=== design 1 ===
Design 1, wires at chosen ports, followed through buffers:
Scale: 6 px per micron.
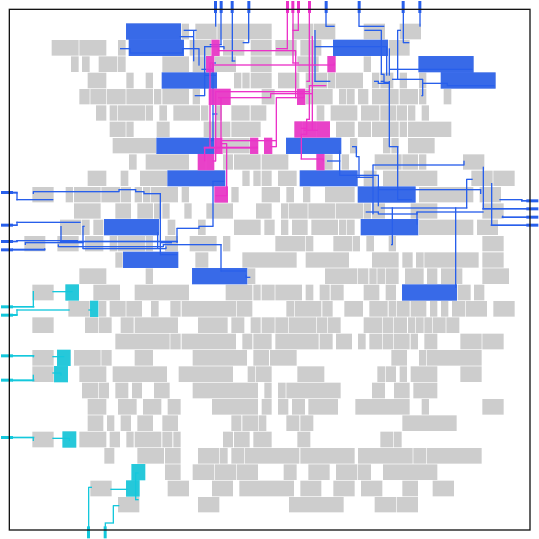

[src/rtl/vend_pkg.sv]
// Shared constants for the multi-slot vending block: FSM state codes,
// deny reason codes and the default price / initial stock tables.
package vend_pkg;

    localparam int DEF_N_SLOTS = 4;
    localparam int DEF_CW      = 7;
    localparam int DEF_SW      = 4;

    // FSM state codes, kept as plain constants so older blocks can share them
    typedef logic [1:0] state_t;
    localparam state_t ST_IDLE   = 2'd0;
    localparam state_t ST_VEND   = 2'd1;
    localparam state_t ST_REFUND = 2'd2;

    // Reason reported alongside a deny pulse
    localparam logic [1:0] DENY_NONE    = 2'b00;
    localparam logic [1:0] DENY_CREDIT  = 2'b01;
    localparam logic [1:0] DENY_SOLDOUT = 2'b10;

    // Slot3..slot0, slot0 in the LSBs
    localparam logic [DEF_N_SLOTS*DEF_CW-1:0] DEF_COST       = {7'd30, 7'd15, 7'd10, 7'd5};
    localparam logic [DEF_N_SLOTS*DEF_SW-1:0] DEF_INIT_STOCK = {4'd1, 4'd1, 4'd2, 4'd6};

endpackage

[src/rtl/vend_slot.sv]
// One item slot: stock counter with saturating restock and single-unit
// decrement, plus sold-out and affordable flags for the purchase decision.
module vend_slot
    import vend_pkg::*;
#(
    parameter int            CW       = DEF_CW,
    parameter int            SW       = DEF_SW,
    parameter logic [CW-1:0] COST_VAL = '0,
    parameter logic [SW-1:0] INIT_VAL = '0
) (
    input  logic          clk,
    input  logic          Reset,
    input  logic          dec,
    input  logic          add_valid,
    input  logic [SW-1:0] add_qty,
    input  logic [CW-1:0] credit,
    output logic [SW-1:0] stock,
    output logic          sold_out,
    output logic          affordable
);

    logic [SW:0] stock_sum;

    // Restock and dispense combine into one sum; a dispense never hits an empty slot
    always_comb begin
        stock_sum = {1'b0, stock} + (add_valid ? {1'b0, add_qty} : '0) - {{SW{1'b0}}, dec};
    end

    // Stock register, clamped at the counter's maximum
    always_ff @(posedge clk or posedge Reset) begin
        if (Reset) begin
            stock <= INIT_VAL;
        end else if (stock_sum[SW]) begin
            stock <= '1;
        end else begin
            stock <= stock_sum[SW-1:0];
        end
    end

    assign sold_out   = (stock == '0);
    assign affordable = (credit >= COST_VAL);

endmodule

[src/rtl/vend_slots.sv]
// Multi-slot vending controller: accumulates coin credit, arbitrates
// purchases to the lowest requested slot, denies sold-out or unaffordable
// requests, refunds on demand and accepts restocking at any time.
module vend_slots
    import vend_pkg::*;
#(
    parameter int                     N_SLOTS    = DEF_N_SLOTS,
    parameter int                     CW         = DEF_CW,
    parameter int                     SW         = DEF_SW,
    parameter logic [N_SLOTS*CW-1:0]  COST       = DEF_COST,
    parameter logic [N_SLOTS*SW-1:0]  INIT_STOCK = DEF_INIT_STOCK,
    parameter int                     SELW       = (N_SLOTS > 1) ? $clog2(N_SLOTS) : 1
) (
    input  logic                  clk,
    input  logic                  Reset,
    input  logic                  coin_valid,
    input  logic [CW-1:0]         coin_value,
    input  logic [N_SLOTS-1:0]    buy_req,
    input  logic                  refund_req,
    input  logic                  restock_valid,
    input  logic [SELW-1:0]       restock_slot,
    input  logic [SW-1:0]         restock_qty,
    output logic [CW-1:0]         credit,
    output logic [N_SLOTS-1:0]    vend,
    output logic                  deny,
    output logic [1:0]            deny_code,
    output logic                  change_valid,
    output logic [CW-1:0]         change_amt,
    output logic [N_SLOTS*SW-1:0] stock,
    output logic                  busy
);

    state_t               state;
    state_t               state_next;
    logic [SELW-1:0]      sel_idx;
    logic [N_SLOTS-1:0]   sel_onehot;
    logic [CW-1:0]        sel_cost;
    logic [N_SLOTS-1:0]   sold_out;
    logic [N_SLOTS-1:0]   affordable;
    logic [N_SLOTS-1:0]   dec;
    logic                 idle;
    logic                 buy_any;
    logic                 accept;
    logic                 deny_soldout;
    logic                 deny_credit;
    logic                 do_refund;
    logic [CW:0]          credit_sum;
    logic [CW-1:0]        credit_next;

    assign idle    = (state == ST_IDLE);
    assign busy    = ~idle;
    assign buy_any = |buy_req;

    // Pick the lowest-index requested slot; higher requests are simply dropped
    always_comb begin
        sel_idx    = '0;
        sel_onehot = '0;
        for (int i = N_SLOTS - 1; i >= 0; i--) begin
            if (buy_req[i]) begin
                sel_idx        = SELW'(i);
                sel_onehot     = '0;
                sel_onehot[i]  = 1'b1;
            end
        end
    end

    // Purchase / refund decision; sold-out outranks insufficient credit, buy outranks refund
    always_comb begin
        sel_cost     = COST[sel_idx*CW +: CW];
        accept       = idle && buy_any && !sold_out[sel_idx] && affordable[sel_idx];
        deny_soldout = idle && buy_any && sold_out[sel_idx];
        deny_credit  = idle && buy_any && !sold_out[sel_idx] && !affordable[sel_idx];
        do_refund    = idle && !buy_any && refund_req && (credit != '0);
        dec          = accept ? sel_onehot : '0;
        if (accept) begin
            state_next = ST_VEND;
        end else if (do_refund) begin
            state_next = ST_REFUND;
        end else begin
            state_next = ST_IDLE;
        end
    end

    // Next credit: a refund empties the balance, coins always land, result saturates
    always_comb begin
        credit_sum = (do_refund ? '0 : ({1'b0, credit} - (accept ? {1'b0, sel_cost} : '0)))
                   + (coin_valid ? {1'b0, coin_value} : '0);
        credit_next = credit_sum[CW] ? '1 : credit_sum[CW-1:0];
    end

    // Per-slot stock registers; an out-of-range restock slot matches no instance
    for (genvar g = 0; g < N_SLOTS; g++) begin : g_slot
        logic [SW-1:0] slot_stock;

        vend_slot #(
            .CW       (CW),
            .SW       (SW),
            .COST_VAL (COST[g*CW +: CW]),
            .INIT_VAL (INIT_STOCK[g*SW +: SW])
        ) u_slot (
            .clk        (clk),
            .Reset      (Reset),
            .dec        (dec[g]),
            .add_valid  (restock_valid && (restock_slot == SELW'(g))),
            .add_qty    (restock_qty),
            .credit     (credit),
            .stock      (slot_stock),
            .sold_out   (sold_out[g]),
            .affordable (affordable[g])
        );

        assign stock[g*SW +: SW] = slot_stock;
    end

    // FSM, credit and the registered one-cycle result pulses
    always_ff @(posedge clk or posedge Reset) begin
        if (Reset) begin
            state        <= ST_IDLE;
            credit       <= '0;
            vend         <= '0;
            deny         <= 1'b0;
            deny_code    <= DENY_NONE;
            change_valid <= 1'b0;
            change_amt   <= '0;
        end else begin
            state        <= state_next;
            credit       <= credit_next;
            vend         <= dec;
            deny         <= deny_soldout || deny_credit;
            deny_code    <= deny_soldout ? DENY_SOLDOUT : (deny_credit ? DENY_CREDIT : DENY_NONE);
            change_valid <= do_refund;
            change_amt   <= do_refund ? credit : '0;
        end
    end

endmodule
[config.mk]
export PLATFORM = sky130hd
export DESIGN_NAME = vend_slots
export DESIGN_NICKNAME = d
export VERILOG_FILES = /design/src/rtl/vend_pkg.sv /design/src/rtl/vend_slot.sv /design/src/rtl/vend_slots.sv
export SDC_FILE = /design/constraint.sdc
export NUM_CORES = 1
export LEC_CHECK = 0
export CORE_MARGIN = 2
export CORE_UTILIZATION = 45
export CTS_CLUSTER_SIZE = 10
export DETAILED_ROUTE_END_ITERATION = 8
export PLACE_DENSITY = 0.7
export SETUP_SLACK_MARGIN = 0.3
export SLEW_MARGIN = 10
export SYNTH_ARGS = -nofsm -noshare
export SYNTH_HDL_FRONTEND = slang
export SYNTH_SLANG_ARGS = --single-unit
[constraint.sdc]
create_clock -name clk -period 6.9 [get_ports clk]
set_input_delay 2.07 -clock clk [delete_from_list [all_inputs] [get_ports clk]]
set_output_delay 2.07 -clock clk [all_outputs]
set_load 0.01 [all_outputs]
=== design 2 ===
**config.mk**
```make
export PLATFORM = sky130hd
export DESIGN_NAME = rng_expect
export DESIGN_NICKNAME = d
export VERILOG_FILES = /design/src/rtl/rng_pkg.sv /design/src/rtl/rng_expect.sv
export SDC_FILE = /design/constraint.sdc
export NUM_CORES = 1
export LEC_CHECK = 0
export CAP_MARGIN = 20
export CELL_PAD_IN_SITES_DETAIL_PLACEMENT = 0
export CELL_PAD_IN_SITES_GLOBAL_PLACEMENT = 1
export CORE_AREA = 5 5 76 96
export CTS_CLUSTER_SIZE = 24
export DETAILED_ROUTE_END_ITERATION = 8
export DIE_AREA = 0 0 81 101
export PLACE_DENSITY_LB_ADDON = 0.2
export SYNTH_ARGS = -nofsm -noshare
export SYNTH_HDL_FRONTEND = slang
export SYNTH_SLANG_ARGS = --single-unit
```
**constraint.sdc**
```tcl
create_clock -name clk -period 5.55 [get_ports clk]
set_clock_uncertainty 0.2 [all_clocks]
set_input_delay 0.555 -clock clk [delete_from_list [all_inputs] [get_ports clk]]
set_output_delay 0.555 -clock clk [all_outputs]
set_load 0.01 [all_outputs]
```
**src/rtl/rng_pkg.sv**
```systemverilog
// Shared definitions for the xorshift32 stream checker: state encoding,
// counter widths and the xorshift32 step function.
package rng_pkg;

    localparam int ERR_CNT_W  = 16;
    localparam int BEAT_CNT_W = 32;
    localparam int MISS_W     = 4;

    typedef enum logic [1:0] {
        ST_IDLE  = 2'd0,
        ST_CHECK = 2'd1,
        ST_LOST  = 2'd2
    } rng_chk_state_t;

    // One xorshift32 step; every shift is truncated to 32 bits.
    function automatic logic [31:0] xorshift32_next(input logic [31:0] x);
        logic [31:0] t;
        t = x ^ (x << 13);
        t = t ^ (t >> 17);
        return t ^ (t << 5);
    endfunction

endpackage

```
**src/rtl/rng_expect.sv**
```systemverilog
// Expected-state register for the checker: holds the 32-bit xorshift32
// state, reloads SEED on request and steps once per accepted beat.
module rng_expect
    import rng_pkg::*;
#(
    parameter logic [31:0] SEED = 32'd1
) (
    input  logic       clk,
    input  logic       rst_n,
    input  logic       i_load,
    input  logic       i_advance,
    output logic [7:0] o_exp_byte
);

    logic [31:0] r_exp;

    // Load has priority over advance so a start always realigns the stream.
    always_ff @(posedge clk or negedge rst_n) begin
        if (!rst_n) begin
            r_exp <= SEED;
        end else if (i_load) begin
            r_exp <= SEED;
        end else if (i_advance) begin
            r_exp <= xorshift32_next(r_exp);
        end
    end

    assign o_exp_byte = r_exp[7:0];

endmodule

```
=== design 3 ===
## config.mk

```make
export PLATFORM = sky130hd
export DESIGN_NAME = rvm_mem_arbiter_flat
export DESIGN_NICKNAME = d
export VERILOG_FILES = /design/src/rtl/rvm_mem_arbiter_pkg.sv /design/src/rtl/rvm_mem_arbiter_if.sv /design/src/rtl/rvm_mem_lanes.sv /design/src/rtl/rvm_mem_arbiter.sv /design/src/flat_wrapper.sv
export SDC_FILE = /design/constraint.sdc
export NUM_CORES = 1
export LEC_CHECK = 0
export ABC_AREA = 1
export CAP_MARGIN = 20
export CORE_UTILIZATION = 30
export CTS_CLUSTER_DIAMETER = 30
export DETAILED_ROUTE_END_ITERATION = 12
export GPL_ROUTABILITY_DRIVEN = 1
export PLACE_DENSITY_LB_ADDON = 0.08
export SKIP_LAST_GASP = 1
export SYNTH_ARGS = -nofsm -noshare
export SYNTH_HDL_FRONTEND = slang
export SYNTH_SLANG_ARGS = --single-unit
```

## constraint.sdc

```tcl
create_clock -name clk -period 2.7 [get_ports clk]
set_input_delay 0.54 -clock clk [delete_from_list [all_inputs] [get_ports clk]]
set_output_delay 0.54 -clock clk [all_outputs]
set_load 0.05 [all_outputs]
```

## src/rtl/rvm_mem_arbiter_pkg.sv

```systemverilog
`default_nettype none
// ============================================================================
// Module   : rvm_mem_arbiter_pkg
// Purpose  : Shared encodings for the memory-port arbiter: FSM states,
//            access-size codes, requester identifiers and the alignment rule.
// Ports    : none (package)
// Revision : 1.0  initial release
// ============================================================================
package rvm_mem_arbiter_pkg;

    typedef enum logic [1:0] {
        ST_IDLE   = 2'b00,
        ST_ACCESS = 2'b01,
        ST_RESP   = 2'b10
    } state_t;

    localparam logic [1:0] RVM_MEM_BYTE    = 2'b00;
    localparam logic [1:0] RVM_MEM_HALF    = 2'b01;
    localparam logic [1:0] RVM_MEM_WORD    = 2'b10;
    localparam logic [1:0] RVM_MEM_ILLEGAL = 2'b11;

    typedef enum logic {
        REQ_IFU = 1'b0,
        REQ_LSU = 1'b1
    } req_id_t;

    // Fetches are presented as word accesses, so one rule covers both sides.
    function automatic logic is_misaligned(input logic [1:0] size, input logic [1:0] off);
        logic bad;
        case (size)
            RVM_MEM_BYTE: bad = 1'b0;
            RVM_MEM_HALF: bad = off[0];
            RVM_MEM_WORD: bad = (off != 2'b00);
            default:      bad = 1'b1;
        endcase
        return bad;
    endfunction

endpackage
`default_nettype wire

```

## src/rtl/rvm_mem_arbiter_if.sv

```systemverilog
`default_nettype none
// ============================================================================
// Module   : rvm_mem_arbiter_if
// Purpose  : Bundles the fetch, load/store and external memory signals of the
//            arbiter. The slave modport is the arbiter's view; the master
//            modport is the view of the surrounding core and memory.
// Ports    : ifu_* fetch channel, lsu_* data channel, mem_* memory pins, busy
// Revision : 1.0  initial release
// ============================================================================
interface rvm_mem_arbiter_if;
    logic        ifu_req;
    logic [31:0] ifu_addr;
    logic        ifu_gnt;
    logic        ifu_rsp_valid;
    logic [31:0] ifu_rdata;
    logic        ifu_error;
    logic        ifu_misalign;

    logic        lsu_req;
    logic        lsu_wen;
    logic [1:0]  lsu_size;
    logic        lsu_signed;
    logic [31:0] lsu_addr;
    logic [31:0] lsu_wdata;
    logic        lsu_gnt;
    logic        lsu_rsp_valid;
    logic [31:0] lsu_rdata;
    logic        lsu_error;
    logic        lsu_misalign;

    logic [31:0] mem_addr;
    logic [31:0] mem_rdata;
    logic [31:0] mem_wdata;
    logic        mem_c_en;
    logic [3:0]  mem_b_en;
    logic        mem_error;
    logic        mem_stall;

    logic        busy;

    modport slave (
        input  ifu_req, ifu_addr,
        output ifu_gnt, ifu_rsp_valid, ifu_rdata, ifu_error, ifu_misalign,
        input  lsu_req, lsu_wen, lsu_size, lsu_signed, lsu_addr, lsu_wdata,
        output lsu_gnt, lsu_rsp_valid, lsu_rdata, lsu_error, lsu_misalign,
        output mem_addr, mem_wdata, mem_c_en, mem_b_en,
        input  mem_rdata, mem_error, mem_stall,
        output busy
    );

    modport master (
        output ifu_req, ifu_addr,
        input  ifu_gnt, ifu_rsp_valid, ifu_rdata, ifu_error, ifu_misalign,
        output lsu_req, lsu_wen, lsu_size, lsu_signed, lsu_addr, lsu_wdata,
        input  lsu_gnt, lsu_rsp_valid, lsu_rdata, lsu_error, lsu_misalign,
        input  mem_addr, mem_wdata, mem_c_en, mem_b_en,
        output mem_rdata, mem_error, mem_stall,
        input  busy
    );
endinterface
`default_nettype wire

```

## src/rtl/rvm_mem_lanes.sv

```systemverilog
`default_nettype none
// ============================================================================
// Module   : rvm_mem_lanes
// Purpose  : Purely combinational byte-lane logic. Request side: misalign
//            check, byte-strobe generation and store-data replication.
//            Response side: load byte/half extraction with sign/zero extend.
// Ports    : req_off/req_size/req_wen/req_wdata -> req_b_en, req_wdata_lanes,
//            req_misalign; rsp_off/rsp_size/rsp_signed/mem_rdata -> load_data
// Revision : 1.0  initial release
// ============================================================================
module rvm_mem_lanes
    import rvm_mem_arbiter_pkg::*;
(
    input  logic [1:0]  req_off,
    input  logic [1:0]  req_size,
    input  logic        req_wen,
    input  logic [31:0] req_wdata,
    output logic [3:0]  req_b_en,
    output logic [31:0] req_wdata_lanes,
    output logic        req_misalign,
    input  logic [1:0]  rsp_off,
    input  logic [1:0]  rsp_size,
    input  logic        rsp_signed,
    input  logic [31:0] mem_rdata,
    output logic [31:0] load_data
);
    logic [7:0]  w_byte;
    logic [15:0] w_half;

    always_comb begin
        req_misalign    = is_misaligned(req_size, req_off);
        req_b_en        = 4'b0000;
        req_wdata_lanes = req_wdata;
        case (req_size)
            RVM_MEM_BYTE: begin
                req_wdata_lanes = {4{req_wdata[7:0]}};
                if (req_wen) req_b_en = 4'b0001 << req_off;
            end
            RVM_MEM_HALF: begin
                req_wdata_lanes = {2{req_wdata[15:0]}};
                if (req_wen) req_b_en = req_off[1] ? 4'b1100 : 4'b0011;
            end
            default: begin
                if (req_wen) req_b_en = 4'b1111;
            end
        endcase
    end

    always_comb begin
        w_byte = mem_rdata[{rsp_off, 3'b000} +: 8];
        w_half = mem_rdata[{rsp_off[1], 4'b0000} +: 16];
        case (rsp_size)
            RVM_MEM_BYTE: load_data = {{24{rsp_signed & w_byte[7]}}, w_byte};
            RVM_MEM_HALF: load_data = {{16{rsp_signed & w_half[15]}}, w_half};
            default:      load_data = mem_rdata;
        endcase
    end

endmodule
`default_nettype wire

```

## src/rtl/rvm_mem_arbiter.sv

```systemverilog
`default_nettype none
// ============================================================================
// Module   : rvm_mem_arbiter
// Purpose  : Shares one memory port between the fetch unit and the load/store
//            unit. Round-robin on ties, IDLE -> ACCESS -> RESP sequencing,
//            misaligned accesses answered without touching memory, and a
//            stall timeout that aborts the access with an error.
// Ports    : clk, resetn (async, active-low), bus (rvm_mem_arbiter_if.slave)
// Params   : TIMEOUT_CYCLES - stalled ACCESS edges before abort, 0 = never
// Revision : 1.0  initial release
// ============================================================================
module rvm_mem_arbiter
    import rvm_mem_arbiter_pkg::*;
#(
    parameter int unsigned TIMEOUT_CYCLES = 255
) (
    input  logic                clk,
    input  logic                resetn,
    rvm_mem_arbiter_if.slave    bus
);
    localparam int CNT_W = (TIMEOUT_CYCLES < 2) ? 1 : $clog2(TIMEOUT_CYCLES + 1);
    localparam logic [CNT_W-1:0] CNT_LIM = CNT_W'(TIMEOUT_CYCLES);

    state_t           r_state;
    req_id_t          r_last_gnt;
    req_id_t          r_owner;
    logic [1:0]       r_off;
    logic [1:0]       r_size;
    logic             r_signed;
    logic             r_wen;
    logic [CNT_W-1:0] r_cnt;
    logic [31:0]      r_mem_addr;
    logic [31:0]      r_mem_wdata;
    logic [3:0]       r_mem_b_en;
    logic             r_mem_c_en;
    logic             r_ifu_rsp_valid, r_ifu_error, r_ifu_misalign;
    logic [31:0]      r_ifu_rdata;
    logic             r_lsu_rsp_valid, r_lsu_error, r_lsu_misalign;
    logic [31:0]      r_lsu_rdata;

    logic             w_grant_ifu, w_grant_lsu, w_any;
    req_id_t          w_sel;
    logic [31:0]      w_req_addr;
    logic [1:0]       w_req_size;
    logic             w_req_wen;
    logic [3:0]       w_req_b_en;
    logic [31:0]      w_req_wdata;
    logic             w_req_mis;
    logic [31:0]      w_load_data;
    logic [CNT_W-1:0] w_cnt_next;
    state_t           w_next_state;
    logic             w_rsp_fire;
    req_id_t          w_rsp_owner;
    logic [31:0]      w_rsp_rdata;
    logic             w_rsp_error, w_rsp_mis;

    // Ties go to whichever side was not granted last time.
    assign w_grant_ifu = (r_state == ST_IDLE) && bus.ifu_req
                         && (!bus.lsu_req || (r_last_gnt == REQ_LSU));
    assign w_grant_lsu = (r_state == ST_IDLE) && bus.lsu_req
                         && (!bus.ifu_req || (r_last_gnt == REQ_IFU));
    assign w_any       = w_grant_ifu | w_grant_lsu;
    assign w_sel       = w_grant_lsu ? REQ_LSU : REQ_IFU;
    assign w_req_addr  = w_grant_lsu ? bus.lsu_addr : bus.ifu_addr;
    assign w_req_size  = w_grant_lsu ? bus.lsu_size : RVM_MEM_WORD;
    assign w_req_wen   = w_grant_lsu & bus.lsu_wen;
    assign w_cnt_next  = r_cnt + 1'b1;

    rvm_mem_lanes u_lanes (
        .req_off         (w_req_addr[1:0]),
        .req_size        (w_req_size),
        .req_wen         (w_req_wen),
        .req_wdata       (bus.lsu_wdata),
        .req_b_en        (w_req_b_en),
        .req_wdata_lanes (w_req_wdata),
        .req_misalign    (w_req_mis),
        .rsp_off         (r_off),
        .rsp_size        (r_size),
        .rsp_signed      (r_signed),
        .mem_rdata       (bus.mem_rdata),
        .load_data       (w_load_data)
    );

    always_comb begin
        w_next_state = r_state;
        w_rsp_fire   = 1'b0;
        w_rsp_owner  = r_owner;
        w_rsp_rdata  = 32'h0;
        w_rsp_error  = 1'b0;
        w_rsp_mis    = 1'b0;
        case (r_state)
            ST_IDLE: begin
                if (w_any) begin
                    if (w_req_mis) begin
                        w_next_state = ST_RESP;
                        w_rsp_fire   = 1'b1;
                        w_rsp_owner  = w_sel;
                        w_rsp_error  = 1'b1;
                        w_rsp_mis    = 1'b1;
                    end else begin
                        w_next_state = ST_ACCESS;
                    end
                end
            end
            ST_ACCESS: begin
                if (!bus.mem_stall) begin
                    w_next_state = ST_RESP;
                    w_rsp_fire   = 1'b1;
                    w_rsp_error  = bus.mem_error;
                    w_rsp_rdata  = (bus.mem_error || r_wen) ? 32'h0 : w_load_data;
                end else if ((TIMEOUT_CYCLES != 0) && (w_cnt_next == CNT_LIM)) begin
                    w_next_state = ST_RESP;
                    w_rsp_fire   = 1'b1;
                    w_rsp_error  = 1'b1;
                end
            end
            ST_RESP: w_next_state = ST_IDLE;
            default: w_next_state = ST_IDLE;
        endcase
    end

    always_ff @(posedge clk or negedge resetn) begin
        if (!resetn) begin
            r_state         <= ST_IDLE;
            r_last_gnt      <= REQ_LSU;
            r_owner         <= REQ_IFU;
            r_off           <= 2'b00;
            r_size          <= RVM_MEM_WORD;
            r_signed        <= 1'b0;
            r_wen           <= 1'b0;
            r_cnt           <= '0;
            r_mem_addr      <= 32'h0;
            r_mem_wdata     <= 32'h0;
            r_mem_b_en      <= 4'b0000;
            r_mem_c_en      <= 1'b0;
            r_ifu_rsp_valid <= 1'b0;
            r_ifu_rdata     <= 32'h0;
            r_ifu_error     <= 1'b0;
            r_ifu_misalign  <= 1'b0;
            r_lsu_rsp_valid <= 1'b0;
            r_lsu_rdata     <= 32'h0;
            r_lsu_error     <= 1'b0;
            r_lsu_misalign  <= 1'b0;
        end else begin
            r_state <= w_next_state;

            // Response registers are live only during RESP, zero otherwise.
            r_ifu_rsp_valid <= w_rsp_fire && (w_rsp_owner == REQ_IFU);
            r_ifu_rdata     <= (w_rsp_fire && (w_rsp_owner == REQ_IFU)) ? w_rsp_rdata : 32'h0;
            r_ifu_error     <= w_rsp_fire && (w_rsp_owner == REQ_IFU) && w_rsp_error;
            r_ifu_misalign  <= w_rsp_fire && (w_rsp_owner == REQ_IFU) && w_rsp_mis;
            r_lsu_rsp_valid <= w_rsp_fire && (w_rsp_owner == REQ_LSU);
            r_lsu_rdata     <= (w_rsp_fire && (w_rsp_owner == REQ_LSU)) ? w_rsp_rdata : 32'h0;
            r_lsu_error     <= w_rsp_fire && (w_rsp_owner == REQ_LSU) && w_rsp_error;
            r_lsu_misalign  <= w_rsp_fire && (w_rsp_owner == REQ_LSU) && w_rsp_mis;

            if ((r_state == ST_IDLE) && w_any) begin
                r_last_gnt <= w_sel;
                r_owner    <= w_sel;
                r_off      <= w_req_addr[1:0];
                r_size     <= w_req_size;
                r_signed   <= w_grant_lsu & bus.lsu_signed;
                r_wen      <= w_req_wen;
                // Memory pins keep their previous address/data when a
                // misaligned request short-circuits to RESP.
                if (!w_req_mis) begin
                    r_mem_addr  <= {w_req_addr[31:2], 2'b00};
                    r_mem_wdata <= w_req_wdata;
                    r_mem_b_en  <= w_req_b_en;
                    r_mem_c_en  <= 1'b1;
                    r_cnt       <= '0;
                end
            end

            if (r_state == ST_ACCESS) begin
                if (bus.mem_stall) r_cnt <= w_cnt_next;
                if (w_next_state != ST_ACCESS) begin
                    r_mem_c_en <= 1'b0;
                    r_mem_b_en <= 4'b0000;
                end
            end
        end
    end

    assign bus.ifu_gnt       = w_grant_ifu;
    assign bus.ifu_rsp_valid = r_ifu_rsp_valid;
    assign bus.ifu_rdata     = r_ifu_rdata;
    assign bus.ifu_error     = r_ifu_error;
    assign bus.ifu_misalign  = r_ifu_misalign;
    assign bus.lsu_gnt       = w_grant_lsu;
    assign bus.lsu_rsp_valid = r_lsu_rsp_valid;
    assign bus.lsu_rdata     = r_lsu_rdata;
    assign bus.lsu_error     = r_lsu_error;
    assign bus.lsu_misalign  = r_lsu_misalign;
    assign bus.mem_addr      = r_mem_addr;
    assign bus.mem_wdata     = r_mem_wdata;
    assign bus.mem_b_en      = r_mem_b_en;
    assign bus.mem_c_en      = r_mem_c_en;
    assign bus.busy          = (r_state != ST_IDLE);

endmodule
`default_nettype wire

```

## src/flat_wrapper.sv

```systemverilog
// flat-port wrapper written by rule: the top's interface ports become plain ports
module rvm_mem_arbiter_flat import rvm_mem_arbiter_pkg::*;
#(
    parameter int unsigned TIMEOUT_CYCLES = 255
)
  (clk, resetn, bus_ifu_req, bus_ifu_addr, bus_ifu_gnt, bus_ifu_rsp_valid, bus_ifu_rdata, bus_ifu_error, bus_ifu_misalign, bus_lsu_req, bus_lsu_wen, bus_lsu_size, bus_lsu_signed, bus_lsu_addr, bus_lsu_wdata, bus_lsu_gnt, bus_lsu_rsp_valid, bus_lsu_rdata, bus_lsu_error, bus_lsu_misalign, bus_mem_addr, bus_mem_wdata, bus_mem_c_en, bus_mem_b_en, bus_mem_rdata, bus_mem_error, bus_mem_stall, bus_busy);
  rvm_mem_arbiter_if bus_i ();
  input  logic clk;
  input  logic resetn;
  input wire logic [$bits(bus_i.ifu_req)-1:0] bus_ifu_req;
  input wire logic [$bits(bus_i.ifu_addr)-1:0] bus_ifu_addr;
  output wire logic [$bits(bus_i.ifu_gnt)-1:0] bus_ifu_gnt;
  output wire logic [$bits(bus_i.ifu_rsp_valid)-1:0] bus_ifu_rsp_valid;
  output wire logic [$bits(bus_i.ifu_rdata)-1:0] bus_ifu_rdata;
  output wire logic [$bits(bus_i.ifu_error)-1:0] bus_ifu_error;
  output wire logic [$bits(bus_i.ifu_misalign)-1:0] bus_ifu_misalign;
  input wire logic [$bits(bus_i.lsu_req)-1:0] bus_lsu_req;
  input wire logic [$bits(bus_i.lsu_wen)-1:0] bus_lsu_wen;
  input wire logic [$bits(bus_i.lsu_size)-1:0] bus_lsu_size;
  input wire logic [$bits(bus_i.lsu_signed)-1:0] bus_lsu_signed;
  input wire logic [$bits(bus_i.lsu_addr)-1:0] bus_lsu_addr;
  input wire logic [$bits(bus_i.lsu_wdata)-1:0] bus_lsu_wdata;
  output wire logic [$bits(bus_i.lsu_gnt)-1:0] bus_lsu_gnt;
  output wire logic [$bits(bus_i.lsu_rsp_valid)-1:0] bus_lsu_rsp_valid;
  output wire logic [$bits(bus_i.lsu_rdata)-1:0] bus_lsu_rdata;
  output wire logic [$bits(bus_i.lsu_error)-1:0] bus_lsu_error;
  output wire logic [$bits(bus_i.lsu_misalign)-1:0] bus_lsu_misalign;
  output wire logic [$bits(bus_i.mem_addr)-1:0] bus_mem_addr;
  output wire logic [$bits(bus_i.mem_wdata)-1:0] bus_mem_wdata;
  output wire logic [$bits(bus_i.mem_c_en)-1:0] bus_mem_c_en;
  output wire logic [$bits(bus_i.mem_b_en)-1:0] bus_mem_b_en;
  input wire logic [$bits(bus_i.mem_rdata)-1:0] bus_mem_rdata;
  input wire logic [$bits(bus_i.mem_error)-1:0] bus_mem_error;
  input wire logic [$bits(bus_i.mem_stall)-1:0] bus_mem_stall;
  output wire logic [$bits(bus_i.busy)-1:0] bus_busy;
  assign bus_i.ifu_req = bus_ifu_req;
  assign bus_i.ifu_addr = bus_ifu_addr;
  assign bus_ifu_gnt = bus_i.ifu_gnt;
  assign bus_ifu_rsp_valid = bus_i.ifu_rsp_valid;
  assign bus_ifu_rdata = bus_i.ifu_rdata;
  assign bus_ifu_error = bus_i.ifu_error;
  assign bus_ifu_misalign = bus_i.ifu_misalign;
  assign bus_i.lsu_req = bus_lsu_req;
  assign bus_i.lsu_wen = bus_lsu_wen;
  assign bus_i.lsu_size = bus_lsu_size;
  assign bus_i.lsu_signed = bus_lsu_signed;
  assign bus_i.lsu_addr = bus_lsu_addr;
  assign bus_i.lsu_wdata = bus_lsu_wdata;
  assign bus_lsu_gnt = bus_i.lsu_gnt;
  assign bus_lsu_rsp_valid = bus_i.lsu_rsp_valid;
  assign bus_lsu_rdata = bus_i.lsu_rdata;
  assign bus_lsu_error = bus_i.lsu_error;
  assign bus_lsu_misalign = bus_i.lsu_misalign;
  assign bus_mem_addr = bus_i.mem_addr;
  assign bus_mem_wdata = bus_i.mem_wdata;
  assign bus_mem_c_en = bus_i.mem_c_en;
  assign bus_mem_b_en = bus_i.mem_b_en;
  assign bus_i.mem_rdata = bus_mem_rdata;
  assign bus_i.mem_error = bus_mem_error;
  assign bus_i.mem_stall = bus_mem_stall;
  assign bus_busy = bus_i.busy;
  rvm_mem_arbiter #(.TIMEOUT_CYCLES(TIMEOUT_CYCLES)) u_core (.clk(clk), .resetn(resetn), .bus(bus_i));
endmodule
```

Design 2, signal wires on met3:
Scale: 4 px per micron.
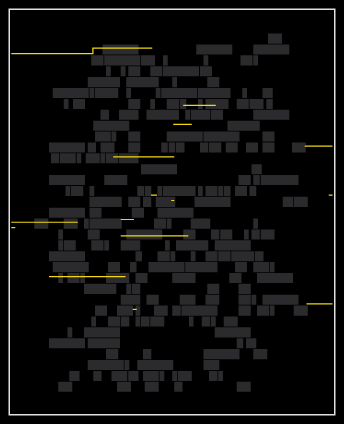
nets with wire on the layer	10
wire length on this layer	135 microns

==> out/qor.tcl, design 2 <==
set qor(status) {complete, no violations}
set qor(vdd_drop_max_mv) 0.191
set qor(antenna_left) 0
set qor(syn_to_final_growth_pct) 7.99
set qor(non_clock_buffer_area_share) 0.0530
set qor(dr_wl_met3_microns) 134
set qor(cp_top_family) {buffers and inverters}
set qor(finalClockPeriodUsage) 0.469
set qor(synthArstFlopShare) 1.00
set qor(dpl.cell_count) 298
set qor(syn-mean-instance-area_sq_um) 10.4
set qor(top_area_frac) 0.335
set qor(grt_max_degree) 39
set qor(yosys.stat.chipArea_sq_um) 2320
set qor(period_minus_slack_ns) 2.60
set qor(worst-path-buf-inv) 3
set qor(final_core_utilization) 0.394
set qor(synth_top_flop_cell) {dfrtp_1}
set qor(routability_congestion_estimate_from_global_placement) 0.691
set qor(report.final.hold_viol_count) 0
set qor(clock_tree_from_tritoncts) {yes}
## design 2: cells in the final DEF (no fill, tap or decap), drive strengths merged, types with 4 or more instances in the layout
master	synthesis	layout
nor2	34	34
xnor2	33	33
dfrtp	31	31
xor2	18	18
xnor3	12	12
nand2	11	11
clkdlybuf4s50	0	11
nor2b	8	8
mux2i	8	8
a21oi	8	8
clkbuf	5	8
mux2	8	8
o21ai	4	4
a31o	4	4
## design 2: logic make-up after synthesis
logic type      after synthesis  share of synthesized area
flops                        32                      0.346
mux                          16                     0.0734
simple gates                 66                      0.131
xor+xnor                     63                      0.329
compound gates               18                     0.0497
buf+inv                      28                     0.0707
## design 2: power by group through the flow
stage | clock network [mW] | logic (mW) | registers, mW
6_report | 0.203 | 0.942 | 0.483
5_1_grt | 0.219 | 1.04 | 0.501
4_1_cts | 0.213 | 0.961 | 0.485
3_5_place_dp | 0 | 0.953 | 0.489
3_3_place_gp | 0 | 0.947 | 0.487
2_1_floorplan | 0 | 0.901 | 0.409
## design 2: worst min-delay path, stage by stage (launching register included)
cell and delay [ns]:
dfrtp_1 0.38, xnor2_1 0.08, nor2_1 0.07
Design 3, wires at chosen ports, followed through buffers:
Scale: 3 px per micron.
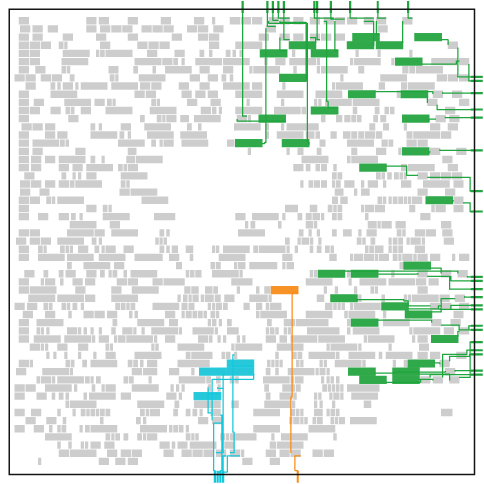
port	color	direction	end cells	wire
`bus_ifu_rdata`	green	output	32	796 microns
`bus_lsu_misalign`	orange	output	1	64.0 microns
`bus_mem_b_en`	cyan	output	4	176 microns

==> out/qor.tcl, design 3 <==
set qor(placement.setup.worst_slack_ns) -0.0209
set qor(groute.usage.overall) 0.188
set qor(finalClockPeriodUsage) 0.864
set qor(grt_max_degree) 67
set qor(power_top_consumer) {combinational cells}
set qor(switching_power_mw) 5.08
set qor(timing.final.max_slew_violations) 0
set qor(timing.final.setup_violations) 0
set qor(yosys.area_share.simple) 0.207
set qor(routability_congestion_estimate_from_global_placement) 0.826
set qor(top_area_frac) 0.548
set qor(std_cell_rows) 55
set qor(postRouteWirelength_microns) 21900
set qor(dr_wl_met3_microns) 1980
set qor(cts_hold_repair.buffers) 0
set qor(detailedPlacementHpwl_microns) 16300
set qor(clock_buffers_created_by_tritoncts) 17
set qor(antenna_left) 0
set qor(remaining_drc_errors) 0
set qor(internal_power_mw) 6.44
set qor(max_clock_freq_ghz) 0.428
set qor(dpl.cell_count) 1303
set qor(worstPathRequired_ns) 2.16
set qor(port_buffers) 277
set qor(synthAdderAreaFrac) 0.00358
set qor(grt_pass1_vias) 6107
set qor(yosysWarnings) 0
set qor(core_area_sq_um) 22700
set qor(combinationalPowerShare) 0.477
set qor(status) {complete, no violations}
set qor(fin_total_pwr_mw) 11.5
set qor(ff_latch_area_sq_um) 3880
set qor(sw_frac_of_total) 0.441
set qor(cts.clk_slew.worst_paths_ns) 0.06
set qor(global_route.usage.met2) 0.289
set qor(finish.cell_count_without_fillers) 1335
-- design 3: worst paths after layout --
check / to / slack, ns / from / depth (start not counted)
min in group clk: u_core.bus.mem_wdata[14] / 0.48 / u_core.bus.mem_wdata[14] / 2
worst max register to register: u_core.bus.ifu_rdata[7] / 0.48 / u_core.r_cnt[1] / 13
worst max-delay path: bus_busy / 0.37 / u_core.r_state[1] / 3
worst min-delay path: u_core.bus.ifu_rdata[8] / 0.08 / resetn / 1
worst min register to register: u_core.bus.mem_wdata[14] / 0.48 / u_core.bus.mem_wdata[14] / 2
max in group asynchronous: u_core.bus.mem_addr[28] / 1.91 / resetn / 2
-- design 3: cell type report --
| type | count | area share |
|---|---|---|
| inverter | 56 | 0.0201 |
| sequential | 155 | 0.363 |
| clock inverter | 13 | 0.0197 |
| clock buffer | 19 | 0.0414 |
| tap | 285 | 0.0333 |
| timing repair buffer | 294 | 0.275 |
| multi-input combinational | 513 | 0.248 |
-- design 3: worst max-delay path, cell delays in order (launching register included) --
cell	delay [ns]
dfrtp_1	0.40
nor2_4	0.22
inv_1	0.06
clkdlybuf4s50_1	0.69
Design 1, placed cells, one color a class:
Scale: 3 px per micron.
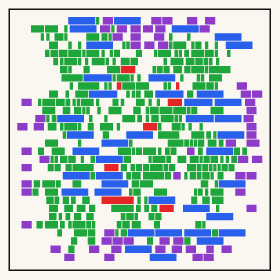
class	color	cells
clock drivers and dummy loads	red	8
registers	blue	40
remaining buffers and delay cells	purple	63
remaining logic cells	green	298

Notes on 'wires at chosen ports, followed through buffers' of design 1 above:
port	color	direction	end cells	wire
`stock`	blue	output	16	563 microns
`coin_value`	cyan	input	7	59.6 microns
`restock_qty`	magenta	input	16	228 microns

==> out/qor.tcl, design 1 <==
set qor(remaining_drc_errors) 0
set qor(period_minus_slack_ns) 6.31
set qor(initial_core_util) 0.459
set qor(met2_wirelength_microns) 3190
set qor(worstHoldStart) {state[0]}
set qor(core_area_sq_um) 6680
set qor(die-width_microns) 86.5
set qor(clkSinkCount) 40
set qor(global_route.usage.met1) 0.268
set qor(post_synth_inst_count) 342
set qor(synth.distinct_cells) 47
set qor(yosysWarnings) 0
set qor(power_per_cell_area_nw_per_um2) 396
set qor(synthDominantAreaCellType) {dfrtp_1}
set qor(hold_class) {reg2reg}
set qor(postSynthRegisterBits) 40
set qor(timing.final.setup_violations) 0
set qor(global_route.usage.met2) 0.312
set qor(internal_power_uw) 874
set qor(fin_worst_skew_ns) 0.0106
set qor(routability_congestion_estimate_from_global_placement) 0.882
set qor(dr.max_layer_used) {met4}
set qor(number_of_flip_flops_in_the_largest_register) 16
set qor(report.final.hold_viol_count) 0
set qor(final_layout_setup_total_negative_slack_ns) 0
set qor(reg.largest.list) {g_slot.u_slot.stock x16, change_amt x7, credit x7}
set qor(m1_wire_length_microns) 3250
set qor(power_top_consumer) {combinational cells}
set qor(nets) 480
set qor(top_usage_layer) {met2}
set qor(timing.hold.ws_ns) 0.549
set qor(globalRouteOverflowTotal) 0
set qor(warnings) 26
set qor(status) {complete, no violations}
set qor(ios) 61
-- design 1: area by class of cell --
| cell class | count | area, sq um | area share |
|---|---|---|---|
| Clock buffer | 6 | 72.6 | 0.0187 |
| Clock inverter | 2 | 35.0 | 0.00904 |
| Inverter | 64 | 240 | 0.0620 |
| Multi-Input combinational cell | 234 | 1800 | 0.463 |
| Sequential cell | 40 | 1010 | 0.260 |
| Tap cell | 80 | 100 | 0.0258 |
| Timing Repair Buffer | 63 | 626 | 0.161 |
-- design 1: cell usage in the layout (no fill, tap or decap), drive strengths merged, types with 4 or more instances in the layout --
cell type,count
a21o,10
a21oi,16
and2,18
clkbuf,6
clkdlybuf4s50,59
dfrtp,35
dfstp,5
fa,6
ha,44
inv,64
nand2,33
nand2b,6
nor2,12
nor2b,6
nor3,9
nor4,7
o21a,4
o21ai,10
o22ai,4
or3,5
xor2,13
-- design 1: worst max-delay path, delay by kind of cell --
family	cells	cell delay (ns)
AND-OR/OR-AND	10	1.83
AND/OR/NAND/NOR	4	1.16
adder cells (fa/ha/maj)	2	0.62
buffers and inverters	1	0.47
multiplexers	1	0.33

==> screenshots <==
Clock routing.
(a)
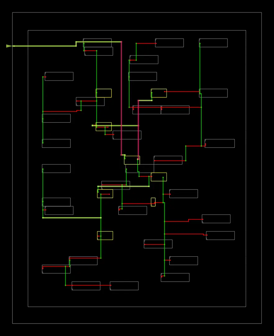
(b)
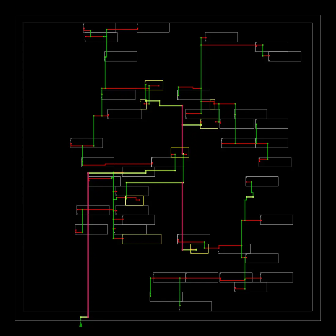
(c)
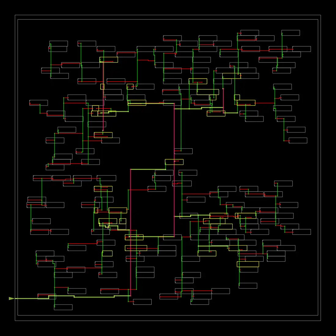
(b): design 1
(c): design 3
(a): design 2
The one with the most sequential cells is (c).


=== design 4 ===
Design 4, clock wires, drivers and flops:
Scale: 1 px per micron.
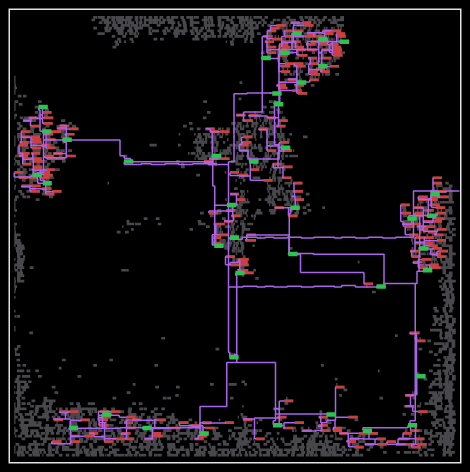

--- src/rtl/set_bit_arbiter_if.sv ---
// rtl/set_bit_arbiter_if.sv - source-side and set_bit-side signals of the set_bit arbiter
interface set_bit_arbiter_if #(
    parameter int NUM_SRC = 6
);
    logic [NUM_SRC-1:0]    src_enable;
    logic [NUM_SRC*64-1:0] src_val;
    logic [NUM_SRC*64-1:0] src_size_of_bit;
    logic [NUM_SRC-1:0]    src_last;
    logic [NUM_SRC-1:0]    src_grant;
    logic                  sb_enable;
    logic [63:0]           sb_val;
    logic [63:0]           sb_size_of_bit;
    logic                  sb_flush;

    modport master (
        input  src_enable, src_val, src_size_of_bit, src_last,
        output src_grant, sb_enable, sb_val, sb_size_of_bit, sb_flush
    );

    modport slave (
        output src_enable, src_val, src_size_of_bit, src_last,
        input  src_grant, sb_enable, sb_val, sb_size_of_bit, sb_flush
    );
endinterface

--- src/rtl/set_bit_arbiter.sv ---
// rtl/set_bit_arbiter.sv - grants frame stream sources in bitstream order onto one set_bit port
// Tracks bit offsets of each segment and byte-aligns the stream with a final flush cycle.
module set_bit_arbiter #(
    parameter int NUM_SRC = 6,
    parameter int CNT_W   = 32
) (
    input  logic                     clock,
    input  logic                     reset_n,
    input  logic                     start,
    input  logic [NUM_SRC-1:0]       skip_mask,
    set_bit_arbiter_if.master        bus,
    output logic [NUM_SRC*CNT_W-1:0] seg_offset_bit,
    output logic [CNT_W-1:0]         total_bits,
    output logic                     busy,
    output logic                     done,
    output logic                     protocol_err
);
    localparam int IDX_W = (NUM_SRC > 1) ? $clog2(NUM_SRC) : 1;

    localparam logic [1:0] S_IDLE  = 2'd0;
    localparam logic [1:0] S_XFER  = 2'd1;
    localparam logic [1:0] S_FLUSH = 2'd2;
    localparam logic [1:0] S_DONE  = 2'd3;

    logic [1:0]               state_q, state_d;
    logic [IDX_W-1:0]         idx_q, idx_d;
    logic [NUM_SRC-1:0]       skip_q, skip_d;
    logic [NUM_SRC-1:0]       grant_q, grant_d;
    logic                     sb_en_q, sb_en_d;
    logic [63:0]              sb_val_q, sb_val_d;
    logic [6:0]               sb_size_q, sb_size_d;
    logic                     sb_flush_q, sb_flush_d;
    logic [NUM_SRC*CNT_W-1:0] seg_q, seg_d;
    logic [CNT_W-1:0]         total_q, total_d;
    logic                     busy_q, busy_d;
    logic                     done_q, done_d;
    logic                     err_q, err_d;

    logic                     first_found, nxt_found;
    logic [IDX_W-1:0]         first_idx, nxt_idx;
    logic [IDX_W+5:0]         g_base;
    logic                     g_en, g_last;
    logic [63:0]              g_size;
    logic [6:0]               sz_raw, sz_eff;
    logic                     size_bad, stray;
    logic [CNT_W-1:0]         total_add, total_rnd;

    // Lowest unskipped source for a new frame, and next unskipped source after the granted one.
    always_comb begin
        first_found = 1'b0;
        first_idx   = '0;
        nxt_found   = 1'b0;
        nxt_idx     = '0;
        for (int j = NUM_SRC - 1; j >= 0; j--) begin
            if (!skip_mask[j]) begin
                first_found = 1'b1;
                first_idx   = IDX_W'(j);
            end
            if (j > int'(idx_q) && !skip_q[j]) begin
                nxt_found = 1'b1;
                nxt_idx   = IDX_W'(j);
            end
        end
    end

    assign g_base    = {idx_q, 6'b0};
    assign g_en      = bus.src_enable[idx_q];
    assign g_last    = bus.src_last[idx_q];
    assign g_size    = bus.src_size_of_bit[g_base +: 64];
    assign sz_raw    = g_size[6:0];
    assign sz_eff    = (sz_raw > 7'd64) ? 7'd64 : sz_raw;
    assign size_bad  = (g_size[63:7] != '0) || (sz_raw > 7'd64);
    assign stray     = |((bus.src_enable | bus.src_last) & ~grant_q);
    assign total_add = total_q + (g_en ? {{(CNT_W-7){1'b0}}, sz_eff} : '0);
    assign total_rnd = total_q + CNT_W'(7);

    always_comb begin
        state_d    = state_q;
        idx_d      = idx_q;
        skip_d     = skip_q;
        grant_d    = grant_q;
        sb_en_d    = 1'b0;
        sb_val_d   = '0;
        sb_size_d  = '0;
        sb_flush_d = 1'b0;
        seg_d      = seg_q;
        total_d    = total_q;
        busy_d     = busy_q;
        done_d     = 1'b0;
        err_d      = err_q;
        case (state_q)
            S_IDLE: begin
                if (start) begin
                    total_d = '0;
                    seg_d   = '0;
                    err_d   = 1'b0;
                    skip_d  = skip_mask;
                    busy_d  = 1'b1;
                    if (first_found) begin
                        state_d = S_XFER;
                        idx_d   = first_idx;
                        grant_d = NUM_SRC'(1) << first_idx;
                    end else begin
                        state_d = S_FLUSH;
                    end
                end
            end
            S_XFER: begin
                if (stray || (g_en && size_bad)) err_d = 1'b1;
                if (g_en) begin
                    sb_en_d   = 1'b1;
                    sb_val_d  = bus.src_val[g_base +: 64];
                    sb_size_d = sz_eff;
                end
                total_d = total_add;
                if (g_last) begin
                    // Skipped sources between here and the next grant share its start offset.
                    for (int j = 0; j < NUM_SRC; j++) begin
                        if (j > int'(idx_q) && (!nxt_found || j <= int'(nxt_idx)))
                            seg_d[j*CNT_W +: CNT_W] = total_add;
                    end
                    if (nxt_found) begin
                        idx_d   = nxt_idx;
                        grant_d = NUM_SRC'(1) << nxt_idx;
                    end else begin
                        grant_d = '0;
                        state_d = S_FLUSH;
                    end
                end
            end
            S_FLUSH: begin
                sb_flush_d = 1'b1;
                total_d    = {total_rnd[CNT_W-1:3], 3'b000};
                state_d    = S_DONE;
            end
            default: begin
                done_d  = 1'b1;
                busy_d  = 1'b0;
                state_d = S_IDLE;
            end
        endcase
    end

    always_ff @(posedge clock or negedge reset_n) begin
        if (!reset_n) begin
            state_q    <= S_IDLE;
            idx_q      <= '0;
            skip_q     <= '0;
            grant_q    <= '0;
            sb_en_q    <= 1'b0;
            sb_val_q   <= '0;
            sb_size_q  <= '0;
            sb_flush_q <= 1'b0;
            seg_q      <= '0;
            total_q    <= '0;
            busy_q     <= 1'b0;
            done_q     <= 1'b0;
            err_q      <= 1'b0;
        end else begin
            state_q    <= state_d;
            idx_q      <= idx_d;
            skip_q     <= skip_d;
            grant_q    <= grant_d;
            sb_en_q    <= sb_en_d;
            sb_val_q   <= sb_val_d;
            sb_size_q  <= sb_size_d;
            sb_flush_q <= sb_flush_d;
            seg_q      <= seg_d;
            total_q    <= total_d;
            busy_q     <= busy_d;
            done_q     <= done_d;
            err_q      <= err_d;
        end
    end

    assign bus.src_grant      = grant_q;
    assign bus.sb_enable      = sb_en_q;
    assign bus.sb_val         = sb_val_q;
    assign bus.sb_size_of_bit = {57'b0, sb_size_q};
    assign bus.sb_flush       = sb_flush_q;
    assign seg_offset_bit     = seg_q;
    assign total_bits         = total_q;
    assign busy               = busy_q;
    assign done               = done_q;
    assign protocol_err       = err_q;
endmodule
--- src/flat_wrapper.sv ---
// flat-port wrapper written by rule: the top's interface ports become plain ports
module set_bit_arbiter_flat 
#(
    parameter int NUM_SRC = 6,
    parameter int CNT_W   = 32
)
  (clock, reset_n, start, skip_mask, seg_offset_bit, total_bits, busy, done, protocol_err, bus_src_enable, bus_src_val, bus_src_size_of_bit, bus_src_last, bus_src_grant, bus_sb_enable, bus_sb_val, bus_sb_size_of_bit, bus_sb_flush);
  set_bit_arbiter_if #(.NUM_SRC(NUM_SRC)) bus_i ();
  input  logic clock;
  input  logic reset_n;
  input  logic start;
  input  logic [NUM_SRC-1:0] skip_mask;
  output logic [NUM_SRC*CNT_W-1:0] seg_offset_bit;
  output logic [CNT_W-1:0] total_bits;
  output logic busy;
  output logic done;
  output logic protocol_err;
  input wire logic [$bits(bus_i.src_enable)-1:0] bus_src_enable;
  input wire logic [$bits(bus_i.src_val)-1:0] bus_src_val;
  input wire logic [$bits(bus_i.src_size_of_bit)-1:0] bus_src_size_of_bit;
  input wire logic [$bits(bus_i.src_last)-1:0] bus_src_last;
  output wire logic [$bits(bus_i.src_grant)-1:0] bus_src_grant;
  output wire logic [$bits(bus_i.sb_enable)-1:0] bus_sb_enable;
  output wire logic [$bits(bus_i.sb_val)-1:0] bus_sb_val;
  output wire logic [$bits(bus_i.sb_size_of_bit)-1:0] bus_sb_size_of_bit;
  output wire logic [$bits(bus_i.sb_flush)-1:0] bus_sb_flush;
  assign bus_i.src_enable = bus_src_enable;
  assign bus_i.src_val = bus_src_val;
  assign bus_i.src_size_of_bit = bus_src_size_of_bit;
  assign bus_i.src_last = bus_src_last;
  assign bus_src_grant = bus_i.src_grant;
  assign bus_sb_enable = bus_i.sb_enable;
  assign bus_sb_val = bus_i.sb_val;
  assign bus_sb_size_of_bit = bus_i.sb_size_of_bit;
  assign bus_sb_flush = bus_i.sb_flush;
  set_bit_arbiter #(.NUM_SRC(NUM_SRC), .CNT_W(CNT_W)) u_core (.clock(clock), .reset_n(reset_n), .start(start), .skip_mask(skip_mask), .bus(bus_i), .seg_offset_bit(seg_offset_bit), .total_bits(total_bits), .busy(busy), .done(done), .protocol_err(protocol_err));
endmodule
--- config.mk ---
export PLATFORM = sky130hd
export DESIGN_NAME = set_bit_arbiter_flat
export DESIGN_NICKNAME = d
export VERILOG_FILES = /design/src/rtl/set_bit_arbiter_if.sv /design/src/rtl/set_bit_arbiter.sv /design/src/flat_wrapper.sv
export SDC_FILE = /design/constraint.sdc
export NUM_CORES = 1
export LEC_CHECK = 0
export ABC_CLOCK_PERIOD_IN_PS = 5800
export CAP_MARGIN = 20
export CORE_AREA = 4 4 446 448
export CTS_CLUSTER_SIZE = 30
export DETAILED_ROUTE_END_ITERATION = 7
export DIE_AREA = 0 0 450 452
export GPL_ROUTABILITY_DRIVEN = 0
export RECOVER_POWER = 100
export SETUP_SLACK_MARGIN = 0.15
export SYNTH_ARGS = -nofsm -noshare
export SYNTH_HDL_FRONTEND = slang
export SYNTH_SLANG_ARGS = --single-unit
--- constraint.sdc ---
create_clock -name clock -period 5.8 [get_ports clock]
set_clock_uncertainty 0.15 [all_clocks]
set_input_delay 1.16 -clock clock [delete_from_list [all_inputs] [get_ports clock]]
set_output_delay 1.16 -clock clock [all_outputs]
set_load 0.005 [all_outputs]
=== design 5 ===
<file path="src/rtl/regfile_access_ctrl_pkg.sv">
// Shared widths and FSM state encoding for the
// register-file access controller.
package regfile_access_ctrl_pkg;

  localparam int DATA_W = 16;
  localparam int ADDR_W = 3;
  localparam int CNT_W  = 8;

  typedef enum logic [2:0] {
    S_IDLE = 3'd0,
    S_READ = 3'd1,
    S_OPND = 3'd2,
    S_EXEC = 3'd3,
    S_WB   = 3'd4
  } state_t;

endpackage

</file>
<file path="src/rtl/regfile_access_ctrl.sv">
// Multicycle regfile initiator: read operands, hand
// them to the ALU, then write the result back on port 3.
module regfile_access_ctrl
  import regfile_access_ctrl_pkg::*;
#(
  parameter int DATA_W = regfile_access_ctrl_pkg::DATA_W,
  parameter int ADDR_W = regfile_access_ctrl_pkg::ADDR_W,
  parameter int CNT_W  = regfile_access_ctrl_pkg::CNT_W
) (
  input  logic              clk,
  input  logic              rst_n,
  input  logic              req_valid,
  output logic              req_ready,
  input  logic [ADDR_W-1:0] req_rs1,
  input  logic [ADDR_W-1:0] req_rs2,
  input  logic [ADDR_W-1:0] req_rd,
  input  logic              req_wb_en,
  output logic [DATA_W-1:0] opa,
  output logic [DATA_W-1:0] opb,
  output logic              op_valid,
  input  logic              op_ready,
  input  logic              res_valid,
  input  logic [DATA_W-1:0] res_data,
  output logic              res_ready,
  output logic [ADDR_W-1:0] rf_a1,
  output logic [ADDR_W-1:0] rf_a2,
  output logic [ADDR_W-1:0] rf_a3,
  output logic [DATA_W-1:0] rf_wd3,
  output logic              rf_we3,
  input  logic [DATA_W-1:0] rf_rd1,
  input  logic [DATA_W-1:0] rf_rd2,
  output logic              busy,
  output logic [CNT_W-1:0]  txn_cnt
);

  state_t            r_state;
  logic [ADDR_W-1:0] r_a1;
  logic [ADDR_W-1:0] r_a2;
  logic [ADDR_W-1:0] r_a3;
  logic [ADDR_W-1:0] r_rd;
  logic              r_wb_en;
  logic [DATA_W-1:0] r_wd3;
  logic              r_we3;
  logic [DATA_W-1:0] r_opa;
  logic [DATA_W-1:0] r_opb;
  logic              r_op_valid;
  logic [CNT_W-1:0]  r_cnt;

  always_ff @(posedge clk) begin
    if (!rst_n) begin
      r_state    <= S_IDLE;
      r_a1       <= '0;
      r_a2       <= '0;
      r_a3       <= '0;
      r_rd       <= '0;
      r_wb_en    <= 1'b0;
      r_wd3      <= '0;
      r_we3      <= 1'b0;
      r_opa      <= '0;
      r_opb      <= '0;
      r_op_valid <= 1'b0;
      r_cnt      <= '0;
    end else begin
      r_we3 <= 1'b0;
      unique case (r_state)
        S_IDLE: begin
          if (req_valid) begin
            r_a1    <= req_rs1;
            r_a2    <= req_rs2;
            r_rd    <= req_rd;
            r_wb_en <= req_wb_en;
            r_state <= S_READ;
          end
        end
        S_READ: begin
          r_opa      <= rf_rd1;
          r_opb      <= rf_rd2;
          r_op_valid <= 1'b1;
          r_state    <= S_OPND;
        end
        S_OPND: begin
          if (op_ready) begin
            r_op_valid <= 1'b0;
            r_state    <= S_EXEC;
          end
        end
        S_EXEC: begin
          if (res_valid) begin
            if (r_wb_en) begin
              r_wd3   <= res_data;
              r_a3    <= r_rd;
              r_we3   <= 1'b1;
              r_state <= S_WB;
            end else begin
              r_state <= S_IDLE;
            end
          end
        end
        S_WB: begin
          if (r_cnt != {CNT_W{1'b1}})
            r_cnt <= r_cnt + 1'b1;
          r_state <= S_IDLE;
        end
        default: r_state <= S_IDLE;
      endcase
    end
  end

  assign req_ready = (r_state == S_IDLE);
  assign res_ready = (r_state == S_EXEC);
  assign busy      = (r_state != S_IDLE);
  assign opa       = r_opa;
  assign opb       = r_opb;
  assign op_valid  = r_op_valid;
  assign rf_a1     = r_a1;
  assign rf_a2     = r_a2;
  assign rf_a3     = r_a3;
  assign rf_wd3    = r_wd3;
  assign txn_cnt   = r_cnt;
  // A reset landing on the WB closing edge must not commit the write.
  assign rf_we3    = r_we3 & rst_n;

endmodule
</file>
<file path="config.mk">
export PLATFORM = sky130hd
export DESIGN_NAME = regfile_access_ctrl
export DESIGN_NICKNAME = d
export VERILOG_FILES = /design/src/rtl/regfile_access_ctrl_pkg.sv /design/src/rtl/regfile_access_ctrl.sv
export SDC_FILE = /design/constraint.sdc
export NUM_CORES = 1
export LEC_CHECK = 0
export ABC_AREA = 1
export CAP_MARGIN = 20
export CORE_UTILIZATION = 40
export CTS_CLUSTER_DIAMETER = 80
export DETAILED_ROUTE_END_ITERATION = 10
export GPL_ROUTABILITY_DRIVEN = 0
export PLACE_DENSITY = 0.83
export SYNTH_ARGS = -nofsm -noshare
export SYNTH_HDL_FRONTEND = slang
export SYNTH_SLANG_ARGS = --single-unit
export TNS_END_PERCENT = 5
</file>
<file path="constraint.sdc">
create_clock -name clk -period 1.5 [get_ports clk]
set_input_delay 0.3 -clock clk [delete_from_list [all_inputs] [get_ports clk]]
set_output_delay 0.3 -clock clk [all_outputs]
set_load 0.01 [all_outputs]
</file>
=== design 6 ===
File: src/rtl/vend_sequencer.sv
// vend_sequencer: turns the pricing FSM's vend/change strobes into timed
// latch-release and coin-eject pulses, waits for a dispenser acknowledge on
// each coin, and latches a fault when the dispenser does not respond.
module vend_sequencer #(
    parameter int unsigned PULSE_W     = 4,
    parameter int unsigned ACK_TIMEOUT = 16,
    parameter int unsigned GAP         = 2
) (
    input  logic clk,
    input  logic rst_n,
    input  logic vend_r,
    input  logic chg_n1,
    input  logic chg_d1,
    input  logic chg_d2,
    input  logic coin_ack,
    input  logic fault_clr,
    output logic latch_out,
    output logic nickel_eject,
    output logic dime_eject,
    output logic coin_inhibit,
    output logic busy,
    output logic vend_done,
    output logic fault,
    output logic overrun
);

    typedef enum logic [2:0] {
        StIdle, StLatch, StGap, StDispN, StDispD, StWaitAck, StDone, StFault
    } state_e;

    localparam logic [7:0] PulseLast = 8'(PULSE_W - 1);
    localparam logic [7:0] GapLast   = 8'((GAP > 0) ? GAP - 1 : 0);
    localparam logic [7:0] AckLast   = 8'(ACK_TIMEOUT - 1);

    state_e      state_q, state_d;
    state_e      tgt_q, tgt_d;
    logic [7:0]  cnt_q, cnt_d;
    logic        n_cnt_q, n_cnt_d;
    logic [1:0]  d_cnt_q, d_cnt_d;
    logic        dime_q, dime_d;
    logic        overrun_d;
    logic        go;
    state_e      go_tgt;

    // Nickels are always paid out before dimes.
    function automatic state_e pick_next(input logic n, input logic [1:0] d);
        if (n) begin
            return StDispN;
        end else if (d != 2'd0) begin
            return StDispD;
        end
        return StDone;
    endfunction

    // Next-state, counter and pending-change bookkeeping.
    always_comb begin
        state_d   = state_q;
        tgt_d     = tgt_q;
        cnt_d     = cnt_q;
        n_cnt_d   = n_cnt_q;
        d_cnt_d   = d_cnt_q;
        dime_d    = dime_q;
        go        = 1'b0;
        go_tgt    = StDone;
        overrun_d = (overrun & ~fault_clr) | (vend_r & (state_q != StIdle));

        unique case (state_q)
            StIdle: begin
                if (vend_r) begin
                    n_cnt_d = chg_n1;
                    d_cnt_d = chg_d2 ? 2'd2 : (chg_d1 ? 2'd1 : 2'd0);
                    cnt_d   = 8'd0;
                    state_d = StLatch;
                end
            end
            StLatch: begin
                if (cnt_q == PulseLast) begin
                    cnt_d  = 8'd0;
                    go     = 1'b1;
                    go_tgt = pick_next(n_cnt_q, d_cnt_q);
                end else begin
                    cnt_d = cnt_q + 8'd1;
                end
            end
            StGap: begin
                if (cnt_q == GapLast) begin
                    cnt_d   = 8'd0;
                    state_d = tgt_q;
                end else begin
                    cnt_d = cnt_q + 8'd1;
                end
            end
            StDispN, StDispD: begin
                if (cnt_q == PulseLast) begin
                    cnt_d   = 8'd0;
                    dime_d  = (state_q == StDispD);
                    state_d = StWaitAck;
                end else begin
                    cnt_d = cnt_q + 8'd1;
                end
            end
            StWaitAck: begin
                // An ack on the last allowed cycle still wins over the timeout.
                if (coin_ack) begin
                    cnt_d = 8'd0;
                    go    = 1'b1;
                    if (dime_q) begin
                        d_cnt_d = d_cnt_q - 2'd1;
                        go_tgt  = pick_next(n_cnt_q, d_cnt_q - 2'd1);
                    end else begin
                        n_cnt_d = 1'b0;
                        go_tgt  = pick_next(1'b0, d_cnt_q);
                    end
                end else if (cnt_q == AckLast) begin
                    cnt_d   = 8'd0;
                    state_d = StFault;
                end else begin
                    cnt_d = cnt_q + 8'd1;
                end
            end
            StDone: begin
                state_d = StIdle;
            end
            StFault: begin
                if (fault_clr) begin
                    state_d = StIdle;
                end
            end
            default: begin
                state_d = StIdle;
            end
        endcase

        // Leaving a pulse/ack phase: insert the idle gap unless it is zero.
        if (go) begin
            if (GAP == 0) begin
                state_d = go_tgt;
            end else begin
                state_d = StGap;
                tgt_d   = go_tgt;
            end
        end
    end

    // State and counter registers.
    always_ff @(posedge clk or negedge rst_n) begin
        if (!rst_n) begin
            state_q <= StIdle;
            tgt_q   <= StIdle;
            cnt_q   <= 8'd0;
            n_cnt_q <= 1'b0;
            d_cnt_q <= 2'd0;
            dime_q  <= 1'b0;
        end else begin
            state_q <= state_d;
            tgt_q   <= tgt_d;
            cnt_q   <= cnt_d;
            n_cnt_q <= n_cnt_d;
            d_cnt_q <= d_cnt_d;
            dime_q  <= dime_d;
        end
    end

    // Registered outputs decoded from the next state so they align with it.
    always_ff @(posedge clk or negedge rst_n) begin
        if (!rst_n) begin
            latch_out    <= 1'b0;
            nickel_eject <= 1'b0;
            dime_eject   <= 1'b0;
            coin_inhibit <= 1'b0;
            busy         <= 1'b0;
            vend_done    <= 1'b0;
            fault        <= 1'b0;
            overrun      <= 1'b0;
        end else begin
            latch_out    <= (state_d == StLatch);
            nickel_eject <= (state_d == StDispN);
            dime_eject   <= (state_d == StDispD);
            coin_inhibit <= (state_d != StIdle);
            busy         <= (state_d != StIdle) && (state_d != StFault);
            vend_done    <= (state_d == StDone);
            fault        <= (state_d == StFault);
            overrun      <= overrun_d;
        end
    end

endmodule

File: config.mk
export PLATFORM = sky130hd
export DESIGN_NAME = vend_sequencer
export DESIGN_NICKNAME = d
export VERILOG_FILES = /design/src/rtl/vend_sequencer.sv
export SDC_FILE = /design/constraint.sdc
export NUM_CORES = 1
export LEC_CHECK = 0
export CAP_MARGIN = 20
export CORE_AREA = 2 2 65 67
export CTS_BUF_LIST = sky130_fd_sc_hd__clkbuf_4 sky130_fd_sc_hd__clkbuf_8 sky130_fd_sc_hd__clkbuf_16
export CTS_CLUSTER_SIZE = 16
export DETAILED_ROUTE_END_ITERATION = 8
export DIE_AREA = 0 0 67 69
export PLACE_DENSITY_LB_ADDON = 0.08
export REMOVE_ABC_BUFFERS = 1
export SYNTH_ARGS = -nofsm -noshare
export SYNTH_HDL_FRONTEND = slang
export SYNTH_SLANG_ARGS = --single-unit
File: constraint.sdc
create_clock -name clk -period 6 [get_ports clk]
set_input_delay 0.6 -clock clk [delete_from_list [all_inputs] [get_ports clk]]
set_output_delay 0.6 -clock clk [all_outputs]
set_load 0.05 [all_outputs]

==> notes/layouts.md <==
Pictures saved along the way, in no particular order.

Signal wires on met3.
panel A
Scale: 1 px per micron.
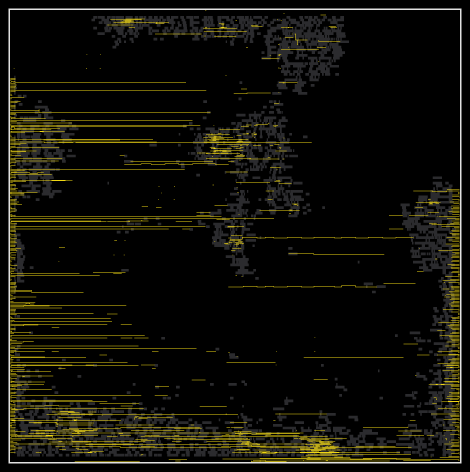
panel B
Scale: 6 px per micron.
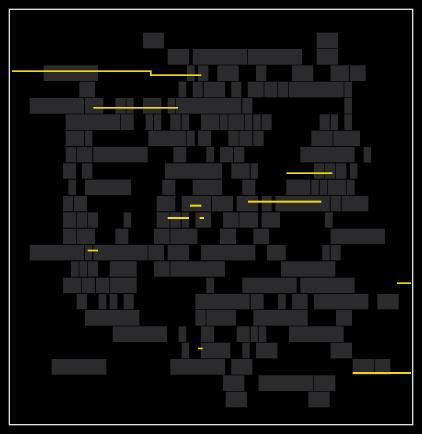
panel C
Scale: 4 px per micron.
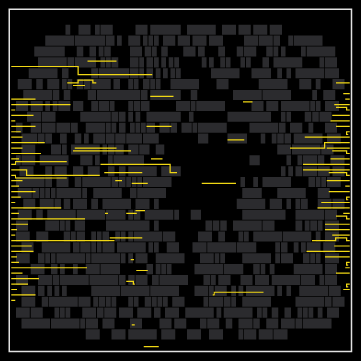
Of these, smallest die: panel B
design 5 -> panel C
design 4 -> panel A
design 6 -> panel B

Key to panel B:
share of all routed wire	2.4%
wire length on this layer	83.2 microns

Design 4, clock routing:
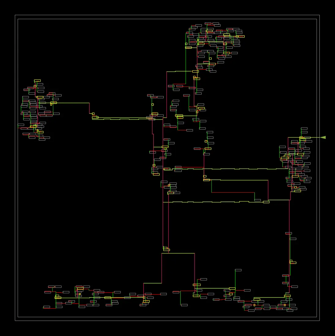
clock latency on the worst-skew pair: 0.61 ns
TritonCTS Sinks: 284
clock-net power: 2.53 mW

Notes on 'clock wires, drivers and flops' of design 4 above:
[flip-flops] red | count: 284
[clock wires] purple | length: 5700 microns
[clock-net drivers] green | count: 40
routed clock nets	41
flops lie	spread over the die

==> out/qor.tcl, design 4 <==
set qor(status) {complete, but fails checks}
set qor(failed_checks) {max-capacitance violations, max-slew violations}
set qor(yosysWarnings) 0
set qor(worstHoldStart) {u_core.seg_offset_bit[34]}
set qor(critPathArrivalTime_ns) 5.93
set qor(timing.reg2reg.setup_slack_ns) 0.50
set qor(die_area_sq_um) 203000
set qor(groute.usage.overall) 0.126
set qor(grt_setup_unrepaired) {false}
set qor(power_top_consumer) {combinational cells}
set qor(internal_power_mw) 6.25
set qor(clock_tree_buf_depth) 3
set qor(crit_path_end) {u_core.seg_offset_bit[154]}
set qor(synth.distinct_cells) 74
set qor(initial_core_util) 0.0863
set qor(synth_sequential_area_ratio) 0.423
set qor(worst-path-stages) 16
set qor(comb_cell_power_mw) 6.19
set qor(cap_viol_max_count) 8
set qor(syn_to_final_growth_pct) 89.6
set qor(drt_pre_antenna_iters) 5
set qor(timing.final.max_slew_violations) 378
set qor(hold_class) {reg2reg}
set qor(fillers) 21719
set qor(post_synth_inst_count) 1645
set qor(final_layout_setup_total_negative_slack_ns) 0
set qor(finalClockPeriodUsage) 0.955
set qor(clock_buffers_created_by_tritoncts) 40
set qor(number_of_antenna_violations_at_the_first_check_in_global_routing) 76
==> design 4: Yosys cell counts (14+ instances only) <==
| library cell | n |
|---|---|
| dfrtp_1 | 284 |
| nor4_1 | 88 |
| nand4_1 | 25 |
| mux4_2 | 74 |
| mux2_2 | 134 |
| nand2_1 | 184 |
| nand3_1 | 21 |
| inv_1 | 14 |
| a22oi_1 | 74 |
| o21ai_0 | 142 |
| xnor2_1 | 15 |
| nor2_1 | 135 |
| nor3_1 | 27 |
| o21ai_1 | 24 |
| buf_2 | 36 |
| buf_4 | 91 |
| clkbuf_1 | 66 |
| a21oi_1 | 29 |
==> design 4: metal layers <==
layer	part of all wire	up-vias	GRT usage
met3	0.12	248	0.0634
li1	-	8137	-
met1	0.40	9229	0.154
met5	0.0030	-	0
met2	0.44	1197	0.194
met4	0.035	62	0.0347
==> design 4: flip-flops by register name, indices dropped and copies added (netlist names), 2 cells and up <==
signal,count
u_core.state_q,2
u_core.bus.src_grant,6
u_core.sb_size_q,7
u_core.idx_q,3
u_core.total_bits,32
u_core.seg_offset_bit,160
u_core.skip_q,5
u_core.bus.sb_val,64
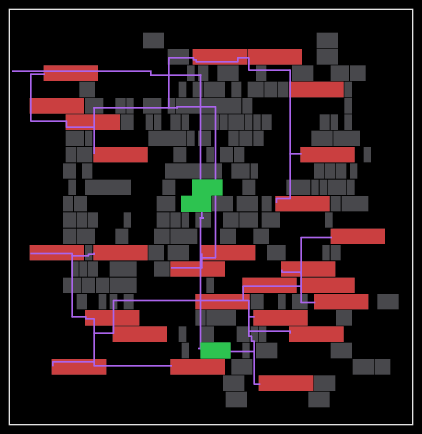
Design 6: clock wires, drivers and flops
Scale: 6 px per micron.
[clock wires] purple | length: 377 microns
[clock-net drivers] green | count: 3
[flip-flops] red | count: 26
flops lie	spread over the die
routed clock nets	4

Design 6, clock routing:
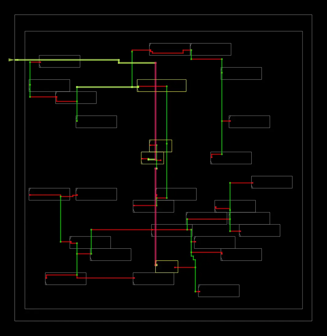
number of clock-tree buffers in the layout: 3
clock buffers created by TritonCTS: 3
clock latency on the worst-skew pair: 0.27 ns

==> out/qor.tcl, design 6 <==
set qor(status) {complete, no violations}
set qor(grt_setup_unrepaired) {false}
set qor(setup.worst_path.end_class) {flop}
set qor(post_cts_resized) 0
set qor(grt_max_degree) 27
set qor(hold_class) {reg2reg}
set qor(dr_wl_met3_microns) 83
set qor(globalRouteOverflowTotal) 0
set qor(dpl.cell_count) 222
set qor(biggestCellCategory) {logic gates}
set qor(timing.hold.ws_ns) 0.537
set qor(route.detailed.vias_per_inst) 5.56
set qor(ys_cells) 161
set qor(worst-path-buf-inv) 1
set qor(combinationalPowerShare) 0.492
set qor(worstPathRequired_ns) 6.17
set qor(period_minus_slack_ns) 2.11
set qor(yosys.stat.chipArea_sq_um) 1510
-- design 6: flip-flops by register name, indices dropped and copies added, names as in the netlist, 2 cells and up --
| signal | count |
|---|---|
| cnt_q | 8 |
| d_cnt_q | 2 |
| state_q | 3 |
| tgt_q | 3 |
-- design 6: kinds of logic (layout without fill, tap and decap cells) --
kind of cell / Yosys count / after routing / synth area share
adder cells (fa/ha/maj): 4 / 4 / 0.0332
flip-flops: 26 / 26 / 0.431
AND/OR/NAND/NOR: 65 / 65 / 0.245
buffers and inverters: 17 / 32 / 0.0539
XOR/XNOR: 2 / 2 / 0.0116
AND-OR/OR-AND: 46 / 46 / 0.219
multiplexers: 1 / 1 / 0.00663
-- design 6: worst max path at each step --
stage	startpoint	to	slack, ns	cells after the start
CTS	coin_ack	busy	3.90	6
global route	cnt_q[0]	busy	3.80	6
floorplan	cnt_q[0]	busy	4.17	6
finish	coin_ack	busy	3.89	6
global placement	coin_ack	busy	3.71	6
detailed placement	coin_ack	cnt_q[2]	3.63	6
Design 5, wires at chosen ports, followed through buffers:
Scale: 6 px per micron.
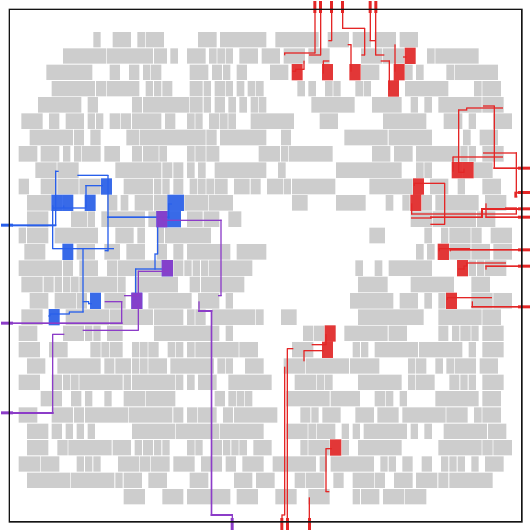
port	color	direction	end cells	wire
`req_rd`	purple	input	3	136 microns
`rf_rd1`	red	input	16	323 microns
`req_valid`	blue	input	12	116 microns

Design 5, placed cells, one color a class:
Scale: 3 px per micron.
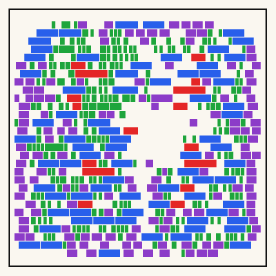
class	color	cells
remaining buffers and delay cells	purple	145
clock drivers and dummy loads	red	16
registers	blue	74
remaining logic cells	green	270

==> out/qor.tcl, design 5 <==
set qor(status) {complete, no violations}
set qor(synth_sequential_area_ratio) 0.535
set qor(final_core_utilization) 0.676
set qor(clock_tree_from_tritoncts) {yes}
set qor(postLayoutSetupSlackWorst_ns) 0.0422
set qor(biggestCellCategory) {sequential cells}
set qor(postRouteWirelength_microns) 7630
set qor(finalClockPeriodUsage) 0.972
set qor(ys_cells) 362
set qor(dr_wl_met3_microns) 596
set qor(static_leakage_nw) 2.00
set qor(port_buffers) 132
set qor(comb_cells) 258
set qor(synthDominantAreaCellType) {dfxtp_1}
set qor(core_area_sq_um) 6530
set qor(cts_hold_repair.buffers) 0
set qor(route.detailed.vias_per_inst) 4.95
set qor(cts.clk_slew.worst_paths_ns) 0.08
set qor(cp_cell_sequence) {buf_4 > nor2_4 > clkdlybuf4s15_2}
set qor(grt_setup_unrepaired) {false}
set qor(final_common_cell) {nor2_1}
## design 5: final timing paths
check | endpoint | slack (ns) | cells after the start
min reg2reg | rf_a1[2] | 0.46 | 2
max | res_ready | 0.04 | 3
min | opb[10] | 0.45 | 4
max reg2reg | txn_cnt[2] | 0.08 | 7
## design 5: worst min-delay path: cells and delay by family
family,cells,cell delay (ns)
AND-OR/OR-AND,1,0.10
AND/OR/NAND/NOR,1,0.04
buffers and inverters,2,0.31
## design 5: logic make-up (layout without fill, tap and decap cells)
kind of cell | count (synthesis) | count (layout) | synth area share
xor+xnor | 1 | 1 | 0.00317
buf+inv | 30 | 173 | 0.0511
fa+ha+maj | 1 | 1 | 0.00452
flops | 74 | 74 | 0.535
simple gates | 184 | 184 | 0.276
compound gates | 72 | 72 | 0.130
## design 5: power groups by stage
stage               Sequential [mW]  Combinational [mW]  Clock [mW]
detailed placement             2.33                1.28           0
floorplan                      2.41               0.497           0
global route                   2.31                1.28        2.20
global placement               2.32                1.26           0
CTS                            2.28                1.15        2.11
finish                         2.28                1.14        2.06

=== design 7 ===
Design 7, signal wires on met3:
Scale: 3 px per micron.
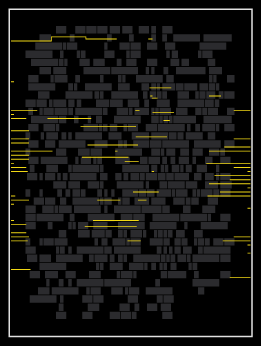

File: config.mk
export PLATFORM = sky130hd
export DESIGN_NAME = sort_seq_ctrl
export DESIGN_NICKNAME = d
export VERILOG_FILES = /design/src/rtl/sort_pkg.sv /design/src/rtl/sort_mem_mux.sv /design/src/rtl/sort_seq_ctrl.sv
export SDC_FILE = /design/constraint.sdc
export NUM_CORES = 1
export LEC_CHECK = 0
export CAP_MARGIN = 10
export CORE_ASPECT_RATIO = 1.4
export CORE_MARGIN = 5
export CORE_UTILIZATION = 45
export DETAILED_ROUTE_END_ITERATION = 12
export GPL_TIMING_DRIVEN = 0
export HOLD_SLACK_MARGIN = 0.05
export PLACE_DENSITY_LB_ADDON = 0.08
export SLEW_MARGIN = 20
export SYNTH_ARGS = -nofsm -noshare
export SYNTH_HDL_FRONTEND = slang
export SYNTH_SLANG_ARGS = --single-unit
File: constraint.sdc
create_clock -name clk -period 2.3 [get_ports clk]
set_clock_uncertainty 0.1 [all_clocks]
set_input_delay 0.345 -clock clk [delete_from_list [all_inputs] [get_ports clk]]
set_output_delay 0.345 -clock clk [all_outputs]
set_load 0.01 [all_outputs]
File: src/rtl/sort_pkg.sv
// Shared constants and FSM state encoding for the bubble-sort sequencer.
package sort_pkg;

  // Default configuration
  localparam int unsigned SortN     = 10;
  localparam int unsigned SortDataW = 16;
  localparam int unsigned SortAddrW = 4;
  localparam int unsigned SortCntW  = 8;

  typedef enum logic [2:0] {
    StIdle = 3'd0,
    StRdA  = 3'd1,
    StRdB  = 3'd2,
    StCmp  = 3'd3,
    StWrA  = 3'd4,
    StWrB  = 3'd5,
    StNext = 3'd6,
    StDone = 3'd7
  } sort_state_e;

endpackage

File: src/rtl/sort_mem_mux.sv
// RAM port mux: the host drives the RAM when selected, otherwise the sequencer does.
module sort_mem_mux #(
  parameter int unsigned ADDR_W = 4,
  parameter int unsigned DATA_W = 16
) (
  input  logic              host_sel,
  input  logic              host_req,
  input  logic              host_wr,
  input  logic [ADDR_W-1:0] host_addr,
  input  logic [DATA_W-1:0] host_wdata,
  output logic              host_gnt,
  input  logic [ADDR_W-1:0] seq_addr,
  input  logic              seq_rd_en,
  input  logic              seq_wr_en,
  input  logic [DATA_W-1:0] seq_wdata,
  output logic [ADDR_W-1:0] mem_addr,
  output logic              mem_rd_en,
  output logic              mem_wr_en,
  output logic [DATA_W-1:0] mem_wdata
);

  // Select the RAM owner; the host is only granted while selected
  always_comb begin
    host_gnt  = 1'b0;
    mem_addr  = seq_addr;
    mem_rd_en = seq_rd_en;
    mem_wr_en = seq_wr_en;
    mem_wdata = seq_wdata;
    if (host_sel) begin
      host_gnt  = host_req;
      mem_addr  = host_addr;
      mem_rd_en = host_req & ~host_wr;
      mem_wr_en = host_req & host_wr;
      mem_wdata = host_wdata;
    end
  end

endmodule

File: src/rtl/sort_seq_ctrl.sv
// Bubble-sort sequencer over a shared 1R/1W synchronous RAM (1-cycle read latency).
// Optional feature: define SORT_EARLY_EXIT_EN to finish after the first pass with no swaps.
module sort_seq_ctrl
  import sort_pkg::*;
#(
  parameter int unsigned N      = SortN,
  parameter int unsigned DATA_W = SortDataW,
  parameter int unsigned ADDR_W = SortAddrW,
  parameter int unsigned CNT_W  = SortCntW
) (
  input  logic              clk,
  input  logic              reset,
  input  logic              start,
  output logic              busy,
  output logic              done,
  output logic [CNT_W-1:0]  swap_count,
  output logic [ADDR_W-1:0] pass_out,
  input  logic              host_req,
  input  logic              host_wr,
  input  logic [ADDR_W-1:0] host_addr,
  input  logic [DATA_W-1:0] host_wdata,
  output logic              host_gnt,
  output logic [ADDR_W-1:0] mem_addr,
  output logic              mem_rd_en,
  output logic              mem_wr_en,
  output logic [DATA_W-1:0] mem_wdata,
  input  logic [DATA_W-1:0] mem_rdata
);

  localparam logic [ADDR_W-1:0] LastPass = ADDR_W'(N - 2);
  localparam logic [ADDR_W-1:0] AddrOne  = ADDR_W'(1);
  localparam logic [CNT_W-1:0]  CntOne   = CNT_W'(1);

  sort_state_e       state_q, state_d;
  logic [ADDR_W-1:0] i_q, i_d;
  logic [ADDR_W-1:0] p_q, p_d;
  logic [CNT_W-1:0]  swap_q, swap_d;
  logic              flag_q, flag_d;
  logic [DATA_W-1:0] a_q, a_d;
  logic [DATA_W-1:0] b_q, b_d;

  logic              host_sel;
  logic [ADDR_W-1:0] seq_addr;
  logic              seq_rd_en;
  logic              seq_wr_en;
  logic [DATA_W-1:0] seq_wdata;
  logic              end_sort;

  // Sort is finished at the end of the last pass (or of a swap-free pass when enabled)
  always_comb begin
`ifdef SORT_EARLY_EXIT_EN
    end_sort = (p_q == LastPass) || !flag_q;
`else
    end_sort = (p_q == LastPass);
`endif
  end

  // State and datapath registers
  always_ff @(posedge clk or posedge reset) begin
    if (reset) begin
      state_q <= StIdle;
      i_q     <= '0;
      p_q     <= '0;
      swap_q  <= '0;
      flag_q  <= 1'b0;
      a_q     <= '0;
      b_q     <= '0;
    end else begin
      state_q <= state_d;
      i_q     <= i_d;
      p_q     <= p_d;
      swap_q  <= swap_d;
      flag_q  <= flag_d;
      a_q     <= a_d;
      b_q     <= b_d;
    end
  end

  // Next-state logic and sequencer RAM controls
  always_comb begin
    state_d   = state_q;
    i_d       = i_q;
    p_d       = p_q;
    swap_d    = swap_q;
    flag_d    = flag_q;
    a_d       = a_q;
    b_d       = b_q;
    seq_addr  = '0;
    seq_rd_en = 1'b0;
    seq_wr_en = 1'b0;
    seq_wdata = '0;
    done      = 1'b0;
    unique case (state_q)
      StIdle: begin
        if (start) begin
          state_d = StRdA;
          i_d     = '0;
          p_d     = '0;
          swap_d  = '0;
          flag_d  = 1'b0;
        end
      end
      StRdA: begin
        seq_addr  = i_q;
        seq_rd_en = 1'b1;
        state_d   = StRdB;
      end
      StRdB: begin
        a_d       = mem_rdata;
        seq_addr  = i_q + AddrOne;
        seq_rd_en = 1'b1;
        state_d   = StCmp;
      end
      StCmp: begin
        b_d     = mem_rdata;
        // Strictly greater: equal items never swap, keeping the sort stable
        state_d = (a_q > mem_rdata) ? StWrA : StNext;
      end
      StWrA: begin
        seq_addr  = i_q;
        seq_wr_en = 1'b1;
        seq_wdata = b_q;
        state_d   = StWrB;
      end
      StWrB: begin
        seq_addr  = i_q + AddrOne;
        seq_wr_en = 1'b1;
        seq_wdata = a_q;
        flag_d    = 1'b1;
        if (swap_q != '1) swap_d = swap_q + CntOne;
        state_d   = StNext;
      end
      StNext: begin
        if (i_q < (LastPass - p_q)) begin
          i_d     = i_q + AddrOne;
          state_d = StRdA;
        end else if (end_sort) begin
          state_d = StDone;
        end else begin
          p_d     = p_q + AddrOne;
          i_d     = '0;
          flag_d  = 1'b0;
          state_d = StRdA;
        end
      end
      StDone: begin
        done    = 1'b1;
        state_d = StIdle;
      end
      default: state_d = StIdle;
    endcase
  end

  // Host owns the RAM only while idle and not being beaten by a start
  assign host_sel   = (state_q == StIdle) && !start;
  assign busy       = (state_q != StIdle);
  assign swap_count = swap_q;
  assign pass_out   = p_q;

  sort_mem_mux #(
    .ADDR_W(ADDR_W),
    .DATA_W(DATA_W)
  ) u_mem_mux (
    .host_sel  (host_sel),
    .host_req  (host_req),
    .host_wr   (host_wr),
    .host_addr (host_addr),
    .host_wdata(host_wdata),
    .host_gnt  (host_gnt),
    .seq_addr  (seq_addr),
    .seq_rd_en (seq_rd_en),
    .seq_wr_en (seq_wr_en),
    .seq_wdata (seq_wdata),
    .mem_addr  (mem_addr),
    .mem_rd_en (mem_rd_en),
    .mem_wr_en (mem_wr_en),
    .mem_wdata (mem_wdata)
  );

endmodule
=== design 8 ===
===== src/rtl/pipe_phy_ctrl_responder.sv =====
// pipe_phy_ctrl_responder: PHY-side PIPE responder for PowerDown, Rate and receiver-detect handshakes
module pipe_phy_ctrl_responder #(
   parameter int RESET_CYCLES   = 16,
   parameter int PD_LATENCY     = 8,
   parameter int RATE_LATENCY   = 32,
   parameter int DETECT_LATENCY = 20
) (
   input  logic       clk,
   input  logic       reset,
   input  logic [3:0] power_down,
   input  logic [3:0] rate,
   input  logic       tx_detect_rx,
   input  logic [3:0] tx_elec_idle,
   input  logic       rx_present,
   output logic       phy_status,
   output logic [2:0] rx_status,
   output logic [3:0] cur_power_down,
   output logic [3:0] cur_rate,
   output logic       busy,
   output logic       illegal_cmd
);
   localparam logic [2:0] RST_HOLD    = 3'd0;
   localparam logic [2:0] IDLE        = 3'd1;
   localparam logic [2:0] PD_WAIT     = 3'd2;
   localparam logic [2:0] RATE_WAIT   = 3'd3;
   localparam logic [2:0] DET_WAIT    = 3'd4;
   localparam logic [2:0] STATUS      = 3'd5;
   localparam logic [2:0] DET_RELEASE = 3'd6;
   localparam logic [3:0] P1          = 4'd2;
   localparam logic [7:0] RST_END  = 8'(RESET_CYCLES - 1);
   localparam logic [7:0] PD_END   = 8'(PD_LATENCY - 1);
   localparam logic [7:0] RATE_END = 8'(RATE_LATENCY - 1);
   localparam logic [7:0] DET_END  = 8'(DETECT_LATENCY - 1);

   if (RESET_CYCLES < 1 || RESET_CYCLES > 255 || PD_LATENCY < 1 || PD_LATENCY > 255 ||
       RATE_LATENCY < 1 || RATE_LATENCY > 255 || DETECT_LATENCY < 1 || DETECT_LATENCY > 255) begin : g_bad_param
      $error("pipe_phy_ctrl_responder: cycle parameters must lie in 1..255");
   end

   logic [2:0] state;
   logic [7:0] cnt;
   logic [3:0] tgt;
   logic [3:0] pd_prev;
   logic       det_op;
   logic       ill_done;
   logic       det_ill_done;
   logic       pd_legal;

   assign pd_legal   = ~|power_down[3:2];
   assign phy_status = (state == RST_HOLD) || (state == STATUS);
   assign busy       = state != IDLE;
   assign rx_status  = (state == STATUS && det_op && rx_present) ? 3'b011 : 3'b000;

   // Handshake FSM: accept one request from IDLE, time it out, pulse PhyStatus, apply the captured target
   always_ff @(posedge clk or negedge reset) begin
      if (!reset) begin
         state          <= RST_HOLD;
         cnt            <= '0;
         tgt            <= '0;
         det_op         <= 1'b0;
         cur_power_down <= P1;
         cur_rate       <= '0;
         illegal_cmd    <= 1'b0;
         ill_done       <= 1'b0;
         det_ill_done   <= 1'b0;
         pd_prev        <= '0;
      end else begin
         illegal_cmd <= 1'b0;
         pd_prev     <= power_down;
         cnt         <= (cnt == 8'hFF) ? cnt : cnt + 8'd1;
         if (power_down != pd_prev) ill_done <= 1'b0;
         if (!tx_detect_rx) det_ill_done <= 1'b0;
         case (state)
            RST_HOLD: if (cnt == RST_END) state <= IDLE;
            IDLE: begin
               cnt <= '0;
               if (rate != cur_rate) begin
                  state  <= RATE_WAIT;
                  tgt    <= rate;
                  det_op <= 1'b0;
               end else if (pd_legal && power_down != cur_power_down) begin
                  state  <= PD_WAIT;
                  tgt    <= power_down;
                  det_op <= 1'b0;
               end else if (!pd_legal) begin
                  illegal_cmd <= !ill_done || power_down != pd_prev;
                  ill_done    <= 1'b1;
               end else if (tx_detect_rx) begin
                  if (cur_power_down == P1 && tx_elec_idle[0]) begin
                     state  <= DET_WAIT;
                     det_op <= 1'b1;
                  end else begin
                     illegal_cmd  <= !det_ill_done;
                     det_ill_done <= 1'b1;
                  end
               end
            end
            PD_WAIT: if (cnt == PD_END) begin
               state          <= STATUS;
               cur_power_down <= tgt;
            end
            RATE_WAIT: if (cnt == RATE_END) begin
               state    <= STATUS;
               cur_rate <= tgt;
            end
            DET_WAIT:    if (cnt == DET_END) state <= STATUS;
            STATUS:      state <= det_op ? DET_RELEASE : IDLE;
            DET_RELEASE: if (!tx_detect_rx) state <= IDLE;
            default:     state <= IDLE;
         endcase
      end
   end
endmodule

===== config.mk =====
export PLATFORM = sky130hd
export DESIGN_NAME = pipe_phy_ctrl_responder
export DESIGN_NICKNAME = d
export VERILOG_FILES = /design/src/rtl/pipe_phy_ctrl_responder.sv
export SDC_FILE = /design/constraint.sdc
export NUM_CORES = 1
export LEC_CHECK = 0
export CAP_MARGIN = 10
export CORE_UTILIZATION = 32
export CTS_CLUSTER_DIAMETER = 200
export DETAILED_ROUTE_END_ITERATION = 7
export SYNTH_ARGS = -nofsm -noshare
export SYNTH_HDL_FRONTEND = slang
export SYNTH_SLANG_ARGS = --single-unit

===== constraint.sdc =====
create_clock -name clk -period 1.9 [get_ports clk]
set_clock_uncertainty 0.2 [all_clocks]
set_input_delay 0.38 -clock clk [delete_from_list [all_inputs] [get_ports clk]]
set_output_delay 0.38 -clock clk [all_outputs]
set_load 0.01 [all_outputs]

=== design 9 ===
File: src/rtl/dbg_abs_cmd.sv
// Abstract command engine for a debug module: decodes and validates a DMI command,
// runs one register access on the responder bus and keeps data0 and the sticky cmderr.
module dbg_abs_cmd (
  input  logic        cpu_clk,
  input  logic        cpu_rstn,
  input  logic        dmi_cmd_wr,
  input  logic        dmi_data0_wr,
  input  logic        dmi_acs_wr,
  input  logic [31:0] dmi_wdata,
  output logic [31:0] data0,
  output logic        busy,
  output logic [2:0]  cmderr,
  input  logic        dbg_mode,
  output logic        dbg_reg_access,
  output logic        dbg_wr1_rd0,
  output logic [15:0] dbg_regno,
  output logic [31:0] dbg_write_data,
  input  logic [31:0] dbg_read_data,
  input  logic        dbg_read_data_valid,
  output logic [2:0]  fsm_state,
  output logic [31:0] command
);

  // Responder handshake: dbg_reg_access is a one-cycle request (EXEC); the read reply
  // is accepted on any cycle where dbg_read_data_valid is high in EXEC or WAIT.
  typedef enum logic [2:0] {
    S_IDLE  = 3'd0,
    S_CHECK = 3'd1,
    S_EXEC  = 3'd2,
    S_WAIT  = 3'd3,
    S_DONE  = 3'd4
  } state_t;

  state_t      state;
  state_t      state_nxt;
  logic [1:0]  wait_cnt;
  logic [31:0] cmd_q;
  logic        cmd_fail;
  logic [2:0]  cmderr_nxt;
  logic        fsm_err_set;
  logic [2:0]  fsm_err_val;
  logic        busy_err;
  logic        rd_load;
  logic        cmd_accept;

  logic [7:0]  cmdtype;
  logic [2:0]  aarsize;
  logic        postinc;
  logic        postexec;
  logic        transfer;
  logic        write;
  logic        bad_cmd;

  assign cmdtype  = cmd_q[31:24];
  assign aarsize  = cmd_q[22:20];
  assign postinc  = cmd_q[19];
  assign postexec = cmd_q[18];
  assign transfer = cmd_q[17];
  assign write    = cmd_q[16];
  assign bad_cmd  = (cmdtype != 8'd0) || postexec || (transfer && (aarsize != 3'd2));

  assign cmd_accept = (state == S_IDLE) && dmi_cmd_wr && (cmderr == 3'd0);
  assign command    = cmd_q;

  // State register
  always_ff @(posedge cpu_clk or negedge cpu_rstn) begin
    if (!cpu_rstn) state <= S_IDLE;
    else           state <= state_nxt;
  end

  // Next-state logic
  always_comb begin
    state_nxt = state;
    case (state)
      S_IDLE:  if (cmd_accept) state_nxt = S_CHECK;
      S_CHECK: begin
        if (bad_cmd || !dbg_mode || !transfer) state_nxt = S_DONE;
        else                                   state_nxt = S_EXEC;
      end
      S_EXEC: begin
        if (write || dbg_read_data_valid) state_nxt = S_DONE;
        else                              state_nxt = S_WAIT;
      end
      S_WAIT:  if (dbg_read_data_valid || (wait_cnt == 2'd2)) state_nxt = S_DONE;
      S_DONE:  state_nxt = S_IDLE;
      default: state_nxt = S_IDLE;
    endcase
  end

  // Outputs
  always_comb begin
    busy           = (state != S_IDLE);
    dbg_reg_access = 1'b0;
    dbg_wr1_rd0    = 1'b0;
    dbg_regno      = 16'd0;
    dbg_write_data = 32'd0;
    fsm_state      = state;
    if (state == S_EXEC) begin
      dbg_reg_access = 1'b1;
      dbg_wr1_rd0    = write;
      dbg_regno      = cmd_q[15:0];
      dbg_write_data = data0;
    end
  end

  // Error sources; a command's own error outranks the busy error and both outrank W1C.
  always_comb begin
    fsm_err_set = 1'b0;
    fsm_err_val = 3'd0;
    if (state == S_CHECK) begin
      if (bad_cmd) begin
        fsm_err_set = 1'b1;
        fsm_err_val = 3'd2;
      end else if (!dbg_mode) begin
        fsm_err_set = 1'b1;
        fsm_err_val = 3'd4;
      end
    end else if ((state == S_WAIT) && !dbg_read_data_valid && (wait_cnt == 2'd2)) begin
      fsm_err_set = 1'b1;
      fsm_err_val = 3'd3;
    end
  end

  assign busy_err = busy && (dmi_cmd_wr || dmi_data0_wr) && (cmderr == 3'd0);
  assign rd_load  = dbg_read_data_valid &&
                    (((state == S_EXEC) && !write) || (state == S_WAIT));

  always_comb begin
    cmderr_nxt = cmderr;
    if (dmi_acs_wr)  cmderr_nxt = cmderr & ~dmi_wdata[10:8];
    if (busy_err)    cmderr_nxt = 3'd1;
    if (fsm_err_set) cmderr_nxt = fsm_err_val;
  end

  always_ff @(posedge cpu_clk or negedge cpu_rstn) begin
    if (!cpu_rstn) begin
      cmd_q    <= 32'd0;
      cmd_fail <= 1'b0;
      wait_cnt <= 2'd0;
      data0    <= 32'd0;
      cmderr   <= 3'd0;
    end else begin
      cmderr <= cmderr_nxt;
      if (cmd_accept) begin
        cmd_q    <= dmi_wdata;
        cmd_fail <= 1'b0;
      end else begin
        if (fsm_err_set) cmd_fail <= 1'b1;
        if ((state == S_DONE) && transfer && postinc && !cmd_fail)
          cmd_q[15:0] <= cmd_q[15:0] + 16'd1;
      end
      // Counter is held at zero outside WAIT, so every entry starts from zero.
      if (state == S_WAIT) wait_cnt <= wait_cnt + 2'd1;
      else                 wait_cnt <= 2'd0;
      if (rd_load)                                  data0 <= dbg_read_data;
      else if ((state == S_IDLE) && dmi_data0_wr)   data0 <= dmi_wdata;
    end
  end

endmodule

File: config.mk
export PLATFORM = sky130hd
export DESIGN_NAME = dbg_abs_cmd
export DESIGN_NICKNAME = d
export VERILOG_FILES = /design/src/rtl/dbg_abs_cmd.sv
export SDC_FILE = /design/constraint.sdc
export NUM_CORES = 1
export LEC_CHECK = 0
export ABC_AREA = 1
export CAP_MARGIN = 20
export CORE_MARGIN = 2
export CORE_UTILIZATION = 41
export CTS_CLUSTER_SIZE = 20
export DETAILED_ROUTE_END_ITERATION = 12
export PLACE_DENSITY_LB_ADDON = 0.12
export SYNTH_ARGS = -nofsm -noshare
export SYNTH_HDL_FRONTEND = slang
export SYNTH_SLANG_ARGS = --single-unit
File: constraint.sdc
create_clock -name cpu_clk -period 1.7 [get_ports cpu_clk]
set_input_delay 0.255 -clock cpu_clk [delete_from_list [all_inputs] [get_ports cpu_clk]]
set_output_delay 0.255 -clock cpu_clk [all_outputs]
set_load 0.05 [all_outputs]
=== design 10 ===
## config.mk

```make
export PLATFORM = sky130hd
export DESIGN_NAME = lsu_ctrl
export DESIGN_NICKNAME = d
export VERILOG_FILES = /design/src/rtl/lsu_pkg.sv /design/src/rtl/lsu_align.sv /design/src/rtl/lsu_ctrl.sv
export SDC_FILE = /design/constraint.sdc
export NUM_CORES = 1
export LEC_CHECK = 0
export ABC_CLOCK_PERIOD_IN_PS = 6200
export CAP_MARGIN = 0
export CELL_PAD_IN_SITES_DETAIL_PLACEMENT = 1
export CELL_PAD_IN_SITES_GLOBAL_PLACEMENT = 2
export CORE_MARGIN = 2
export CORE_UTILIZATION = 33
export CTS_BUF_LIST = sky130_fd_sc_hd__clkbuf_4 sky130_fd_sc_hd__clkbuf_8
export DETAILED_ROUTE_END_ITERATION = 10
export PLACE_DENSITY = 0.86
export SETUP_SLACK_MARGIN = 0.4
export SLEW_MARGIN = 30
export SYNTH_ARGS = -nofsm -noshare
export SYNTH_HDL_FRONTEND = slang
export SYNTH_SLANG_ARGS = --single-unit
```

## constraint.sdc

```tcl
create_clock -name clk -period 6.2 [get_ports clk]
set_input_delay 1.86 -clock clk [delete_from_list [all_inputs] [get_ports clk]]
set_output_delay 1.86 -clock clk [all_outputs]
set_load 0.03 [all_outputs]
```

## src/rtl/lsu_pkg.sv

```systemverilog
// Shared constants and types for the load/store sequencer.
package lsu_pkg;

  // RV32I load/store funct3 encodings
  localparam logic [2:0] F3_B  = 3'b000;
  localparam logic [2:0] F3_H  = 3'b001;
  localparam logic [2:0] F3_W  = 3'b010;
  localparam logic [2:0] F3_BU = 3'b100;
  localparam logic [2:0] F3_HU = 3'b101;

  // Sequencer state encoding
  typedef logic [1:0] state_t;
  localparam state_t StIdle  = 2'd0;
  localparam state_t StRead  = 2'd1;
  localparam state_t StWrite = 2'd2;
  localparam state_t StResp  = 2'd3;

  // Byte lane within a 32-bit word
  typedef logic [1:0] lane_t;

endpackage

```

## src/rtl/lsu_align.sv

```systemverilog
// Combinational datapath: request legality check, load extract/extend, store merge.
module lsu_align
  import lsu_pkg::*;
(
  input  logic        chk_we,
  input  logic [2:0]  chk_funct3,
  input  lane_t       chk_lane,
  output logic        chk_err,
  input  logic [2:0]  op_funct3,
  input  lane_t       op_lane,
  input  logic [31:0] rdata,
  input  logic [31:0] wdata,
  output logic [31:0] load_data,
  output logic [31:0] merge_data
);

  logic [7:0]  byte_sel;
  logic [15:0] half_sel;

  assign byte_sel = rdata[{op_lane, 3'b000} +: 8];
  assign half_sel = op_lane[1] ? rdata[31:16] : rdata[15:0];

  // Misalignment and funct3 legality for the incoming request
  always_comb begin
    chk_err = 1'b1;
    case (chk_funct3)
      F3_B:    chk_err = 1'b0;
      F3_H:    chk_err = chk_lane[0];
      F3_W:    chk_err = (chk_lane != 2'b00);
      F3_BU:   chk_err = chk_we;
      F3_HU:   chk_err = chk_we | chk_lane[0];
      default: chk_err = 1'b1;
    endcase
  end

  // Select the addressed lane and sign/zero extend
  always_comb begin
    load_data = rdata;
    case (op_funct3)
      F3_B:    load_data = {{24{byte_sel[7]}}, byte_sel};
      F3_H:    load_data = {{16{half_sel[15]}}, half_sel};
      F3_BU:   load_data = {24'h0, byte_sel};
      F3_HU:   load_data = {16'h0, half_sel};
      default: load_data = rdata;
    endcase
  end

  // Replace the addressed byte/half of the fetched word with store data
  always_comb begin
    merge_data = rdata;
    case (op_funct3)
      F3_B: merge_data[{op_lane, 3'b000} +: 8] = wdata[7:0];
      F3_H: begin
        if (op_lane[1]) merge_data[31:16] = wdata[15:0];
        else            merge_data[15:0]  = wdata[15:0];
      end
      default: merge_data = wdata;
    endcase
  end

endmodule

```

## src/rtl/lsu_ctrl.sv

```systemverilog
// Load/store sequencer: turns RV32I byte/half/word accesses into aligned word accesses,
// using read-modify-write for sub-word stores.
module lsu_ctrl
  import lsu_pkg::*;
#(
  parameter int unsigned ADDR_W  = 32,
  parameter int unsigned RD_WAIT = 0
) (
  input  logic              clk,
  input  logic              rst,
  input  logic              req_valid,
  output logic              req_ready,
  input  logic              req_we,
  input  logic [2:0]        req_funct3,
  input  logic [ADDR_W-1:0] req_addr,
  input  logic [31:0]       req_wdata,
  output logic              resp_valid,
  output logic [31:0]       resp_rdata,
  output logic              resp_err,
  output logic              mem_rw,
  output logic [ADDR_W-1:0] mem_addr,
  output logic [31:0]       mem_wdata,
  input  logic [31:0]       mem_rdata
);

  localparam int unsigned WaitW = (RD_WAIT > 0) ? $clog2(RD_WAIT + 1) : 1;
  localparam logic [WaitW-1:0] WaitLast = WaitW'(RD_WAIT);

  state_t            state_q, state_d;
  logic              we_q, we_d;
  logic [2:0]        f3_q, f3_d;
  logic [ADDR_W-1:0] addr_q, addr_d;
  logic [31:0]       wdata_q, wdata_d;
  logic [WaitW-1:0]  wait_q, wait_d;
  logic [31:0]       wword_q, wword_d;
  logic [31:0]       rdata_q, rdata_d;
  logic              err_q, err_d;

  logic        chk_err;
  logic [31:0] load_data;
  logic [31:0] merge_data;

  lsu_align u_align (
    .chk_we     (req_we),
    .chk_funct3 (req_funct3),
    .chk_lane   (req_addr[1:0]),
    .chk_err    (chk_err),
    .op_funct3  (f3_q),
    .op_lane    (addr_q[1:0]),
    .rdata      (mem_rdata),
    .wdata      (wdata_q),
    .load_data  (load_data),
    .merge_data (merge_data)
  );

  // Next-state: accept in idle, wait out the read, merge or extract, then respond
  always_comb begin
    state_d = state_q;
    we_d    = we_q;
    f3_d    = f3_q;
    addr_d  = addr_q;
    wdata_d = wdata_q;
    wait_d  = wait_q;
    wword_d = wword_q;
    rdata_d = rdata_q;
    err_d   = err_q;
    unique case (state_q)
      StIdle: begin
        if (req_valid) begin
          we_d    = req_we;
          f3_d    = req_funct3;
          addr_d  = req_addr;
          wdata_d = req_wdata;
          wait_d  = '0;
          rdata_d = '0;
          err_d   = chk_err;
          if (chk_err) begin
            state_d = StResp;
          end else if (req_we && (req_funct3 == F3_W)) begin
            wword_d = req_wdata;
            state_d = StWrite;
          end else begin
            state_d = StRead;
          end
        end
      end
      StRead: begin
        if (wait_q == WaitLast) begin
          if (we_q) begin
            wword_d = merge_data;
            state_d = StWrite;
          end else begin
            rdata_d = load_data;
            state_d = StResp;
          end
        end else begin
          wait_d = wait_q + 1'b1;
        end
      end
      StWrite: state_d = StResp;
      StResp:  state_d = StIdle;
      default: state_d = StIdle;
    endcase
  end

  // State and datapath registers
  always_ff @(posedge clk or negedge rst) begin
    if (!rst) begin
      state_q <= StIdle;
      we_q    <= 1'b0;
      f3_q    <= 3'b000;
      addr_q  <= '0;
      wdata_q <= '0;
      wait_q  <= '0;
      wword_q <= '0;
      rdata_q <= '0;
      err_q   <= 1'b0;
    end else begin
      state_q <= state_d;
      we_q    <= we_d;
      f3_q    <= f3_d;
      addr_q  <= addr_d;
      wdata_q <= wdata_d;
      wait_q  <= wait_d;
      wword_q <= wword_d;
      rdata_q <= rdata_d;
      err_q   <= err_d;
    end
  end

  // Outputs decoded from state so reset kills a pending write at once
  always_comb begin
    req_ready  = (state_q == StIdle);
    resp_valid = (state_q == StResp);
    resp_rdata = rdata_q;
    resp_err   = err_q;
    mem_rw     = (state_q != StWrite);
    mem_addr   = {addr_q[ADDR_W-1:2], 2'b00};
    mem_wdata  = wword_q;
  end

endmodule

```

Design 8, placed cells, one color a class:
Scale: 4 px per micron.
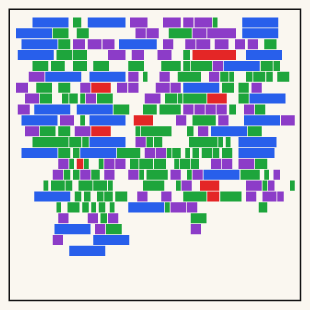
class	color	cells
remaining buffers and delay cells	purple	80
remaining logic cells	green	118
registers	blue	31
clock drivers and dummy loads	red	8

Design 8, wires at chosen ports, followed through buffers:
Scale: 6 px per micron.
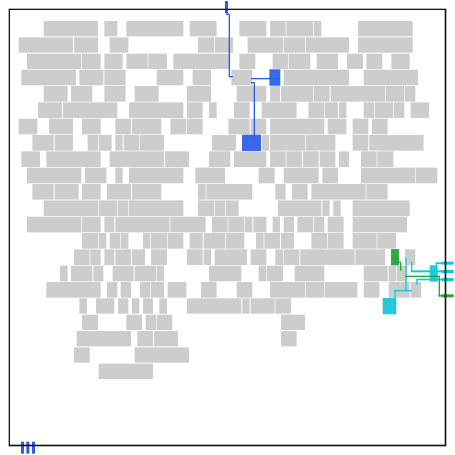
port	color	direction	end cells	wire
`phy_status`	green	output	1	11.7 microns
`rx_status`	cyan	output	2	25.0 microns
`tx_elec_idle`	blue	input	2	26.4 microns

==> out/qor.tcl, design 8 <==
set qor(postLayoutSetupSlackWorst_ns) -0.0957
set qor(post_drt_wl_per_cell_microns) 14.6
set qor(grt_first_pass_wirelength_microns) 6960
set qor(min_path_cells) 2
set qor(clock_tree_from_tritoncts) {yes}
set qor(layout_top_cells) {buf_4 (49), dfrtp_1 (28), clkdlybuf4s50_1 (11)}
set qor(xor_area_frac) 0.0772
set qor(globalRouteOverflowTotal) 0
set qor(failed_checks) {negative setup slack}
set qor(worst-path-stages) 5
set qor(timing.final.setup_violations) 4
set qor(grt_pass1_vias) 1469
set qor(synthDominantAreaCellType) {dfrtp_1}
set qor(std_cell_rows) 25
set qor(postPlaceCellArea_sq_um) 2260
set qor(timing.critical_path.slowest_cell_delay_ns) 0.57
set qor(drive_above_1_share) 0.468
set qor(worst-path-buf-inv) 0
set qor(warnings) 32
set qor(routability_congestion_estimate_from_global_placement) 0.853
set qor(dr.max_layer_used) {met4}
set qor(combGateArea_sq_um) 926
set qor(post_synth_instance_area_sq_um) 1590
set qor(timing.final.max_slew_violations) 0
set qor(nets) 253
set qor(m1_wire_length_microns) 1980
set qor(status) {complete, but fails checks}
set qor(cts.clk_slew.worst_paths_ns) 0.07
[design 8: logic make-up (layout without fill, tap and decap cells)]
group	count (synthesis)	after routing
compound gates	26	26
xor+xnor	14	14
fa+ha+maj	1	1
buf+inv	11	94
flops	31	31
mux	12	12
other cells	1	1
simple gates	58	58
[design 8: cell type report]
class,count,share of cell area
clock buffer,5,0.0264
clock inverter,3,0.0168
inverter,6,0.00864
multi-input combinational,112,0.355
sequential,31,0.299
tap,67,0.0321
timing repair buffer,80,0.262
[design 8: Yosys cell counts (2+ instances only)]
master	number
nand4_1	2
a221oi_1	3
nor2b_1	2
buf_2	2
inv_2	2
buf_4	3
o21ai_0	8
mux2_2	8
nand3_1	10
mux2i_1	3
dfrtp_1	30
nor2_1	15
nand2_1	12
a21oi_1	3
inv_1	4
nor3_1	8
xor2_1	6
o211ai_1	2
xnor2_1	8
[design 8: sequential cells by signal, indices dropped and copies added (netlist names)]
register,count
cnt,8
cur_power_down,4
cur_rate,4
pd_prev,4
tgt,4
state,3
det_ill_done,1
det_op,1
ill_done,1
illegal_cmd,1
[design 8: power breakdown]
part / internal [mW] / switching, mW
combinational: 0.608 / 0.547
clock: 0.390 / 0.261
sequential: 0.766 / 0.113
Design 7, clock routing:
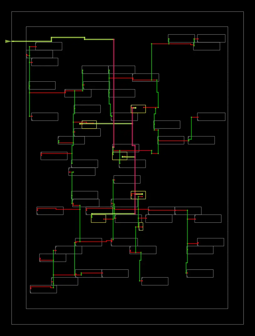
number of clock-tree buffers in the layout: 6
clock buffers created by TritonCTS: 5
TritonCTS Sinks: 51
sequential cell count of the final layout: 51
clock-net power: 492 uW

Design 7, clock wires, drivers and flops:
Scale: 4 px per micron.
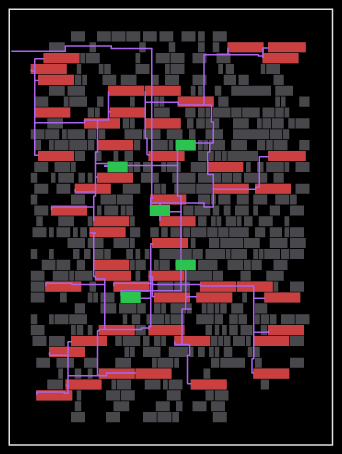
[clock wires] purple | length: 673 microns
[clock-net drivers] green | count: 5
[flip-flops] red | count: 51
flops lie	spread over the die
routed clock nets	6

Notes on 'signal wires on met3' of design 7 above:
main direction	horizontal
wire length on this layer	429 microns
nets with wire on the layer	57
share of all routed wire	5.1%
longest straight run	18.2 microns

==> out/qor.tcl, design 7 <==
set qor(max_clock_freq_ghz) 0.408
set qor(groute.usage.overall) 0.199
set qor(static_leakage_nw) 2.13
set qor(finalClockPeriodUsage) 1.07
set qor(std_cell_rows) 36
set qor(cap_viol_max_count) 0
set qor(worst-slew-pin-transition_ns) 0.650
set qor(reg_power_frac) 0.310
set qor(status) {complete, but fails checks}
set qor(power_top_consumer) {combinational cells}
set qor(layout_top_cells) {clkdlybuf4s50_1 (52), dfrtp_1 (49), nand2_1 (41)}
set qor(failed_checks) {negative setup slack}
set qor(postLayoutSetupSlackWorst_ns) -0.150
set qor(comb_cells) 225
set qor(timing.final.setup_violations) 20
set qor(global_route.usage.met2) 0.376
set qor(critical_path.startpoint_type) {flop}
set qor(cpMaxStageDelayCell) {or3_4}
[design 7: through the flow]
stage | hold slack [ns] | instances | TNS, ns | area [sq um] | util
global placement | 0.371 | 504 | -36.48 | 4010 | 0.586
floorplan | 0.350 | 332 | 0 | 3120 | -
global route | 0.422 | 533 | -3.78 | 4390 | 0.641
finish | 0.380 | 533 | -1.81 | 4390 | 0.641
CTS | 0.398 | 527 | -1.91 | 4280 | 0.625
detailed placement | 0.378 | 504 | -12.96 | 4020 | 0.587
[design 7: cell usage after synthesis (all sizes together) (2+ instances only)]
cell,count,share of area
buf,7,0.014
a211oi,3,0.0072
a222oi,16,0.051
a21o,3,0.0072
or3,5,0.010
xor2,5,0.014
nor2,12,0.014
dfrtp,51,0.41
nand2b,2,0.0040
ha,23,0.092
mux2,16,0.058
nand4,9,0.018
nor3b,2,0.0048
xnor2,2,0.0056
o21bai,2,0.0048
inv,41,0.049
and2,2,0.0040
nand3,7,0.015
nand3b,2,0.0048
mux2i,2,0.0064
a21oi,14,0.026
nand2,41,0.049
and3,3,0.0060
clkbuf,8,0.0096
a221o,2,0.0064
nor3,5,0.0080
o21ai,30,0.048
o2bb2ai,2,0.0056
Design 10, placed cells, one color a class:
Scale: 2 px per micron.
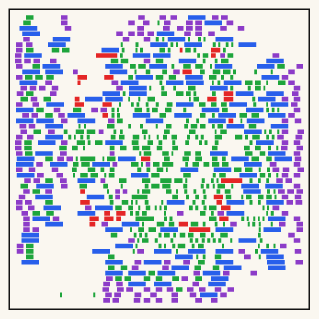
class	color	cells
remaining buffers and delay cells	purple	210
remaining logic cells	green	431
registers	blue	135
clock drivers and dummy loads	red	32

Design 10, clock routing:
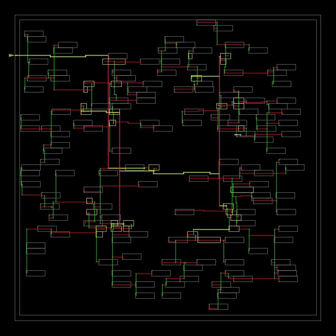
clock latency on the worst-skew pair: 0.45 ns
sequential cell count of the final layout: 135
TritonCTS Sinks: 135
number of clock-tree buffers in the layout: 18

==> out/qor.tcl, design 10 <==
set qor(status) {complete, no violations}
set qor(placement.setup.worst_slack_ns) 2.02
set qor(cts.clk_slew.worst_paths_ns) 0.08
set qor(worstPathRequired_ns) 4.34
set qor(std_cell_rows) 53
set qor(postRouteWirelength_microns) 23200
set qor(clock_tree_buf_depth) 2
set qor(internal_power_mw) 2.93
set qor(timing.hold.ws_ns) 0.487
set qor(fin_worst_skew_ns) 0.0103
set qor(seq-cell-share) 0.360
set qor(post_synth_instance_area_sq_um) 6960
set qor(power_top_consumer) {combinational cells}
set qor(drt_iter0_markers) 323
set qor(criticalPathCategory) {reg2out}
set qor(final_antenna_diode_count) 0
set qor(report.final.hold_viol_count) 0
## design 10: worst max-delay path by stage
stage | depth (start not counted) | end | slack (ns)
2_1_floorplan | 6 | mem_wdata[10] | 3.08
3_3_place_gp | 6 | resp_rdata[31] | 2.11
3_5_place_dp | 6 | resp_rdata[29] | 2.02
4_1_cts | 3 | req_ready | 2.13
5_1_grt | 3 | req_ready | 2.04
6_report | 3 | req_ready | 2.16
## design 10: state kept, by name, summed over array words and instances, names as in the netlist
signal	count
addr_q	32
f3_q	3
state_q	2
resp_err	1
resp_rdata	32
wdata_q	32
mem_wdata	32
we_q	1
## design 10: cell usage in the layout, fill, tap and decap left out, drive strengths merged, types with 3 or more instances in the layout
cell type	count
nand4	3
clkinv	3
or3	3
ha	9
clkdlybuf4s50	199
bufinv	3
clkinvlp	5
a221oi	22
buf	11
clkbuf	18
nand2b	3
nor2	21
dfrtp	135
o22ai	5
a21oi	37
mux2i	13
nand3	16
a311oi	7
mux2	77
inv	14
a211oi	3
nand2	58
o221ai	9
a221o	25
o21ai	75
o211ai	7
## design 10: critical path, cell delays in order, from the launching register on
cell             delay (ns)
dfrtp_1                0.42
inv_1                  0.09
ha_1                   0.44
clkdlybuf4s50_1        0.78
Design 9, wires at chosen ports, followed through buffers:
Scale: 4 px per micron.
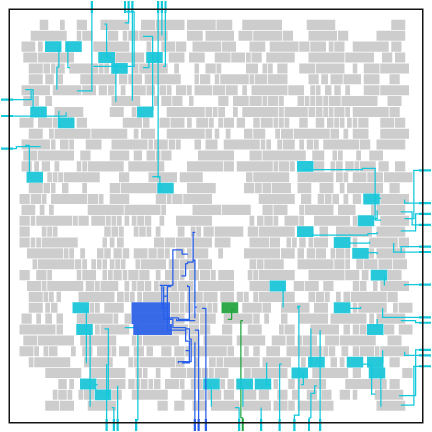
port	color	direction	end cells	wire
`fsm_state`	blue	output	3	204 microns
`dbg_wr1_rd0`	green	output	1	30.0 microns
`dbg_write_data`	cyan	output	32	677 microns

Design 9, signal wires on met3:
Scale: 4 px per micron.
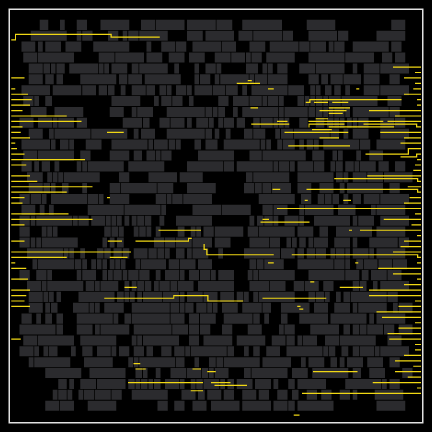
share of all routed wire	7.6%
longest straight run	35.7 microns
nets with wire on the layer	136
main direction	horizontal
wire length on this layer	1080 microns

==> out/qor.tcl, design 9 <==
set qor(postLayoutSetupSlackWorst_ns) -0.217
set qor(timing.final.setup_violations) 50
set qor(m1_wire_length_microns) 5540
set qor(clock.latency.late_pin_ns) 0.35
set qor(worstPathRequired_ns) 1.44
set qor(internal_power_mw) 5.57
set qor(reg_power_frac) 0.263
set qor(synth_sequential_area_ratio) 0.455
set qor(cts_hold_repair.buffers) 1
set qor(clock_buffers_created_by_tritoncts) 9
set qor(yosys.stat.chipArea_sq_um) 4020
set qor(dieHeight_microns) 103
set qor(power_top_consumer) {combinational cells}
set qor(globalRouteOverflowTotal) 0
set qor(stdcell_area_sq_um) 7340
set qor(top_usage_layer) {met2}
set qor(critical_path.startpoint_type) {flop}
set qor(std_cell_rows) 36
set qor(synth.distinct_cells) 33
set qor(failed_checks) {negative setup slack}
set qor(status) {complete, but fails checks}
set qor(nets) 816
set qor(power.clock.total_mw) 1.46
set qor(ctsHtreeMaxLevel) 3
set qor(top_area_frac) 0.455
[design 9: per-stage QoR]
| stage | setup TNS, ns | worst slack [ns] |
|---|---|---|
| detailed placement | -0.0795 | -0.0355 |
| floorplan | -16.93 | -0.362 |
| finish | -9.61 | -0.217 |
| CTS | -8.28 | -0.190 |
| global placement | 0 | 0.00664 |
| global route | -12.26 | -0.267 |
[design 9: registers in the layout (all words and copies together) (netlist names)]
signal / cells
wait_cnt: 2
command: 32
data0: 32
cmderr: 3
cmd_fail: 1
fsm_state: 3
[design 9: layout make-up]
class | instances | area, sq um | area share
Clock buffer | 14 | 173 | 0.0235
Clock inverter | 2 | 35.0 | 0.00477
Inverter | 87 | 338 | 0.0460
Multi-Input combinational cell | 346 | 2130 | 0.290
Sequential cell | 73 | 1830 | 0.250
Tap cell | 133 | 166 | 0.0227
Timing Repair Buffer | 225 | 2650 | 0.361
Timing Repair inverter | 1 | 16.3 | 0.00222
[design 9: cells by family (layout without fill, tap and decap cells)]
group,after synthesis,count (layout),share of synthesized area
xor+xnor,11,11,0.0240
flops,73,73,0.455
buf+inv,110,329,0.120
fa+ha+maj,2,2,0.00623
compound gates,110,110,0.159
simple gates,223,223,0.236

=== design 11 ===
===== config.mk =====
export PLATFORM = sky130hd
export DESIGN_NAME = set_assoc_cache
export DESIGN_NICKNAME = d
export VERILOG_FILES = /design/src/rtl/set_assoc_cache.sv
export SDC_FILE = /design/constraint.sdc
export NUM_CORES = 1
export LEC_CHECK = 0
export CORE_ASPECT_RATIO = 1.2
export CORE_MARGIN = 2
export CORE_UTILIZATION = 65
export DETAILED_ROUTE_END_ITERATION = 16
export PLACE_DENSITY = 0.87
export SYNTH_ARGS = -nofsm -noshare
export SYNTH_HDL_FRONTEND = slang
export SYNTH_SLANG_ARGS = --single-unit

===== constraint.sdc =====
create_clock -name clk -period 23.3 [get_ports clk]
set_input_delay 6.99 -clock clk [delete_from_list [all_inputs] [get_ports clk]]
set_output_delay 6.99 -clock clk [all_outputs]
set_load 0.005 [all_outputs]

===== src/rtl/set_assoc_cache.sv =====
// N-way set-associative write-back/write-allocate cache, single-word lines, true LRU.
// Define CACHE_FLUSH_EN to add the flush/flush_done whole-cache write-back walk.
module set_assoc_cache #(
    parameter int ADDR_WIDTH = 16,
    parameter int DATA_WIDTH = 16,
    parameter int NUM_SETS   = 16,
    parameter int WAYS       = 2
) (
    input  logic                  clk,
    input  logic                  reset,
`ifdef CACHE_FLUSH_EN
    input  logic                  flush,
    output logic                  flush_done,
`endif
    input  logic                  req_valid,
    output logic                  req_ready,
    input  logic                  req_we,
    input  logic [ADDR_WIDTH-1:0] req_addr,
    input  logic [DATA_WIDTH-1:0] req_wdata,
    output logic                  resp_valid,
    output logic [DATA_WIDTH-1:0] resp_rdata,
    output logic                  resp_hit,
    output logic                  mem_req,
    output logic                  mem_we,
    output logic [ADDR_WIDTH-1:0] mem_addr,
    output logic [DATA_WIDTH-1:0] mem_wdata,
    input  logic                  mem_ack,
    input  logic [DATA_WIDTH-1:0] mem_rdata,
    output logic [31:0]           hit_count,
    output logic [31:0]           miss_count,
    output logic [31:0]           wb_count
);
    localparam int INDEX_WIDTH = $clog2(NUM_SETS);
    localparam int TAG_WIDTH   = ADDR_WIDTH - INDEX_WIDTH;
    localparam int WAY_W       = (WAYS > 1) ? $clog2(WAYS) : 1;

    typedef logic [WAY_W-1:0]       way_t;
    typedef logic [INDEX_WIDTH-1:0] idx_t;
    typedef way_t [WAYS-1:0]        ages_t;

    typedef enum logic [2:0] {
        S_IDLE,
        S_TAG,
        S_WB,
`ifdef CACHE_FLUSH_EN
        S_FILL,
        S_FL_SCAN,
        S_FL_WB,
        S_FL_DONE
`else
        S_FILL
`endif
    } state_e;

    state_e                state_q, state_d;
    logic                  start_req;
    logic                  we_q;
    logic [ADDR_WIDTH-1:0] addr_q;
    logic [DATA_WIDTH-1:0] wdata_q;
    way_t                  victim_q;
    logic [WAYS-1:0]       valid_q [NUM_SETS];
    logic [WAYS-1:0]       dirty_q [NUM_SETS];
    logic [TAG_WIDTH-1:0]  tag_q   [NUM_SETS][WAYS];
    logic [DATA_WIDTH-1:0] data_q  [NUM_SETS][WAYS];
    ages_t                 ages_q  [NUM_SETS];
    logic                  resp_valid_q, resp_hit_q;
    logic [DATA_WIDTH-1:0] resp_rdata_q;
    logic [31:0]           hit_q, miss_q, wb_q;

    idx_t                  idx;
    logic [TAG_WIDTH-1:0]  tag;
    logic                  hit, has_inv;
    way_t                  hit_way, victim;

    assign idx = addr_q[INDEX_WIDTH-1:0];
    assign tag = addr_q[ADDR_WIDTH-1:INDEX_WIDTH];

    // Accessed way becomes youngest; every way younger than it ages by one.
    function automatic ages_t lru_update(input ages_t a, input way_t acc);
        ages_t r;
        r = a;
        for (int w = 0; w < WAYS; w++) begin
            if (way_t'(w) == acc)    r[w] = '0;
            else if (a[w] < a[acc])  r[w] = a[w] + way_t'(1);
        end
        return r;
    endfunction

    always_comb begin
        hit     = 1'b0;
        hit_way = '0;
        has_inv = 1'b0;
        victim  = '0;
        for (int w = WAYS - 1; w >= 0; w--) begin
            if (valid_q[idx][w] && tag_q[idx][w] == tag) begin
                hit     = 1'b1;
                hit_way = way_t'(w);
            end
            if (!valid_q[idx][w]) begin
                has_inv = 1'b1;
                victim  = way_t'(w);
            end
        end
        if (!has_inv) begin
            for (int w = 0; w < WAYS; w++)
                if (ages_q[idx][w] == way_t'(WAYS - 1)) victim = way_t'(w);
        end
    end

`ifdef CACHE_FLUSH_EN
    idx_t fl_set_q;
    way_t fl_way_q;
    logic fl_dirty, fl_last;
    assign fl_dirty   = valid_q[fl_set_q][fl_way_q] && dirty_q[fl_set_q][fl_way_q];
    assign fl_last    = (fl_set_q == idx_t'(NUM_SETS - 1)) && (fl_way_q == way_t'(WAYS - 1));
    assign flush_done = (state_q == S_FL_DONE);
`endif

    always_ff @(posedge clk or posedge reset) begin
        if (reset) state_q <= S_IDLE;
        else       state_q <= state_d;
    end

    // Memory outputs are decoded from state so reset drops mem_req asynchronously.
    always_comb begin
        state_d   = state_q;
        start_req = 1'b0;
        mem_req   = 1'b0;
        mem_we    = 1'b0;
        mem_addr  = '0;
        mem_wdata = '0;
        case (state_q)
            S_IDLE: begin
`ifdef CACHE_FLUSH_EN
                if (flush) begin
                    state_d = S_FL_SCAN;
                end else if (req_valid) begin
                    start_req = 1'b1;
                    state_d   = S_TAG;
                end
`else
                if (req_valid) begin
                    start_req = 1'b1;
                    state_d   = S_TAG;
                end
`endif
            end
            S_TAG: begin
                if (hit)                                                state_d = S_IDLE;
                else if (valid_q[idx][victim] && dirty_q[idx][victim])  state_d = S_WB;
                else                                                    state_d = S_FILL;
            end
            S_WB: begin
                mem_req   = 1'b1;
                mem_we    = 1'b1;
                mem_addr  = {tag_q[idx][victim_q], idx};
                mem_wdata = data_q[idx][victim_q];
                if (mem_ack) state_d = S_FILL;
            end
            S_FILL: begin
                mem_req  = 1'b1;
                mem_addr = addr_q;
                if (mem_ack) state_d = S_IDLE;
            end
`ifdef CACHE_FLUSH_EN
            S_FL_SCAN: begin
                if (fl_dirty)     state_d = S_FL_WB;
                else if (fl_last) state_d = S_FL_DONE;
            end
            S_FL_WB: begin
                mem_req   = 1'b1;
                mem_we    = 1'b1;
                mem_addr  = {tag_q[fl_set_q][fl_way_q], fl_set_q};
                mem_wdata = data_q[fl_set_q][fl_way_q];
                if (mem_ack) state_d = fl_last ? S_FL_DONE : S_FL_SCAN;
            end
            S_FL_DONE: state_d = S_IDLE;
`endif
            default: state_d = S_IDLE;
        endcase
    end

    always_ff @(posedge clk or posedge reset) begin
        if (reset) begin
            for (int s = 0; s < NUM_SETS; s++) begin
                valid_q[s] <= '0;
                dirty_q[s] <= '0;
                for (int w = 0; w < WAYS; w++) ages_q[s][w] <= way_t'(w);
            end
            victim_q     <= '0;
            resp_valid_q <= 1'b0;
            resp_hit_q   <= 1'b0;
            resp_rdata_q <= '0;
            hit_q        <= '0;
            miss_q       <= '0;
            wb_q         <= '0;
`ifdef CACHE_FLUSH_EN
            fl_set_q     <= '0;
            fl_way_q     <= '0;
`endif
        end else begin
            resp_valid_q <= 1'b0;
            case (state_q)
                S_TAG: begin
                    if (hit) begin
                        if (we_q) dirty_q[idx][hit_way] <= 1'b1;
                        ages_q[idx]  <= lru_update(ages_q[idx], hit_way);
                        resp_valid_q <= 1'b1;
                        resp_hit_q   <= 1'b1;
                        resp_rdata_q <= we_q ? wdata_q : data_q[idx][hit_way];
                        hit_q        <= hit_q + 32'd1;
                    end else begin
                        victim_q <= victim;
                        miss_q   <= miss_q + 32'd1;
                    end
                end
                S_WB: begin
                    if (mem_ack) begin
                        dirty_q[idx][victim_q] <= 1'b0;
                        wb_q                   <= wb_q + 32'd1;
                    end
                end
                S_FILL: begin
                    if (mem_ack) begin
                        valid_q[idx][victim_q] <= 1'b1;
                        dirty_q[idx][victim_q] <= we_q;
                        ages_q[idx]            <= lru_update(ages_q[idx], victim_q);
                        resp_valid_q           <= 1'b1;
                        resp_hit_q             <= 1'b0;
                        resp_rdata_q           <= we_q ? wdata_q : mem_rdata;
                    end
                end
`ifdef CACHE_FLUSH_EN
                S_FL_SCAN, S_FL_WB: begin
                    if ((state_q == S_FL_SCAN && !fl_dirty) || (state_q == S_FL_WB && mem_ack)) begin
                        valid_q[fl_set_q][fl_way_q] <= 1'b0;
                        dirty_q[fl_set_q][fl_way_q] <= 1'b0;
                        if (state_q == S_FL_WB) wb_q <= wb_q + 32'd1;
                        fl_way_q <= (fl_way_q == way_t'(WAYS - 1)) ? '0 : fl_way_q + way_t'(1);
                        if (fl_way_q == way_t'(WAYS - 1)) fl_set_q <= fl_set_q + idx_t'(1);
                    end
                end
`endif
                default: ;
            endcase
        end
    end

    // Request latch and line storage carry no reset; valid bits gate their use.
    always_ff @(posedge clk) begin
        if (start_req) begin
            we_q    <= req_we;
            addr_q  <= req_addr;
            wdata_q <= req_wdata;
        end
        if (state_q == S_TAG && hit && we_q) data_q[idx][hit_way] <= wdata_q;
        if (state_q == S_FILL && mem_ack) begin
            tag_q[idx][victim_q]  <= tag;
            data_q[idx][victim_q] <= we_q ? wdata_q : mem_rdata;
        end
    end

    assign req_ready  = (state_q == S_IDLE);
    assign resp_valid = resp_valid_q;
    assign resp_hit   = resp_hit_q;
    assign resp_rdata = resp_rdata_q;
    assign hit_count  = hit_q;
    assign miss_count = miss_q;
    assign wb_count   = wb_q;
endmodule

=== design 12 ===
<file path="src/rtl/ysyx_23060203_branch_ctrl.sv">
// Branch/jump resolution controller: evaluates B-type conditions, computes target and link, optional perf counters via YSYX_23060203_BRC_PERF_EN.
// Latency: accept -> out_valid/redirect_valid one cycle later; back-to-back at one op per cycle when both consumers are ready.
// Backpressure: the entry is held until write-back and IFU redirect have both fired; in_ready drops while the entry is outstanding.
module ysyx_23060203_branch_ctrl #(
    parameter int              XLEN          = 32,
    parameter logic [XLEN-1:0] RESET_PC_IDLE = '0
) (
    input  logic            clock,
    input  logic            reset,
    input  logic            in_valid,
    output logic            in_ready,
    input  logic [XLEN-1:0] in_pc,
    input  logic [XLEN-1:0] in_src1,
    input  logic [XLEN-1:0] in_src2,
    input  logic [XLEN-1:0] in_imm,
    input  logic [2:0]      in_funct,
    input  logic [1:0]      in_kind,
    output logic            out_valid,
    input  logic            out_ready,
    output logic [XLEN-1:0] out_link,
    output logic            out_excp,
    output logic            redirect_valid,
    input  logic            redirect_ready,
    output logic [XLEN-1:0] redirect_pc,
    input  logic            flush
`ifdef YSYX_23060203_BRC_PERF_EN
    ,
    output logic [31:0]     perf_br_cnt,
    output logic [31:0]     perf_taken_cnt,
    output logic [31:0]     perf_redir_stall
`endif
);

    localparam logic [0:0] S_IDLE = 1'b0;
    localparam logic [0:0] S_BUSY = 1'b1;

    localparam logic [1:0] K_BRANCH = 2'b00;
    localparam logic [1:0] K_JAL    = 2'b01;
    localparam logic [1:0] K_JALR   = 2'b10;

    logic [0:0]      state;
    logic            wb_done;
    logic            rd_done;

    logic [XLEN:0]   diff;
    logic            cf;
    logic            ovf;
    logic            eq;
    logic            lts;
    logic            ltu;
    logic            cond;
    logic            taken;
    logic            misalign;
    logic [XLEN-1:0] target;
    logic [XLEN-1:0] link;

    logic            busy;
    logic            wb_fire;
    logic            rd_fire;
    logic            complete;
    logic            accept;

    // Subtract-based comparator: diff = src1 - src2 with carry out in the top bit.
    assign diff = {1'b0, in_src1} + {1'b0, ~in_src2} + {{XLEN{1'b0}}, 1'b1};
    assign cf   = diff[XLEN];
    assign eq   = (diff[XLEN-1:0] == '0);
    assign ovf  = (in_src1[XLEN-1] ^ in_src2[XLEN-1]) & (in_src1[XLEN-1] ^ diff[XLEN-1]);
    assign lts  = diff[XLEN-1] ^ ovf;
    assign ltu  = ~cf;

    always_comb begin
        cond = 1'b0;
        if (!in_funct[2]) begin
            cond = in_funct[1] ? 1'b0 : (eq ^ in_funct[0]);
        end else begin
            cond = (in_funct[1] ? ltu : lts) ^ in_funct[0];
        end
    end

    assign taken = (in_kind == K_JAL) | (in_kind == K_JALR) | ((in_kind == K_BRANCH) & cond);

    always_comb begin
        target = in_pc + in_imm;
        if (in_kind == K_JALR) begin
            target = (in_src1 + in_imm) & ~{{(XLEN-1){1'b0}}, 1'b1};
        end
    end

    assign link     = in_pc + XLEN'(4);
    assign misalign = taken & target[1];

    assign busy     = (state == S_BUSY);
    assign wb_fire  = out_valid & out_ready;
    assign rd_fire  = redirect_valid & redirect_ready;
    assign complete = busy & (wb_done | wb_fire) & (rd_done | rd_fire);
    assign in_ready = ~flush & (~busy | complete);
    assign accept   = in_valid & in_ready;

    assign out_valid      = busy & ~wb_done;
    assign redirect_valid = busy & ~rd_done;

    always_ff @(posedge clock) begin
        if (!reset) begin
            state       <= S_IDLE;
            wb_done     <= 1'b0;
            rd_done     <= 1'b0;
            out_link    <= RESET_PC_IDLE;
            redirect_pc <= RESET_PC_IDLE;
            out_excp    <= 1'b0;
        end else if (flush || (complete && !accept)) begin
            state       <= S_IDLE;
            wb_done     <= 1'b0;
            rd_done     <= 1'b0;
            out_link    <= RESET_PC_IDLE;
            redirect_pc <= RESET_PC_IDLE;
            out_excp    <= 1'b0;
        end else if (accept) begin
            state       <= S_BUSY;
            wb_done     <= 1'b0;
            // No redirect handshake for not-taken or misaligned targets.
            rd_done     <= ~(taken & ~misalign);
            out_link    <= link;
            redirect_pc <= target;
            out_excp    <= misalign;
        end else begin
            wb_done     <= wb_done | wb_fire;
            rd_done     <= rd_done | rd_fire;
        end
    end

`ifdef YSYX_23060203_BRC_PERF_EN
    logic r_is_br;
    logic r_taken;

    // A completion that coincides with flush still counts: both handshakes happened.
    always_ff @(posedge clock) begin
        if (!reset) begin
            r_is_br          <= 1'b0;
            r_taken          <= 1'b0;
            perf_br_cnt      <= '0;
            perf_taken_cnt   <= '0;
            perf_redir_stall <= '0;
        end else begin
            if (accept) begin
                r_is_br <= (in_kind == K_BRANCH) | (in_kind == 2'b11);
                r_taken <= taken;
            end
            if (complete && r_is_br) begin
                perf_br_cnt <= perf_br_cnt + 32'd1;
            end
            if (complete && r_taken) begin
                perf_taken_cnt <= perf_taken_cnt + 32'd1;
            end
            if (redirect_valid && !redirect_ready) begin
                perf_redir_stall <= perf_redir_stall + 32'd1;
            end
        end
    end
`endif

endmodule

</file>
<file path="config.mk">
export PLATFORM = sky130hd
export DESIGN_NAME = ysyx_23060203_branch_ctrl
export DESIGN_NICKNAME = d
export VERILOG_FILES = /design/src/rtl/ysyx_23060203_branch_ctrl.sv
export SDC_FILE = /design/constraint.sdc
export NUM_CORES = 1
export LEC_CHECK = 0
export CAP_MARGIN = 25
export CORE_ASPECT_RATIO = 0.8
export CORE_MARGIN = 2
export CORE_UTILIZATION = 26
export CTS_BUF_LIST = sky130_fd_sc_hd__clkbuf_4 sky130_fd_sc_hd__clkbuf_8
export DETAILED_ROUTE_END_ITERATION = 10
export GPL_TIMING_DRIVEN = 1
export PLACE_DENSITY_LB_ADDON = 0.12
export SYNTH_ARGS = -nofsm -noshare
export SYNTH_HDL_FRONTEND = slang
export SYNTH_SLANG_ARGS = --single-unit
</file>
<file path="constraint.sdc">
create_clock -name clock -period 7 [get_ports clock]
set_clock_uncertainty 0.15 [all_clocks]
set_input_delay 0.7 -clock clock [delete_from_list [all_inputs] [get_ports clock]]
set_output_delay 0.7 -clock clock [all_outputs]
set_load 0.005 [all_outputs]
</file>
Design 12, wires at chosen ports, followed through buffers:
Scale: 2 px per micron.
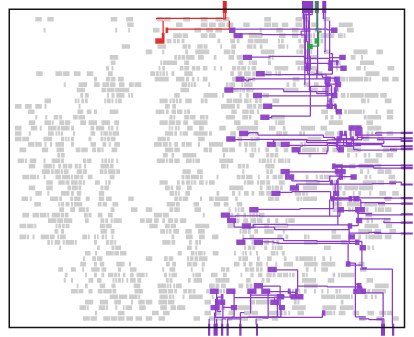
port	color	direction	end cells	wire
`in_kind`	red	input	3	91.5 microns
`out_ready`	green	input	2	24.5 microns
`in_pc`	purple	input	93	2530 microns

==> out/qor.tcl, design 12 <==
set qor(status) {complete, no violations}
set qor(globalRouteOverflowTotal) 0
set qor(postSynthRegisterBits) 68
set qor(syn_nets) 1293
set qor(clock_tree_from_tritoncts) {yes}
set qor(dr_wl_met3_microns) 1460
set qor(power.clock.total_uw) 332
set qor(nets) 1492
set qor(critical_path.startpoint_type) {input pin}
set qor(std_cell_rows) 56
set qor(core_area_sq_um) 29300
set qor(final_core_utilization) 0.356
set qor(clkSinkCount) 68
set qor(top_usage_layer) {met1}
set qor(post_synth_main_logic_family) {AND-OR/OR-AND gates}
set qor(global_route.usage.met2) 0.276
set qor(setup.worst_path.end_class) {flop}
set qor(groute.usage.overall) 0.189
set qor(timing.reg2reg.setup_slack_ns) 3.84
set qor(finish.cell_count_without_fillers) 1637
set qor(comb_cells) 887
set qor(drive_above_1_share) 0.0365
set qor(clock_root_cell) {clkbuf_8}
set qor(syn-mean-instance-area_sq_um) 7.34
set qor(synthArstFlopShare) 0
set qor(grt_setup_unrepaired) {false}
set qor(clock_area_frac) 0.0183
set qor(global_route.usage.met1) 0.285
set qor(worst-path-buf-inv) 3
set qor(top_area_frac) 0.176
set qor(ff_latch_area_sq_um) 1360
==> design 12: Yosys cell counts, drive strengths merged, types with 4 or more instances <==
cell	count
nand3	21
nor2b	5
nor3	21
or4	6
mux2i	7
nand4	18
o21bai	11
o21ai	89
o31ai	10
and3	15
a21oi	89
a31oi	12
ha	96
inv	72
o21a	9
o311ai	4
a211oi	14
a2111oi	4
nand2	125
clkbuf	23
a21o	39
dfxtp	68
o211ai	12
and4	4
or3	6
and2	10
nor3b	4
xnor2	45
o311a	4
buf	5
a22oi	7
nand2b	16
nor4	8
nor2	79
xor2	39
==> design 12: how the worst min path moves through the flow <==
| stage | cells after the start | end | slack, ns | from |
|---|---|---|---|---|
| after floorplan | 2 | redirect_pc[4] | 0.29 | redirect_pc[4] |
| after global placement | 2 | out_link[4] | 0.29 | out_link[4] |
| after detailed placement | 2 | redirect_pc[12] | 0.29 | redirect_pc[12] |
| after CTS | 2 | redirect_pc[4] | 0.31 | redirect_pc[4] |
| after global routing | 2 | redirect_pc[4] | 0.33 | redirect_pc[4] |
| final | 2 | redirect_pc[4] | 0.30 | redirect_pc[4] |
Design 11, placed cells, one color a class:
Scale: 1 px per micron.
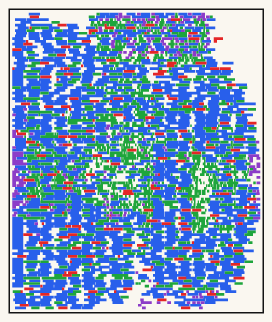
class	color	cells
remaining buffers and delay cells	purple	264
registers	blue	1146
clock drivers and dummy loads	red	196
remaining logic cells	green	1493

Design 11, clock wires, drivers and flops:
Scale: 1.5 px per micron.
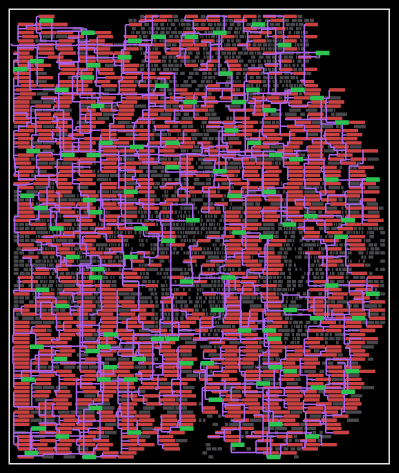
[clock-net drivers] green | count: 105
[clock wires] purple | length: 12000 microns
[flip-flops] red | count: 1146
routed clock nets	106

==> out/qor.tcl, design 11 <==
set qor(status) {complete, no violations}
set qor(clock_area_frac) 0.0641
set qor(remaining_drc_errors) 0
set qor(finalClockPeriodUsage) 0.534
set qor(cts.clk_slew.worst_paths_ns) 0.06
set qor(flops) 1146
set qor(routability_congestion_estimate_from_global_placement) 0.906
set qor(warnings) 30
set qor(xor_area_frac) 0.0207
set qor(post_synth_main_logic_family) {multiplexers}
set qor(max_clock_freq_ghz) 0.0804
set qor(timing.final.max_slew_violations) 0
set qor(ys_cells) 2811
set qor(slew_headroom) 0.127
set qor(yosys.area_share.simple) 0.0716
set qor(stdcell_area_sq_um) 54700
set qor(synth.area.mux_share) 0.162
set qor(number_of_antenna_violations_at_the_first_check_in_global_routing) 1
set qor(final_layout_setup_total_negative_slack_ns) 0
set qor(clkSinkCount) 1146
set qor(port_buffers) 201
set qor(internal_power_mw) 3.83
set qor(worstHoldStart) {valid_q[27]}
set qor(grt_max_degree) 142
set qor(cpMaxStageDelayCell) {buf_4}
set qor(worst-path-max-fanout) 54
set qor(nets) 3066
set qor(worstPathRequired_ns) 16.31
set qor(hold_crit_endpoint) {valid_q[27]}
set qor(synthArstFlopShare) 0.186
set qor(clock_root_cell) {clkbuf_16}
set qor(synth_sequential_area_ratio) 0.693
set qor(synth-edff-count) 929
set qor(dpl.cell_count) 3846
set qor(grt_first_pass_wirelength_microns) 187000
set qor(globalRouteOverflowTotal) 0
set qor(post_drt_wl_per_cell_microns) 31.4
set qor(postLayoutSetupSlackWorst_ns) 10.87
set qor(postSynthRegisterBits) 1146
set qor(timing.critical_path.slowest_cell_delay_ns) 0.89
set qor(report.final.hold_viol_count) 0
set qor(power_top_consumer) {sequential cells}
set qor(worst-path-stages) 7
set qor(finish.cell_count_without_fillers) 4045
design 11: cell usage after synthesis, types with 22 or more instances:
| master | count | area share |
|---|---|---|
| nand4_1 | 22 | 0.0029 |
| nor2_1 | 164 | 0.013 |
| mux2i_1 | 63 | 0.013 |
| a21oi_1 | 74 | 0.0077 |
| buf_2 | 33 | 0.0034 |
| dfrtp_1 | 197 | 0.10 |
| o211ai_1 | 29 | 0.0045 |
| nand2_1 | 154 | 0.012 |
| o21ai_0 | 43 | 0.0045 |
| nor3_1 | 41 | 0.0043 |
| xnor2_1 | 63 | 0.011 |
| and2_1 | 31 | 0.0040 |
| clkbuf_1 | 95 | 0.0074 |
| edfxtp_1 | 929 | 0.58 |
| mux2_2 | 84 | 0.020 |
| and3_1 | 33 | 0.0043 |
| xor2_1 | 51 | 0.0093 |
| mux4_2 | 271 | 0.13 |
| or2_2 | 35 | 0.0046 |
| buf_1 | 26 | 0.0020 |
| nand3_1 | 86 | 0.0089 |
design 11: routing by layer:
metal / part of all wire / routed length, microns / GRT usage
met1: 0.33 / 42400 / 0.418
met2: 0.50 / 63900 / 0.567
met5: 0 / 0 / 0
met4: 0.059 / 7520 / 0.173
met3: 0.10 / 13200 / 0.0768

=== design 13 ===
## src/rtl/mdu_seq_ctrl.sv

```systemverilog
// Iterative MULT/MULTU/DIV/DIVU sequencer owning HI/LO; DATA_W+2 cycles start->done, stalls EX while busy.
// Define MDU_EARLY_OUT_EN to let multiplies leave RUN once the remaining multiplier bits are zero.
module mdu_seq_ctrl #(
  parameter int DATA_W = 32
) (
  input  logic              clk,
  input  logic              rst_n,
  input  logic              start,
  input  logic [5:0]        funct,
  input  logic [DATA_W-1:0] op_a,
  input  logic [DATA_W-1:0] op_b,
  input  logic              flush,
  output logic              stall,
  output logic              done,
  output logic [DATA_W-1:0] hi,
  output logic [DATA_W-1:0] lo
);

  localparam logic [5:0] F_MTHI  = 6'h11;
  localparam logic [5:0] F_MTLO  = 6'h13;
  localparam logic [5:0] F_MULT  = 6'h18;
  localparam logic [5:0] F_MULTU = 6'h19;
  localparam logic [5:0] F_DIV   = 6'h1A;
  localparam logic [5:0] F_DIVU  = 6'h1B;
  localparam int CW = $clog2(DATA_W);
  localparam logic [CW-1:0] CNT_LAST = CW'(DATA_W - 1);

`ifdef MDU_EARLY_OUT_EN
  localparam bit EARLY = 1'b1;
`else
  localparam bit EARLY = 1'b0;
`endif

  typedef enum logic [1:0] {S_IDLE, S_RUN, S_FIX, S_DONE} state_t;

  state_t              state_q;
  logic [CW-1:0]       cnt_q;
  logic                is_div_q, neg_q, neg_r_q, done_q;
  logic [2*DATA_W-1:0] acc_q, a_q;
  logic [DATA_W-1:0]   b_q, hi_q, lo_q;

  logic                is_mul, is_dv, sgn, sa, sb, div0, run_exit;
  logic [DATA_W-1:0]   a_abs, b_abs;
  logic [2*DATA_W-1:0] acc_step, prod;
  logic [DATA_W:0]     rem_sh;
  logic [DATA_W-1:0]   diff, rem_nx, quot_nx, res_hi, res_lo;
  logic                ge;

  assign is_mul = (funct == F_MULT) || (funct == F_MULTU);
  assign is_dv  = (funct == F_DIV)  || (funct == F_DIVU);
  assign sgn    = (funct == F_MULT) || (funct == F_DIV);
  assign sa     = sgn & op_a[DATA_W-1];
  assign sb     = sgn & op_b[DATA_W-1];
  assign a_abs  = sa ? -op_a : op_a;
  assign b_abs  = sb ? -op_b : op_b;
  assign div0   = (op_b == '0);

  // Multiply: a_q holds the multiplicand pre-shifted to the current bit weight.
  assign acc_step = acc_q + (b_q[0] ? a_q : '0);

  // Restore-divide: remainder lives in acc_q low half, dividend/quotient share b_q.
  assign rem_sh  = {acc_q[DATA_W-1:0], b_q[DATA_W-1]};
  assign ge      = rem_sh >= {1'b0, a_q[DATA_W-1:0]};
  assign diff    = rem_sh[DATA_W-1:0] - a_q[DATA_W-1:0];
  assign rem_nx  = ge ? diff : rem_sh[DATA_W-1:0];
  assign quot_nx = {b_q[DATA_W-2:0], ge};

  assign run_exit = (cnt_q == '0) || (EARLY && !is_div_q && (b_q[DATA_W-1:1] == '0));

  assign prod   = neg_q ? -acc_q : acc_q;
  assign res_hi = is_div_q ? (neg_r_q ? -acc_q[DATA_W-1:0] : acc_q[DATA_W-1:0]) : prod[2*DATA_W-1:DATA_W];
  assign res_lo = is_div_q ? (neg_q ? -b_q : b_q) : prod[DATA_W-1:0];

  always_ff @(posedge clk or negedge rst_n) begin
    if (!rst_n) begin
      state_q  <= S_IDLE;
      cnt_q    <= '0;
      is_div_q <= 1'b0;
      neg_q    <= 1'b0;
      neg_r_q  <= 1'b0;
      done_q   <= 1'b0;
      acc_q    <= '0;
      a_q      <= '0;
      b_q      <= '0;
      hi_q     <= '0;
      lo_q     <= '0;
    end else begin
      done_q <= 1'b0;
      if (flush) begin
        state_q <= S_IDLE;
      end else begin
        case (state_q)
          S_IDLE: begin
            if (start && (is_mul || is_dv)) begin
              is_div_q <= is_dv;
              cnt_q    <= CNT_LAST;
              acc_q    <= '0;
              a_q      <= {{DATA_W{1'b0}}, is_dv ? b_abs : a_abs};
              // Divide by zero keeps the raw dividend so it falls out as the remainder.
              if (is_dv && div0) begin
                b_q     <= op_a;
                neg_q   <= 1'b0;
                neg_r_q <= 1'b0;
              end else begin
                b_q     <= is_dv ? a_abs : b_abs;
                neg_q   <= sa ^ sb;
                neg_r_q <= is_dv & sa;
              end
              state_q <= (EARLY && is_mul && (b_abs == '0)) ? S_FIX : S_RUN;
            end else if (start && funct == F_MTHI) begin
              hi_q <= op_a;
            end else if (start && funct == F_MTLO) begin
              lo_q <= op_a;
            end
          end
          S_RUN: begin
            if (is_div_q) begin
              acc_q <= {{DATA_W{1'b0}}, rem_nx};
              b_q   <= quot_nx;
            end else begin
              acc_q <= acc_step;
              a_q   <= a_q << 1;
              b_q   <= b_q >> 1;
            end
            cnt_q <= cnt_q - CW'(1);
            if (run_exit) state_q <= S_FIX;
          end
          S_FIX: begin
            hi_q    <= res_hi;
            lo_q    <= res_lo;
            done_q  <= 1'b1;
            state_q <= S_DONE;
          end
          default: state_q <= S_IDLE;
        endcase
      end
    end
  end

  assign stall = (state_q == S_IDLE && start && (is_mul || is_dv) && !flush) ||
                 (state_q == S_RUN) || (state_q == S_FIX);
  assign done  = done_q;
  assign hi    = hi_q;
  assign lo    = lo_q;

endmodule

```

## config.mk

```make
export PLATFORM = sky130hd
export DESIGN_NAME = mdu_seq_ctrl
export DESIGN_NICKNAME = d
export VERILOG_FILES = /design/src/rtl/mdu_seq_ctrl.sv
export SDC_FILE = /design/constraint.sdc
export NUM_CORES = 1
export LEC_CHECK = 0
export ABC_CLOCK_PERIOD_IN_PS = 4900
export CORE_MARGIN = 2
export CORE_UTILIZATION = 37
export DETAILED_ROUTE_END_ITERATION = 8
export SKIP_CTS_REPAIR_TIMING = 1
export SLEW_MARGIN = 20
export SYNTH_ARGS = -nofsm -noshare
export SYNTH_HDL_FRONTEND = slang
export SYNTH_SLANG_ARGS = --single-unit
```

## constraint.sdc

```tcl
create_clock -name clk -period 4.9 [get_ports clk]
set_input_delay 0.98 -clock clk [delete_from_list [all_inputs] [get_ports clk]]
set_output_delay 0.98 -clock clk [all_outputs]
set_load 0.03 [all_outputs]
```

=== design 14 ===
==> config.mk <==
export PLATFORM = sky130hd
export DESIGN_NAME = ifetch_prefetch_flat
export DESIGN_NICKNAME = d
export VERILOG_FILES = /design/src/rtl/ifetch_prefetch_if.sv /design/src/rtl/ifetch_prefetch.sv /design/src/flat_wrapper.sv
export SDC_FILE = /design/constraint.sdc
export NUM_CORES = 1
export LEC_CHECK = 0
export ABC_AREA = 1
export CAP_MARGIN = 25
export CORE_MARGIN = 2
export CORE_UTILIZATION = 45
export DETAILED_ROUTE_END_ITERATION = 6
export PLACE_DENSITY = 0.67
export SYNTH_ARGS = -nofsm -noshare
export SYNTH_HDL_FRONTEND = slang
export SYNTH_SLANG_ARGS = --single-unit
export TNS_END_PERCENT = 10
==> constraint.sdc <==
create_clock -name clk_i -period 2.3 [get_ports clk_i]
set_input_delay 0.345 -clock clk_i [delete_from_list [all_inputs] [get_ports clk_i]]
set_output_delay 0.345 -clock clk_i [all_outputs]
set_load 0.01 [all_outputs]
==> src/rtl/ifetch_prefetch_if.sv <==
// Fetch-side and Wishbone read-port bundle of the instruction prefetch queue.
// master = prefetch queue side, slave = fetch stage / bus slave side.
interface ifetch_prefetch_if;
  logic        pc_set_i;
  logic [31:0] pc_i;
  logic        pop_i;
  logic        valid_o;
  logic [31:0] word_o;
  logic [31:0] word_pc_o;
  logic        bus_cyc_o;
  logic        bus_stb_o;
  logic [31:0] bus_adr_o;
  logic        bus_stall_i;
  logic        bus_ack_i;
  logic [31:0] bus_dat_i;

  modport master (
    input  pc_set_i, pc_i, pop_i, bus_stall_i, bus_ack_i, bus_dat_i,
    output valid_o, word_o, word_pc_o, bus_cyc_o, bus_stb_o, bus_adr_o
  );
  modport slave (
    output pc_set_i, pc_i, pop_i, bus_stall_i, bus_ack_i, bus_dat_i,
    input  valid_o, word_o, word_pc_o, bus_cyc_o, bus_stb_o, bus_adr_o
  );
endinterface

==> src/rtl/ifetch_prefetch.sv <==
// Instruction prefetch queue: sequential pipelined Wishbone reads into a small word/PC FIFO.
// Optional macro PREFETCH_STATS_EN adds saturating flush / discarded-ack counters.
module ifetch_prefetch #(
  parameter int unsigned DEPTH    = 4,
  parameter logic [31:0] RESET_PC = 32'h0
) (
  input  logic              clk_i,
  input  logic              rst_i,
  ifetch_prefetch_if.master bus
`ifdef PREFETCH_STATS_EN
  ,
  output logic [15:0]       stat_flush_o,
  output logic [15:0]       stat_discard_o
`endif
);
  localparam int unsigned AW = (DEPTH > 1) ? $clog2(DEPTH) : 1;
  localparam int unsigned CW = AW + 1;

  typedef enum logic {ST_RUN, ST_DRAIN} state_t;

  state_t                 r_state;
  logic [31:0]            r_fadr;
  logic [CW-1:0]          r_cnt, r_out, r_drain;
  logic [AW-1:0]          r_rd, r_wr, r_prd, r_pwr;
  logic [DEPTH-1:0][31:0] r_dat, r_dpc, r_ipc;

  logic [CW:0]   w_used;
  logic          w_stb, w_acc, w_ack_run, w_ack_drn, w_push, w_pop;
  logic [CW-1:0] w_out_nxt, w_drain_nxt;

  // Buffered + in-flight never exceeds DEPTH, so an ack always has a free slot.
  assign w_used      = {1'b0, r_cnt} + {1'b0, r_out};
  assign w_stb       = rst_i && (r_state == ST_RUN) && (w_used < DEPTH[CW:0]);
  assign w_acc       = w_stb && !bus.bus_stall_i;
  assign w_ack_run   = bus.bus_ack_i && (r_state == ST_RUN) && (r_out != '0);
  assign w_ack_drn   = bus.bus_ack_i && (r_state == ST_DRAIN) && (r_drain != '0);
  assign w_push      = w_ack_run && !bus.pc_set_i;
  assign w_pop       = (r_cnt != '0) && bus.pop_i && !bus.pc_set_i;
  assign w_out_nxt   = r_out + CW'(w_acc) - CW'(w_ack_run);
  assign w_drain_nxt = r_drain - CW'(w_ack_drn);

  assign bus.bus_stb_o = w_stb;
  assign bus.bus_cyc_o = w_stb || (r_out != '0) || (r_state == ST_DRAIN);
  assign bus.bus_adr_o = r_fadr;
  assign bus.valid_o   = (r_cnt != '0);
  assign bus.word_o    = r_dat[r_rd];
  assign bus.word_pc_o = r_dpc[r_rd];

  always_ff @(posedge clk_i or negedge rst_i) begin
    if (!rst_i) begin
      r_state <= ST_RUN;
      r_fadr  <= RESET_PC;
      r_cnt   <= '0;
      r_out   <= '0;
      r_drain <= '0;
      r_rd    <= '0;
      r_wr    <= '0;
      r_prd   <= '0;
      r_pwr   <= '0;
      r_dat   <= '0;
      r_dpc   <= '0;
      r_ipc   <= '0;
    end else begin
      if (w_acc) begin
        r_ipc[r_pwr] <= r_fadr;
        r_pwr        <= r_pwr + 1'b1;
        r_fadr       <= r_fadr + 32'd4;
      end
      if (w_ack_run) r_prd <= r_prd + 1'b1;
      if (w_push) begin
        r_dat[r_wr] <= bus.bus_dat_i;
        r_dpc[r_wr] <= r_ipc[r_prd];
        r_wr        <= r_wr + 1'b1;
      end
      if (w_pop) r_rd <= r_rd + 1'b1;
      r_cnt   <= r_cnt + CW'(w_push) - CW'(w_pop);
      r_out   <= w_out_nxt;
      r_drain <= w_drain_nxt;
      if (r_state == ST_DRAIN && w_drain_nxt == '0) r_state <= ST_RUN;
      // Redirect wins over this cycle's accept/push/pop; in-flight reads become drain.
      if (bus.pc_set_i) begin
        r_fadr <= {bus.pc_i[31:2], 2'b00};
        r_rd   <= '0;
        r_wr   <= '0;
        r_cnt  <= '0;
        r_prd  <= '0;
        r_pwr  <= '0;
        if (r_state == ST_RUN) begin
          r_out <= '0;
          if (w_out_nxt != '0) begin
            r_drain <= w_out_nxt;
            r_state <= ST_DRAIN;
          end
        end
      end
    end
  end

`ifdef PREFETCH_STATS_EN
  logic [15:0] r_sflush, r_sdisc;

  always_ff @(posedge clk_i or negedge rst_i) begin
    if (!rst_i) begin
      r_sflush <= '0;
      r_sdisc  <= '0;
    end else begin
      if (bus.pc_set_i && r_sflush != 16'hFFFF) r_sflush <= r_sflush + 16'd1;
      if (w_ack_drn && r_sdisc != 16'hFFFF)     r_sdisc  <= r_sdisc + 16'd1;
    end
  end

  assign stat_flush_o   = r_sflush;
  assign stat_discard_o = r_sdisc;
`endif
endmodule
==> src/flat_wrapper.sv <==
// flat-port wrapper written by rule: the top's interface ports become plain ports
module ifetch_prefetch_flat 
#(
  parameter int unsigned DEPTH    = 4,
  parameter logic [31:0] RESET_PC = 32'h0
)
  (clk_i, rst_i, bus_pc_set_i, bus_pc_i, bus_pop_i, bus_bus_stall_i, bus_bus_ack_i, bus_bus_dat_i, bus_valid_o, bus_word_o, bus_word_pc_o, bus_bus_cyc_o, bus_bus_stb_o, bus_bus_adr_o);
  ifetch_prefetch_if bus_i ();
  input  logic clk_i;
  input  logic rst_i;
  input wire logic [$bits(bus_i.pc_set_i)-1:0] bus_pc_set_i;
  input wire logic [$bits(bus_i.pc_i)-1:0] bus_pc_i;
  input wire logic [$bits(bus_i.pop_i)-1:0] bus_pop_i;
  input wire logic [$bits(bus_i.bus_stall_i)-1:0] bus_bus_stall_i;
  input wire logic [$bits(bus_i.bus_ack_i)-1:0] bus_bus_ack_i;
  input wire logic [$bits(bus_i.bus_dat_i)-1:0] bus_bus_dat_i;
  output wire logic [$bits(bus_i.valid_o)-1:0] bus_valid_o;
  output wire logic [$bits(bus_i.word_o)-1:0] bus_word_o;
  output wire logic [$bits(bus_i.word_pc_o)-1:0] bus_word_pc_o;
  output wire logic [$bits(bus_i.bus_cyc_o)-1:0] bus_bus_cyc_o;
  output wire logic [$bits(bus_i.bus_stb_o)-1:0] bus_bus_stb_o;
  output wire logic [$bits(bus_i.bus_adr_o)-1:0] bus_bus_adr_o;
  assign bus_i.pc_set_i = bus_pc_set_i;
  assign bus_i.pc_i = bus_pc_i;
  assign bus_i.pop_i = bus_pop_i;
  assign bus_i.bus_stall_i = bus_bus_stall_i;
  assign bus_i.bus_ack_i = bus_bus_ack_i;
  assign bus_i.bus_dat_i = bus_bus_dat_i;
  assign bus_valid_o = bus_i.valid_o;
  assign bus_word_o = bus_i.word_o;
  assign bus_word_pc_o = bus_i.word_pc_o;
  assign bus_bus_cyc_o = bus_i.bus_cyc_o;
  assign bus_bus_stb_o = bus_i.bus_stb_o;
  assign bus_bus_adr_o = bus_i.bus_adr_o;
  ifetch_prefetch #(.DEPTH(DEPTH), .RESET_PC(RESET_PC)) u_core (.clk_i(clk_i), .rst_i(rst_i), .bus(bus_i));
endmodule
=== design 15 ===
**config.mk**
```make
export PLATFORM = sky130hd
export DESIGN_NAME = wb_load_unit_flat
export DESIGN_NICKNAME = d
export VERILOG_FILES = /design/src/rtl/wb_load_if.sv /design/src/rtl/wb_load_unit.sv /design/src/flat_wrapper.sv
export SDC_FILE = /design/constraint.sdc
export NUM_CORES = 1
export LEC_CHECK = 0
export CORE_MARGIN = 2
export CORE_UTILIZATION = 42
export CTS_CLUSTER_SIZE = 16
export DETAILED_ROUTE_END_ITERATION = 10
export GPL_TIMING_DRIVEN = 0
export PLACE_DENSITY = 0.8
export RECOVER_POWER = 100
export SYNTH_ARGS = -nofsm -noshare
export SYNTH_HDL_FRONTEND = slang
export SYNTH_SLANG_ARGS = --single-unit
```
**constraint.sdc**
```tcl
create_clock -name clk -period 2.35 [get_ports clk]
set_input_delay 0.47 -clock clk [delete_from_list [all_inputs] [get_ports clk]]
set_output_delay 0.47 -clock clk [all_outputs]
set_load 0.005 [all_outputs]
```
**src/rtl/wb_load_if.sv**
```systemverilog
// wb_load_if: execute-side, data-memory and register-file write-port signals of the write-back stage.
interface wb_load_if;
  logic        ex_valid;
  logic        ex_ready;
  logic        ex_is_load;
  logic [4:0]  ex_rd;
  logic [31:0] ex_result;
  logic [2:0]  ex_funct3;
  logic [1:0]  ex_addr_lo;
  logic        mem_rvalid;
  logic [31:0] mem_rdata;
  logic        rf_we;
  logic [4:0]  rf_wraddr;
  logic [31:0] rf_wrdata;
  logic        err_timeout;
  modport slave (
    input  ex_valid, ex_is_load, ex_rd, ex_result, ex_funct3, ex_addr_lo, mem_rvalid, mem_rdata,
    output ex_ready, rf_we, rf_wraddr, rf_wrdata, err_timeout
  );
  modport master (
    output ex_valid, ex_is_load, ex_rd, ex_result, ex_funct3, ex_addr_lo, mem_rvalid, mem_rdata,
    input  ex_ready, rf_we, rf_wraddr, rf_wrdata, err_timeout
  );
endinterface

```
**src/rtl/wb_load_unit.sv**
```systemverilog
// wb_load_unit: write-back stage; writes ALU results, waits for and formats load data.
// Optional WB_TIMEOUT_EN abandons a load after TIMEOUT_CYCLES wait cycles without a response.
module wb_load_unit #(
  parameter int TIMEOUT_CYCLES = 255,
  parameter int CNT_W = 8
) (
  input logic clk,
  input logic rst,
  wb_load_if.slave bus_io
);
  typedef enum logic {IDLE, WAIT_LOAD} state_t;
  state_t      state_q;
  logic [4:0]  rd_q;
  logic [2:0]  funct3_q;
  logic [1:0]  addr_lo_q;
  logic        we_q;
  logic [4:0]  wraddr_q;
  logic [31:0] wrdata_q;
  logic [7:0]  bsel;
  logic [15:0] hsel;
  logic [31:0] load_data;
  logic        accept;
  assign accept = bus_io.ex_valid && (state_q == IDLE);
  assign bus_io.ex_ready = (state_q == IDLE);
  assign bus_io.rf_we = we_q;
  assign bus_io.rf_wraddr = wraddr_q;
  assign bus_io.rf_wrdata = wrdata_q;
  always_comb begin
    bsel = bus_io.mem_rdata[{addr_lo_q, 3'b000} +: 8];
    hsel = addr_lo_q[1] ? bus_io.mem_rdata[31:16] : bus_io.mem_rdata[15:0];
    load_data = funct3_q == 3'b000 ? {{24{bsel[7]}}, bsel} :
                funct3_q == 3'b001 ? {{16{hsel[15]}}, hsel} :
                funct3_q == 3'b100 ? {24'b0, bsel} :
                funct3_q == 3'b101 ? {16'b0, hsel} : bus_io.mem_rdata;
  end
`ifdef WB_TIMEOUT_EN
  logic [CNT_W-1:0] cnt_q;
  logic             err_q;
  assign bus_io.err_timeout = err_q;
`else
  localparam int unused_timeout = TIMEOUT_CYCLES + CNT_W;
  assign bus_io.err_timeout = 1'b0;
`endif
  always_ff @(posedge clk or posedge rst) begin
    if (rst) begin
      state_q <= IDLE;
      rd_q <= '0;
      funct3_q <= '0;
      addr_lo_q <= '0;
      we_q <= 1'b0;
      wraddr_q <= '0;
      wrdata_q <= '0;
`ifdef WB_TIMEOUT_EN
      cnt_q <= '0;
      err_q <= 1'b0;
`endif
    end else begin
      we_q <= 1'b0;
`ifdef WB_TIMEOUT_EN
      err_q <= 1'b0;
`endif
      // x0 writes are suppressed entirely so address/data keep the last real write
      if (state_q == IDLE) begin
        if (accept && bus_io.ex_is_load) begin
          rd_q <= bus_io.ex_rd;
          funct3_q <= bus_io.ex_funct3;
          addr_lo_q <= bus_io.ex_addr_lo;
          state_q <= WAIT_LOAD;
`ifdef WB_TIMEOUT_EN
          cnt_q <= '0;
`endif
        end else if (accept && bus_io.ex_rd != 5'd0) begin
          we_q <= 1'b1;
          wraddr_q <= bus_io.ex_rd;
          wrdata_q <= bus_io.ex_result;
        end
      end else if (bus_io.mem_rvalid) begin
        state_q <= IDLE;
        if (rd_q != 5'd0) begin
          we_q <= 1'b1;
          wraddr_q <= rd_q;
          wrdata_q <= load_data;
        end
`ifdef WB_TIMEOUT_EN
      end else if (cnt_q == CNT_W'(TIMEOUT_CYCLES - 1)) begin
        state_q <= IDLE;
        err_q <= 1'b1;
      end else begin
        cnt_q <= cnt_q + 1'b1;
`endif
      end
    end
  end
endmodule

```
**src/flat_wrapper.sv**
```systemverilog
// flat-port wrapper written by rule: the top's interface ports become plain ports
module wb_load_unit_flat 
#(
  parameter int TIMEOUT_CYCLES = 255,
  parameter int CNT_W = 8
)
  (clk, rst, bus_io_ex_valid, bus_io_ex_is_load, bus_io_ex_rd, bus_io_ex_result, bus_io_ex_funct3, bus_io_ex_addr_lo, bus_io_mem_rvalid, bus_io_mem_rdata, bus_io_ex_ready, bus_io_rf_we, bus_io_rf_wraddr, bus_io_rf_wrdata, bus_io_err_timeout);
  wb_load_if bus_io_i ();
  input logic clk;
  input logic rst;
  input wire logic [$bits(bus_io_i.ex_valid)-1:0] bus_io_ex_valid;
  input wire logic [$bits(bus_io_i.ex_is_load)-1:0] bus_io_ex_is_load;
  input wire logic [$bits(bus_io_i.ex_rd)-1:0] bus_io_ex_rd;
  input wire logic [$bits(bus_io_i.ex_result)-1:0] bus_io_ex_result;
  input wire logic [$bits(bus_io_i.ex_funct3)-1:0] bus_io_ex_funct3;
  input wire logic [$bits(bus_io_i.ex_addr_lo)-1:0] bus_io_ex_addr_lo;
  input wire logic [$bits(bus_io_i.mem_rvalid)-1:0] bus_io_mem_rvalid;
  input wire logic [$bits(bus_io_i.mem_rdata)-1:0] bus_io_mem_rdata;
  output wire logic [$bits(bus_io_i.ex_ready)-1:0] bus_io_ex_ready;
  output wire logic [$bits(bus_io_i.rf_we)-1:0] bus_io_rf_we;
  output wire logic [$bits(bus_io_i.rf_wraddr)-1:0] bus_io_rf_wraddr;
  output wire logic [$bits(bus_io_i.rf_wrdata)-1:0] bus_io_rf_wrdata;
  output wire logic [$bits(bus_io_i.err_timeout)-1:0] bus_io_err_timeout;
  assign bus_io_i.ex_valid = bus_io_ex_valid;
  assign bus_io_i.ex_is_load = bus_io_ex_is_load;
  assign bus_io_i.ex_rd = bus_io_ex_rd;
  assign bus_io_i.ex_result = bus_io_ex_result;
  assign bus_io_i.ex_funct3 = bus_io_ex_funct3;
  assign bus_io_i.ex_addr_lo = bus_io_ex_addr_lo;
  assign bus_io_i.mem_rvalid = bus_io_mem_rvalid;
  assign bus_io_i.mem_rdata = bus_io_mem_rdata;
  assign bus_io_ex_ready = bus_io_i.ex_ready;
  assign bus_io_rf_we = bus_io_i.rf_we;
  assign bus_io_rf_wraddr = bus_io_i.rf_wraddr;
  assign bus_io_rf_wrdata = bus_io_i.rf_wrdata;
  assign bus_io_err_timeout = bus_io_i.err_timeout;
  wb_load_unit #(.TIMEOUT_CYCLES(TIMEOUT_CYCLES), .CNT_W(CNT_W)) u_core (.clk(clk), .rst(rst), .bus_io(bus_io_i));
endmodule
```
Design 14, clock routing:
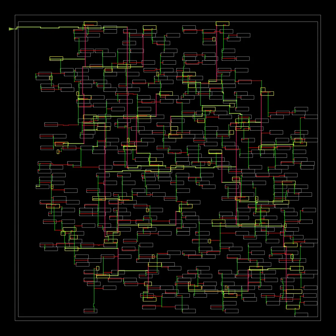
number of clock-tree buffers in the layout: 69
TritonCTS Sinks: 416

Design 14, clock wires, drivers and flops:
Scale: 2 px per micron.
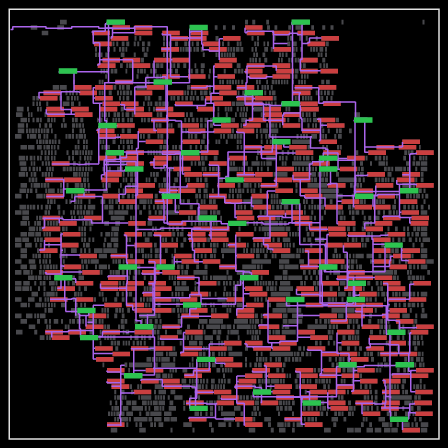
[flip-flops] red | count: 416
[clock wires] purple | length: 5390 microns
[clock-net drivers] green | count: 46
routed clock nets	47

==> out/qor.tcl, design 14 <==
set qor(status) {complete, but fails checks}
set qor(failed_checks) {negative setup slack}
set qor(worstPathRequired_ns) 1.96
set qor(detailedPlacementHpwl_microns) 33800
set qor(combinationalPowerShare) 0.367
set qor(core_area_sq_um) 43400
set qor(postSynthRegisterBits) 416
set qor(timing.final.setup_violations) 15
set qor(internal_power_mw) 17.5
set qor(yosys.area_share.simple) 0.246
set qor(synthDominantAreaCellType) {dfrtp_1}
set qor(clock_tree_from_tritoncts) {yes}
set qor(syn-mean-instance-area_sq_um) 7.78
set qor(synth_sequential_area_ratio) 0.524
set qor(postPlaceCellArea_sq_um) 22100
set qor(switching_power_mw) 10.3
set qor(worst-path-stages) 5
set qor(postLayoutSetupSlackWorst_ns) -0.0771
set qor(postCtsSetupBuffers) 12
set qor(grt_setup_unrepaired) {true}
set qor(post_synth_instance_area_sq_um) 19900
set qor(power_per_cell_area_nw_per_um2) 1150
set qor(grt_pass1_vias) 17706
set qor(critPathArrivalTime_ns) 2.03
set qor(grt_first_pass_wirelength_microns) 95500
set qor(report.final.hold_viol_count) 0
set qor(dieHeight_microns) 214
set qor(reg_power_frac) 0.372
set qor(ctsHtreeMaxLevel) 2
set qor(warnings) 40
set qor(remaining_drc_errors) 0
set qor(dpl.cell_count) 3189
set qor(die-width_microns) 214
set qor(route.detailed.vias_per_inst) 5.40
==> design 14: cell type report <==
class	count	area (sq um)
inverter	115	448
multi-input combinational	1835	8230
fill	3977	19300
clock inverter	12	124
sequential	416	10400
tap	585	732
timing repair buffer	266	2790
clock buffer	69	1350
==> design 14: cells in the final DEF, fill, tap and decap left out, drive strengths merged <==
cell	count
clkdlybuf4s50	95
clkinvlp	2
nand3	63
o31ai	1
nor3	3
dlygate4sd3	1
fa	2
a21oi	4
clkbuf	71
or3	1
nand2	939
and2	1
nand4	4
xnor2	5
o311a	1
clkinv	9
conb	4
clkdlybuf4s15	7
xor2	5
nand2b	1
o21ai	442
inv	114
ha	17
bufbuf	3
nor2	247
o21bai	3
buf	157
o22ai	92
dfrtp	416
dlymetal6s2s	1
bufinv	2
==> design 14: metrics by stage <==
step	setup slack [ns]	power, mW
6_report	-0.0771	27.8
5_1_grt	-0.186	29.5
4_1_cts	-0.123	27.8
3_5_place_dp	-0.346	20.1
3_3_place_gp	-0.294	19.8
2_1_floorplan	0.0725	15.5
==> design 14: routing by layer <==
layer	GRT usage	wire length [microns]
met1	0.346	25100
met2	0.421	28100
met3	0.0394	4100
met4	0.100	1660
met5	0	0
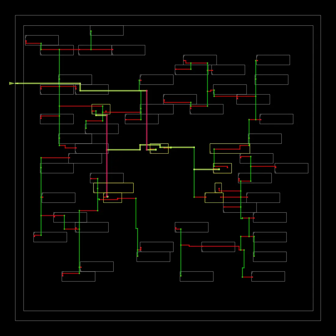
Design 15: clock routing
number of clock-tree buffers in the layout: 5
sequential cell count of the final layout: 49
TritonCTS Sinks: 49
clock buffers created by TritonCTS: 5
Layout Skew: 0.00556 ns

Design 15, clock wires, drivers and flops:
Scale: 6 px per micron.
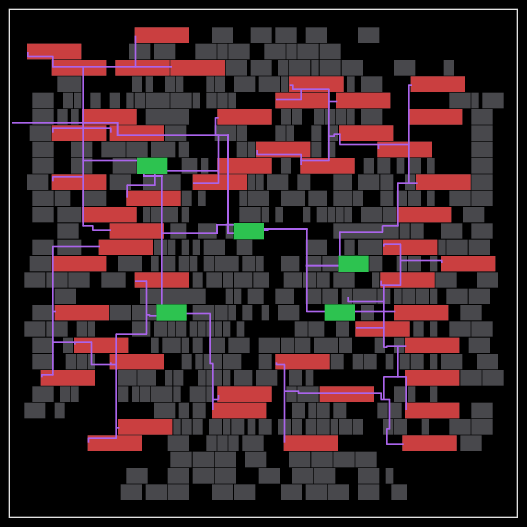
[clock-net drivers] green | count: 5
[clock wires] purple | length: 604 microns
[flip-flops] red | count: 49
routed clock nets	6
flops lie	spread over the die

==> out/qor.tcl, design 15 <==
set qor(status) {complete, no violations}
set qor(worstRegToRegCells) 5
set qor(drt_pre_antenna_iters) 4
set qor(postRouteWirelength_microns) 8410
set qor(clockPowerShare) 0.228
set qor(combGateArea_sq_um) 1330
set qor(std_cell_rows) 29
set qor(criticalPathCategory) {in2reg}
set qor(layout_top_cells) {clkdlybuf4s50_1 (78), dfrtp_1 (49), dlygate4sd3_1 (39)}
set qor(syn-mean-instance-area_sq_um) 9.00
set qor(ios) 119
set qor(worst-path-stages) 8
set qor(port_buffers) 117
set qor(power.clock.total_uw) 718
set qor(fillers) 557
set qor(worst-path-buf-inv) 3
set qor(pg_seq_mw) 1.22
set qor(timing.final.setup_violations) 0
set qor(critical_path.startpoint_type) {input pin}
set qor(grt_first_pass_wirelength_microns) 13800
set qor(max_clock_freq_ghz) 0.455
set qor(internal_power_mw) 2.16
set qor(worstPathRequired_ns) 2.53
set qor(finalClockPeriodUsage) 0.936
set qor(biggestCellCategory) {logic gates}
set qor(worst-path-max-fanout) 10
set qor(timing.final.max_slew_violations) 0
set qor(cp_top_family) {simple AND/OR/NAND/NOR gates}
set qor(synthDominantAreaCellType) {dfrtp_1}
set qor(finish.cell_count_without_fillers) 504
design 15: through the flow:
step           TNS, ns  worst slack [ns]  power, mW
6_report             0             0.151       3.16
5_1_grt              0            0.0345       3.36
4_1_cts              0            0.0600       3.26
3_5_place_dp     -3.35            -0.164       2.55
3_3_place_gp    -12.45            -0.207       2.50
2_1_floorplan        0             0.512       1.82
design 15: sequential cells by signal, summed over array words and instances (netlist names):
register,flops
u_core.bus_io.rf_wrdata,32
u_core.rd_q,5
u_core.addr_lo_q,2
u_core.bus_io.rf_we,1
u_core.funct3_q,3
u_core.state_q,1
u_core.bus_io.rf_wraddr,5
design 15: metal layers:
metal / wire (microns) / vias up / share of wire
met3: 587 / 17 / 0.070
met4: 163 / 0 / 0.019
met5: 0 / - / 0
met2: 4110 / 128 / 0.49
li1: - / 1355 / -
met1: 3540 / 1316 / 0.42
design 15: kinds of logic after synthesis:
| logic type | after synthesis | synth area share |
|---|---|---|
| buffers and inverters | 32 | 0.0599 |
| other | 1 | 0.00138 |
| multiplexers | 17 | 0.0677 |
| AND/OR/NAND/NOR | 91 | 0.164 |
| flip-flops | 49 | 0.451 |
| AND-OR/OR-AND | 112 | 0.256 |
Design 13, wires at chosen ports, followed through buffers:
Scale: 2 px per micron.
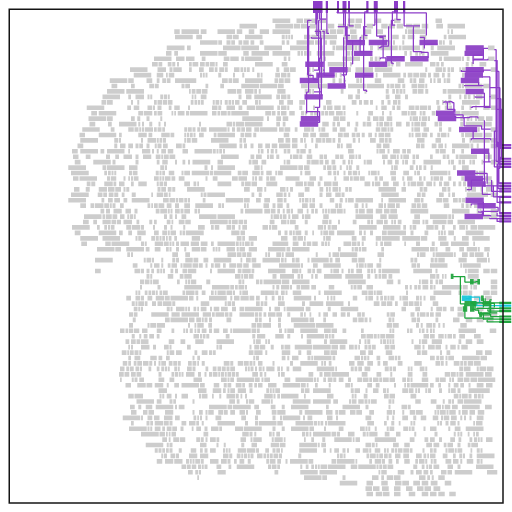
port	color	direction	end cells	wire
`lo`	purple	output	32	1370 microns
`funct`	green	input	10	171 microns
`start`	cyan	input	3	30.3 microns

Design 13, clock routing:
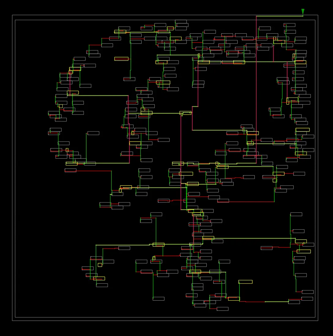
Layout Skew: 0.0311 ns
clock latency on the worst-skew pair: 0.61 ns
number of clock-tree buffers in the layout: 32
sequential cell count of the final layout: 235

==> out/qor.tcl, design 13 <==
set qor(status) {complete, no violations}
set qor(ys_cells) 2847
set qor(number_of_antenna_violations_at_the_first_check_in_global_routing) 2
set qor(final_layout_setup_total_negative_slack_ns) 0
set qor(timing.reg2reg.setup_slack_ns) 0.66
set qor(yosysWarnings) 0
set qor(drt_iter0_markers) 1916
set qor(synth_sequential_area_ratio) 0.271
set qor(final_antenna_diode_count) 0
set qor(yosys.stat.chipArea_sq_um) 21700
set qor(syn-mean-instance-area_sq_um) 7.62
set qor(groute.usage.overall) 0.272
set qor(clock_tree_from_tritoncts) {yes}
set qor(combAreaFraction) 0.597
set qor(postPlaceCellArea_sq_um) 23800
set qor(clock_root_cell) {clkbuf_16}
set qor(crit_path_start) {funct[4]}
set qor(biggestCellCategory) {logic gates}
set qor(criticalPathCategory) {in2out}
set qor(timing.hold.ws_ns) 0.365
set qor(ios) 140
set qor(synthDominantAreaCellType) {dfrtp_1}
set qor(cp_cell_sequence) {clkdlybuf4s50_1 > nor4bb_1 > and3_1 > nor2b_1 > or3_1 > clkdlybuf4s50_1}
set qor(finalClockPeriodUsage) 0.881
set qor(timing.critical_path.slowest_cell_delay_ns) 0.67
set qor(setup.worst_path.end_class) {primary output}
-- design 13: logic make-up (layout without fill, tap and decap cells) --
kind of cell,after synthesis,in the layout,synth area share
AND-OR/OR-AND,932,932,0.263
AND/OR/NAND/NOR,929,929,0.202
XOR/XNOR,293,293,0.118
buffers and inverters,277,322,0.0485
flip-flops,235,235,0.271
adder cells (fa/ha/maj),106,106,0.0619
multiplexers,75,75,0.0357
-- design 13: routing by layer --
layer / vias up / track usage / part of all wire
li1: 10207 / - / -
met1: 10572 / 0.349 / 0.41
met2: 963 / 0.443 / 0.46
met3: 198 / 0.0371 / 0.069
met4: 0 / 0.145 / 0.060
met5: - / 0 / 0
-- design 13: power by group --
group	total, mW	internal, mW	switching (mW)	leakage (nW)
clock network	2.37	1.40	0.966	0.498
registers	3.15	2.40	0.757	3.10
logic	5.56	2.07	3.49	6.74
-- design 13: sequential cells by signal, indices dropped and copies added (netlist names) --
name / flops
neg_r_q: 1
neg_q: 1
a_q: 64
done: 1
acc_q: 64
state_q: 2
lo: 32
b_q: 32
is_div_q: 1
hi: 32
cnt_q: 5

## Gallery

Signal wires on met3.
picture 1
Scale: 1.5 px per micron.
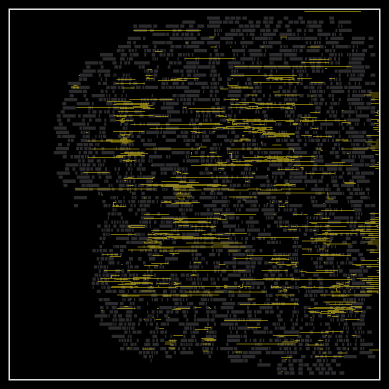
picture 2
Scale: 4 px per micron.
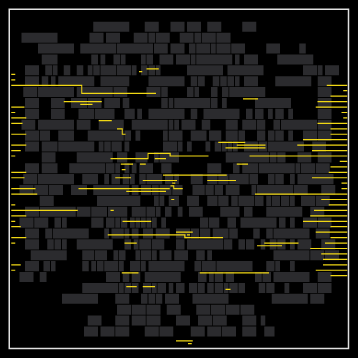
picture 3
Scale: 1.5 px per micron.
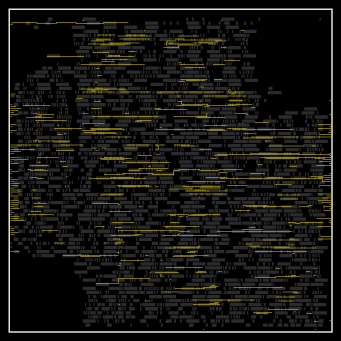
The one with the smallest die is picture 2.
The one with the largest die is picture 1.
design 13: picture 1
design 15: picture 2
design 14: picture 3

Key to picture 1:
main direction	horizontal
nets with wire on the layer	375
longest straight run	78.4 microns
share of all routed wire	6.9%
wire length on this layer	5830 microns


=== design 16 ===
### config.mk
export PLATFORM = sky130hd
export DESIGN_NAME = index_request_reader
export DESIGN_NICKNAME = d
export VERILOG_FILES = /design/src/rtl/dram_cache_pkg.sv /design/src/rtl/req_skid_buffer.sv /design/src/rtl/index_request_reader.sv
export SDC_FILE = /design/constraint.sdc
export NUM_CORES = 1
export LEC_CHECK = 0
export CAP_MARGIN = 30
export CORE_UTILIZATION = 30
export DETAILED_ROUTE_END_ITERATION = 16
export PLACE_DENSITY = 0.59
export RECOVER_POWER = 25
export SYNTH_ARGS = -nofsm -noshare
export SYNTH_HDL_FRONTEND = slang
export SYNTH_SLANG_ARGS = --single-unit
### constraint.sdc
create_clock -name clk -period 2.23 [get_ports clk]
set_input_delay 0.5575 -clock clk [delete_from_list [all_inputs] [get_ports clk]]
set_output_delay 0.5575 -clock clk [all_outputs]
set_load 0.01 [all_outputs]
### src/rtl/dram_cache_pkg.sv
// Shared definitions for the DRAM-cache request path.
// Both the index extractor (FIFO writer) and the index request reader (FIFO
// reader) import this package, so the 128-bit request entry layout lives in
// exactly one place.
// Contents: entry bit positions, the packed entry struct, the default cache
// geometry and the output-buffer state type.
package dram_cache_pkg;

  localparam int ENTRY_WIDTH    = 128;
  localparam int ENTRY_ADDR_LSB = 0;
  localparam int ENTRY_ID_LSB   = 32;
  localparam int ENTRY_WR_BIT   = 64;
  localparam int ENTRY_IDX_LSB  = 65;
  localparam int ENTRY_RSVD_LSB = 69;

  // 16 sets, 64-byte lines
  localparam int DEFAULT_INDEX_WIDTH  = 4;
  localparam int DEFAULT_OFFSET_WIDTH = 6;

  // Field widths are derived from the bit positions above so the struct and
  // the constants cannot drift apart. Packed structs list the MSB field first.
  typedef struct packed {
    logic [ENTRY_WIDTH-ENTRY_RSVD_LSB-1:0]    rsvd;
    logic [ENTRY_RSVD_LSB-ENTRY_IDX_LSB-1:0]  index;
    logic                                     is_write;
    logic [ENTRY_WR_BIT-ENTRY_ID_LSB-1:0]     id;
    logic [ENTRY_ID_LSB-ENTRY_ADDR_LSB-1:0]   addr;
  } req_entry_t;

  typedef enum logic [1:0] {
    BUF_EMPTY = 2'd0,
    BUF_ONE   = 2'd1,
    BUF_FULL  = 2'd2
  } buf_state_t;

endpackage

### src/rtl/req_skid_buffer.sv
// Two-entry valid/ready buffer. The head register drives the output; a
// second register absorbs one extra word so the upstream can keep issuing
// while the consumer stalls.
// Ports:
//   clk, rst_n  clock, synchronous active-low reset
//   in_valid    write in_data at the tail this cycle
//   in_data     payload to store
//   out_valid   head holds a word
//   out_ready   consumer accepts the head this cycle
//   out_data    head word (held stable until accepted)
//   level       number of stored words (0..2)
// The writer must never push while FULL unless the head is popped in the same
// cycle; the reader's credit counter guarantees this.
module req_skid_buffer
  import dram_cache_pkg::*;
#(
  parameter int WIDTH = 8
) (
  input  logic             clk,
  input  logic             rst_n,
  input  logic             in_valid,
  input  logic [WIDTH-1:0] in_data,
  output logic             out_valid,
  input  logic             out_ready,
  output logic [WIDTH-1:0] out_data,
  output logic [1:0]       level
);

  buf_state_t       state, state_next;
  logic [WIDTH-1:0] head_q, tail_q;
  logic             pop;

  assign pop      = out_valid && out_ready;
  assign out_data = head_q;

  // Occupancy state register
  always_ff @(posedge clk) begin
    if (!rst_n) begin
      state <= BUF_EMPTY;
    end else begin
      state <= state_next;
    end
  end

  // Next occupancy plus the status outputs decoded from it
  always_comb begin
    state_next = state;
    out_valid  = 1'b0;
    level      = 2'd0;
    case (state)
      BUF_EMPTY: begin
        if (in_valid) state_next = BUF_ONE;
      end
      BUF_ONE: begin
        out_valid = 1'b1;
        level     = 2'd1;
        if (in_valid && !pop)      state_next = BUF_FULL;
        else if (pop && !in_valid) state_next = BUF_EMPTY;
      end
      BUF_FULL: begin
        out_valid = 1'b1;
        level     = 2'd2;
        if (pop && !in_valid) state_next = BUF_ONE;
      end
      default: state_next = BUF_EMPTY;
    endcase
  end

  // Data movement: a push lands in the head when the head is free (or being
  // vacated with nothing behind it), otherwise in the tail
  always_ff @(posedge clk) begin
    if (!rst_n) begin
      head_q <= '0;
      tail_q <= '0;
    end else begin
      case (state)
        BUF_EMPTY: begin
          if (in_valid) head_q <= in_data;
        end
        BUF_ONE: begin
          if (in_valid && pop) head_q <= in_data;
          else if (in_valid)   tail_q <= in_data;
        end
        BUF_FULL: begin
          if (pop) begin
            head_q <= tail_q;
            if (in_valid) tail_q <= in_data;
          end
        end
        default: ;
      endcase
    end
  end

endmodule

### src/rtl/index_request_reader.sv
// Drains the request FIFO filled by the index extractor, decodes each 128-bit
// entry and presents it on a valid/ready port toward the tag-lookup stage.
// Ports:
//   clk, rst_n             clock, synchronous active-low reset
//   fifo_empty_i           request FIFO empty
//   fifo_rd_en_o           pop strobe; data returns the following cycle
//   fifo_rdata_i           popped entry
//   req_valid_o/ready_i    request handshake
//   req_id_o, req_addr_o   AXI id and full address
//   req_write_o            1 = write, 0 = read
//   req_index_o, req_tag_o set index and tag, both sliced from the address
//   err_o                  sticky: some entry was malformed since reset
//   rd_count_o/wr_count_o  dispatched read/write counts (wrapping)
module index_request_reader
  import dram_cache_pkg::*;
#(
  parameter int ADDR_WIDTH   = 32,
  parameter int ID_WIDTH     = 32,
  parameter int INDEX_WIDTH  = DEFAULT_INDEX_WIDTH,
  parameter int OFFSET_WIDTH = DEFAULT_OFFSET_WIDTH,
  parameter int TAG_WIDTH    = ADDR_WIDTH - INDEX_WIDTH - OFFSET_WIDTH
) (
  input  logic                   clk,
  input  logic                   rst_n,
  input  logic                   fifo_empty_i,
  output logic                   fifo_rd_en_o,
  input  logic [ENTRY_WIDTH-1:0] fifo_rdata_i,
  output logic                   req_valid_o,
  input  logic                   req_ready_i,
  output logic [ID_WIDTH-1:0]    req_id_o,
  output logic [ADDR_WIDTH-1:0]  req_addr_o,
  output logic                   req_write_o,
  output logic [INDEX_WIDTH-1:0] req_index_o,
  output logic [TAG_WIDTH-1:0]   req_tag_o,
  output logic                   err_o,
  output logic [15:0]            rd_count_o,
  output logic [15:0]            wr_count_o
);

  // Index and tag are re-derived from the address at the output, so only
  // direction, id and address travel through the buffer.
  localparam int PAYLOAD_WIDTH = 1 + ID_WIDTH + ADDR_WIDTH;

  req_entry_t               entry;
  logic [ADDR_WIDTH-1:0]    entry_addr;
  logic [INDEX_WIDTH-1:0]   addr_index;
  logic                     malformed;
  logic                     pop_inflight;
  logic                     handshake;
  logic [1:0]               buf_level;
  logic [1:0]               occ;
  logic [PAYLOAD_WIDTH-1:0] in_payload;
  logic [PAYLOAD_WIDTH-1:0] head_payload;

  assign entry      = req_entry_t'(fifo_rdata_i);
  assign entry_addr = entry.addr[ADDR_WIDTH-1:0];
  assign addr_index = entry_addr[OFFSET_WIDTH +: INDEX_WIDTH];
  assign malformed  = (|entry.rsvd) || (INDEX_WIDTH'(entry.index) != addr_index);
  assign in_payload = {entry.is_write, entry.id[ID_WIDTH-1:0], entry_addr};

  assign handshake = req_valid_o && req_ready_i;

  // Credit = buffered words + the pop whose data arrives next cycle. A
  // handshake frees a slot in the same cycle, which is what keeps the
  // stream at one request per cycle. Reset blocks pops because the FIFO
  // owner is being reset alongside us.
  assign occ          = buf_level + {1'b0, pop_inflight};
  assign fifo_rd_en_o = rst_n && !fifo_empty_i && ((occ < 2'd2) || handshake);

  // A pop this cycle means fifo_rdata_i is valid (and captured) next cycle
  always_ff @(posedge clk) begin
    if (!rst_n) begin
      pop_inflight <= 1'b0;
    end else begin
      pop_inflight <= fifo_rd_en_o;
    end
  end

  // Sticky malformed-entry flag, raised at capture time
  always_ff @(posedge clk) begin
    if (!rst_n) begin
      err_o <= 1'b0;
    end else if (pop_inflight && malformed) begin
      err_o <= 1'b1;
    end
  end

  // Dispatch counters, free-running 16-bit wrap
  always_ff @(posedge clk) begin
    if (!rst_n) begin
      rd_count_o <= '0;
      wr_count_o <= '0;
    end else if (handshake) begin
      if (req_write_o) wr_count_o <= wr_count_o + 16'd1;
      else             rd_count_o <= rd_count_o + 16'd1;
    end
  end

  req_skid_buffer #(
    .WIDTH (PAYLOAD_WIDTH)
  ) u_buf (
    .clk       (clk),
    .rst_n     (rst_n),
    .in_valid  (pop_inflight),
    .in_data   (in_payload),
    .out_valid (req_valid_o),
    .out_ready (req_ready_i),
    .out_data  (head_payload),
    .level     (buf_level)
  );

  assign {req_write_o, req_id_o, req_addr_o} = head_payload;
  assign req_index_o = req_addr_o[OFFSET_WIDTH +: INDEX_WIDTH];
  assign req_tag_o   = req_addr_o[ADDR_WIDTH-1 -: TAG_WIDTH];

endmodule

=== design 17 ===
--- config.mk ---
export PLATFORM = sky130hd
export DESIGN_NAME = fir_sample_capture
export DESIGN_NICKNAME = d
export VERILOG_FILES = /design/src/rtl/fir_sample_capture.sv
export SDC_FILE = /design/constraint.sdc
export NUM_CORES = 2
export LEC_CHECK = 0
export CAP_MARGIN = 5
export CORE_UTILIZATION = 35
export DETAILED_ROUTE_END_ITERATION = 16
export GPL_TIMING_DRIVEN = 0
export HOLD_SLACK_MARGIN = 0.05
export SYNTH_ARGS = -nofsm -noshare
export SYNTH_HDL_FRONTEND = slang
export SYNTH_SLANG_ARGS = --single-unit
--- constraint.sdc ---
create_clock -name clk -period 3.28 [get_ports clk]
set_clock_uncertainty 0.15 [all_clocks]
set_input_delay 0.656 -clock clk [delete_from_list [all_inputs] [get_ports clk]]
set_output_delay 0.656 -clock clk [all_outputs]
set_load 0.005 [all_outputs]
--- src/rtl/fir_sample_capture.sv ---
// Output-side capture buffer for the FIR filters. It discards the fill transient,
// stores DEPTH samples in RAM and drains them in order over a valid/ready read port.
module fir_sample_capture #(
  parameter int unsigned DATA_W = 8,
  parameter int unsigned DEPTH  = 400,
  parameter int unsigned ADDR_W = 9,
  parameter int unsigned SKIP   = 16
) (
  input  logic              clk,
  input  logic              rst_n,
  input  logic [DATA_W-1:0] sample_in,
  input  logic              sample_valid,
  input  logic              arm,
  output logic              busy,
  output logic [ADDR_W:0]   count,
  output logic              overrun,
  output logic [DATA_W-1:0] rd_data,
  output logic              rd_valid,
  input  logic              rd_ready,
  output logic              rd_last
);

  localparam int unsigned CNT_W     = ADDR_W + 1;
  localparam int unsigned SKIP_W    = (SKIP > 1) ? $clog2(SKIP + 1) : 1;
  localparam int unsigned SKIP_LAST = (SKIP > 0) ? SKIP - 1 : 0;

  typedef enum logic [1:0] {S_IDLE, S_SKIP, S_CAPTURE, S_DRAIN} state_t;

  state_t            r_state;
  logic [SKIP_W-1:0] r_skip_cnt;
  logic [ADDR_W-1:0] r_wr_ptr;
  logic [ADDR_W-1:0] r_rd_ptr;
  logic [DATA_W-1:0] r_mem [DEPTH];

  logic              w_wr_en;
  logic              w_hs;
  logic [ADDR_W-1:0] w_rd_addr;

  assign w_wr_en = (r_state == S_CAPTURE) && sample_valid;
  assign w_hs    = rd_valid && rd_ready;
  // Prefetch address keeps the drain at one sample per cycle through a registered read
  assign w_rd_addr = w_hs ? r_rd_ptr + ADDR_W'(1) : r_rd_ptr;

  always_ff @(posedge clk) begin
    if (w_wr_en) begin
      r_mem[r_wr_ptr] <= sample_in;
    end
  end

  always_ff @(posedge clk) begin
    if (!rst_n) begin
      r_state    <= S_IDLE;
      busy       <= 1'b0;
      count      <= '0;
      overrun    <= 1'b0;
      rd_data    <= '0;
      rd_valid   <= 1'b0;
      rd_last    <= 1'b0;
      r_skip_cnt <= '0;
      r_wr_ptr   <= '0;
      r_rd_ptr   <= '0;
    end else begin
      case (r_state)
        S_IDLE: begin
          if (arm) begin
            count      <= '0;
            overrun    <= 1'b0;
            r_skip_cnt <= '0;
            r_wr_ptr   <= '0;
            r_rd_ptr   <= '0;
            busy       <= 1'b1;
            r_state    <= (SKIP > 0) ? S_SKIP : S_CAPTURE;
          end
        end
        S_SKIP: begin
          if (sample_valid) begin
            r_skip_cnt <= r_skip_cnt + SKIP_W'(1);
            if (r_skip_cnt == SKIP_W'(SKIP_LAST)) begin
              r_state <= S_CAPTURE;
            end
          end
        end
        S_CAPTURE: begin
          if (sample_valid) begin
            r_wr_ptr <= r_wr_ptr + ADDR_W'(1);
            count    <= count + CNT_W'(1);
            if (count == CNT_W'(DEPTH - 1)) begin
              r_state <= S_DRAIN;
            end
          end
        end
        S_DRAIN: begin
          if (sample_valid) begin
            overrun <= 1'b1;
          end
          if (w_hs && rd_last) begin
            rd_valid <= 1'b0;
            rd_last  <= 1'b0;
            busy     <= 1'b0;
            r_state  <= S_IDLE;
          end else begin
            // A stall re-reads the same address, so the presented sample holds
            rd_valid <= 1'b1;
            rd_data  <= r_mem[w_rd_addr];
            rd_last  <= (w_rd_addr == ADDR_W'(DEPTH - 1));
            r_rd_ptr <= w_rd_addr;
          end
        end
        default: r_state <= S_IDLE;
      endcase
    end
  end

endmodule

Design 17, clock wires, drivers and flops:
Scale: 1 px per micron.
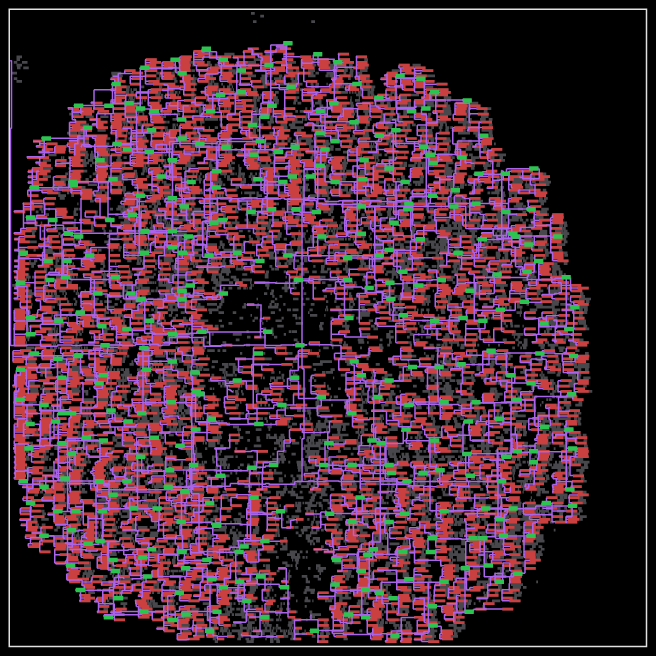
[flip-flops] red | count: 3247
[clock-net drivers] green | count: 355
[clock wires] purple | length: 41.3 mm
flops lie	spread over the die

==> out/qor.tcl, design 17 <==
set qor(postLayoutSetupSlackWorst_ns) -1.68
set qor(synth_top_flop_cell) {edfxtp_1}
set qor(postPlaceCellArea_sq_um) 150000
set qor(flops) 3247
set qor(routability_congestion_estimate_from_global_placement) 1.11
set qor(reg_power_frac) 0.509
set qor(grt_pass1_vias) 92701
set qor(setup.worst_path.end_class) {flop}
set qor(die-width_microns) 636
set qor(min_path_cells) 1
set qor(final_common_cell) {edfxtp_1}
set qor(route.vias.total) 101032
set qor(static_leakage_nw) 52.1
set qor(status) {complete, but fails checks}
set qor(ios) 35
set qor(grt_max_degree) 159
set qor(synth.area.mux_share) 0.129
set qor(finalClockPeriodUsage) 1.51
set qor(rr_startpoint) {r_rd_ptr[1]}
set qor(die_area_sq_um) 404000
set qor(core_area_sq_um) 399000
set qor(dpl.cell_count) 14615
set qor(worst-path-max-fanout) 10
set qor(initial_core_util) 0.352
set qor(finish.cell_count_without_fillers) 15497
set qor(failed_checks) {negative setup slack}
set qor(drt_pre_antenna_iters) 9
set qor(report.final.hold_viol_count) 0
set qor(detailedPlacementHpwl_microns) 522000
set qor(pg_seq_mw) 45.6
set qor(non_clock_buffer_area_share) 0.0669
set qor(timing.final.setup_violations) 1216
set qor(number_of_antenna_violations_at_the_first_check_in_global_routing) 97
set qor(post_synth_inst_count) 9217
set qor(ff_latch_area_sq_um) 97000
set qor(xor_area_frac) 0.00187
set qor(sw_frac_of_total) 0.228
set qor(final_core_utilization) 0.428
## design 17: layer usage
metal	routed length, microns	GRT usage
met5	455	0
met4	70500	0.262
met3	105000	0.150
met2	292000	0.484
met1	252000	0.414
## design 17: registers in the layout (all words and copies together) (netlist names)
| register | count |
|---|---|
| rd_data | 8 |
| r_mem | 3200 |
| overrun | 1 |
| r_state | 2 |
| rd_last | 1 |
| r_skip_cnt | 5 |
| busy | 1 |
| r_rd_ptr | 9 |
| rd_valid | 1 |
| r_wr_ptr | 9 |
| count | 10 |
## design 17: what timing repair did
| item | CTS | global route |
|---|---|---|
| cloned | 1 | 0 |
| buffers inserted | 121 | 49 |
| hold endpoints to repair | 105 | 0 |
| hold buffers | 5 | 0 |
| gates resized | 1298 | 818 |
| endpoints found under the setup margin | 3221 | 3191 |
| pin swaps | 67 | 51 |
## design 17: critical path, stage by stage (launching register included)
cell	delay, ns
dfxtp_4	0.36
ha_4	0.33
and3_4	0.27
nor2_4	0.08
buf_6	0.23
clkbuf_4	0.39
a2111oi_4	0.57
nor3_2	0.20
a211oi_4	0.53
o211ai_1	0.44
nand4bb_1	0.27
nand4_1	0.64
Design 16, clock routing:
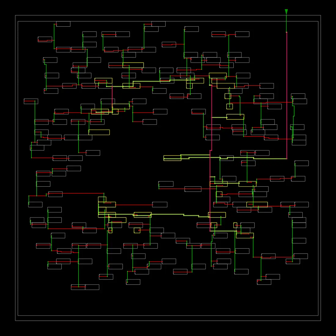
number of clock-tree buffers in the layout: 17
clock buffers created by TritonCTS: 17
clock-net power: 3.12 mW
Layout Skew: 0.00931 ns

==> out/qor.tcl, design 16 <==
set qor(criticalPathCategory) {reg2out}
set qor(static_leakage_nw) 3.87
set qor(clock.latency.late_pin_ns) 0.42
set qor(ctsHtreeMaxLevel) 4
set qor(final_common_cell) {clkdlybuf4s50_1}
set qor(layout.non_clock_buffers) 301
set qor(synth_top_flop_cell) {dfxtp_1}
set qor(clock_root_cell) {clkbuf_16}
set qor(syn-mean-instance-area_sq_um) 8.83
set qor(comb_cells) 577
set qor(status) {complete, no violations}
set qor(critical_path.startpoint_type) {flop}
set qor(setup.worst_path.end_class) {primary output}
set qor(post_drt_wl_per_cell_microns) 17.1
set qor(route.vias.total) 7173
design 16: flip-flops by register name, summed over array words and instances, names as in the netlist:
register,count
u_buf.out_data,65
u_buf.state,2
wr_count_o,16
err_o,1
pop_inflight,1
rd_count_o,16
u_buf.tail_q,65
design 16: stage by stage:
stage	setup TNS (ns)	util	hold slack (ns)	setup slack, ns	instances
2_1_floorplan	0	-	0.454	0.194	858
3_3_place_gp	-34.59	0.429	0.453	-0.479	1375
3_5_place_dp	-32.80	0.429	0.466	-0.432	1375
4_1_cts	0	0.455	0.476	0.00192	1407
5_1_grt	-0.00737	0.457	0.498	-0.00737	1409
6_report	0	0.457	0.473	0.0520	1409
design 16: report_power, final:
part | switching [mW] | internal (mW) | leakage [nW]
Combinational | 1.39 | 1.37 | 2.21
Sequential | 0.232 | 3.31 | 1.36
Clock | 1.32 | 1.80 | 0.303
design 16: repair_timing:
| item | 4_1_cts | 5_1_grt |
|---|---|---|
| hold buffers | 0 | 0 |
| endpoints found under the hold margin | 0 | 0 |
| buffers inserted | 0 | 2 |
| gates resized | 15 | 11 |
| setup endpoints to repair | 2 | 1 |
| pin swaps | 1 | 4 |

=== design 18 ===
Design 18, wires at chosen ports, followed through buffers:
Scale: 2 px per micron.
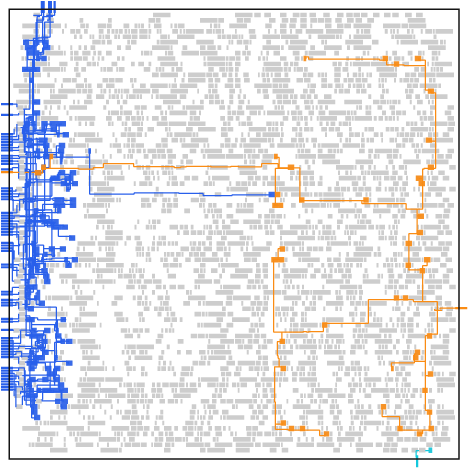

### config.mk
export PLATFORM = sky130hd
export DESIGN_NAME = seq_divider_flat
export DESIGN_NICKNAME = d
export VERILOG_FILES = /design/src/rtl/seq_divider_pkg.sv /design/src/rtl/seq_divider_if.sv /design/src/rtl/seq_divider_div_step.sv /design/src/rtl/seq_divider.sv /design/src/flat_wrapper.sv
export SDC_FILE = /design/constraint.sdc
export NUM_CORES = 1
export LEC_CHECK = 0
export CAP_MARGIN = 20
export CORE_UTILIZATION = 45
export CTS_CLUSTER_DIAMETER = 80
export CTS_CLUSTER_SIZE = 10
export DETAILED_ROUTE_END_ITERATION = 6
export GPL_TIMING_DRIVEN = 1
export HOLD_SLACK_MARGIN = 0.06
export RECOVER_POWER = 25
export SETUP_SLACK_MARGIN = 0.02
export SLEW_MARGIN = 20
export SYNTH_ARGS = -nofsm -noshare
export SYNTH_HDL_FRONTEND = slang
export SYNTH_SLANG_ARGS = --single-unit
### constraint.sdc
create_clock -name clk -period 11.3 [get_ports clk]
set_input_delay 1.695 -clock clk [delete_from_list [all_inputs] [get_ports clk]]
set_output_delay 1.695 -clock clk [all_outputs]
set_load 0.005 [all_outputs]
### src/rtl/seq_divider_pkg.sv
// ---------------------------------------------------------------------------
// seq_divider_pkg : FSM state and op-code encodings for seq_divider  (rev 1.0)
// ---------------------------------------------------------------------------
`default_nettype none
`ifndef SEQ_DIVIDER_PKG_SV
`define SEQ_DIVIDER_PKG_SV

package seq_divider_pkg;

  typedef enum logic [1:0] {
    ST_IDLE = 2'd0,
    ST_CALC = 2'd1,
    ST_FIX  = 2'd2,
    ST_DONE = 2'd3
  } state_t;

  localparam logic [1:0] OP_DIV  = 2'b00;
  localparam logic [1:0] OP_DIVU = 2'b01;
  localparam logic [1:0] OP_REM  = 2'b10;
  localparam logic [1:0] OP_REMU = 2'b11;

  function automatic logic op_is_signed(input logic [1:0] op);
    return (op == OP_DIV) || (op == OP_REM);
  endfunction

  function automatic logic op_is_rem(input logic [1:0] op);
    return (op == OP_REM) || (op == OP_REMU);
  endfunction

endpackage

`endif
`default_nettype wire

### src/rtl/seq_divider_if.sv
// ---------------------------------------------------------------------------
// seq_divider_if : request/response handshake bundle for seq_divider  (rev 1.0)
// ---------------------------------------------------------------------------
`default_nettype none

interface seq_divider_if #(
  parameter int WIDTH = 64
);
  import seq_divider_pkg::*;

  logic             in_valid;
  logic             in_ready;
  logic [1:0]       op;
  logic [WIDTH-1:0] dividend;
  logic [WIDTH-1:0] divisor;
  logic             out_valid;
  logic             out_ready;
  logic [WIDTH-1:0] result;

  modport master (
    output in_valid, op, dividend, divisor, out_ready,
    input  in_ready, out_valid, result
  );

  modport slave (
    input  in_valid, op, dividend, divisor, out_ready,
    output in_ready, out_valid, result
  );

endinterface

`default_nettype wire

### src/rtl/seq_divider_div_step.sv
// ---------------------------------------------------------------------------
// div_step : one restoring-division step (shift, trial subtract, restore/keep)
// rev 1.0
// ---------------------------------------------------------------------------
`default_nettype none

module div_step #(
  parameter int WIDTH = 64
) (
  input  wire logic [WIDTH-1:0] i_p,
  input  wire logic [WIDTH-1:0] i_q,
  input  wire logic [WIDTH-1:0] i_dvsr,
  output logic      [WIDTH-1:0] o_p,
  output logic      [WIDTH-1:0] o_q
);
  import seq_divider_pkg::*;

  logic [WIDTH:0] w_ps;
  logic [WIDTH:0] w_sum_lo;
  logic           w_carry;
  logic           w_borrow;

  assign w_ps = {i_p, i_q[WIDTH-1]};

  // WIDTH+1-bit subtract ps + ~{0,dvsr} + 1; the top slice adds ps[W] + 1 + carry_in,
  // whose carry-out collapses to ps[W] | carry_in.
  assign w_sum_lo = {1'b0, w_ps[WIDTH-1:0]} + {1'b0, ~i_dvsr} + {{WIDTH{1'b0}}, 1'b1};
  assign w_carry  = w_ps[WIDTH] | w_sum_lo[WIDTH];
  assign w_borrow = ~w_carry;

  assign o_p = w_borrow ? w_ps[WIDTH-1:0] : w_sum_lo[WIDTH-1:0];
  assign o_q = {i_q[WIDTH-2:0], ~w_borrow};

endmodule

`default_nettype wire

### src/rtl/seq_divider.sv
// ---------------------------------------------------------------------------
// seq_divider : multi-cycle restoring divider for DIV/DIVU/REM/REMU  (rev 1.0)
// ---------------------------------------------------------------------------
`default_nettype none

module seq_divider #(
  parameter int WIDTH = 64,
  parameter int CNT_W = 7
) (
  input  wire logic     clk,
  input  wire logic     reset,
  seq_divider_if.slave  bus
);
  import seq_divider_pkg::*;

  localparam logic [WIDTH-1:0] C_MIN_NEG = {1'b1, {(WIDTH-1){1'b0}}};
  localparam logic [WIDTH-1:0] C_ONES    = {WIDTH{1'b1}};
  localparam logic [CNT_W-1:0] C_LAST    = CNT_W'(WIDTH - 1);

  state_t           r_state;
  state_t           w_state_nxt;
  logic [WIDTH-1:0] r_p;
  logic [WIDTH-1:0] r_q;
  logic [WIDTH-1:0] r_dvsr;
  logic [WIDTH-1:0] r_result;
  logic [CNT_W-1:0] r_cnt;
  logic             r_neg_q;
  logic             r_neg_r;
  logic             r_rem;

  logic             w_accept;
  logic             w_signed;
  logic             w_sa;
  logic             w_sb;
  logic [WIDTH-1:0] w_abs_a;
  logic [WIDTH-1:0] w_abs_b;
  logic             w_div0;
  logic             w_ovf;
  logic             w_special;
  logic [WIDTH-1:0] w_special_res;
  logic [WIDTH-1:0] w_step_p;
  logic [WIDTH-1:0] w_step_q;
  logic             w_last;
  logic [WIDTH-1:0] w_q_fix;
  logic [WIDTH-1:0] w_r_fix;

  assign w_accept = bus.in_valid && (r_state == ST_IDLE);
  assign w_signed = op_is_signed(bus.op);
  assign w_sa     = w_signed & bus.dividend[WIDTH-1];
  assign w_sb     = w_signed & bus.divisor[WIDTH-1];
  assign w_abs_a  = w_sa ? (~bus.dividend + 1'b1) : bus.dividend;
  assign w_abs_b  = w_sb ? (~bus.divisor + 1'b1) : bus.divisor;

  // Zero divisor and signed overflow bypass CALC and are resolved on the accept edge.
  assign w_div0    = (bus.divisor == '0);
  assign w_ovf     = w_signed && (bus.dividend == C_MIN_NEG) && (bus.divisor == C_ONES);
  assign w_special = w_div0 || w_ovf;
  always_comb begin
    w_special_res = '0;
    if (w_div0) begin
      w_special_res = op_is_rem(bus.op) ? bus.dividend : C_ONES;
    end else begin
      w_special_res = op_is_rem(bus.op) ? '0 : bus.dividend;
    end
  end

  div_step #(.WIDTH(WIDTH)) u_step (
    .i_p    (r_p),
    .i_q    (r_q),
    .i_dvsr (r_dvsr),
    .o_p    (w_step_p),
    .o_q    (w_step_q)
  );

  assign w_last  = (r_cnt == C_LAST);
  assign w_q_fix = r_neg_q ? (~r_q + 1'b1) : r_q;
  assign w_r_fix = r_neg_r ? (~r_p + 1'b1) : r_p;

  always_ff @(posedge clk or posedge reset) begin
    if (reset) begin
      r_state <= ST_IDLE;
    end else begin
      r_state <= w_state_nxt;
    end
  end

  always_comb begin
    w_state_nxt = r_state;
    case (r_state)
      ST_IDLE: if (w_accept) w_state_nxt = w_special ? ST_DONE : ST_CALC;
      ST_CALC: if (w_last) w_state_nxt = ST_FIX;
      ST_FIX:  w_state_nxt = ST_DONE;
      ST_DONE: if (bus.out_ready) w_state_nxt = ST_IDLE;
      default: w_state_nxt = ST_IDLE;
    endcase
  end

  always_ff @(posedge clk or posedge reset) begin
    if (reset) begin
      r_p      <= '0;
      r_q      <= '0;
      r_dvsr   <= '0;
      r_result <= '0;
      r_cnt    <= '0;
      r_neg_q  <= 1'b0;
      r_neg_r  <= 1'b0;
      r_rem    <= 1'b0;
    end else begin
      case (r_state)
        ST_IDLE: begin
          if (w_accept) begin
            r_rem   <= op_is_rem(bus.op);
            r_neg_q <= w_sa ^ w_sb;
            r_neg_r <= w_sa;
            r_q     <= w_abs_a;
            r_dvsr  <= w_abs_b;
            r_p     <= '0;
            r_cnt   <= '0;
            if (w_special) begin
              r_result <= w_special_res;
            end
          end
        end
        ST_CALC: begin
          r_p   <= w_step_p;
          r_q   <= w_step_q;
          r_cnt <= r_cnt + CNT_W'(1);
        end
        ST_FIX: begin
          r_result <= r_rem ? w_r_fix : w_q_fix;
        end
        default: begin
        end
      endcase
    end
  end

  assign bus.in_ready  = (r_state == ST_IDLE);
  assign bus.out_valid = (r_state == ST_DONE);
  assign bus.result    = r_result;

endmodule

`default_nettype wire

### src/flat_wrapper.sv
// flat-port wrapper written by rule: the top's interface ports become plain ports
module seq_divider_flat import seq_divider_pkg::*;
#(
  parameter int WIDTH = 64,
  parameter int CNT_W = 7
)
  (clk, reset, bus_in_valid, bus_op, bus_dividend, bus_divisor, bus_out_ready, bus_in_ready, bus_out_valid, bus_result);
  seq_divider_if #(.WIDTH(WIDTH)) bus_i ();
  input  wire logic clk;
  input  wire logic reset;
  input wire logic [$bits(bus_i.in_valid)-1:0] bus_in_valid;
  input wire logic [$bits(bus_i.op)-1:0] bus_op;
  input wire logic [$bits(bus_i.dividend)-1:0] bus_dividend;
  input wire logic [$bits(bus_i.divisor)-1:0] bus_divisor;
  input wire logic [$bits(bus_i.out_ready)-1:0] bus_out_ready;
  output wire logic [$bits(bus_i.in_ready)-1:0] bus_in_ready;
  output wire logic [$bits(bus_i.out_valid)-1:0] bus_out_valid;
  output wire logic [$bits(bus_i.result)-1:0] bus_result;
  assign bus_i.in_valid = bus_in_valid;
  assign bus_i.op = bus_op;
  assign bus_i.dividend = bus_dividend;
  assign bus_i.divisor = bus_divisor;
  assign bus_i.out_ready = bus_out_ready;
  assign bus_in_ready = bus_i.in_ready;
  assign bus_out_valid = bus_i.out_valid;
  assign bus_result = bus_i.result;
  seq_divider #(.WIDTH(WIDTH), .CNT_W(CNT_W)) u_core (.clk(clk), .reset(reset), .bus(bus_i));
endmodule
=== design 19 ===
$ cat src/rtl/npu_sram_pkg.sv
// npu_sram_pkg: shared sram_B geometry, port id and command types
package npu_sram_pkg;
  localparam int SRAM_B_ADDR_W = 10;
  localparam int SRAM_B_DATA_W = 8;
  localparam int SRAM_B_RD_LAT = 1;
  typedef logic port_id_t;
  typedef struct packed {
    logic we;
    logic [SRAM_B_ADDR_W-1:0] addr;
    logic [SRAM_B_DATA_W-1:0] din;
  } sram_cmd_t;
endpackage

$ cat src/rtl/sram_b_arbiter_if.sv
// sram_b_arbiter_if: two request/response ports plus sram_B pins; master = requesters and memory, slave = arbiter
interface sram_b_arbiter_if
  import npu_sram_pkg::*;
#(
  parameter int ADDR_W = SRAM_B_ADDR_W,
  parameter int DATA_W = SRAM_B_DATA_W
);
  logic p0_valid, p0_ready, p0_we, p0_rvalid;
  logic [ADDR_W-1:0] p0_addr;
  logic [DATA_W-1:0] p0_wdata, p0_rdata;
  logic p1_valid, p1_ready, p1_we, p1_rvalid;
  logic [ADDR_W-1:0] p1_addr;
  logic [DATA_W-1:0] p1_wdata, p1_rdata;
  logic sram_ce, sram_we;
  logic [ADDR_W-1:0] sram_addr;
  logic [DATA_W-1:0] sram_din, sram_dout;
  modport master (
    output p0_valid, p0_we, p0_addr, p0_wdata, p1_valid, p1_we, p1_addr, p1_wdata, sram_dout,
    input p0_ready, p0_rvalid, p0_rdata, p1_ready, p1_rvalid, p1_rdata, sram_ce, sram_we, sram_addr, sram_din
  );
  modport slave (
    input p0_valid, p0_we, p0_addr, p0_wdata, p1_valid, p1_we, p1_addr, p1_wdata, sram_dout,
    output p0_ready, p0_rvalid, p0_rdata, p1_ready, p1_rvalid, p1_rdata, sram_ce, sram_we, sram_addr, sram_din
  );
endinterface

$ cat src/rtl/rr_arb2.sv
// rr_arb2: two-request round-robin grant; ports clk, rst_n, req[1:0] in, gnt[1:0] out (one-hot or zero)
module rr_arb2
  import npu_sram_pkg::*;
(
  input  logic       clk,
  input  logic       rst_n,
  input  logic [1:0] req,
  output logic [1:0] gnt
);
  port_id_t prio;
  assign gnt = &req ? (prio ? 2'b10 : 2'b01) : req;
  always_ff @(posedge clk or negedge rst_n)
    if (!rst_n) prio <= 1'b0;
    else if (&req) prio <= ~prio;
endmodule

$ cat src/rtl/sram_b_arbiter.sv
// sram_b_arbiter: round-robin sequencer owning sram_B; ports clk, rst_n, bus (slave: two valid/ready ports, read responses, sram pins)
module sram_b_arbiter
  import npu_sram_pkg::*;
#(
  parameter int ADDR_W = SRAM_B_ADDR_W,
  parameter int DATA_W = SRAM_B_DATA_W,
  parameter int RD_LAT = SRAM_B_RD_LAT
) (
  input logic clk,
  input logic rst_n,
  sram_b_arbiter_if.slave bus
);
  logic [1:0] gnt;
  logic acc, we_sel, rd;
  port_id_t sel;
  logic [ADDR_W-1:0] addr_sel;
  logic [DATA_W-1:0] din_sel;
  logic [RD_LAT:0] pv, pp;
  rr_arb2 u_arb (.clk(clk), .rst_n(rst_n), .req({bus.p1_valid, bus.p0_valid}), .gnt(gnt));
  assign acc = |gnt;
  assign sel = gnt[1];
  assign we_sel = sel ? bus.p1_we : bus.p0_we;
  assign addr_sel = sel ? bus.p1_addr : bus.p0_addr;
  assign din_sel = sel ? bus.p1_wdata : bus.p0_wdata;
  assign rd = acc & ~we_sel;
  assign bus.p0_ready = gnt[0];
  assign bus.p1_ready = gnt[1];
  always_ff @(posedge clk or negedge rst_n)
    if (!rst_n) begin
      bus.sram_ce <= 1'b0;
      bus.sram_we <= 1'b0;
      bus.sram_addr <= '0;
      bus.sram_din <= '0;
      pv <= '0;
      pp <= '0;
      bus.p0_rvalid <= 1'b0;
      bus.p1_rvalid <= 1'b0;
      bus.p0_rdata <= '0;
      bus.p1_rdata <= '0;
    end else begin
      bus.sram_ce <= acc;
      bus.sram_we <= acc & we_sel;
      if (acc) begin
        bus.sram_addr <= addr_sel;
        bus.sram_din <= din_sel;
      end
      pv <= {pv[RD_LAT-1:0], rd};
      pp <= {pp[RD_LAT-1:0], sel};
      bus.p0_rvalid <= pv[RD_LAT] & ~pp[RD_LAT];
      bus.p1_rvalid <= pv[RD_LAT] & pp[RD_LAT];
      if (pv[RD_LAT] & ~pp[RD_LAT]) bus.p0_rdata <= bus.sram_dout;
      if (pv[RD_LAT] & pp[RD_LAT]) bus.p1_rdata <= bus.sram_dout;
    end
endmodule

$ cat src/flat_wrapper.sv
// flat-port wrapper written by rule: the top's interface ports become plain ports
module sram_b_arbiter_flat import npu_sram_pkg::*;
#(
  parameter int ADDR_W = SRAM_B_ADDR_W,
  parameter int DATA_W = SRAM_B_DATA_W,
  parameter int RD_LAT = SRAM_B_RD_LAT
)
  (clk, rst_n, bus_p0_valid, bus_p0_we, bus_p0_addr, bus_p0_wdata, bus_p1_valid, bus_p1_we, bus_p1_addr, bus_p1_wdata, bus_sram_dout, bus_p0_ready, bus_p0_rvalid, bus_p0_rdata, bus_p1_ready, bus_p1_rvalid, bus_p1_rdata, bus_sram_ce, bus_sram_we, bus_sram_addr, bus_sram_din);
  sram_b_arbiter_if #(.ADDR_W(ADDR_W), .DATA_W(DATA_W)) bus_i ();
  input logic clk;
  input logic rst_n;
  input wire logic [$bits(bus_i.p0_valid)-1:0] bus_p0_valid;
  input wire logic [$bits(bus_i.p0_we)-1:0] bus_p0_we;
  input wire logic [$bits(bus_i.p0_addr)-1:0] bus_p0_addr;
  input wire logic [$bits(bus_i.p0_wdata)-1:0] bus_p0_wdata;
  input wire logic [$bits(bus_i.p1_valid)-1:0] bus_p1_valid;
  input wire logic [$bits(bus_i.p1_we)-1:0] bus_p1_we;
  input wire logic [$bits(bus_i.p1_addr)-1:0] bus_p1_addr;
  input wire logic [$bits(bus_i.p1_wdata)-1:0] bus_p1_wdata;
  input wire logic [$bits(bus_i.sram_dout)-1:0] bus_sram_dout;
  output wire logic [$bits(bus_i.p0_ready)-1:0] bus_p0_ready;
  output wire logic [$bits(bus_i.p0_rvalid)-1:0] bus_p0_rvalid;
  output wire logic [$bits(bus_i.p0_rdata)-1:0] bus_p0_rdata;
  output wire logic [$bits(bus_i.p1_ready)-1:0] bus_p1_ready;
  output wire logic [$bits(bus_i.p1_rvalid)-1:0] bus_p1_rvalid;
  output wire logic [$bits(bus_i.p1_rdata)-1:0] bus_p1_rdata;
  output wire logic [$bits(bus_i.sram_ce)-1:0] bus_sram_ce;
  output wire logic [$bits(bus_i.sram_we)-1:0] bus_sram_we;
  output wire logic [$bits(bus_i.sram_addr)-1:0] bus_sram_addr;
  output wire logic [$bits(bus_i.sram_din)-1:0] bus_sram_din;
  assign bus_i.p0_valid = bus_p0_valid;
  assign bus_i.p0_we = bus_p0_we;
  assign bus_i.p0_addr = bus_p0_addr;
  assign bus_i.p0_wdata = bus_p0_wdata;
  assign bus_i.p1_valid = bus_p1_valid;
  assign bus_i.p1_we = bus_p1_we;
  assign bus_i.p1_addr = bus_p1_addr;
  assign bus_i.p1_wdata = bus_p1_wdata;
  assign bus_i.sram_dout = bus_sram_dout;
  assign bus_p0_ready = bus_i.p0_ready;
  assign bus_p0_rvalid = bus_i.p0_rvalid;
  assign bus_p0_rdata = bus_i.p0_rdata;
  assign bus_p1_ready = bus_i.p1_ready;
  assign bus_p1_rvalid = bus_i.p1_rvalid;
  assign bus_p1_rdata = bus_i.p1_rdata;
  assign bus_sram_ce = bus_i.sram_ce;
  assign bus_sram_we = bus_i.sram_we;
  assign bus_sram_addr = bus_i.sram_addr;
  assign bus_sram_din = bus_i.sram_din;
  sram_b_arbiter #(.ADDR_W(ADDR_W), .DATA_W(DATA_W), .RD_LAT(RD_LAT)) u_core (.clk(clk), .rst_n(rst_n), .bus(bus_i));
endmodule
$ cat config.mk
export PLATFORM = sky130hd
export DESIGN_NAME = sram_b_arbiter_flat
export DESIGN_NICKNAME = d
export VERILOG_FILES = /design/src/rtl/npu_sram_pkg.sv /design/src/rtl/sram_b_arbiter_if.sv /design/src/rtl/rr_arb2.sv /design/src/rtl/sram_b_arbiter.sv /design/src/flat_wrapper.sv
export SDC_FILE = /design/constraint.sdc
export NUM_CORES = 1
export LEC_CHECK = 0
export CAP_MARGIN = 20
export CORE_MARGIN = 3
export CORE_UTILIZATION = 40
export DETAILED_ROUTE_END_ITERATION = 16
export PLACE_DENSITY = 0.77
export SYNTH_ARGS = -nofsm -noshare
export SYNTH_HDL_FRONTEND = slang
export SYNTH_HIERARCHICAL = 1
export SYNTH_SLANG_ARGS = --single-unit
$ cat constraint.sdc
create_clock -name clk -period 4.3 [get_ports clk]
set_clock_uncertainty 0.15 [all_clocks]
set_input_delay 0.43 -clock clk [delete_from_list [all_inputs] [get_ports clk]]
set_output_delay 0.43 -clock clk [all_outputs]
set_load 0.05 [all_outputs]
Design 19, clock routing:
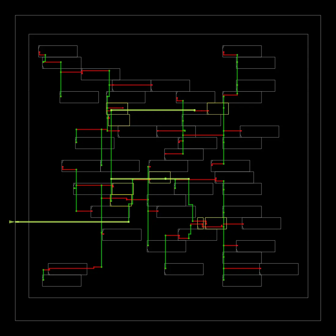
TritonCTS Sinks: 43
clock buffers created by TritonCTS: 5
clock latency on the worst-skew pair: 0.28 ns

Design 19, placed cells, one color a class:
Scale: 4 px per micron.
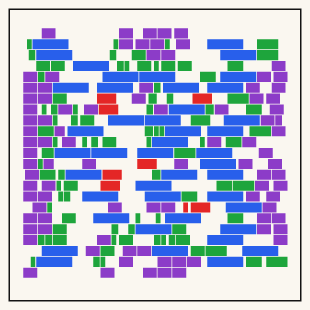
class	color	cells
registers	blue	43
remaining logic cells	green	85
clock drivers and dummy loads	red	8
remaining buffers and delay cells	purple	91

==> out/qor.tcl, design 19 <==
set qor(status) {complete, no violations}
set qor(worst-path-max-fanout) 3
set qor(report.final.hold_viol_count) 0
set qor(post_synth_inst_count) 135
set qor(crit_path_end) {bus_p0_ready}
set qor(hold_class) {in2async}
set qor(synth-edff-count) 0
set qor(dpl.cell_count) 269
set qor(finalClockPeriodUsage) 0.586
set qor(max_clock_freq_ghz) 0.397
set qor(fin_total_pwr_mw) 1.94
set qor(synth_top_flop_cell) {dfrtp_1}
set qor(routability_congestion_estimate_from_global_placement) 0.779
set qor(route.detailed.vias_per_inst) 4.80
set qor(cts_hold_repair.buffers) 0
set qor(timing.final.setup_violations) 0
set qor(dr.max_layer_used) {met3}
set qor(worstPathRequired_ns) 3.72
set qor(grt_max_degree) 44
set qor(final_common_cell) {clkdlybuf4s50_1}
set qor(yosys-top-cells-count) {dfrtp_1 (43), nand2_1 (20), o21ai_0 (19), mux2i_1 (18)}
set qor(clock_root_cell) {clkbuf_8}
set qor(ctsHtreeMaxLevel) 2
set qor(drive_above_1_share) 0.137
set qor(timing.hold.ws_ns) 0.128
set qor(post_synth_main_logic_family) {multiplexers}
set qor(synth_top_cell_by_count) {dfrtp_1}
set qor(global_route.usage.met1) 0.213
set qor(xor_area_frac) 0.00495
set qor(worstRegToRegCells) 4
set qor(dr_wl_met3_microns) 401
set qor(synth_sequential_area_ratio) 0.609
[design 19: worst max-delay path: stages]
cell and delay [ns]:
clkdlybuf4s50_1 0.51, a21boi_2 0.18, clkdlybuf4s50_1 0.81
[design 19: power breakdown]
part / total, mW / switching [mW] / internal [mW]
clock network: 0.271 / 0.124 / 0.146
logic: 1.05 / 0.652 / 0.394
registers: 0.623 / 0.0771 / 0.546
total: 1.94 / 0.853 / 1.09
[design 19: registers in the layout, summed over array words and instances, names as in the netlist]
register,count
u_core/u_arb/prio,1
u_core/pp,2
u_core/pv,2
u_core/bus.p1_rvalid,1
u_core/bus.sram_ce,1
u_core/bus.sram_addr,10
u_core/bus.p1_rdata,8
u_core/bus.sram_we,1
u_core/bus.sram_din,8
u_core/bus.p0_rvalid,1
u_core/bus.p0_rdata,8
[design 19: final cells by class]
class,count,area [sq um],area share
clock buffers,8,100,0.0359
well taps,50,62.6,0.0225
multi-input cells,81,631,0.226
repair buffers,91,901,0.323
inverters,4,15.0,0.00539
flip-flops and latches,43,1080,0.386
Design 18, clock routing:
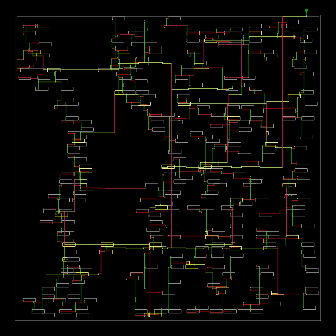
Layout Skew: 0.0331 ns
clock-net power: 1.06 mW
clock buffers created by TritonCTS: 35

Design 18, signal wires on met3:
Scale: 1.5 px per micron.
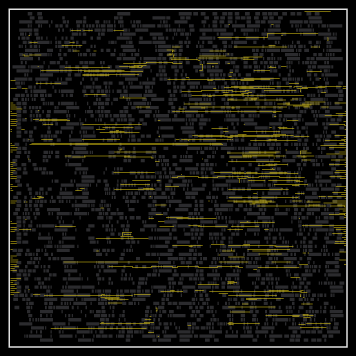
nets with wire on the layer	329
wire length on this layer	4820 microns
longest straight run	129 microns

Notes on 'wires at chosen ports, followed through buffers' of design 18 above:
port	color	direction	end cells	wire
`bus_op`	orange	input	48	899 microns
`bus_divisor`	blue	input	154	3040 microns
`reset`	cyan	input	1	7.20 microns

==> out/qor.tcl, design 18 <==
set qor(status) {complete, but fails checks}
set qor(failed_checks) {max-capacitance violations, max-slew violations}
set qor(worst-slew-pin-transition_ns) 5.73
set qor(synth_top_flop_cell) {dfrtp_1}
set qor(yosys-top-cells-count) {nand2_1 (408), o21ai_0 (343), dfrtp_1 (268), a21oi_1 (234), nor2_1 (219)}
set qor(globalRouteOverflowTotal) 0
set qor(criticalPathCategory) {in2async}
set qor(grt_setup_unrepaired) {false}
set qor(grt_pass1_vias) 19893
set qor(drt_iter0_markers) 1912
set qor(synthArstFlopShare) 1.00
set qor(timing.final.max_slew_violations) 122
set qor(die_area_sq_um) 50300
set qor(cap_viol_max_count) 1
set qor(worst-path-stages) 2
set qor(critPathArrivalTime_ns) 5.54
set qor(yosys.area_share.simple) 0.193
## design 18: routing by layer
layer	GRT usage	wire [microns]	vias to the layer above
met5	0	0	-
li1	-	-	10438
met3	0.0451	4820	107
met4	0.0948	2220	0
met1	0.424	35500	10181
met2	0.444	32200	720
## design 18: flip-flops by register name (all words and copies together) (netlist names)
register / count
u_core.bus.result: 64
u_core.r_state: 2
u_core.r_neg_r: 1
u_core.r_rem: 1
u_core.r_p: 64
u_core.r_neg_q: 1
u_core.r_q: 64
u_core.r_cnt: 7
u_core.r_dvsr: 64
## design 18: per-stage QoR
| step | total power [mW] | hold WS, ns | instance area, sq um | utilization |
|---|---|---|---|---|
| floorplan | 1.31 | 0.450 | 22200 | - |
| global placement | 1.48 | 0.464 | 24600 | 0.503 |
| detailed placement | 1.49 | 0.467 | 24600 | 0.503 |
| CTS | 2.55 | 0.475 | 25600 | 0.524 |
| global route | 2.64 | 0.498 | 25600 | 0.523 |
| finish | 2.54 | 0.468 | 25600 | 0.523 |
## design 18: final cells by class
class                      instances  area, sq um
timing repair buffer             221         2160
clock buffer                      42          933
inverter                         100          377
sequential                       268         6710
tap                              664          831
multi-input combinational       2327        14500
fill                            4856        23300
clock inverter                     8         87.6

=== design 20 ===
Design 20, clock routing:
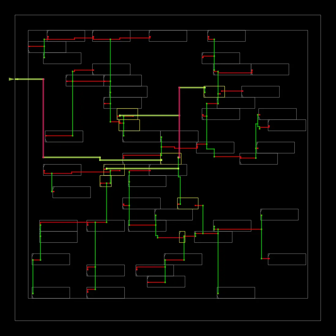

## config.mk

```make
export PLATFORM = sky130hd
export DESIGN_NAME = crc_receiver
export DESIGN_NICKNAME = d
export VERILOG_FILES = /design/src/rtl/crc_receiver.sv
export SDC_FILE = /design/constraint.sdc
export NUM_CORES = 1
export LEC_CHECK = 0
export CAP_MARGIN = 30
export CORE_MARGIN = 3
export CORE_UTILIZATION = 56
export DETAILED_ROUTE_END_ITERATION = 8
export HOLD_SLACK_MARGIN = 0.02
export PLACE_DENSITY = 0.85
export SLEW_MARGIN = 20
export SYNTH_ARGS = -nofsm -noshare
export SYNTH_HDL_FRONTEND = slang
export SYNTH_SLANG_ARGS = --single-unit
```

## constraint.sdc

```tcl
create_clock -name clk -period 4.9 [get_ports clk]
set_clock_uncertainty 0.2 [all_clocks]
set_input_delay 1.225 -clock clk [delete_from_list [all_inputs] [get_ports clk]]
set_output_delay 1.225 -clock clk [all_outputs]
set_load 0.05 [all_outputs]
```

## src/rtl/crc_receiver.sv

```systemverilog
// Two-stage CRC syndrome checker with single-bit correction and saturating
// codeword/error statistics. Codeword layout is {data, crc}, data in the MSBs.
module crc_receiver #(
  parameter int              BW         = 4,
  parameter int              CRC_BW     = 3,
  parameter logic [CRC_BW:0] POLY       = 4'b1011,
  parameter int              CNT_W      = 16,
  parameter bit              CORRECT_EN = 1'b1
) (
  input  logic                   clk,
  input  logic                   rstn,
  input  logic                   in_valid,
  input  logic [BW+CRC_BW-1:0]   in,
  input  logic                   clr_cnt,
  output logic                   out_valid,
  output logic [BW-1:0]          out,
  output logic                   err_flag,
  output logic                   corr_flag,
  output logic                   uncorr_flag,
  output logic [CNT_W-1:0]       cw_cnt,
  output logic [CNT_W-1:0]       err_cnt
);
  localparam int N = BW + CRC_BW;

  // Polynomial remainder of v mod POLY by bitwise long division, MSB first.
  function automatic logic [CRC_BW-1:0] f_mod(input logic [N-1:0] v);
    logic [N-1:0] r;
    r = v;
    for (int i = N - 1; i >= CRC_BW; i--)
      if (r[i]) r[i -: CRC_BW+1] = r[i -: CRC_BW+1] ^ POLY;
    return r[CRC_BW-1:0];
  endfunction

  logic [CRC_BW-1:0] w_syn;
  logic [N-1:0]      r_cw;
  logic [CRC_BW-1:0] r_syn;
  logic              r_vld1;
  logic [N-1:0]      w_match;
  logic [N-1:0]      w_fix;
  logic              w_err, w_one, w_corr, w_uncorr;

  assign w_syn = f_mod(in);

  // Syndrome of a lone error at bit g is x^g mod POLY; fixed at elaboration.
  for (genvar g = 0; g < N; g++) begin : g_pat
    localparam logic [N-1:0]      ONE_HOT = {{(N-1){1'b0}}, 1'b1} << g;
    localparam logic [CRC_BW-1:0] PAT     = f_mod(ONE_HOT);
    assign w_match[g] = (r_syn == PAT);
  end

  assign w_err    = |r_syn;
  assign w_one    = $onehot(w_match);
  assign w_corr   = w_err && CORRECT_EN && w_one;
  assign w_uncorr = w_err && !w_one;
  assign w_fix    = w_corr ? (r_cw ^ w_match) : r_cw;

  always_ff @(posedge clk or negedge rstn) begin
    if (!rstn) begin
      r_cw        <= '0;
      r_syn       <= '0;
      r_vld1      <= 1'b0;
      out_valid   <= 1'b0;
      out         <= '0;
      err_flag    <= 1'b0;
      corr_flag   <= 1'b0;
      uncorr_flag <= 1'b0;
      cw_cnt      <= '0;
      err_cnt     <= '0;
    end else begin
      r_vld1    <= in_valid;
      out_valid <= r_vld1;
      if (in_valid) begin
        r_cw  <= in;
        r_syn <= w_syn;
      end
      if (r_vld1) begin
        out         <= w_fix[N-1:CRC_BW];
        err_flag    <= w_err;
        corr_flag   <= w_corr;
        uncorr_flag <= w_uncorr;
      end
      // Clear wins over a same-edge increment; that word goes uncounted.
      if (clr_cnt) begin
        cw_cnt  <= '0;
        err_cnt <= '0;
      end else if (in_valid) begin
        if (cw_cnt != '1) cw_cnt <= cw_cnt + CNT_W'(1);
        if ((w_syn != '0) && (err_cnt != '1)) err_cnt <= err_cnt + CNT_W'(1);
      end
    end
  end
endmodule

```

=== design 21 ===
<file path="config.mk">
export PLATFORM = sky130hd
export DESIGN_NAME = bit_serializer
export DESIGN_NICKNAME = d
export VERILOG_FILES = /design/src/rtl/bit_serializer.sv
export SDC_FILE = /design/constraint.sdc
export NUM_CORES = 1
export LEC_CHECK = 0
export CAP_MARGIN = 15
export CORE_ASPECT_RATIO = 2
export CORE_UTILIZATION = 40
export DETAILED_ROUTE_END_ITERATION = 10
export PLACE_DENSITY = 0.67
export SETUP_SLACK_MARGIN = 0.05
export SYNTH_ARGS = -nofsm -noshare
export SYNTH_HDL_FRONTEND = slang
export SYNTH_SLANG_ARGS = --single-unit
</file>
<file path="constraint.sdc">
create_clock -name CLOCK -period 3.35 [get_ports CLOCK]
set_input_delay 0.67 -clock CLOCK [delete_from_list [all_inputs] [get_ports CLOCK]]
set_output_delay 0.67 -clock CLOCK [all_outputs]
set_load 0.01 [all_outputs]
</file>
<file path="src/rtl/bit_serializer.sv">
// bit_serializer
//   Parallel-to-serial feeder for a single-bit sequence detector input.
//   Words are accepted through a valid/ready handshake and sent one bit per
//   clock on SER_OUT. Back-to-back words stream with no idle bit between them.
//
// Ports
//   CLOCK       in   rising-edge clock
//   RESET       in   synchronous, active-low reset
//   DATA        in   WIDTH-bit word, sampled on accept
//   LOAD_VALID  in   DATA is valid
//   LOAD_READY  out  a word can be accepted this cycle (combinational)
//   STALL       in   freeze serialization, hold the current bit
//   SER_OUT     out  serial bit (IDLE_BIT when no bit is being sent)
//   SER_VALID   out  SER_OUT carries a data bit
//   LAST        out  SER_OUT is the final bit of the current word
//   WORD_COUNT  out  number of words fully sent, wraps at 16 bits
module bit_serializer #(
  parameter int WIDTH     = 8,
  parameter bit LSB_FIRST = 1'b0,
  parameter bit IDLE_BIT  = 1'b0
) (
  input  logic             CLOCK,
  input  logic             RESET,
  input  logic [WIDTH-1:0] DATA,
  input  logic             LOAD_VALID,
  output logic             LOAD_READY,
  input  logic             STALL,
  output logic             SER_OUT,
  output logic             SER_VALID,
  output logic             LAST,
  output logic [15:0]      WORD_COUNT
);

  localparam int IDX_W = (WIDTH > 1) ? $clog2(WIDTH) : 1;
  localparam logic [IDX_W-1:0] LAST_IDX = IDX_W'(WIDTH - 1);

  typedef enum logic {
    ST_IDLE  = 1'b0,
    ST_SHIFT = 1'b1
  } state_t;

  state_t                 state_q, state_d;
  logic [IDX_W-1:0]       idx_q, idx_d;
  logic [WIDTH-1:0]       sreg_q, sreg_d;
  logic                   ser_out_q, ser_out_d;
  logic                   ser_valid_q, ser_valid_d;
  logic                   last_q, last_d;
  logic [15:0]            word_count_q, word_count_d;

  logic                   at_last;
  logic                   accept;
  logic                   word_done;
  logic [WIDTH-1:0]       sreg_next;

  // Bit currently presented by a word held in the shift register.
  function automatic logic head_bit(input logic [WIDTH-1:0] w);
    if (LSB_FIRST) return w[0];
    else           return w[WIDTH-1];
  endfunction

  // Move the next bit into the presented position.
  function automatic logic [WIDTH-1:0] shift_word(input logic [WIDTH-1:0] w);
    if (LSB_FIRST) return w >> 1;
    else           return w << 1;
  endfunction

  always_comb begin
    state_d      = state_q;
    idx_d        = idx_q;
    sreg_d       = sreg_q;
    ser_out_d    = ser_out_q;
    ser_valid_d  = ser_valid_q;
    last_d       = last_q;
    word_count_d = word_count_q;

    at_last    = (state_q == ST_SHIFT) && (idx_q == LAST_IDX);
    LOAD_READY = RESET && !STALL && ((state_q == ST_IDLE) || at_last);
    accept     = LOAD_VALID && LOAD_READY;
    word_done  = at_last && !STALL;
    sreg_next  = shift_word(sreg_q);

    // The count advances on the edge that ends the last bit, whether or not
    // a following word is accepted on that same edge.
    if (word_done) begin
      word_count_d = word_count_q + 16'd1;
    end

    if (accept) begin
      // The output flop is loaded with the new word's first bit so it shows
      // up in the cycle right after the accept edge, gapless when streaming.
      state_d     = ST_SHIFT;
      idx_d       = '0;
      sreg_d      = DATA;
      ser_out_d   = head_bit(DATA);
      ser_valid_d = 1'b1;
      last_d      = (LAST_IDX == '0);
    end else if (word_done) begin
      state_d     = ST_IDLE;
      idx_d       = '0;
      sreg_d      = '0;
      ser_out_d   = IDLE_BIT;
      ser_valid_d = 1'b0;
      last_d      = 1'b0;
    end else if ((state_q == ST_SHIFT) && !STALL) begin
      idx_d       = idx_q + IDX_W'(1);
      sreg_d      = sreg_next;
      ser_out_d   = head_bit(sreg_next);
      ser_valid_d = 1'b1;
      last_d      = ((idx_q + IDX_W'(1)) == LAST_IDX);
    end
  end

  always_ff @(posedge CLOCK) begin
    if (!RESET) begin
      state_q      <= ST_IDLE;
      idx_q        <= '0;
      sreg_q       <= '0;
      ser_out_q    <= IDLE_BIT;
      ser_valid_q  <= 1'b0;
      last_q       <= 1'b0;
      word_count_q <= '0;
    end else begin
      state_q      <= state_d;
      idx_q        <= idx_d;
      sreg_q       <= sreg_d;
      ser_out_q    <= ser_out_d;
      ser_valid_q  <= ser_valid_d;
      last_q       <= last_d;
      word_count_q <= word_count_d;
    end
  end

  assign SER_OUT    = ser_out_q;
  assign SER_VALID  = ser_valid_q;
  assign LAST       = last_q;
  assign WORD_COUNT = word_count_q;

endmodule
</file>
Design 21, wires at chosen ports, followed through buffers:
Scale: 8 px per micron.
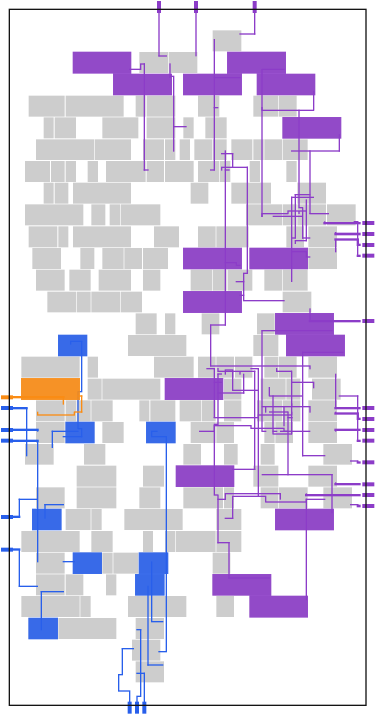
port	color	direction	end cells	wire
`SER_OUT`	orange	output	1	15.8 microns
`DATA`	blue	input	8	152 microns
`WORD_COUNT`	purple	output	16	567 microns

==> out/qor.tcl, design 21 <==
set qor(final_antenna_diode_count) 0
set qor(critical_path.startpoint_type) {flop}
set qor(syn_nets) 173
set qor(dr_wl_met3_microns) 115
set qor(timing.reg2reg.setup_slack_ns) 0.93
set qor(status) {complete, no violations}
set qor(clock_root_cell) {clkbuf_8}
set qor(dpl.cell_count) 228
set qor(port_buffers) 31
set qor(fillers) 329
set qor(globalRouteOverflowTotal) 0
set qor(clock_area_frac) 0.0585
set qor(initial_core_util) 0.421
set qor(cpMostUsedCell) {ha_1}
set qor(number_of_antenna_violations_at_the_first_check_in_global_routing) 0
set qor(clock_tree_from_tritoncts) {yes}
set qor(worstHoldStart) {LAST}
set qor(worst-path-max-fanout) 10
set qor(setup.worst_path.end_class) {primary output}
set qor(cts.clk_slew.worst_paths_ns) 0.06
set qor(rr_startpoint) {idx_q[0]}
set qor(power_top_consumer) {sequential cells}
set qor(route.vias.total) 1222
set qor(seq-cell-share) 0.319
set qor(drt_iter0_markers) 24
set qor(synth.area.mux_share) 0.0209
set qor(report.final.hold_viol_count) 0
set qor(ff_latch_area_sq_um) 601
set qor(layout.non_clock_buffers) 32
set qor(postRouteWirelength_microns) 3020
set qor(hold_crit_endpoint) {LAST}
set qor(synthArstFlopShare) 0
set qor(power_per_cell_area_nw_per_um2) 403
set qor(route.detailed.vias_per_inst) 5.18
set qor(routability_congestion_estimate_from_global_placement) 0.829
set qor(post_drt_wl_per_cell_microns) 12.8
set qor(clockPowerShare) 0.447
set qor(cap_viol_max_count) 0
set qor(synth-edff-count) 0
set qor(timing.hold.ws_ns) 0.458
set qor(synth_top_flop_cell) {dfxtp_1}
set qor(post_synth_main_logic_family) {simple AND/OR/NAND/NOR gates}
set qor(cpMaxStageDelayCell) {clkdlybuf4s50_1}
set qor(clock_buffers_created_by_tritoncts) 5
set qor(drive_above_1_share) 0.0638
-- design 21: cells in the mapped netlist (2+ instances only) --
master / instances
nand2b_1: 2
mux2i_1: 3
inv_1: 5
a21boi_0: 5
nand3_1: 8
nand4_1: 5
nor2b_1: 2
ha_1: 4
buf_2: 2
xor2_1: 4
nor3_1: 2
and2_1: 10
a21oi_1: 2
o211ai_1: 2
nand2_1: 18
xnor2_1: 7
or3_1: 2
o21ai_0: 3
o211a_1: 7
o311ai_0: 3
clkbuf_1: 5
dfxtp_1: 30
nor4_1: 4
nor2_1: 3
nand3b_1: 5
-- design 21: per-stage QoR --
step | power (mW) | area (sq um)
2_1_floorplan | 0.403 | 1440
3_3_place_gp | 0.425 | 1770
3_5_place_dp | 0.427 | 1770
4_1_cts | 0.770 | 1880
5_1_grt | 0.790 | 1880
6_report | 0.758 | 1880
-- design 21: kinds of logic (layout without fill, tap and decap cells) --
group | count (synthesis) | count (layout)
xor gates and xnor gates | 11 | 11
AOI/OAI and AO/OA | 25 | 25
adders and majority gates | 4 | 4
muxes | 3 | 3
DFF | 30 | 30
and+or+nand+nor | 70 | 70
buffers and inverters | 14 | 45
Design 20, clock wires, drivers and flops:
Scale: 6 px per micron.
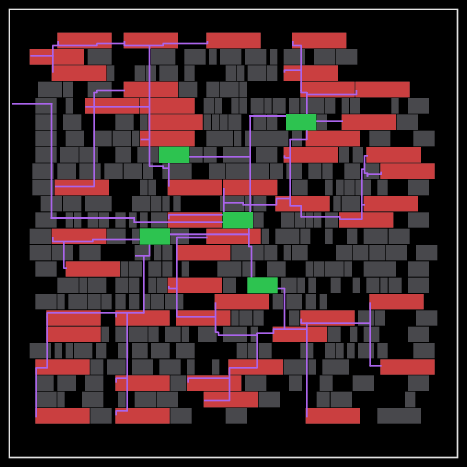
[flip-flops] red | count: 48
[clock-net drivers] green | count: 5
[clock wires] purple | length: 562 microns
routed clock nets	6

Design 20, signal wires on met3:
Scale: 4 px per micron.
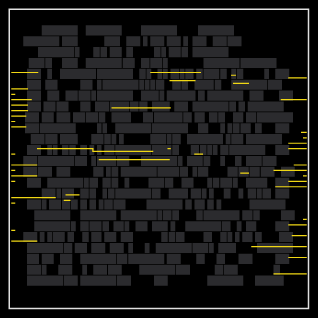
wire length on this layer	237 microns
nets with wire on the layer	43
longest straight run	17.5 microns
share of all routed wire	4.4%

About 'clock routing' of design 20:
clock buffers created by TritonCTS: 5
clock latency on the worst-skew pair: 0.30 ns

==> out/qor.tcl, design 20 <==
set qor(synth-edff-count) 0
set qor(synth.distinct_cells) 39
set qor(dr_wl_met3_microns) 236
set qor(groute.usage.overall) 0.210
set qor(switching_power_uw) 338
set qor(post_synth_main_logic_family) {simple AND/OR/NAND/NOR gates}
set qor(synthAdderAreaFrac) 0.0343
set qor(status) {complete, no violations}
set qor(max_clock_freq_ghz) 0.289
set qor(cts.clk_slew.worst_paths_ns) 0.09
set qor(rr_startpoint) {r_syn[2]}
set qor(yosys-top-cells-area) {dfrtp_1 (46%), nor2_1 (5.4%), mux2_2 (4.7%), xor2_1 (4.3%), xnor2_1 (4.0%)}
set qor(grt_max_degree) 32
set qor(worst-path-buf-inv) 2
set qor(yosys.stat.chipArea_sq_um) 2620
set qor(grt_first_pass_wirelength_microns) 9110
set qor(pg_seq_uw) 454
set qor(yosysWarnings) 0
set qor(placement.setup.worst_slack_ns) 1.16
set qor(internal_power_uw) 647
set qor(ios) 51
set qor(comb_cell_power_uw) 284
set qor(routability_congestion_estimate_from_global_placement) 0.820
set qor(initial_core_util) 0.590
set qor(drt_pre_antenna_iters) 4
set qor(cts_hold_repair.buffers) 0
## design 20: per-stage QoR
stage	area, sq um	power [mW]	cells	hold WS (ns)
floorplan	2620	0.656	275	0.207
global placement	3140	0.736	367	0.292
detailed placement	3160	0.746	368	0.297
CTS	3250	0.989	376	0.317
global route	3270	1.04	377	0.336
finish	3270	0.985	377	0.315
## design 20: state kept, by name (all words and copies together), names as in the netlist
name	cells
out	4
cw_cnt	16
out_valid	1
corr_flag	1
err_cnt	16
uncorr_flag	1
r_vld1	1
err_flag	1
r_syn	3
r_cw	4
## design 20: how the worst max path moves through the flow
stage	end	cells past startpoint
floorplan	err_cnt[5]	7
global placement	err_cnt[5]	6
detailed placement	err_cnt[5]	6
CTS	err_cnt[5]	6
global route	err_cnt[5]	6
finish	err_cnt[5]	6
## design 20: cell type report
| type | instances | area [sq um] |
|---|---|---|
| well taps | 52 | 65.1 |
| clock inverters | 1 | 7.51 |
| clock buffers | 7 | 86.3 |
| flip-flops and latches | 48 | 1200 |
| repair buffers | 53 | 538 |
| fillers | 370 | 1170 |
| multi-input cells | 206 | 1330 |
| inverters | 10 | 37.5 |

=== design 22 ===
===== src/rtl/rot_apply_engine_pkg.sv =====
// Shared types and shift helper for the folded CORDIC rotation engine.
package rot_apply_pkg;

  typedef enum logic [1:0] {
    IDLE   = 2'd0,
    ROTATE = 2'd1,
    DONE   = 2'd2
  } state_t;

  localparam int SHIFT_W = 16;
  localparam int ASR_W   = 64;

  // Arithmetic right shift of a sign-extended operand; shifting by the
  // datapath width or more collapses to pure sign bits (0 or -1).
  function automatic logic signed [ASR_W-1:0] asr_sat(
    input logic signed [ASR_W-1:0] v,
    input logic [SHIFT_W-1:0]      s,
    input int unsigned             w
  );
    if (32'(s) >= w) return v[ASR_W-1] ? '1 : '0;
    return v >>> s;
  endfunction

endpackage


===== src/rtl/rot_apply_engine_if.sv =====
// Job/result handshake bundle between a source and the rotation engine.
interface rot_apply_engine_if #(
  parameter int CORDIC_WIDTH = 22,
  parameter int N_STAGES     = 16
);
  logic                           in_valid;
  logic                           in_ready;
  logic signed [CORDIC_WIDTH-1:0] x_in;
  logic signed [CORDIC_WIDTH-1:0] y_in;
  logic [N_STAGES-1:0]            micro_rot_in;
  logic                           inverse_in;
  logic                           out_valid;
  logic                           out_ready;
  logic signed [CORDIC_WIDTH-1:0] x_out;
  logic signed [CORDIC_WIDTH-1:0] y_out;

  modport master (
    output in_valid, x_in, y_in, micro_rot_in, inverse_in, out_ready,
    input  in_ready, out_valid, x_out, y_out
  );

  modport slave (
    input  in_valid, x_in, y_in, micro_rot_in, inverse_in, out_ready,
    output in_ready, out_valid, x_out, y_out
  );
endinterface


===== src/rtl/rot_apply_engine_micro_step.sv =====
// One CORDIC micro-rotation: simultaneous x/y update by a shifted cross term.
module rot_micro_step
  import rot_apply_pkg::*;
#(
  parameter int W       = 22,
  parameter int SHIFT_W = rot_apply_pkg::SHIFT_W
) (
  input  logic signed [W-1:0] x,
  input  logic signed [W-1:0] y,
  input  logic [SHIFT_W-1:0]  s,
  input  logic                d,
  output logic signed [W-1:0] x_nxt,
  output logic signed [W-1:0] y_nxt
);
  logic signed [ASR_W-1:0] x_ext, y_ext;
  logic signed [W-1:0]     x_sh, y_sh;

  assign x_ext = ASR_W'(x);
  assign y_ext = ASR_W'(y);
  assign x_sh  = W'(asr_sat(x_ext, s, W));
  assign y_sh  = W'(asr_sat(y_ext, s, W));

  // d=1 turns the rotation the other way; sums wrap at W bits by design.
  always_comb begin
    if (d) begin
      x_nxt = x - y_sh;
      y_nxt = y + x_sh;
    end else begin
      x_nxt = x + y_sh;
      y_nxt = y - x_sh;
    end
  end
endmodule


===== src/rtl/rot_apply_engine.sv =====
// Folded CORDIC rotation-mode engine: replays vectoring direction bits one
// micro-rotation per clock; output keeps the uncompensated CORDIC gain.
module rot_apply_engine
  import rot_apply_pkg::*;
#(
  parameter int CORDIC_WIDTH = 22,
  parameter int N_STAGES     = 16,
  parameter int STAGE_START  = 0,
  parameter int CNT_W        = $clog2(N_STAGES + 1)
) (
  input  logic              clk,
  input  logic              reset,
  rot_apply_engine_if.slave bus
);
  localparam logic [CNT_W-1:0] LAST = CNT_W'(N_STAGES - 1);

  state_t                         state_q, state_d;
  logic [CNT_W-1:0]               cnt_q, cnt_d;
  logic signed [CORDIC_WIDTH-1:0] x_q, y_q, x_d, y_d, x_step, y_step;
  logic [N_STAGES-1:0]            rot_q, rot_d;
  logic                           inv_q, inv_d;
  logic [SHIFT_W-1:0]             shift;

  assign shift = SHIFT_W'(STAGE_START) + SHIFT_W'(cnt_q);

  // rot_q is consumed LSB-first, so bit 0 always holds the current stage.
  rot_micro_step #(.W(CORDIC_WIDTH), .SHIFT_W(SHIFT_W)) u_step (
    .x    (x_q),
    .y    (y_q),
    .s    (shift),
    .d    (rot_q[0] ^ inv_q),
    .x_nxt(x_step),
    .y_nxt(y_step)
  );

  always_ff @(posedge clk or posedge reset) begin
    if (reset) begin
      state_q <= IDLE;
      cnt_q   <= '0;
      x_q     <= '0;
      y_q     <= '0;
      rot_q   <= '0;
      inv_q   <= 1'b0;
    end else begin
      state_q <= state_d;
      cnt_q   <= cnt_d;
      x_q     <= x_d;
      y_q     <= y_d;
      rot_q   <= rot_d;
      inv_q   <= inv_d;
    end
  end

  always_comb begin
    state_d = state_q;
    cnt_d   = cnt_q;
    x_d     = x_q;
    y_d     = y_q;
    rot_d   = rot_q;
    inv_d   = inv_q;
    case (state_q)
      IDLE: begin
        if (bus.in_valid) begin
          x_d     = bus.x_in;
          y_d     = bus.y_in;
          rot_d   = bus.micro_rot_in;
          inv_d   = bus.inverse_in;
          cnt_d   = '0;
          state_d = ROTATE;
        end
      end
      ROTATE: begin
        x_d   = x_step;
        y_d   = y_step;
        rot_d = rot_q >> 1;
        cnt_d = cnt_q + CNT_W'(1);
        if (cnt_q == LAST) state_d = DONE;
      end
      DONE: begin
        if (bus.out_ready) state_d = IDLE;
      end
      default: state_d = IDLE;
    endcase
  end

  assign bus.in_ready  = (state_q == IDLE);
  assign bus.out_valid = (state_q == DONE);
  assign bus.x_out     = x_q;
  assign bus.y_out     = y_q;

endmodule


===== src/flat_wrapper.sv =====
// flat-port wrapper written by rule: the top's interface ports become plain ports
module rot_apply_engine_flat import rot_apply_pkg::*;
#(
  parameter int CORDIC_WIDTH = 22,
  parameter int N_STAGES     = 16,
  parameter int STAGE_START  = 0,
  parameter int CNT_W        = $clog2(N_STAGES + 1)
)
  (clk, reset, bus_in_valid, bus_x_in, bus_y_in, bus_micro_rot_in, bus_inverse_in, bus_out_ready, bus_in_ready, bus_out_valid, bus_x_out, bus_y_out);
  rot_apply_engine_if #(.CORDIC_WIDTH(CORDIC_WIDTH), .N_STAGES(N_STAGES)) bus_i ();
  input  logic clk;
  input  logic reset;
  input wire logic [$bits(bus_i.in_valid)-1:0] bus_in_valid;
  input wire logic [$bits(bus_i.x_in)-1:0] bus_x_in;
  input wire logic [$bits(bus_i.y_in)-1:0] bus_y_in;
  input wire logic [$bits(bus_i.micro_rot_in)-1:0] bus_micro_rot_in;
  input wire logic [$bits(bus_i.inverse_in)-1:0] bus_inverse_in;
  input wire logic [$bits(bus_i.out_ready)-1:0] bus_out_ready;
  output wire logic [$bits(bus_i.in_ready)-1:0] bus_in_ready;
  output wire logic [$bits(bus_i.out_valid)-1:0] bus_out_valid;
  output wire logic [$bits(bus_i.x_out)-1:0] bus_x_out;
  output wire logic [$bits(bus_i.y_out)-1:0] bus_y_out;
  assign bus_i.in_valid = bus_in_valid;
  assign bus_i.x_in = bus_x_in;
  assign bus_i.y_in = bus_y_in;
  assign bus_i.micro_rot_in = bus_micro_rot_in;
  assign bus_i.inverse_in = bus_inverse_in;
  assign bus_i.out_ready = bus_out_ready;
  assign bus_in_ready = bus_i.in_ready;
  assign bus_out_valid = bus_i.out_valid;
  assign bus_x_out = bus_i.x_out;
  assign bus_y_out = bus_i.y_out;
  rot_apply_engine #(.CORDIC_WIDTH(CORDIC_WIDTH), .N_STAGES(N_STAGES), .STAGE_START(STAGE_START), .CNT_W(CNT_W)) u_core (.clk(clk), .reset(reset), .bus(bus_i));
endmodule

===== config.mk =====
export PLATFORM = sky130hd
export DESIGN_NAME = rot_apply_engine_flat
export DESIGN_NICKNAME = d
export VERILOG_FILES = /design/src/rtl/rot_apply_engine_pkg.sv /design/src/rtl/rot_apply_engine_if.sv /design/src/rtl/rot_apply_engine_micro_step.sv /design/src/rtl/rot_apply_engine.sv /design/src/flat_wrapper.sv
export SDC_FILE = /design/constraint.sdc
export NUM_CORES = 1
export LEC_CHECK = 0
export CAP_MARGIN = 15
export CORE_MARGIN = 2
export CORE_UTILIZATION = 58
export CTS_CLUSTER_SIZE = 8
export DETAILED_ROUTE_END_ITERATION = 12
export GPL_ROUTABILITY_DRIVEN = 0
export PLACE_DENSITY_LB_ADDON = 0.15
export SYNTH_ARGS = -nofsm -noshare
export SYNTH_HDL_FRONTEND = slang
export SYNTH_SLANG_ARGS = --single-unit

===== constraint.sdc =====
create_clock -name clk -period 7.3 [get_ports clk]
set_input_delay 0.73 -clock clk [delete_from_list [all_inputs] [get_ports clk]]
set_output_delay 0.73 -clock clk [all_outputs]
set_load 0.05 [all_outputs]

=== design 23 ===
### config.mk
export PLATFORM = sky130hd
export DESIGN_NAME = alu_arbiter
export DESIGN_NICKNAME = d
export VERILOG_FILES = /design/src/rtl/alu_arbiter.sv
export SDC_FILE = /design/constraint.sdc
export NUM_CORES = 1
export LEC_CHECK = 0
export CAP_MARGIN = 30
export CORE_MARGIN = 8
export CORE_UTILIZATION = 39
export CTS_BUF_LIST = sky130_fd_sc_hd__clkbuf_8
export CTS_CLUSTER_DIAMETER = 150
export DETAILED_ROUTE_END_ITERATION = 16
export PLACE_DENSITY_LB_ADDON = 0.05
export SKIP_LAST_GASP = 1
export SLEW_MARGIN = 20
export SYNTH_ARGS = -nofsm -noshare
export SYNTH_HDL_FRONTEND = slang
export SYNTH_SLANG_ARGS = --single-unit
### constraint.sdc
create_clock -name clk -period 2.3 [get_ports clk]
set_clock_uncertainty 0.1 [all_clocks]
set_input_delay 0.46 -clock clk [delete_from_list [all_inputs] [get_ports clk]]
set_output_delay 0.46 -clock clk [all_outputs]
set_load 0.05 [all_outputs]
### src/rtl/alu_arbiter.sv
// Round-robin arbiter that shares one ALU between two requesters and returns one response at a time.
// Optional macro ALU_ARBITER_DIV_ZERO_GUARD_EN answers divide-by-zero locally instead of issuing it.
module alu_arbiter #(
  parameter int unsigned SETTLE = 1
) (
  input  logic       clk,
  input  logic       rst_n,
  input  logic       req0_valid,
  input  logic [7:0] req0_op1,
  input  logic [7:0] req0_op2,
  input  logic [7:0] req0_opcode,
  output logic       req0_ready,
  input  logic       req1_valid,
  input  logic [7:0] req1_op1,
  input  logic [7:0] req1_op2,
  input  logic [7:0] req1_opcode,
  output logic       req1_ready,
  output logic [7:0] alu_operator1,
  output logic [7:0] alu_operator2,
  output logic [7:0] alu_operation,
  input  logic [7:0] alu_result,
  input  logic       alu_overflow,
  output logic       rsp_valid,
  output logic       rsp_id,
  output logic [7:0] rsp_result,
  output logic       rsp_overflow,
  output logic       rsp_error,
  input  logic       rsp_ready
);

  typedef enum logic [1:0] {
    IDLE  = 2'd0,
    ISSUE = 2'd1,
    RESP  = 2'd2
  } state_t;

  localparam logic [3:0] SETTLE_CNT = 4'(SETTLE);

  state_t     state, state_nxt;
  logic       prio;
  logic [3:0] cnt;

  logic       any_valid;
  logic       grant_id;
  logic [7:0] sel_op1, sel_op2, sel_opc;
  logic       bad_opc;
  logic       div_zero;
  logic       skip_issue;
  logic       accept;
  logic       issue_last;
  logic       rsp_done;

  // Contention goes to the priority bit; a lone requester always wins.
  assign any_valid = req0_valid | req1_valid;
  assign grant_id  = (req0_valid & req1_valid) ? prio : req1_valid;
  assign sel_op1   = grant_id ? req1_op1    : req0_op1;
  assign sel_op2   = grant_id ? req1_op2    : req0_op2;
  assign sel_opc   = grant_id ? req1_opcode : req0_opcode;
  assign bad_opc   = (sel_opc > 8'd5);

`ifdef ALU_ARBITER_DIV_ZERO_GUARD_EN
  assign div_zero = (sel_opc == 8'd5) && (sel_op2 == 8'd0);
`else
  assign div_zero = 1'b0;
`endif

  assign skip_issue = bad_opc | div_zero;
  assign issue_last = (state == ISSUE) && (cnt == 4'd1);
  assign rsp_done   = (state == RESP) && rsp_ready;

  always_ff @(posedge clk or negedge rst_n) begin
    if (!rst_n) begin
      state <= IDLE;
    end else begin
      state <= state_nxt;
    end
  end

  always_comb begin
    state_nxt = state;
    accept    = 1'b0;
    case (state)
      IDLE: begin
        if (any_valid) begin
          accept    = 1'b1;
          state_nxt = skip_issue ? RESP : ISSUE;
        end
      end
      ISSUE: begin
        if (cnt == 4'd1) state_nxt = RESP;
      end
      RESP: begin
        if (rsp_ready) state_nxt = IDLE;
      end
      default: state_nxt = IDLE;
    endcase
  end

  // Ready is gated by rst_n so it reads 0 the instant reset asserts.
  assign req0_ready = rst_n & accept & ~grant_id;
  assign req1_ready = rst_n & accept &  grant_id;
  assign rsp_valid  = (state == RESP);

  always_ff @(posedge clk or negedge rst_n) begin
    if (!rst_n) begin
      cnt <= 4'd0;
    end else if (accept && !skip_issue) begin
      cnt <= SETTLE_CNT;
    end else if (state == ISSUE) begin
      cnt <= cnt - 4'd1;
    end else begin
      cnt <= 4'd0;
    end
  end

  always_ff @(posedge clk or negedge rst_n) begin
    if (!rst_n) begin
      prio <= 1'b0;
    end else if (rsp_done) begin
      prio <= ~rsp_id;
    end
  end

  // ALU port registers only change when an operation is really issued.
  always_ff @(posedge clk or negedge rst_n) begin
    if (!rst_n) begin
      alu_operator1 <= 8'd0;
      alu_operator2 <= 8'd0;
      alu_operation <= 8'd0;
    end else if (accept && !skip_issue) begin
      alu_operator1 <= sel_op1;
      alu_operator2 <= sel_op2;
      alu_operation <= sel_opc;
    end
  end

  always_ff @(posedge clk or negedge rst_n) begin
    if (!rst_n) begin
      rsp_id       <= 1'b0;
      rsp_result   <= 8'd0;
      rsp_overflow <= 1'b0;
      rsp_error    <= 1'b0;
    end else if (accept) begin
      rsp_id <= grant_id;
      if (bad_opc) begin
        rsp_result   <= 8'h00;
        rsp_overflow <= 1'b0;
        rsp_error    <= 1'b1;
      end else if (div_zero) begin
        rsp_result   <= 8'hFF;
        rsp_overflow <= 1'b1;
        rsp_error    <= 1'b0;
      end else begin
        rsp_error    <= 1'b0;
      end
    end else if (issue_last) begin
      rsp_result   <= alu_result;
      rsp_overflow <= alu_overflow;
    end
  end

endmodule
Design 23, placed cells, one color a class:
Scale: 3 px per micron.
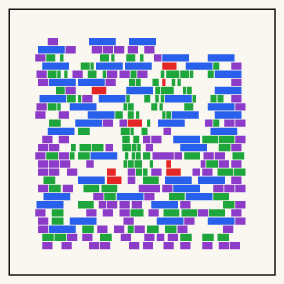
class	color	cells
clock drivers and dummy loads	red	8
remaining buffers and delay cells	purple	112
registers	blue	42
remaining logic cells	green	113

Design 23, wires at chosen ports, followed through buffers:
Scale: 6 px per micron.
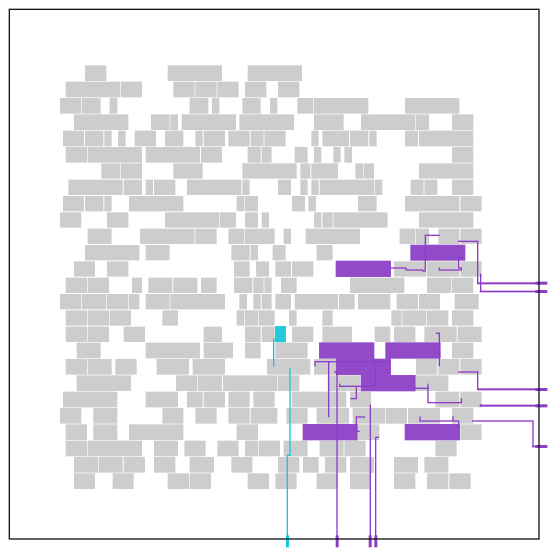
port	color	direction	end cells	wire
`alu_operator1`	purple	output	8	229 microns
`req0_ready`	cyan	output	1	33.4 microns

==> out/qor.tcl, design 23 <==
set qor(synthDominantAreaCellType) {dfrtp_1}
set qor(clock_root_cell) {clkbuf_8}
set qor(critPathArrivalTime_ns) 1.62
set qor(finish.cell_count_without_fillers) 345
set qor(clock.latency.late_pin_ns) 0.30
set qor(postCtsSetupBuffers) 0
set qor(final_core_utilization) 0.639
set qor(synthAdderAreaFrac) 0.0124
set qor(status) {complete, no violations}
set qor(drt_pre_antenna_iters) 6
set qor(nets) 338
set qor(grt_setup_unrepaired) {false}
set qor(synth_top_cell_by_count) {dfrtp_1}
set qor(postLayoutSetupSlackWorst_ns) 0.121
set qor(timing.critical_path.slowest_cell_delay_ns) 0.59
set qor(clock_area_frac) 0.0266
set qor(final_layout_setup_total_negative_slack_ns) 0
set qor(combGateArea_sq_um) 900
set qor(yosys-top-cells-area) {dfrtp_1 (52%), mux2_2 (14%), mux2_4 (9.6%), o2bb2ai_1 (3.9%), nand2_1 (3.3%)}
set qor(cpMaxStageDelayCell) {clkdlybuf4s50_1}
set qor(worstPathRequired_ns) 1.74
set qor(route.vias.total) 1645
set qor(ios) 100
set qor(post_drt_wl_per_cell_microns) 15.5
[design 23: placed cells by master (no fill, tap or decap), types with 2 or more instances in the layout]
master | synthesis | layout
clkdlybuf4s50_1 | 0 | 95
buf_4 | 0 | 14
clkbuf_8 | 0 | 5
o211ai_1 | 3 | 3
inv_1 | 5 | 6
nor2_1 | 7 | 7
nand2_1 | 18 | 17
ha_1 | 2 | 2
nand2b_1 | 3 | 3
nand3_1 | 2 | 2
buf_12 | 1 | 2
a31oi_1 | 2 | 2
xnor2_1 | 2 | 2
o21ai_0 | 2 | 2
mux2_2 | 25 | 25
o2bb2ai_1 | 9 | 9
a21oi_1 | 4 | 4
dfrtp_1 | 42 | 42
mux2_4 | 13 | 13
nor2b_1 | 3 | 3
and2_1 | 5 | 5
[design 23: cells by family after synthesis]
| group | after synthesis |
|---|---|
| AOI/OAI and AO/OA | 22 |
| xor gates and xnor gates | 2 |
| adders and majority gates | 2 |
| buffers and inverters | 11 |
| DFF | 42 |
| muxes | 38 |
| and+or+nand+nor | 44 |
Design 22, signal wires on met3:
Scale: 3 px per micron.
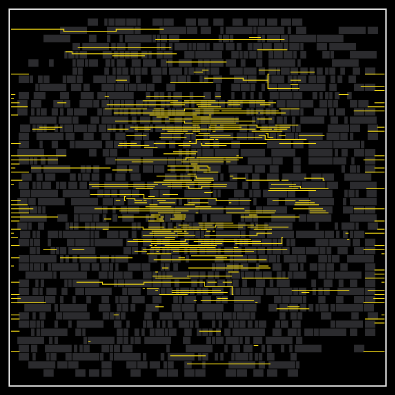
longest straight run	49.7 microns
share of all routed wire	11%
main direction	horizontal
nets with wire on the layer	197
wire length on this layer	2840 microns

==> out/qor.tcl, design 22 <==
set qor(status) {complete, no violations}
set qor(route.detailed.vias_per_inst) 6.77
set qor(min_path_cells) 2
set qor(grt_setup_unrepaired) {false}
set qor(fin_worst_skew_ns) 0.0124
set qor(globalRouteOverflowTotal) 0
set qor(finish.cell_count_without_fillers) 1285
set qor(antenna_left) 0
set qor(crit-reg2reg-capture) {u_core.bus.x_out[21]}
set qor(ctsHtreeMaxLevel) 3
set qor(report.final.hold_viol_count) 0
set qor(number_of_antenna_violations_at_the_first_check_in_global_routing) 0
set qor(hold_crit_endpoint) {u_core.rot_q[11]}
set qor(yosys.stat.chipArea_sq_um) 8500
set qor(clock_tree_buf_depth) 2
set qor(finalClockPeriodUsage) 0.887
set qor(synth-edff-count) 0
set qor(syn-mean-instance-area_sq_um) 8.33
set qor(cts_hold_repair.buffers) 0
set qor(global_route.usage.met3) 0.0774
set qor(postCtsSetupBuffers) 0
set qor(critical_path.startpoint_type) {flop}
set qor(yosys-top-cells-area) {dfrtp_1 (20%), mux4_2 (11%), ha_1 (7.5%), nand2_1 (4.9%), nor2_1 (4.9%)}
set qor(postLayoutSetupSlackWorst_ns) 0.827
==> design 22: metrics by stage <==
stage / area, sq um / utilization / hold WS (ns)
after floorplan: 8500 / - / 0.467
after global placement: 9710 / 0.673 / 0.478
after detailed placement: 9710 / 0.673 / 0.487
after CTS: 10000 / 0.695 / 0.501
after global routing: 10000 / 0.695 / 0.522
final: 10000 / 0.695 / 0.500
==> design 22: area by class of cell <==
type	instances	area, sq um	share of cell area
Multi-Input combinational cell	865	6440	0.642
Timing Repair Buffer	127	1240	0.124
Clock inverter	6	72.6	0.00724
Clock buffer	10	239	0.0239
Inverter	25	93.8	0.00937
Tap cell	184	230	0.0230
Sequential cell	68	1710	0.170
==> design 22: sequential cells by signal (all words and copies together), names as in the netlist <==
signal / flops
u_core.cnt_q: 5
u_core.state_q: 2
u_core.bus.y_out: 22
u_core.inv_q: 1
u_core.bus.x_out: 22
u_core.rot_q: 16
==> design 22: layer usage <==
layer	share of wire	wire length, microns
met2	0.43	11300
met1	0.43	11100
met5	0	0
met3	0.11	2840
met4	0.032	843


==> layout pictures side by side <==
Signal wires on met3.
Plate I
Scale: 6 px per micron.
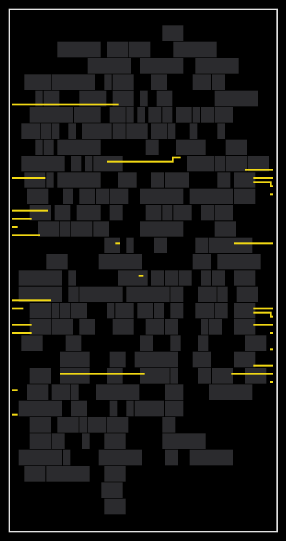
Plate II
Scale: 2 px per micron.
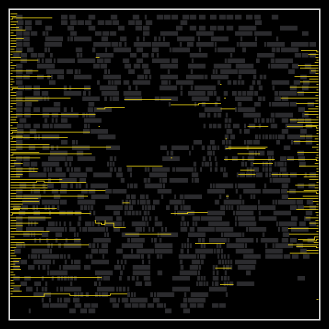
Plate III
Scale: 1 px per micron.
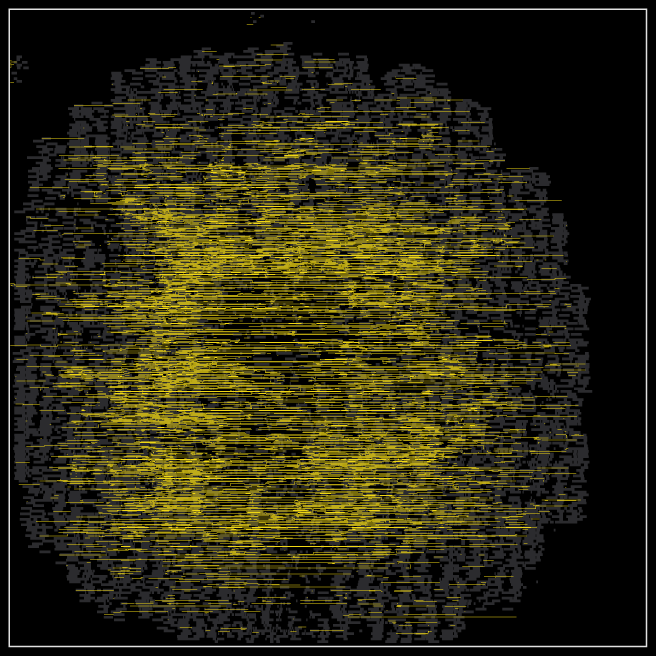
Plate IV
Scale: 4 px per micron.
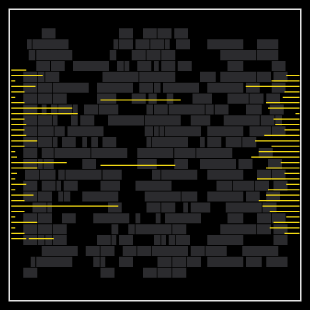
Plate V
Scale: 2 px per micron.
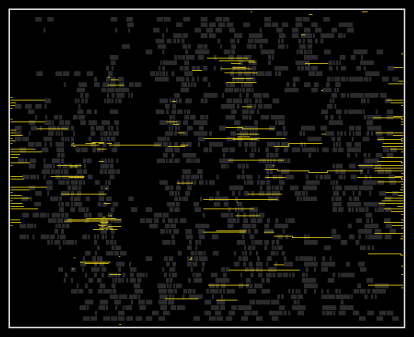
Plate VI
Scale: 1 px per micron.
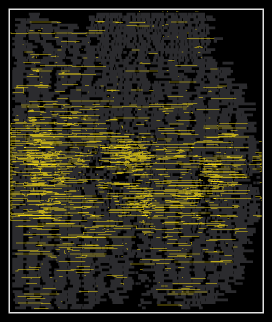
| from | picture |
|---|---|
| design 21 | Plate I |
| design 17 | Plate III |
| design 19 | Plate IV |
| design 11 | Plate VI |
| design 12 | Plate V |
| design 3 | Plate II |


==> gallery <==
Clock routing.
shot_01.png
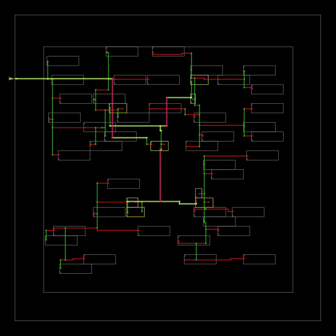
shot_02.png
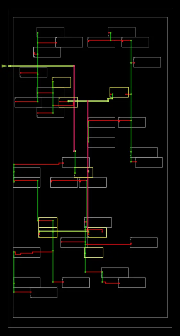
shot_03.png
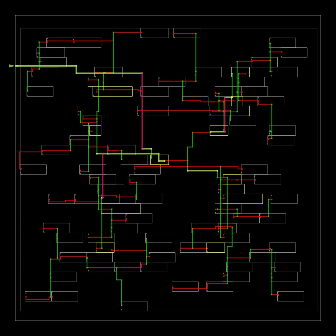
shot_04.png
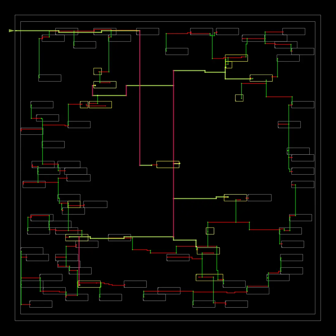
shot_05.png
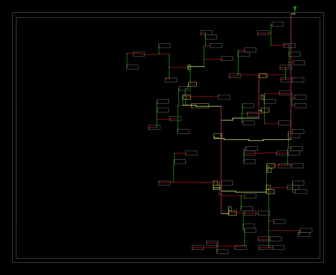
shot_06.png
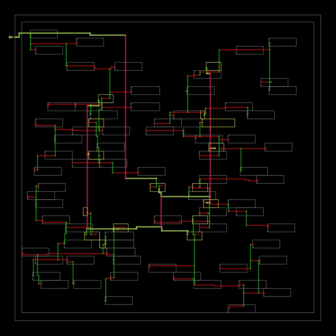
shot_06.png: design 9
shot_03.png: design 5
shot_05.png: design 12
shot_01.png: design 23
shot_02.png: design 21
shot_04.png: design 22
The one with the fewest sequential cells is shot_02.png.
The one with the fewest clock buffers is shot_01.png.

Power and IR drop assume default switching activity.
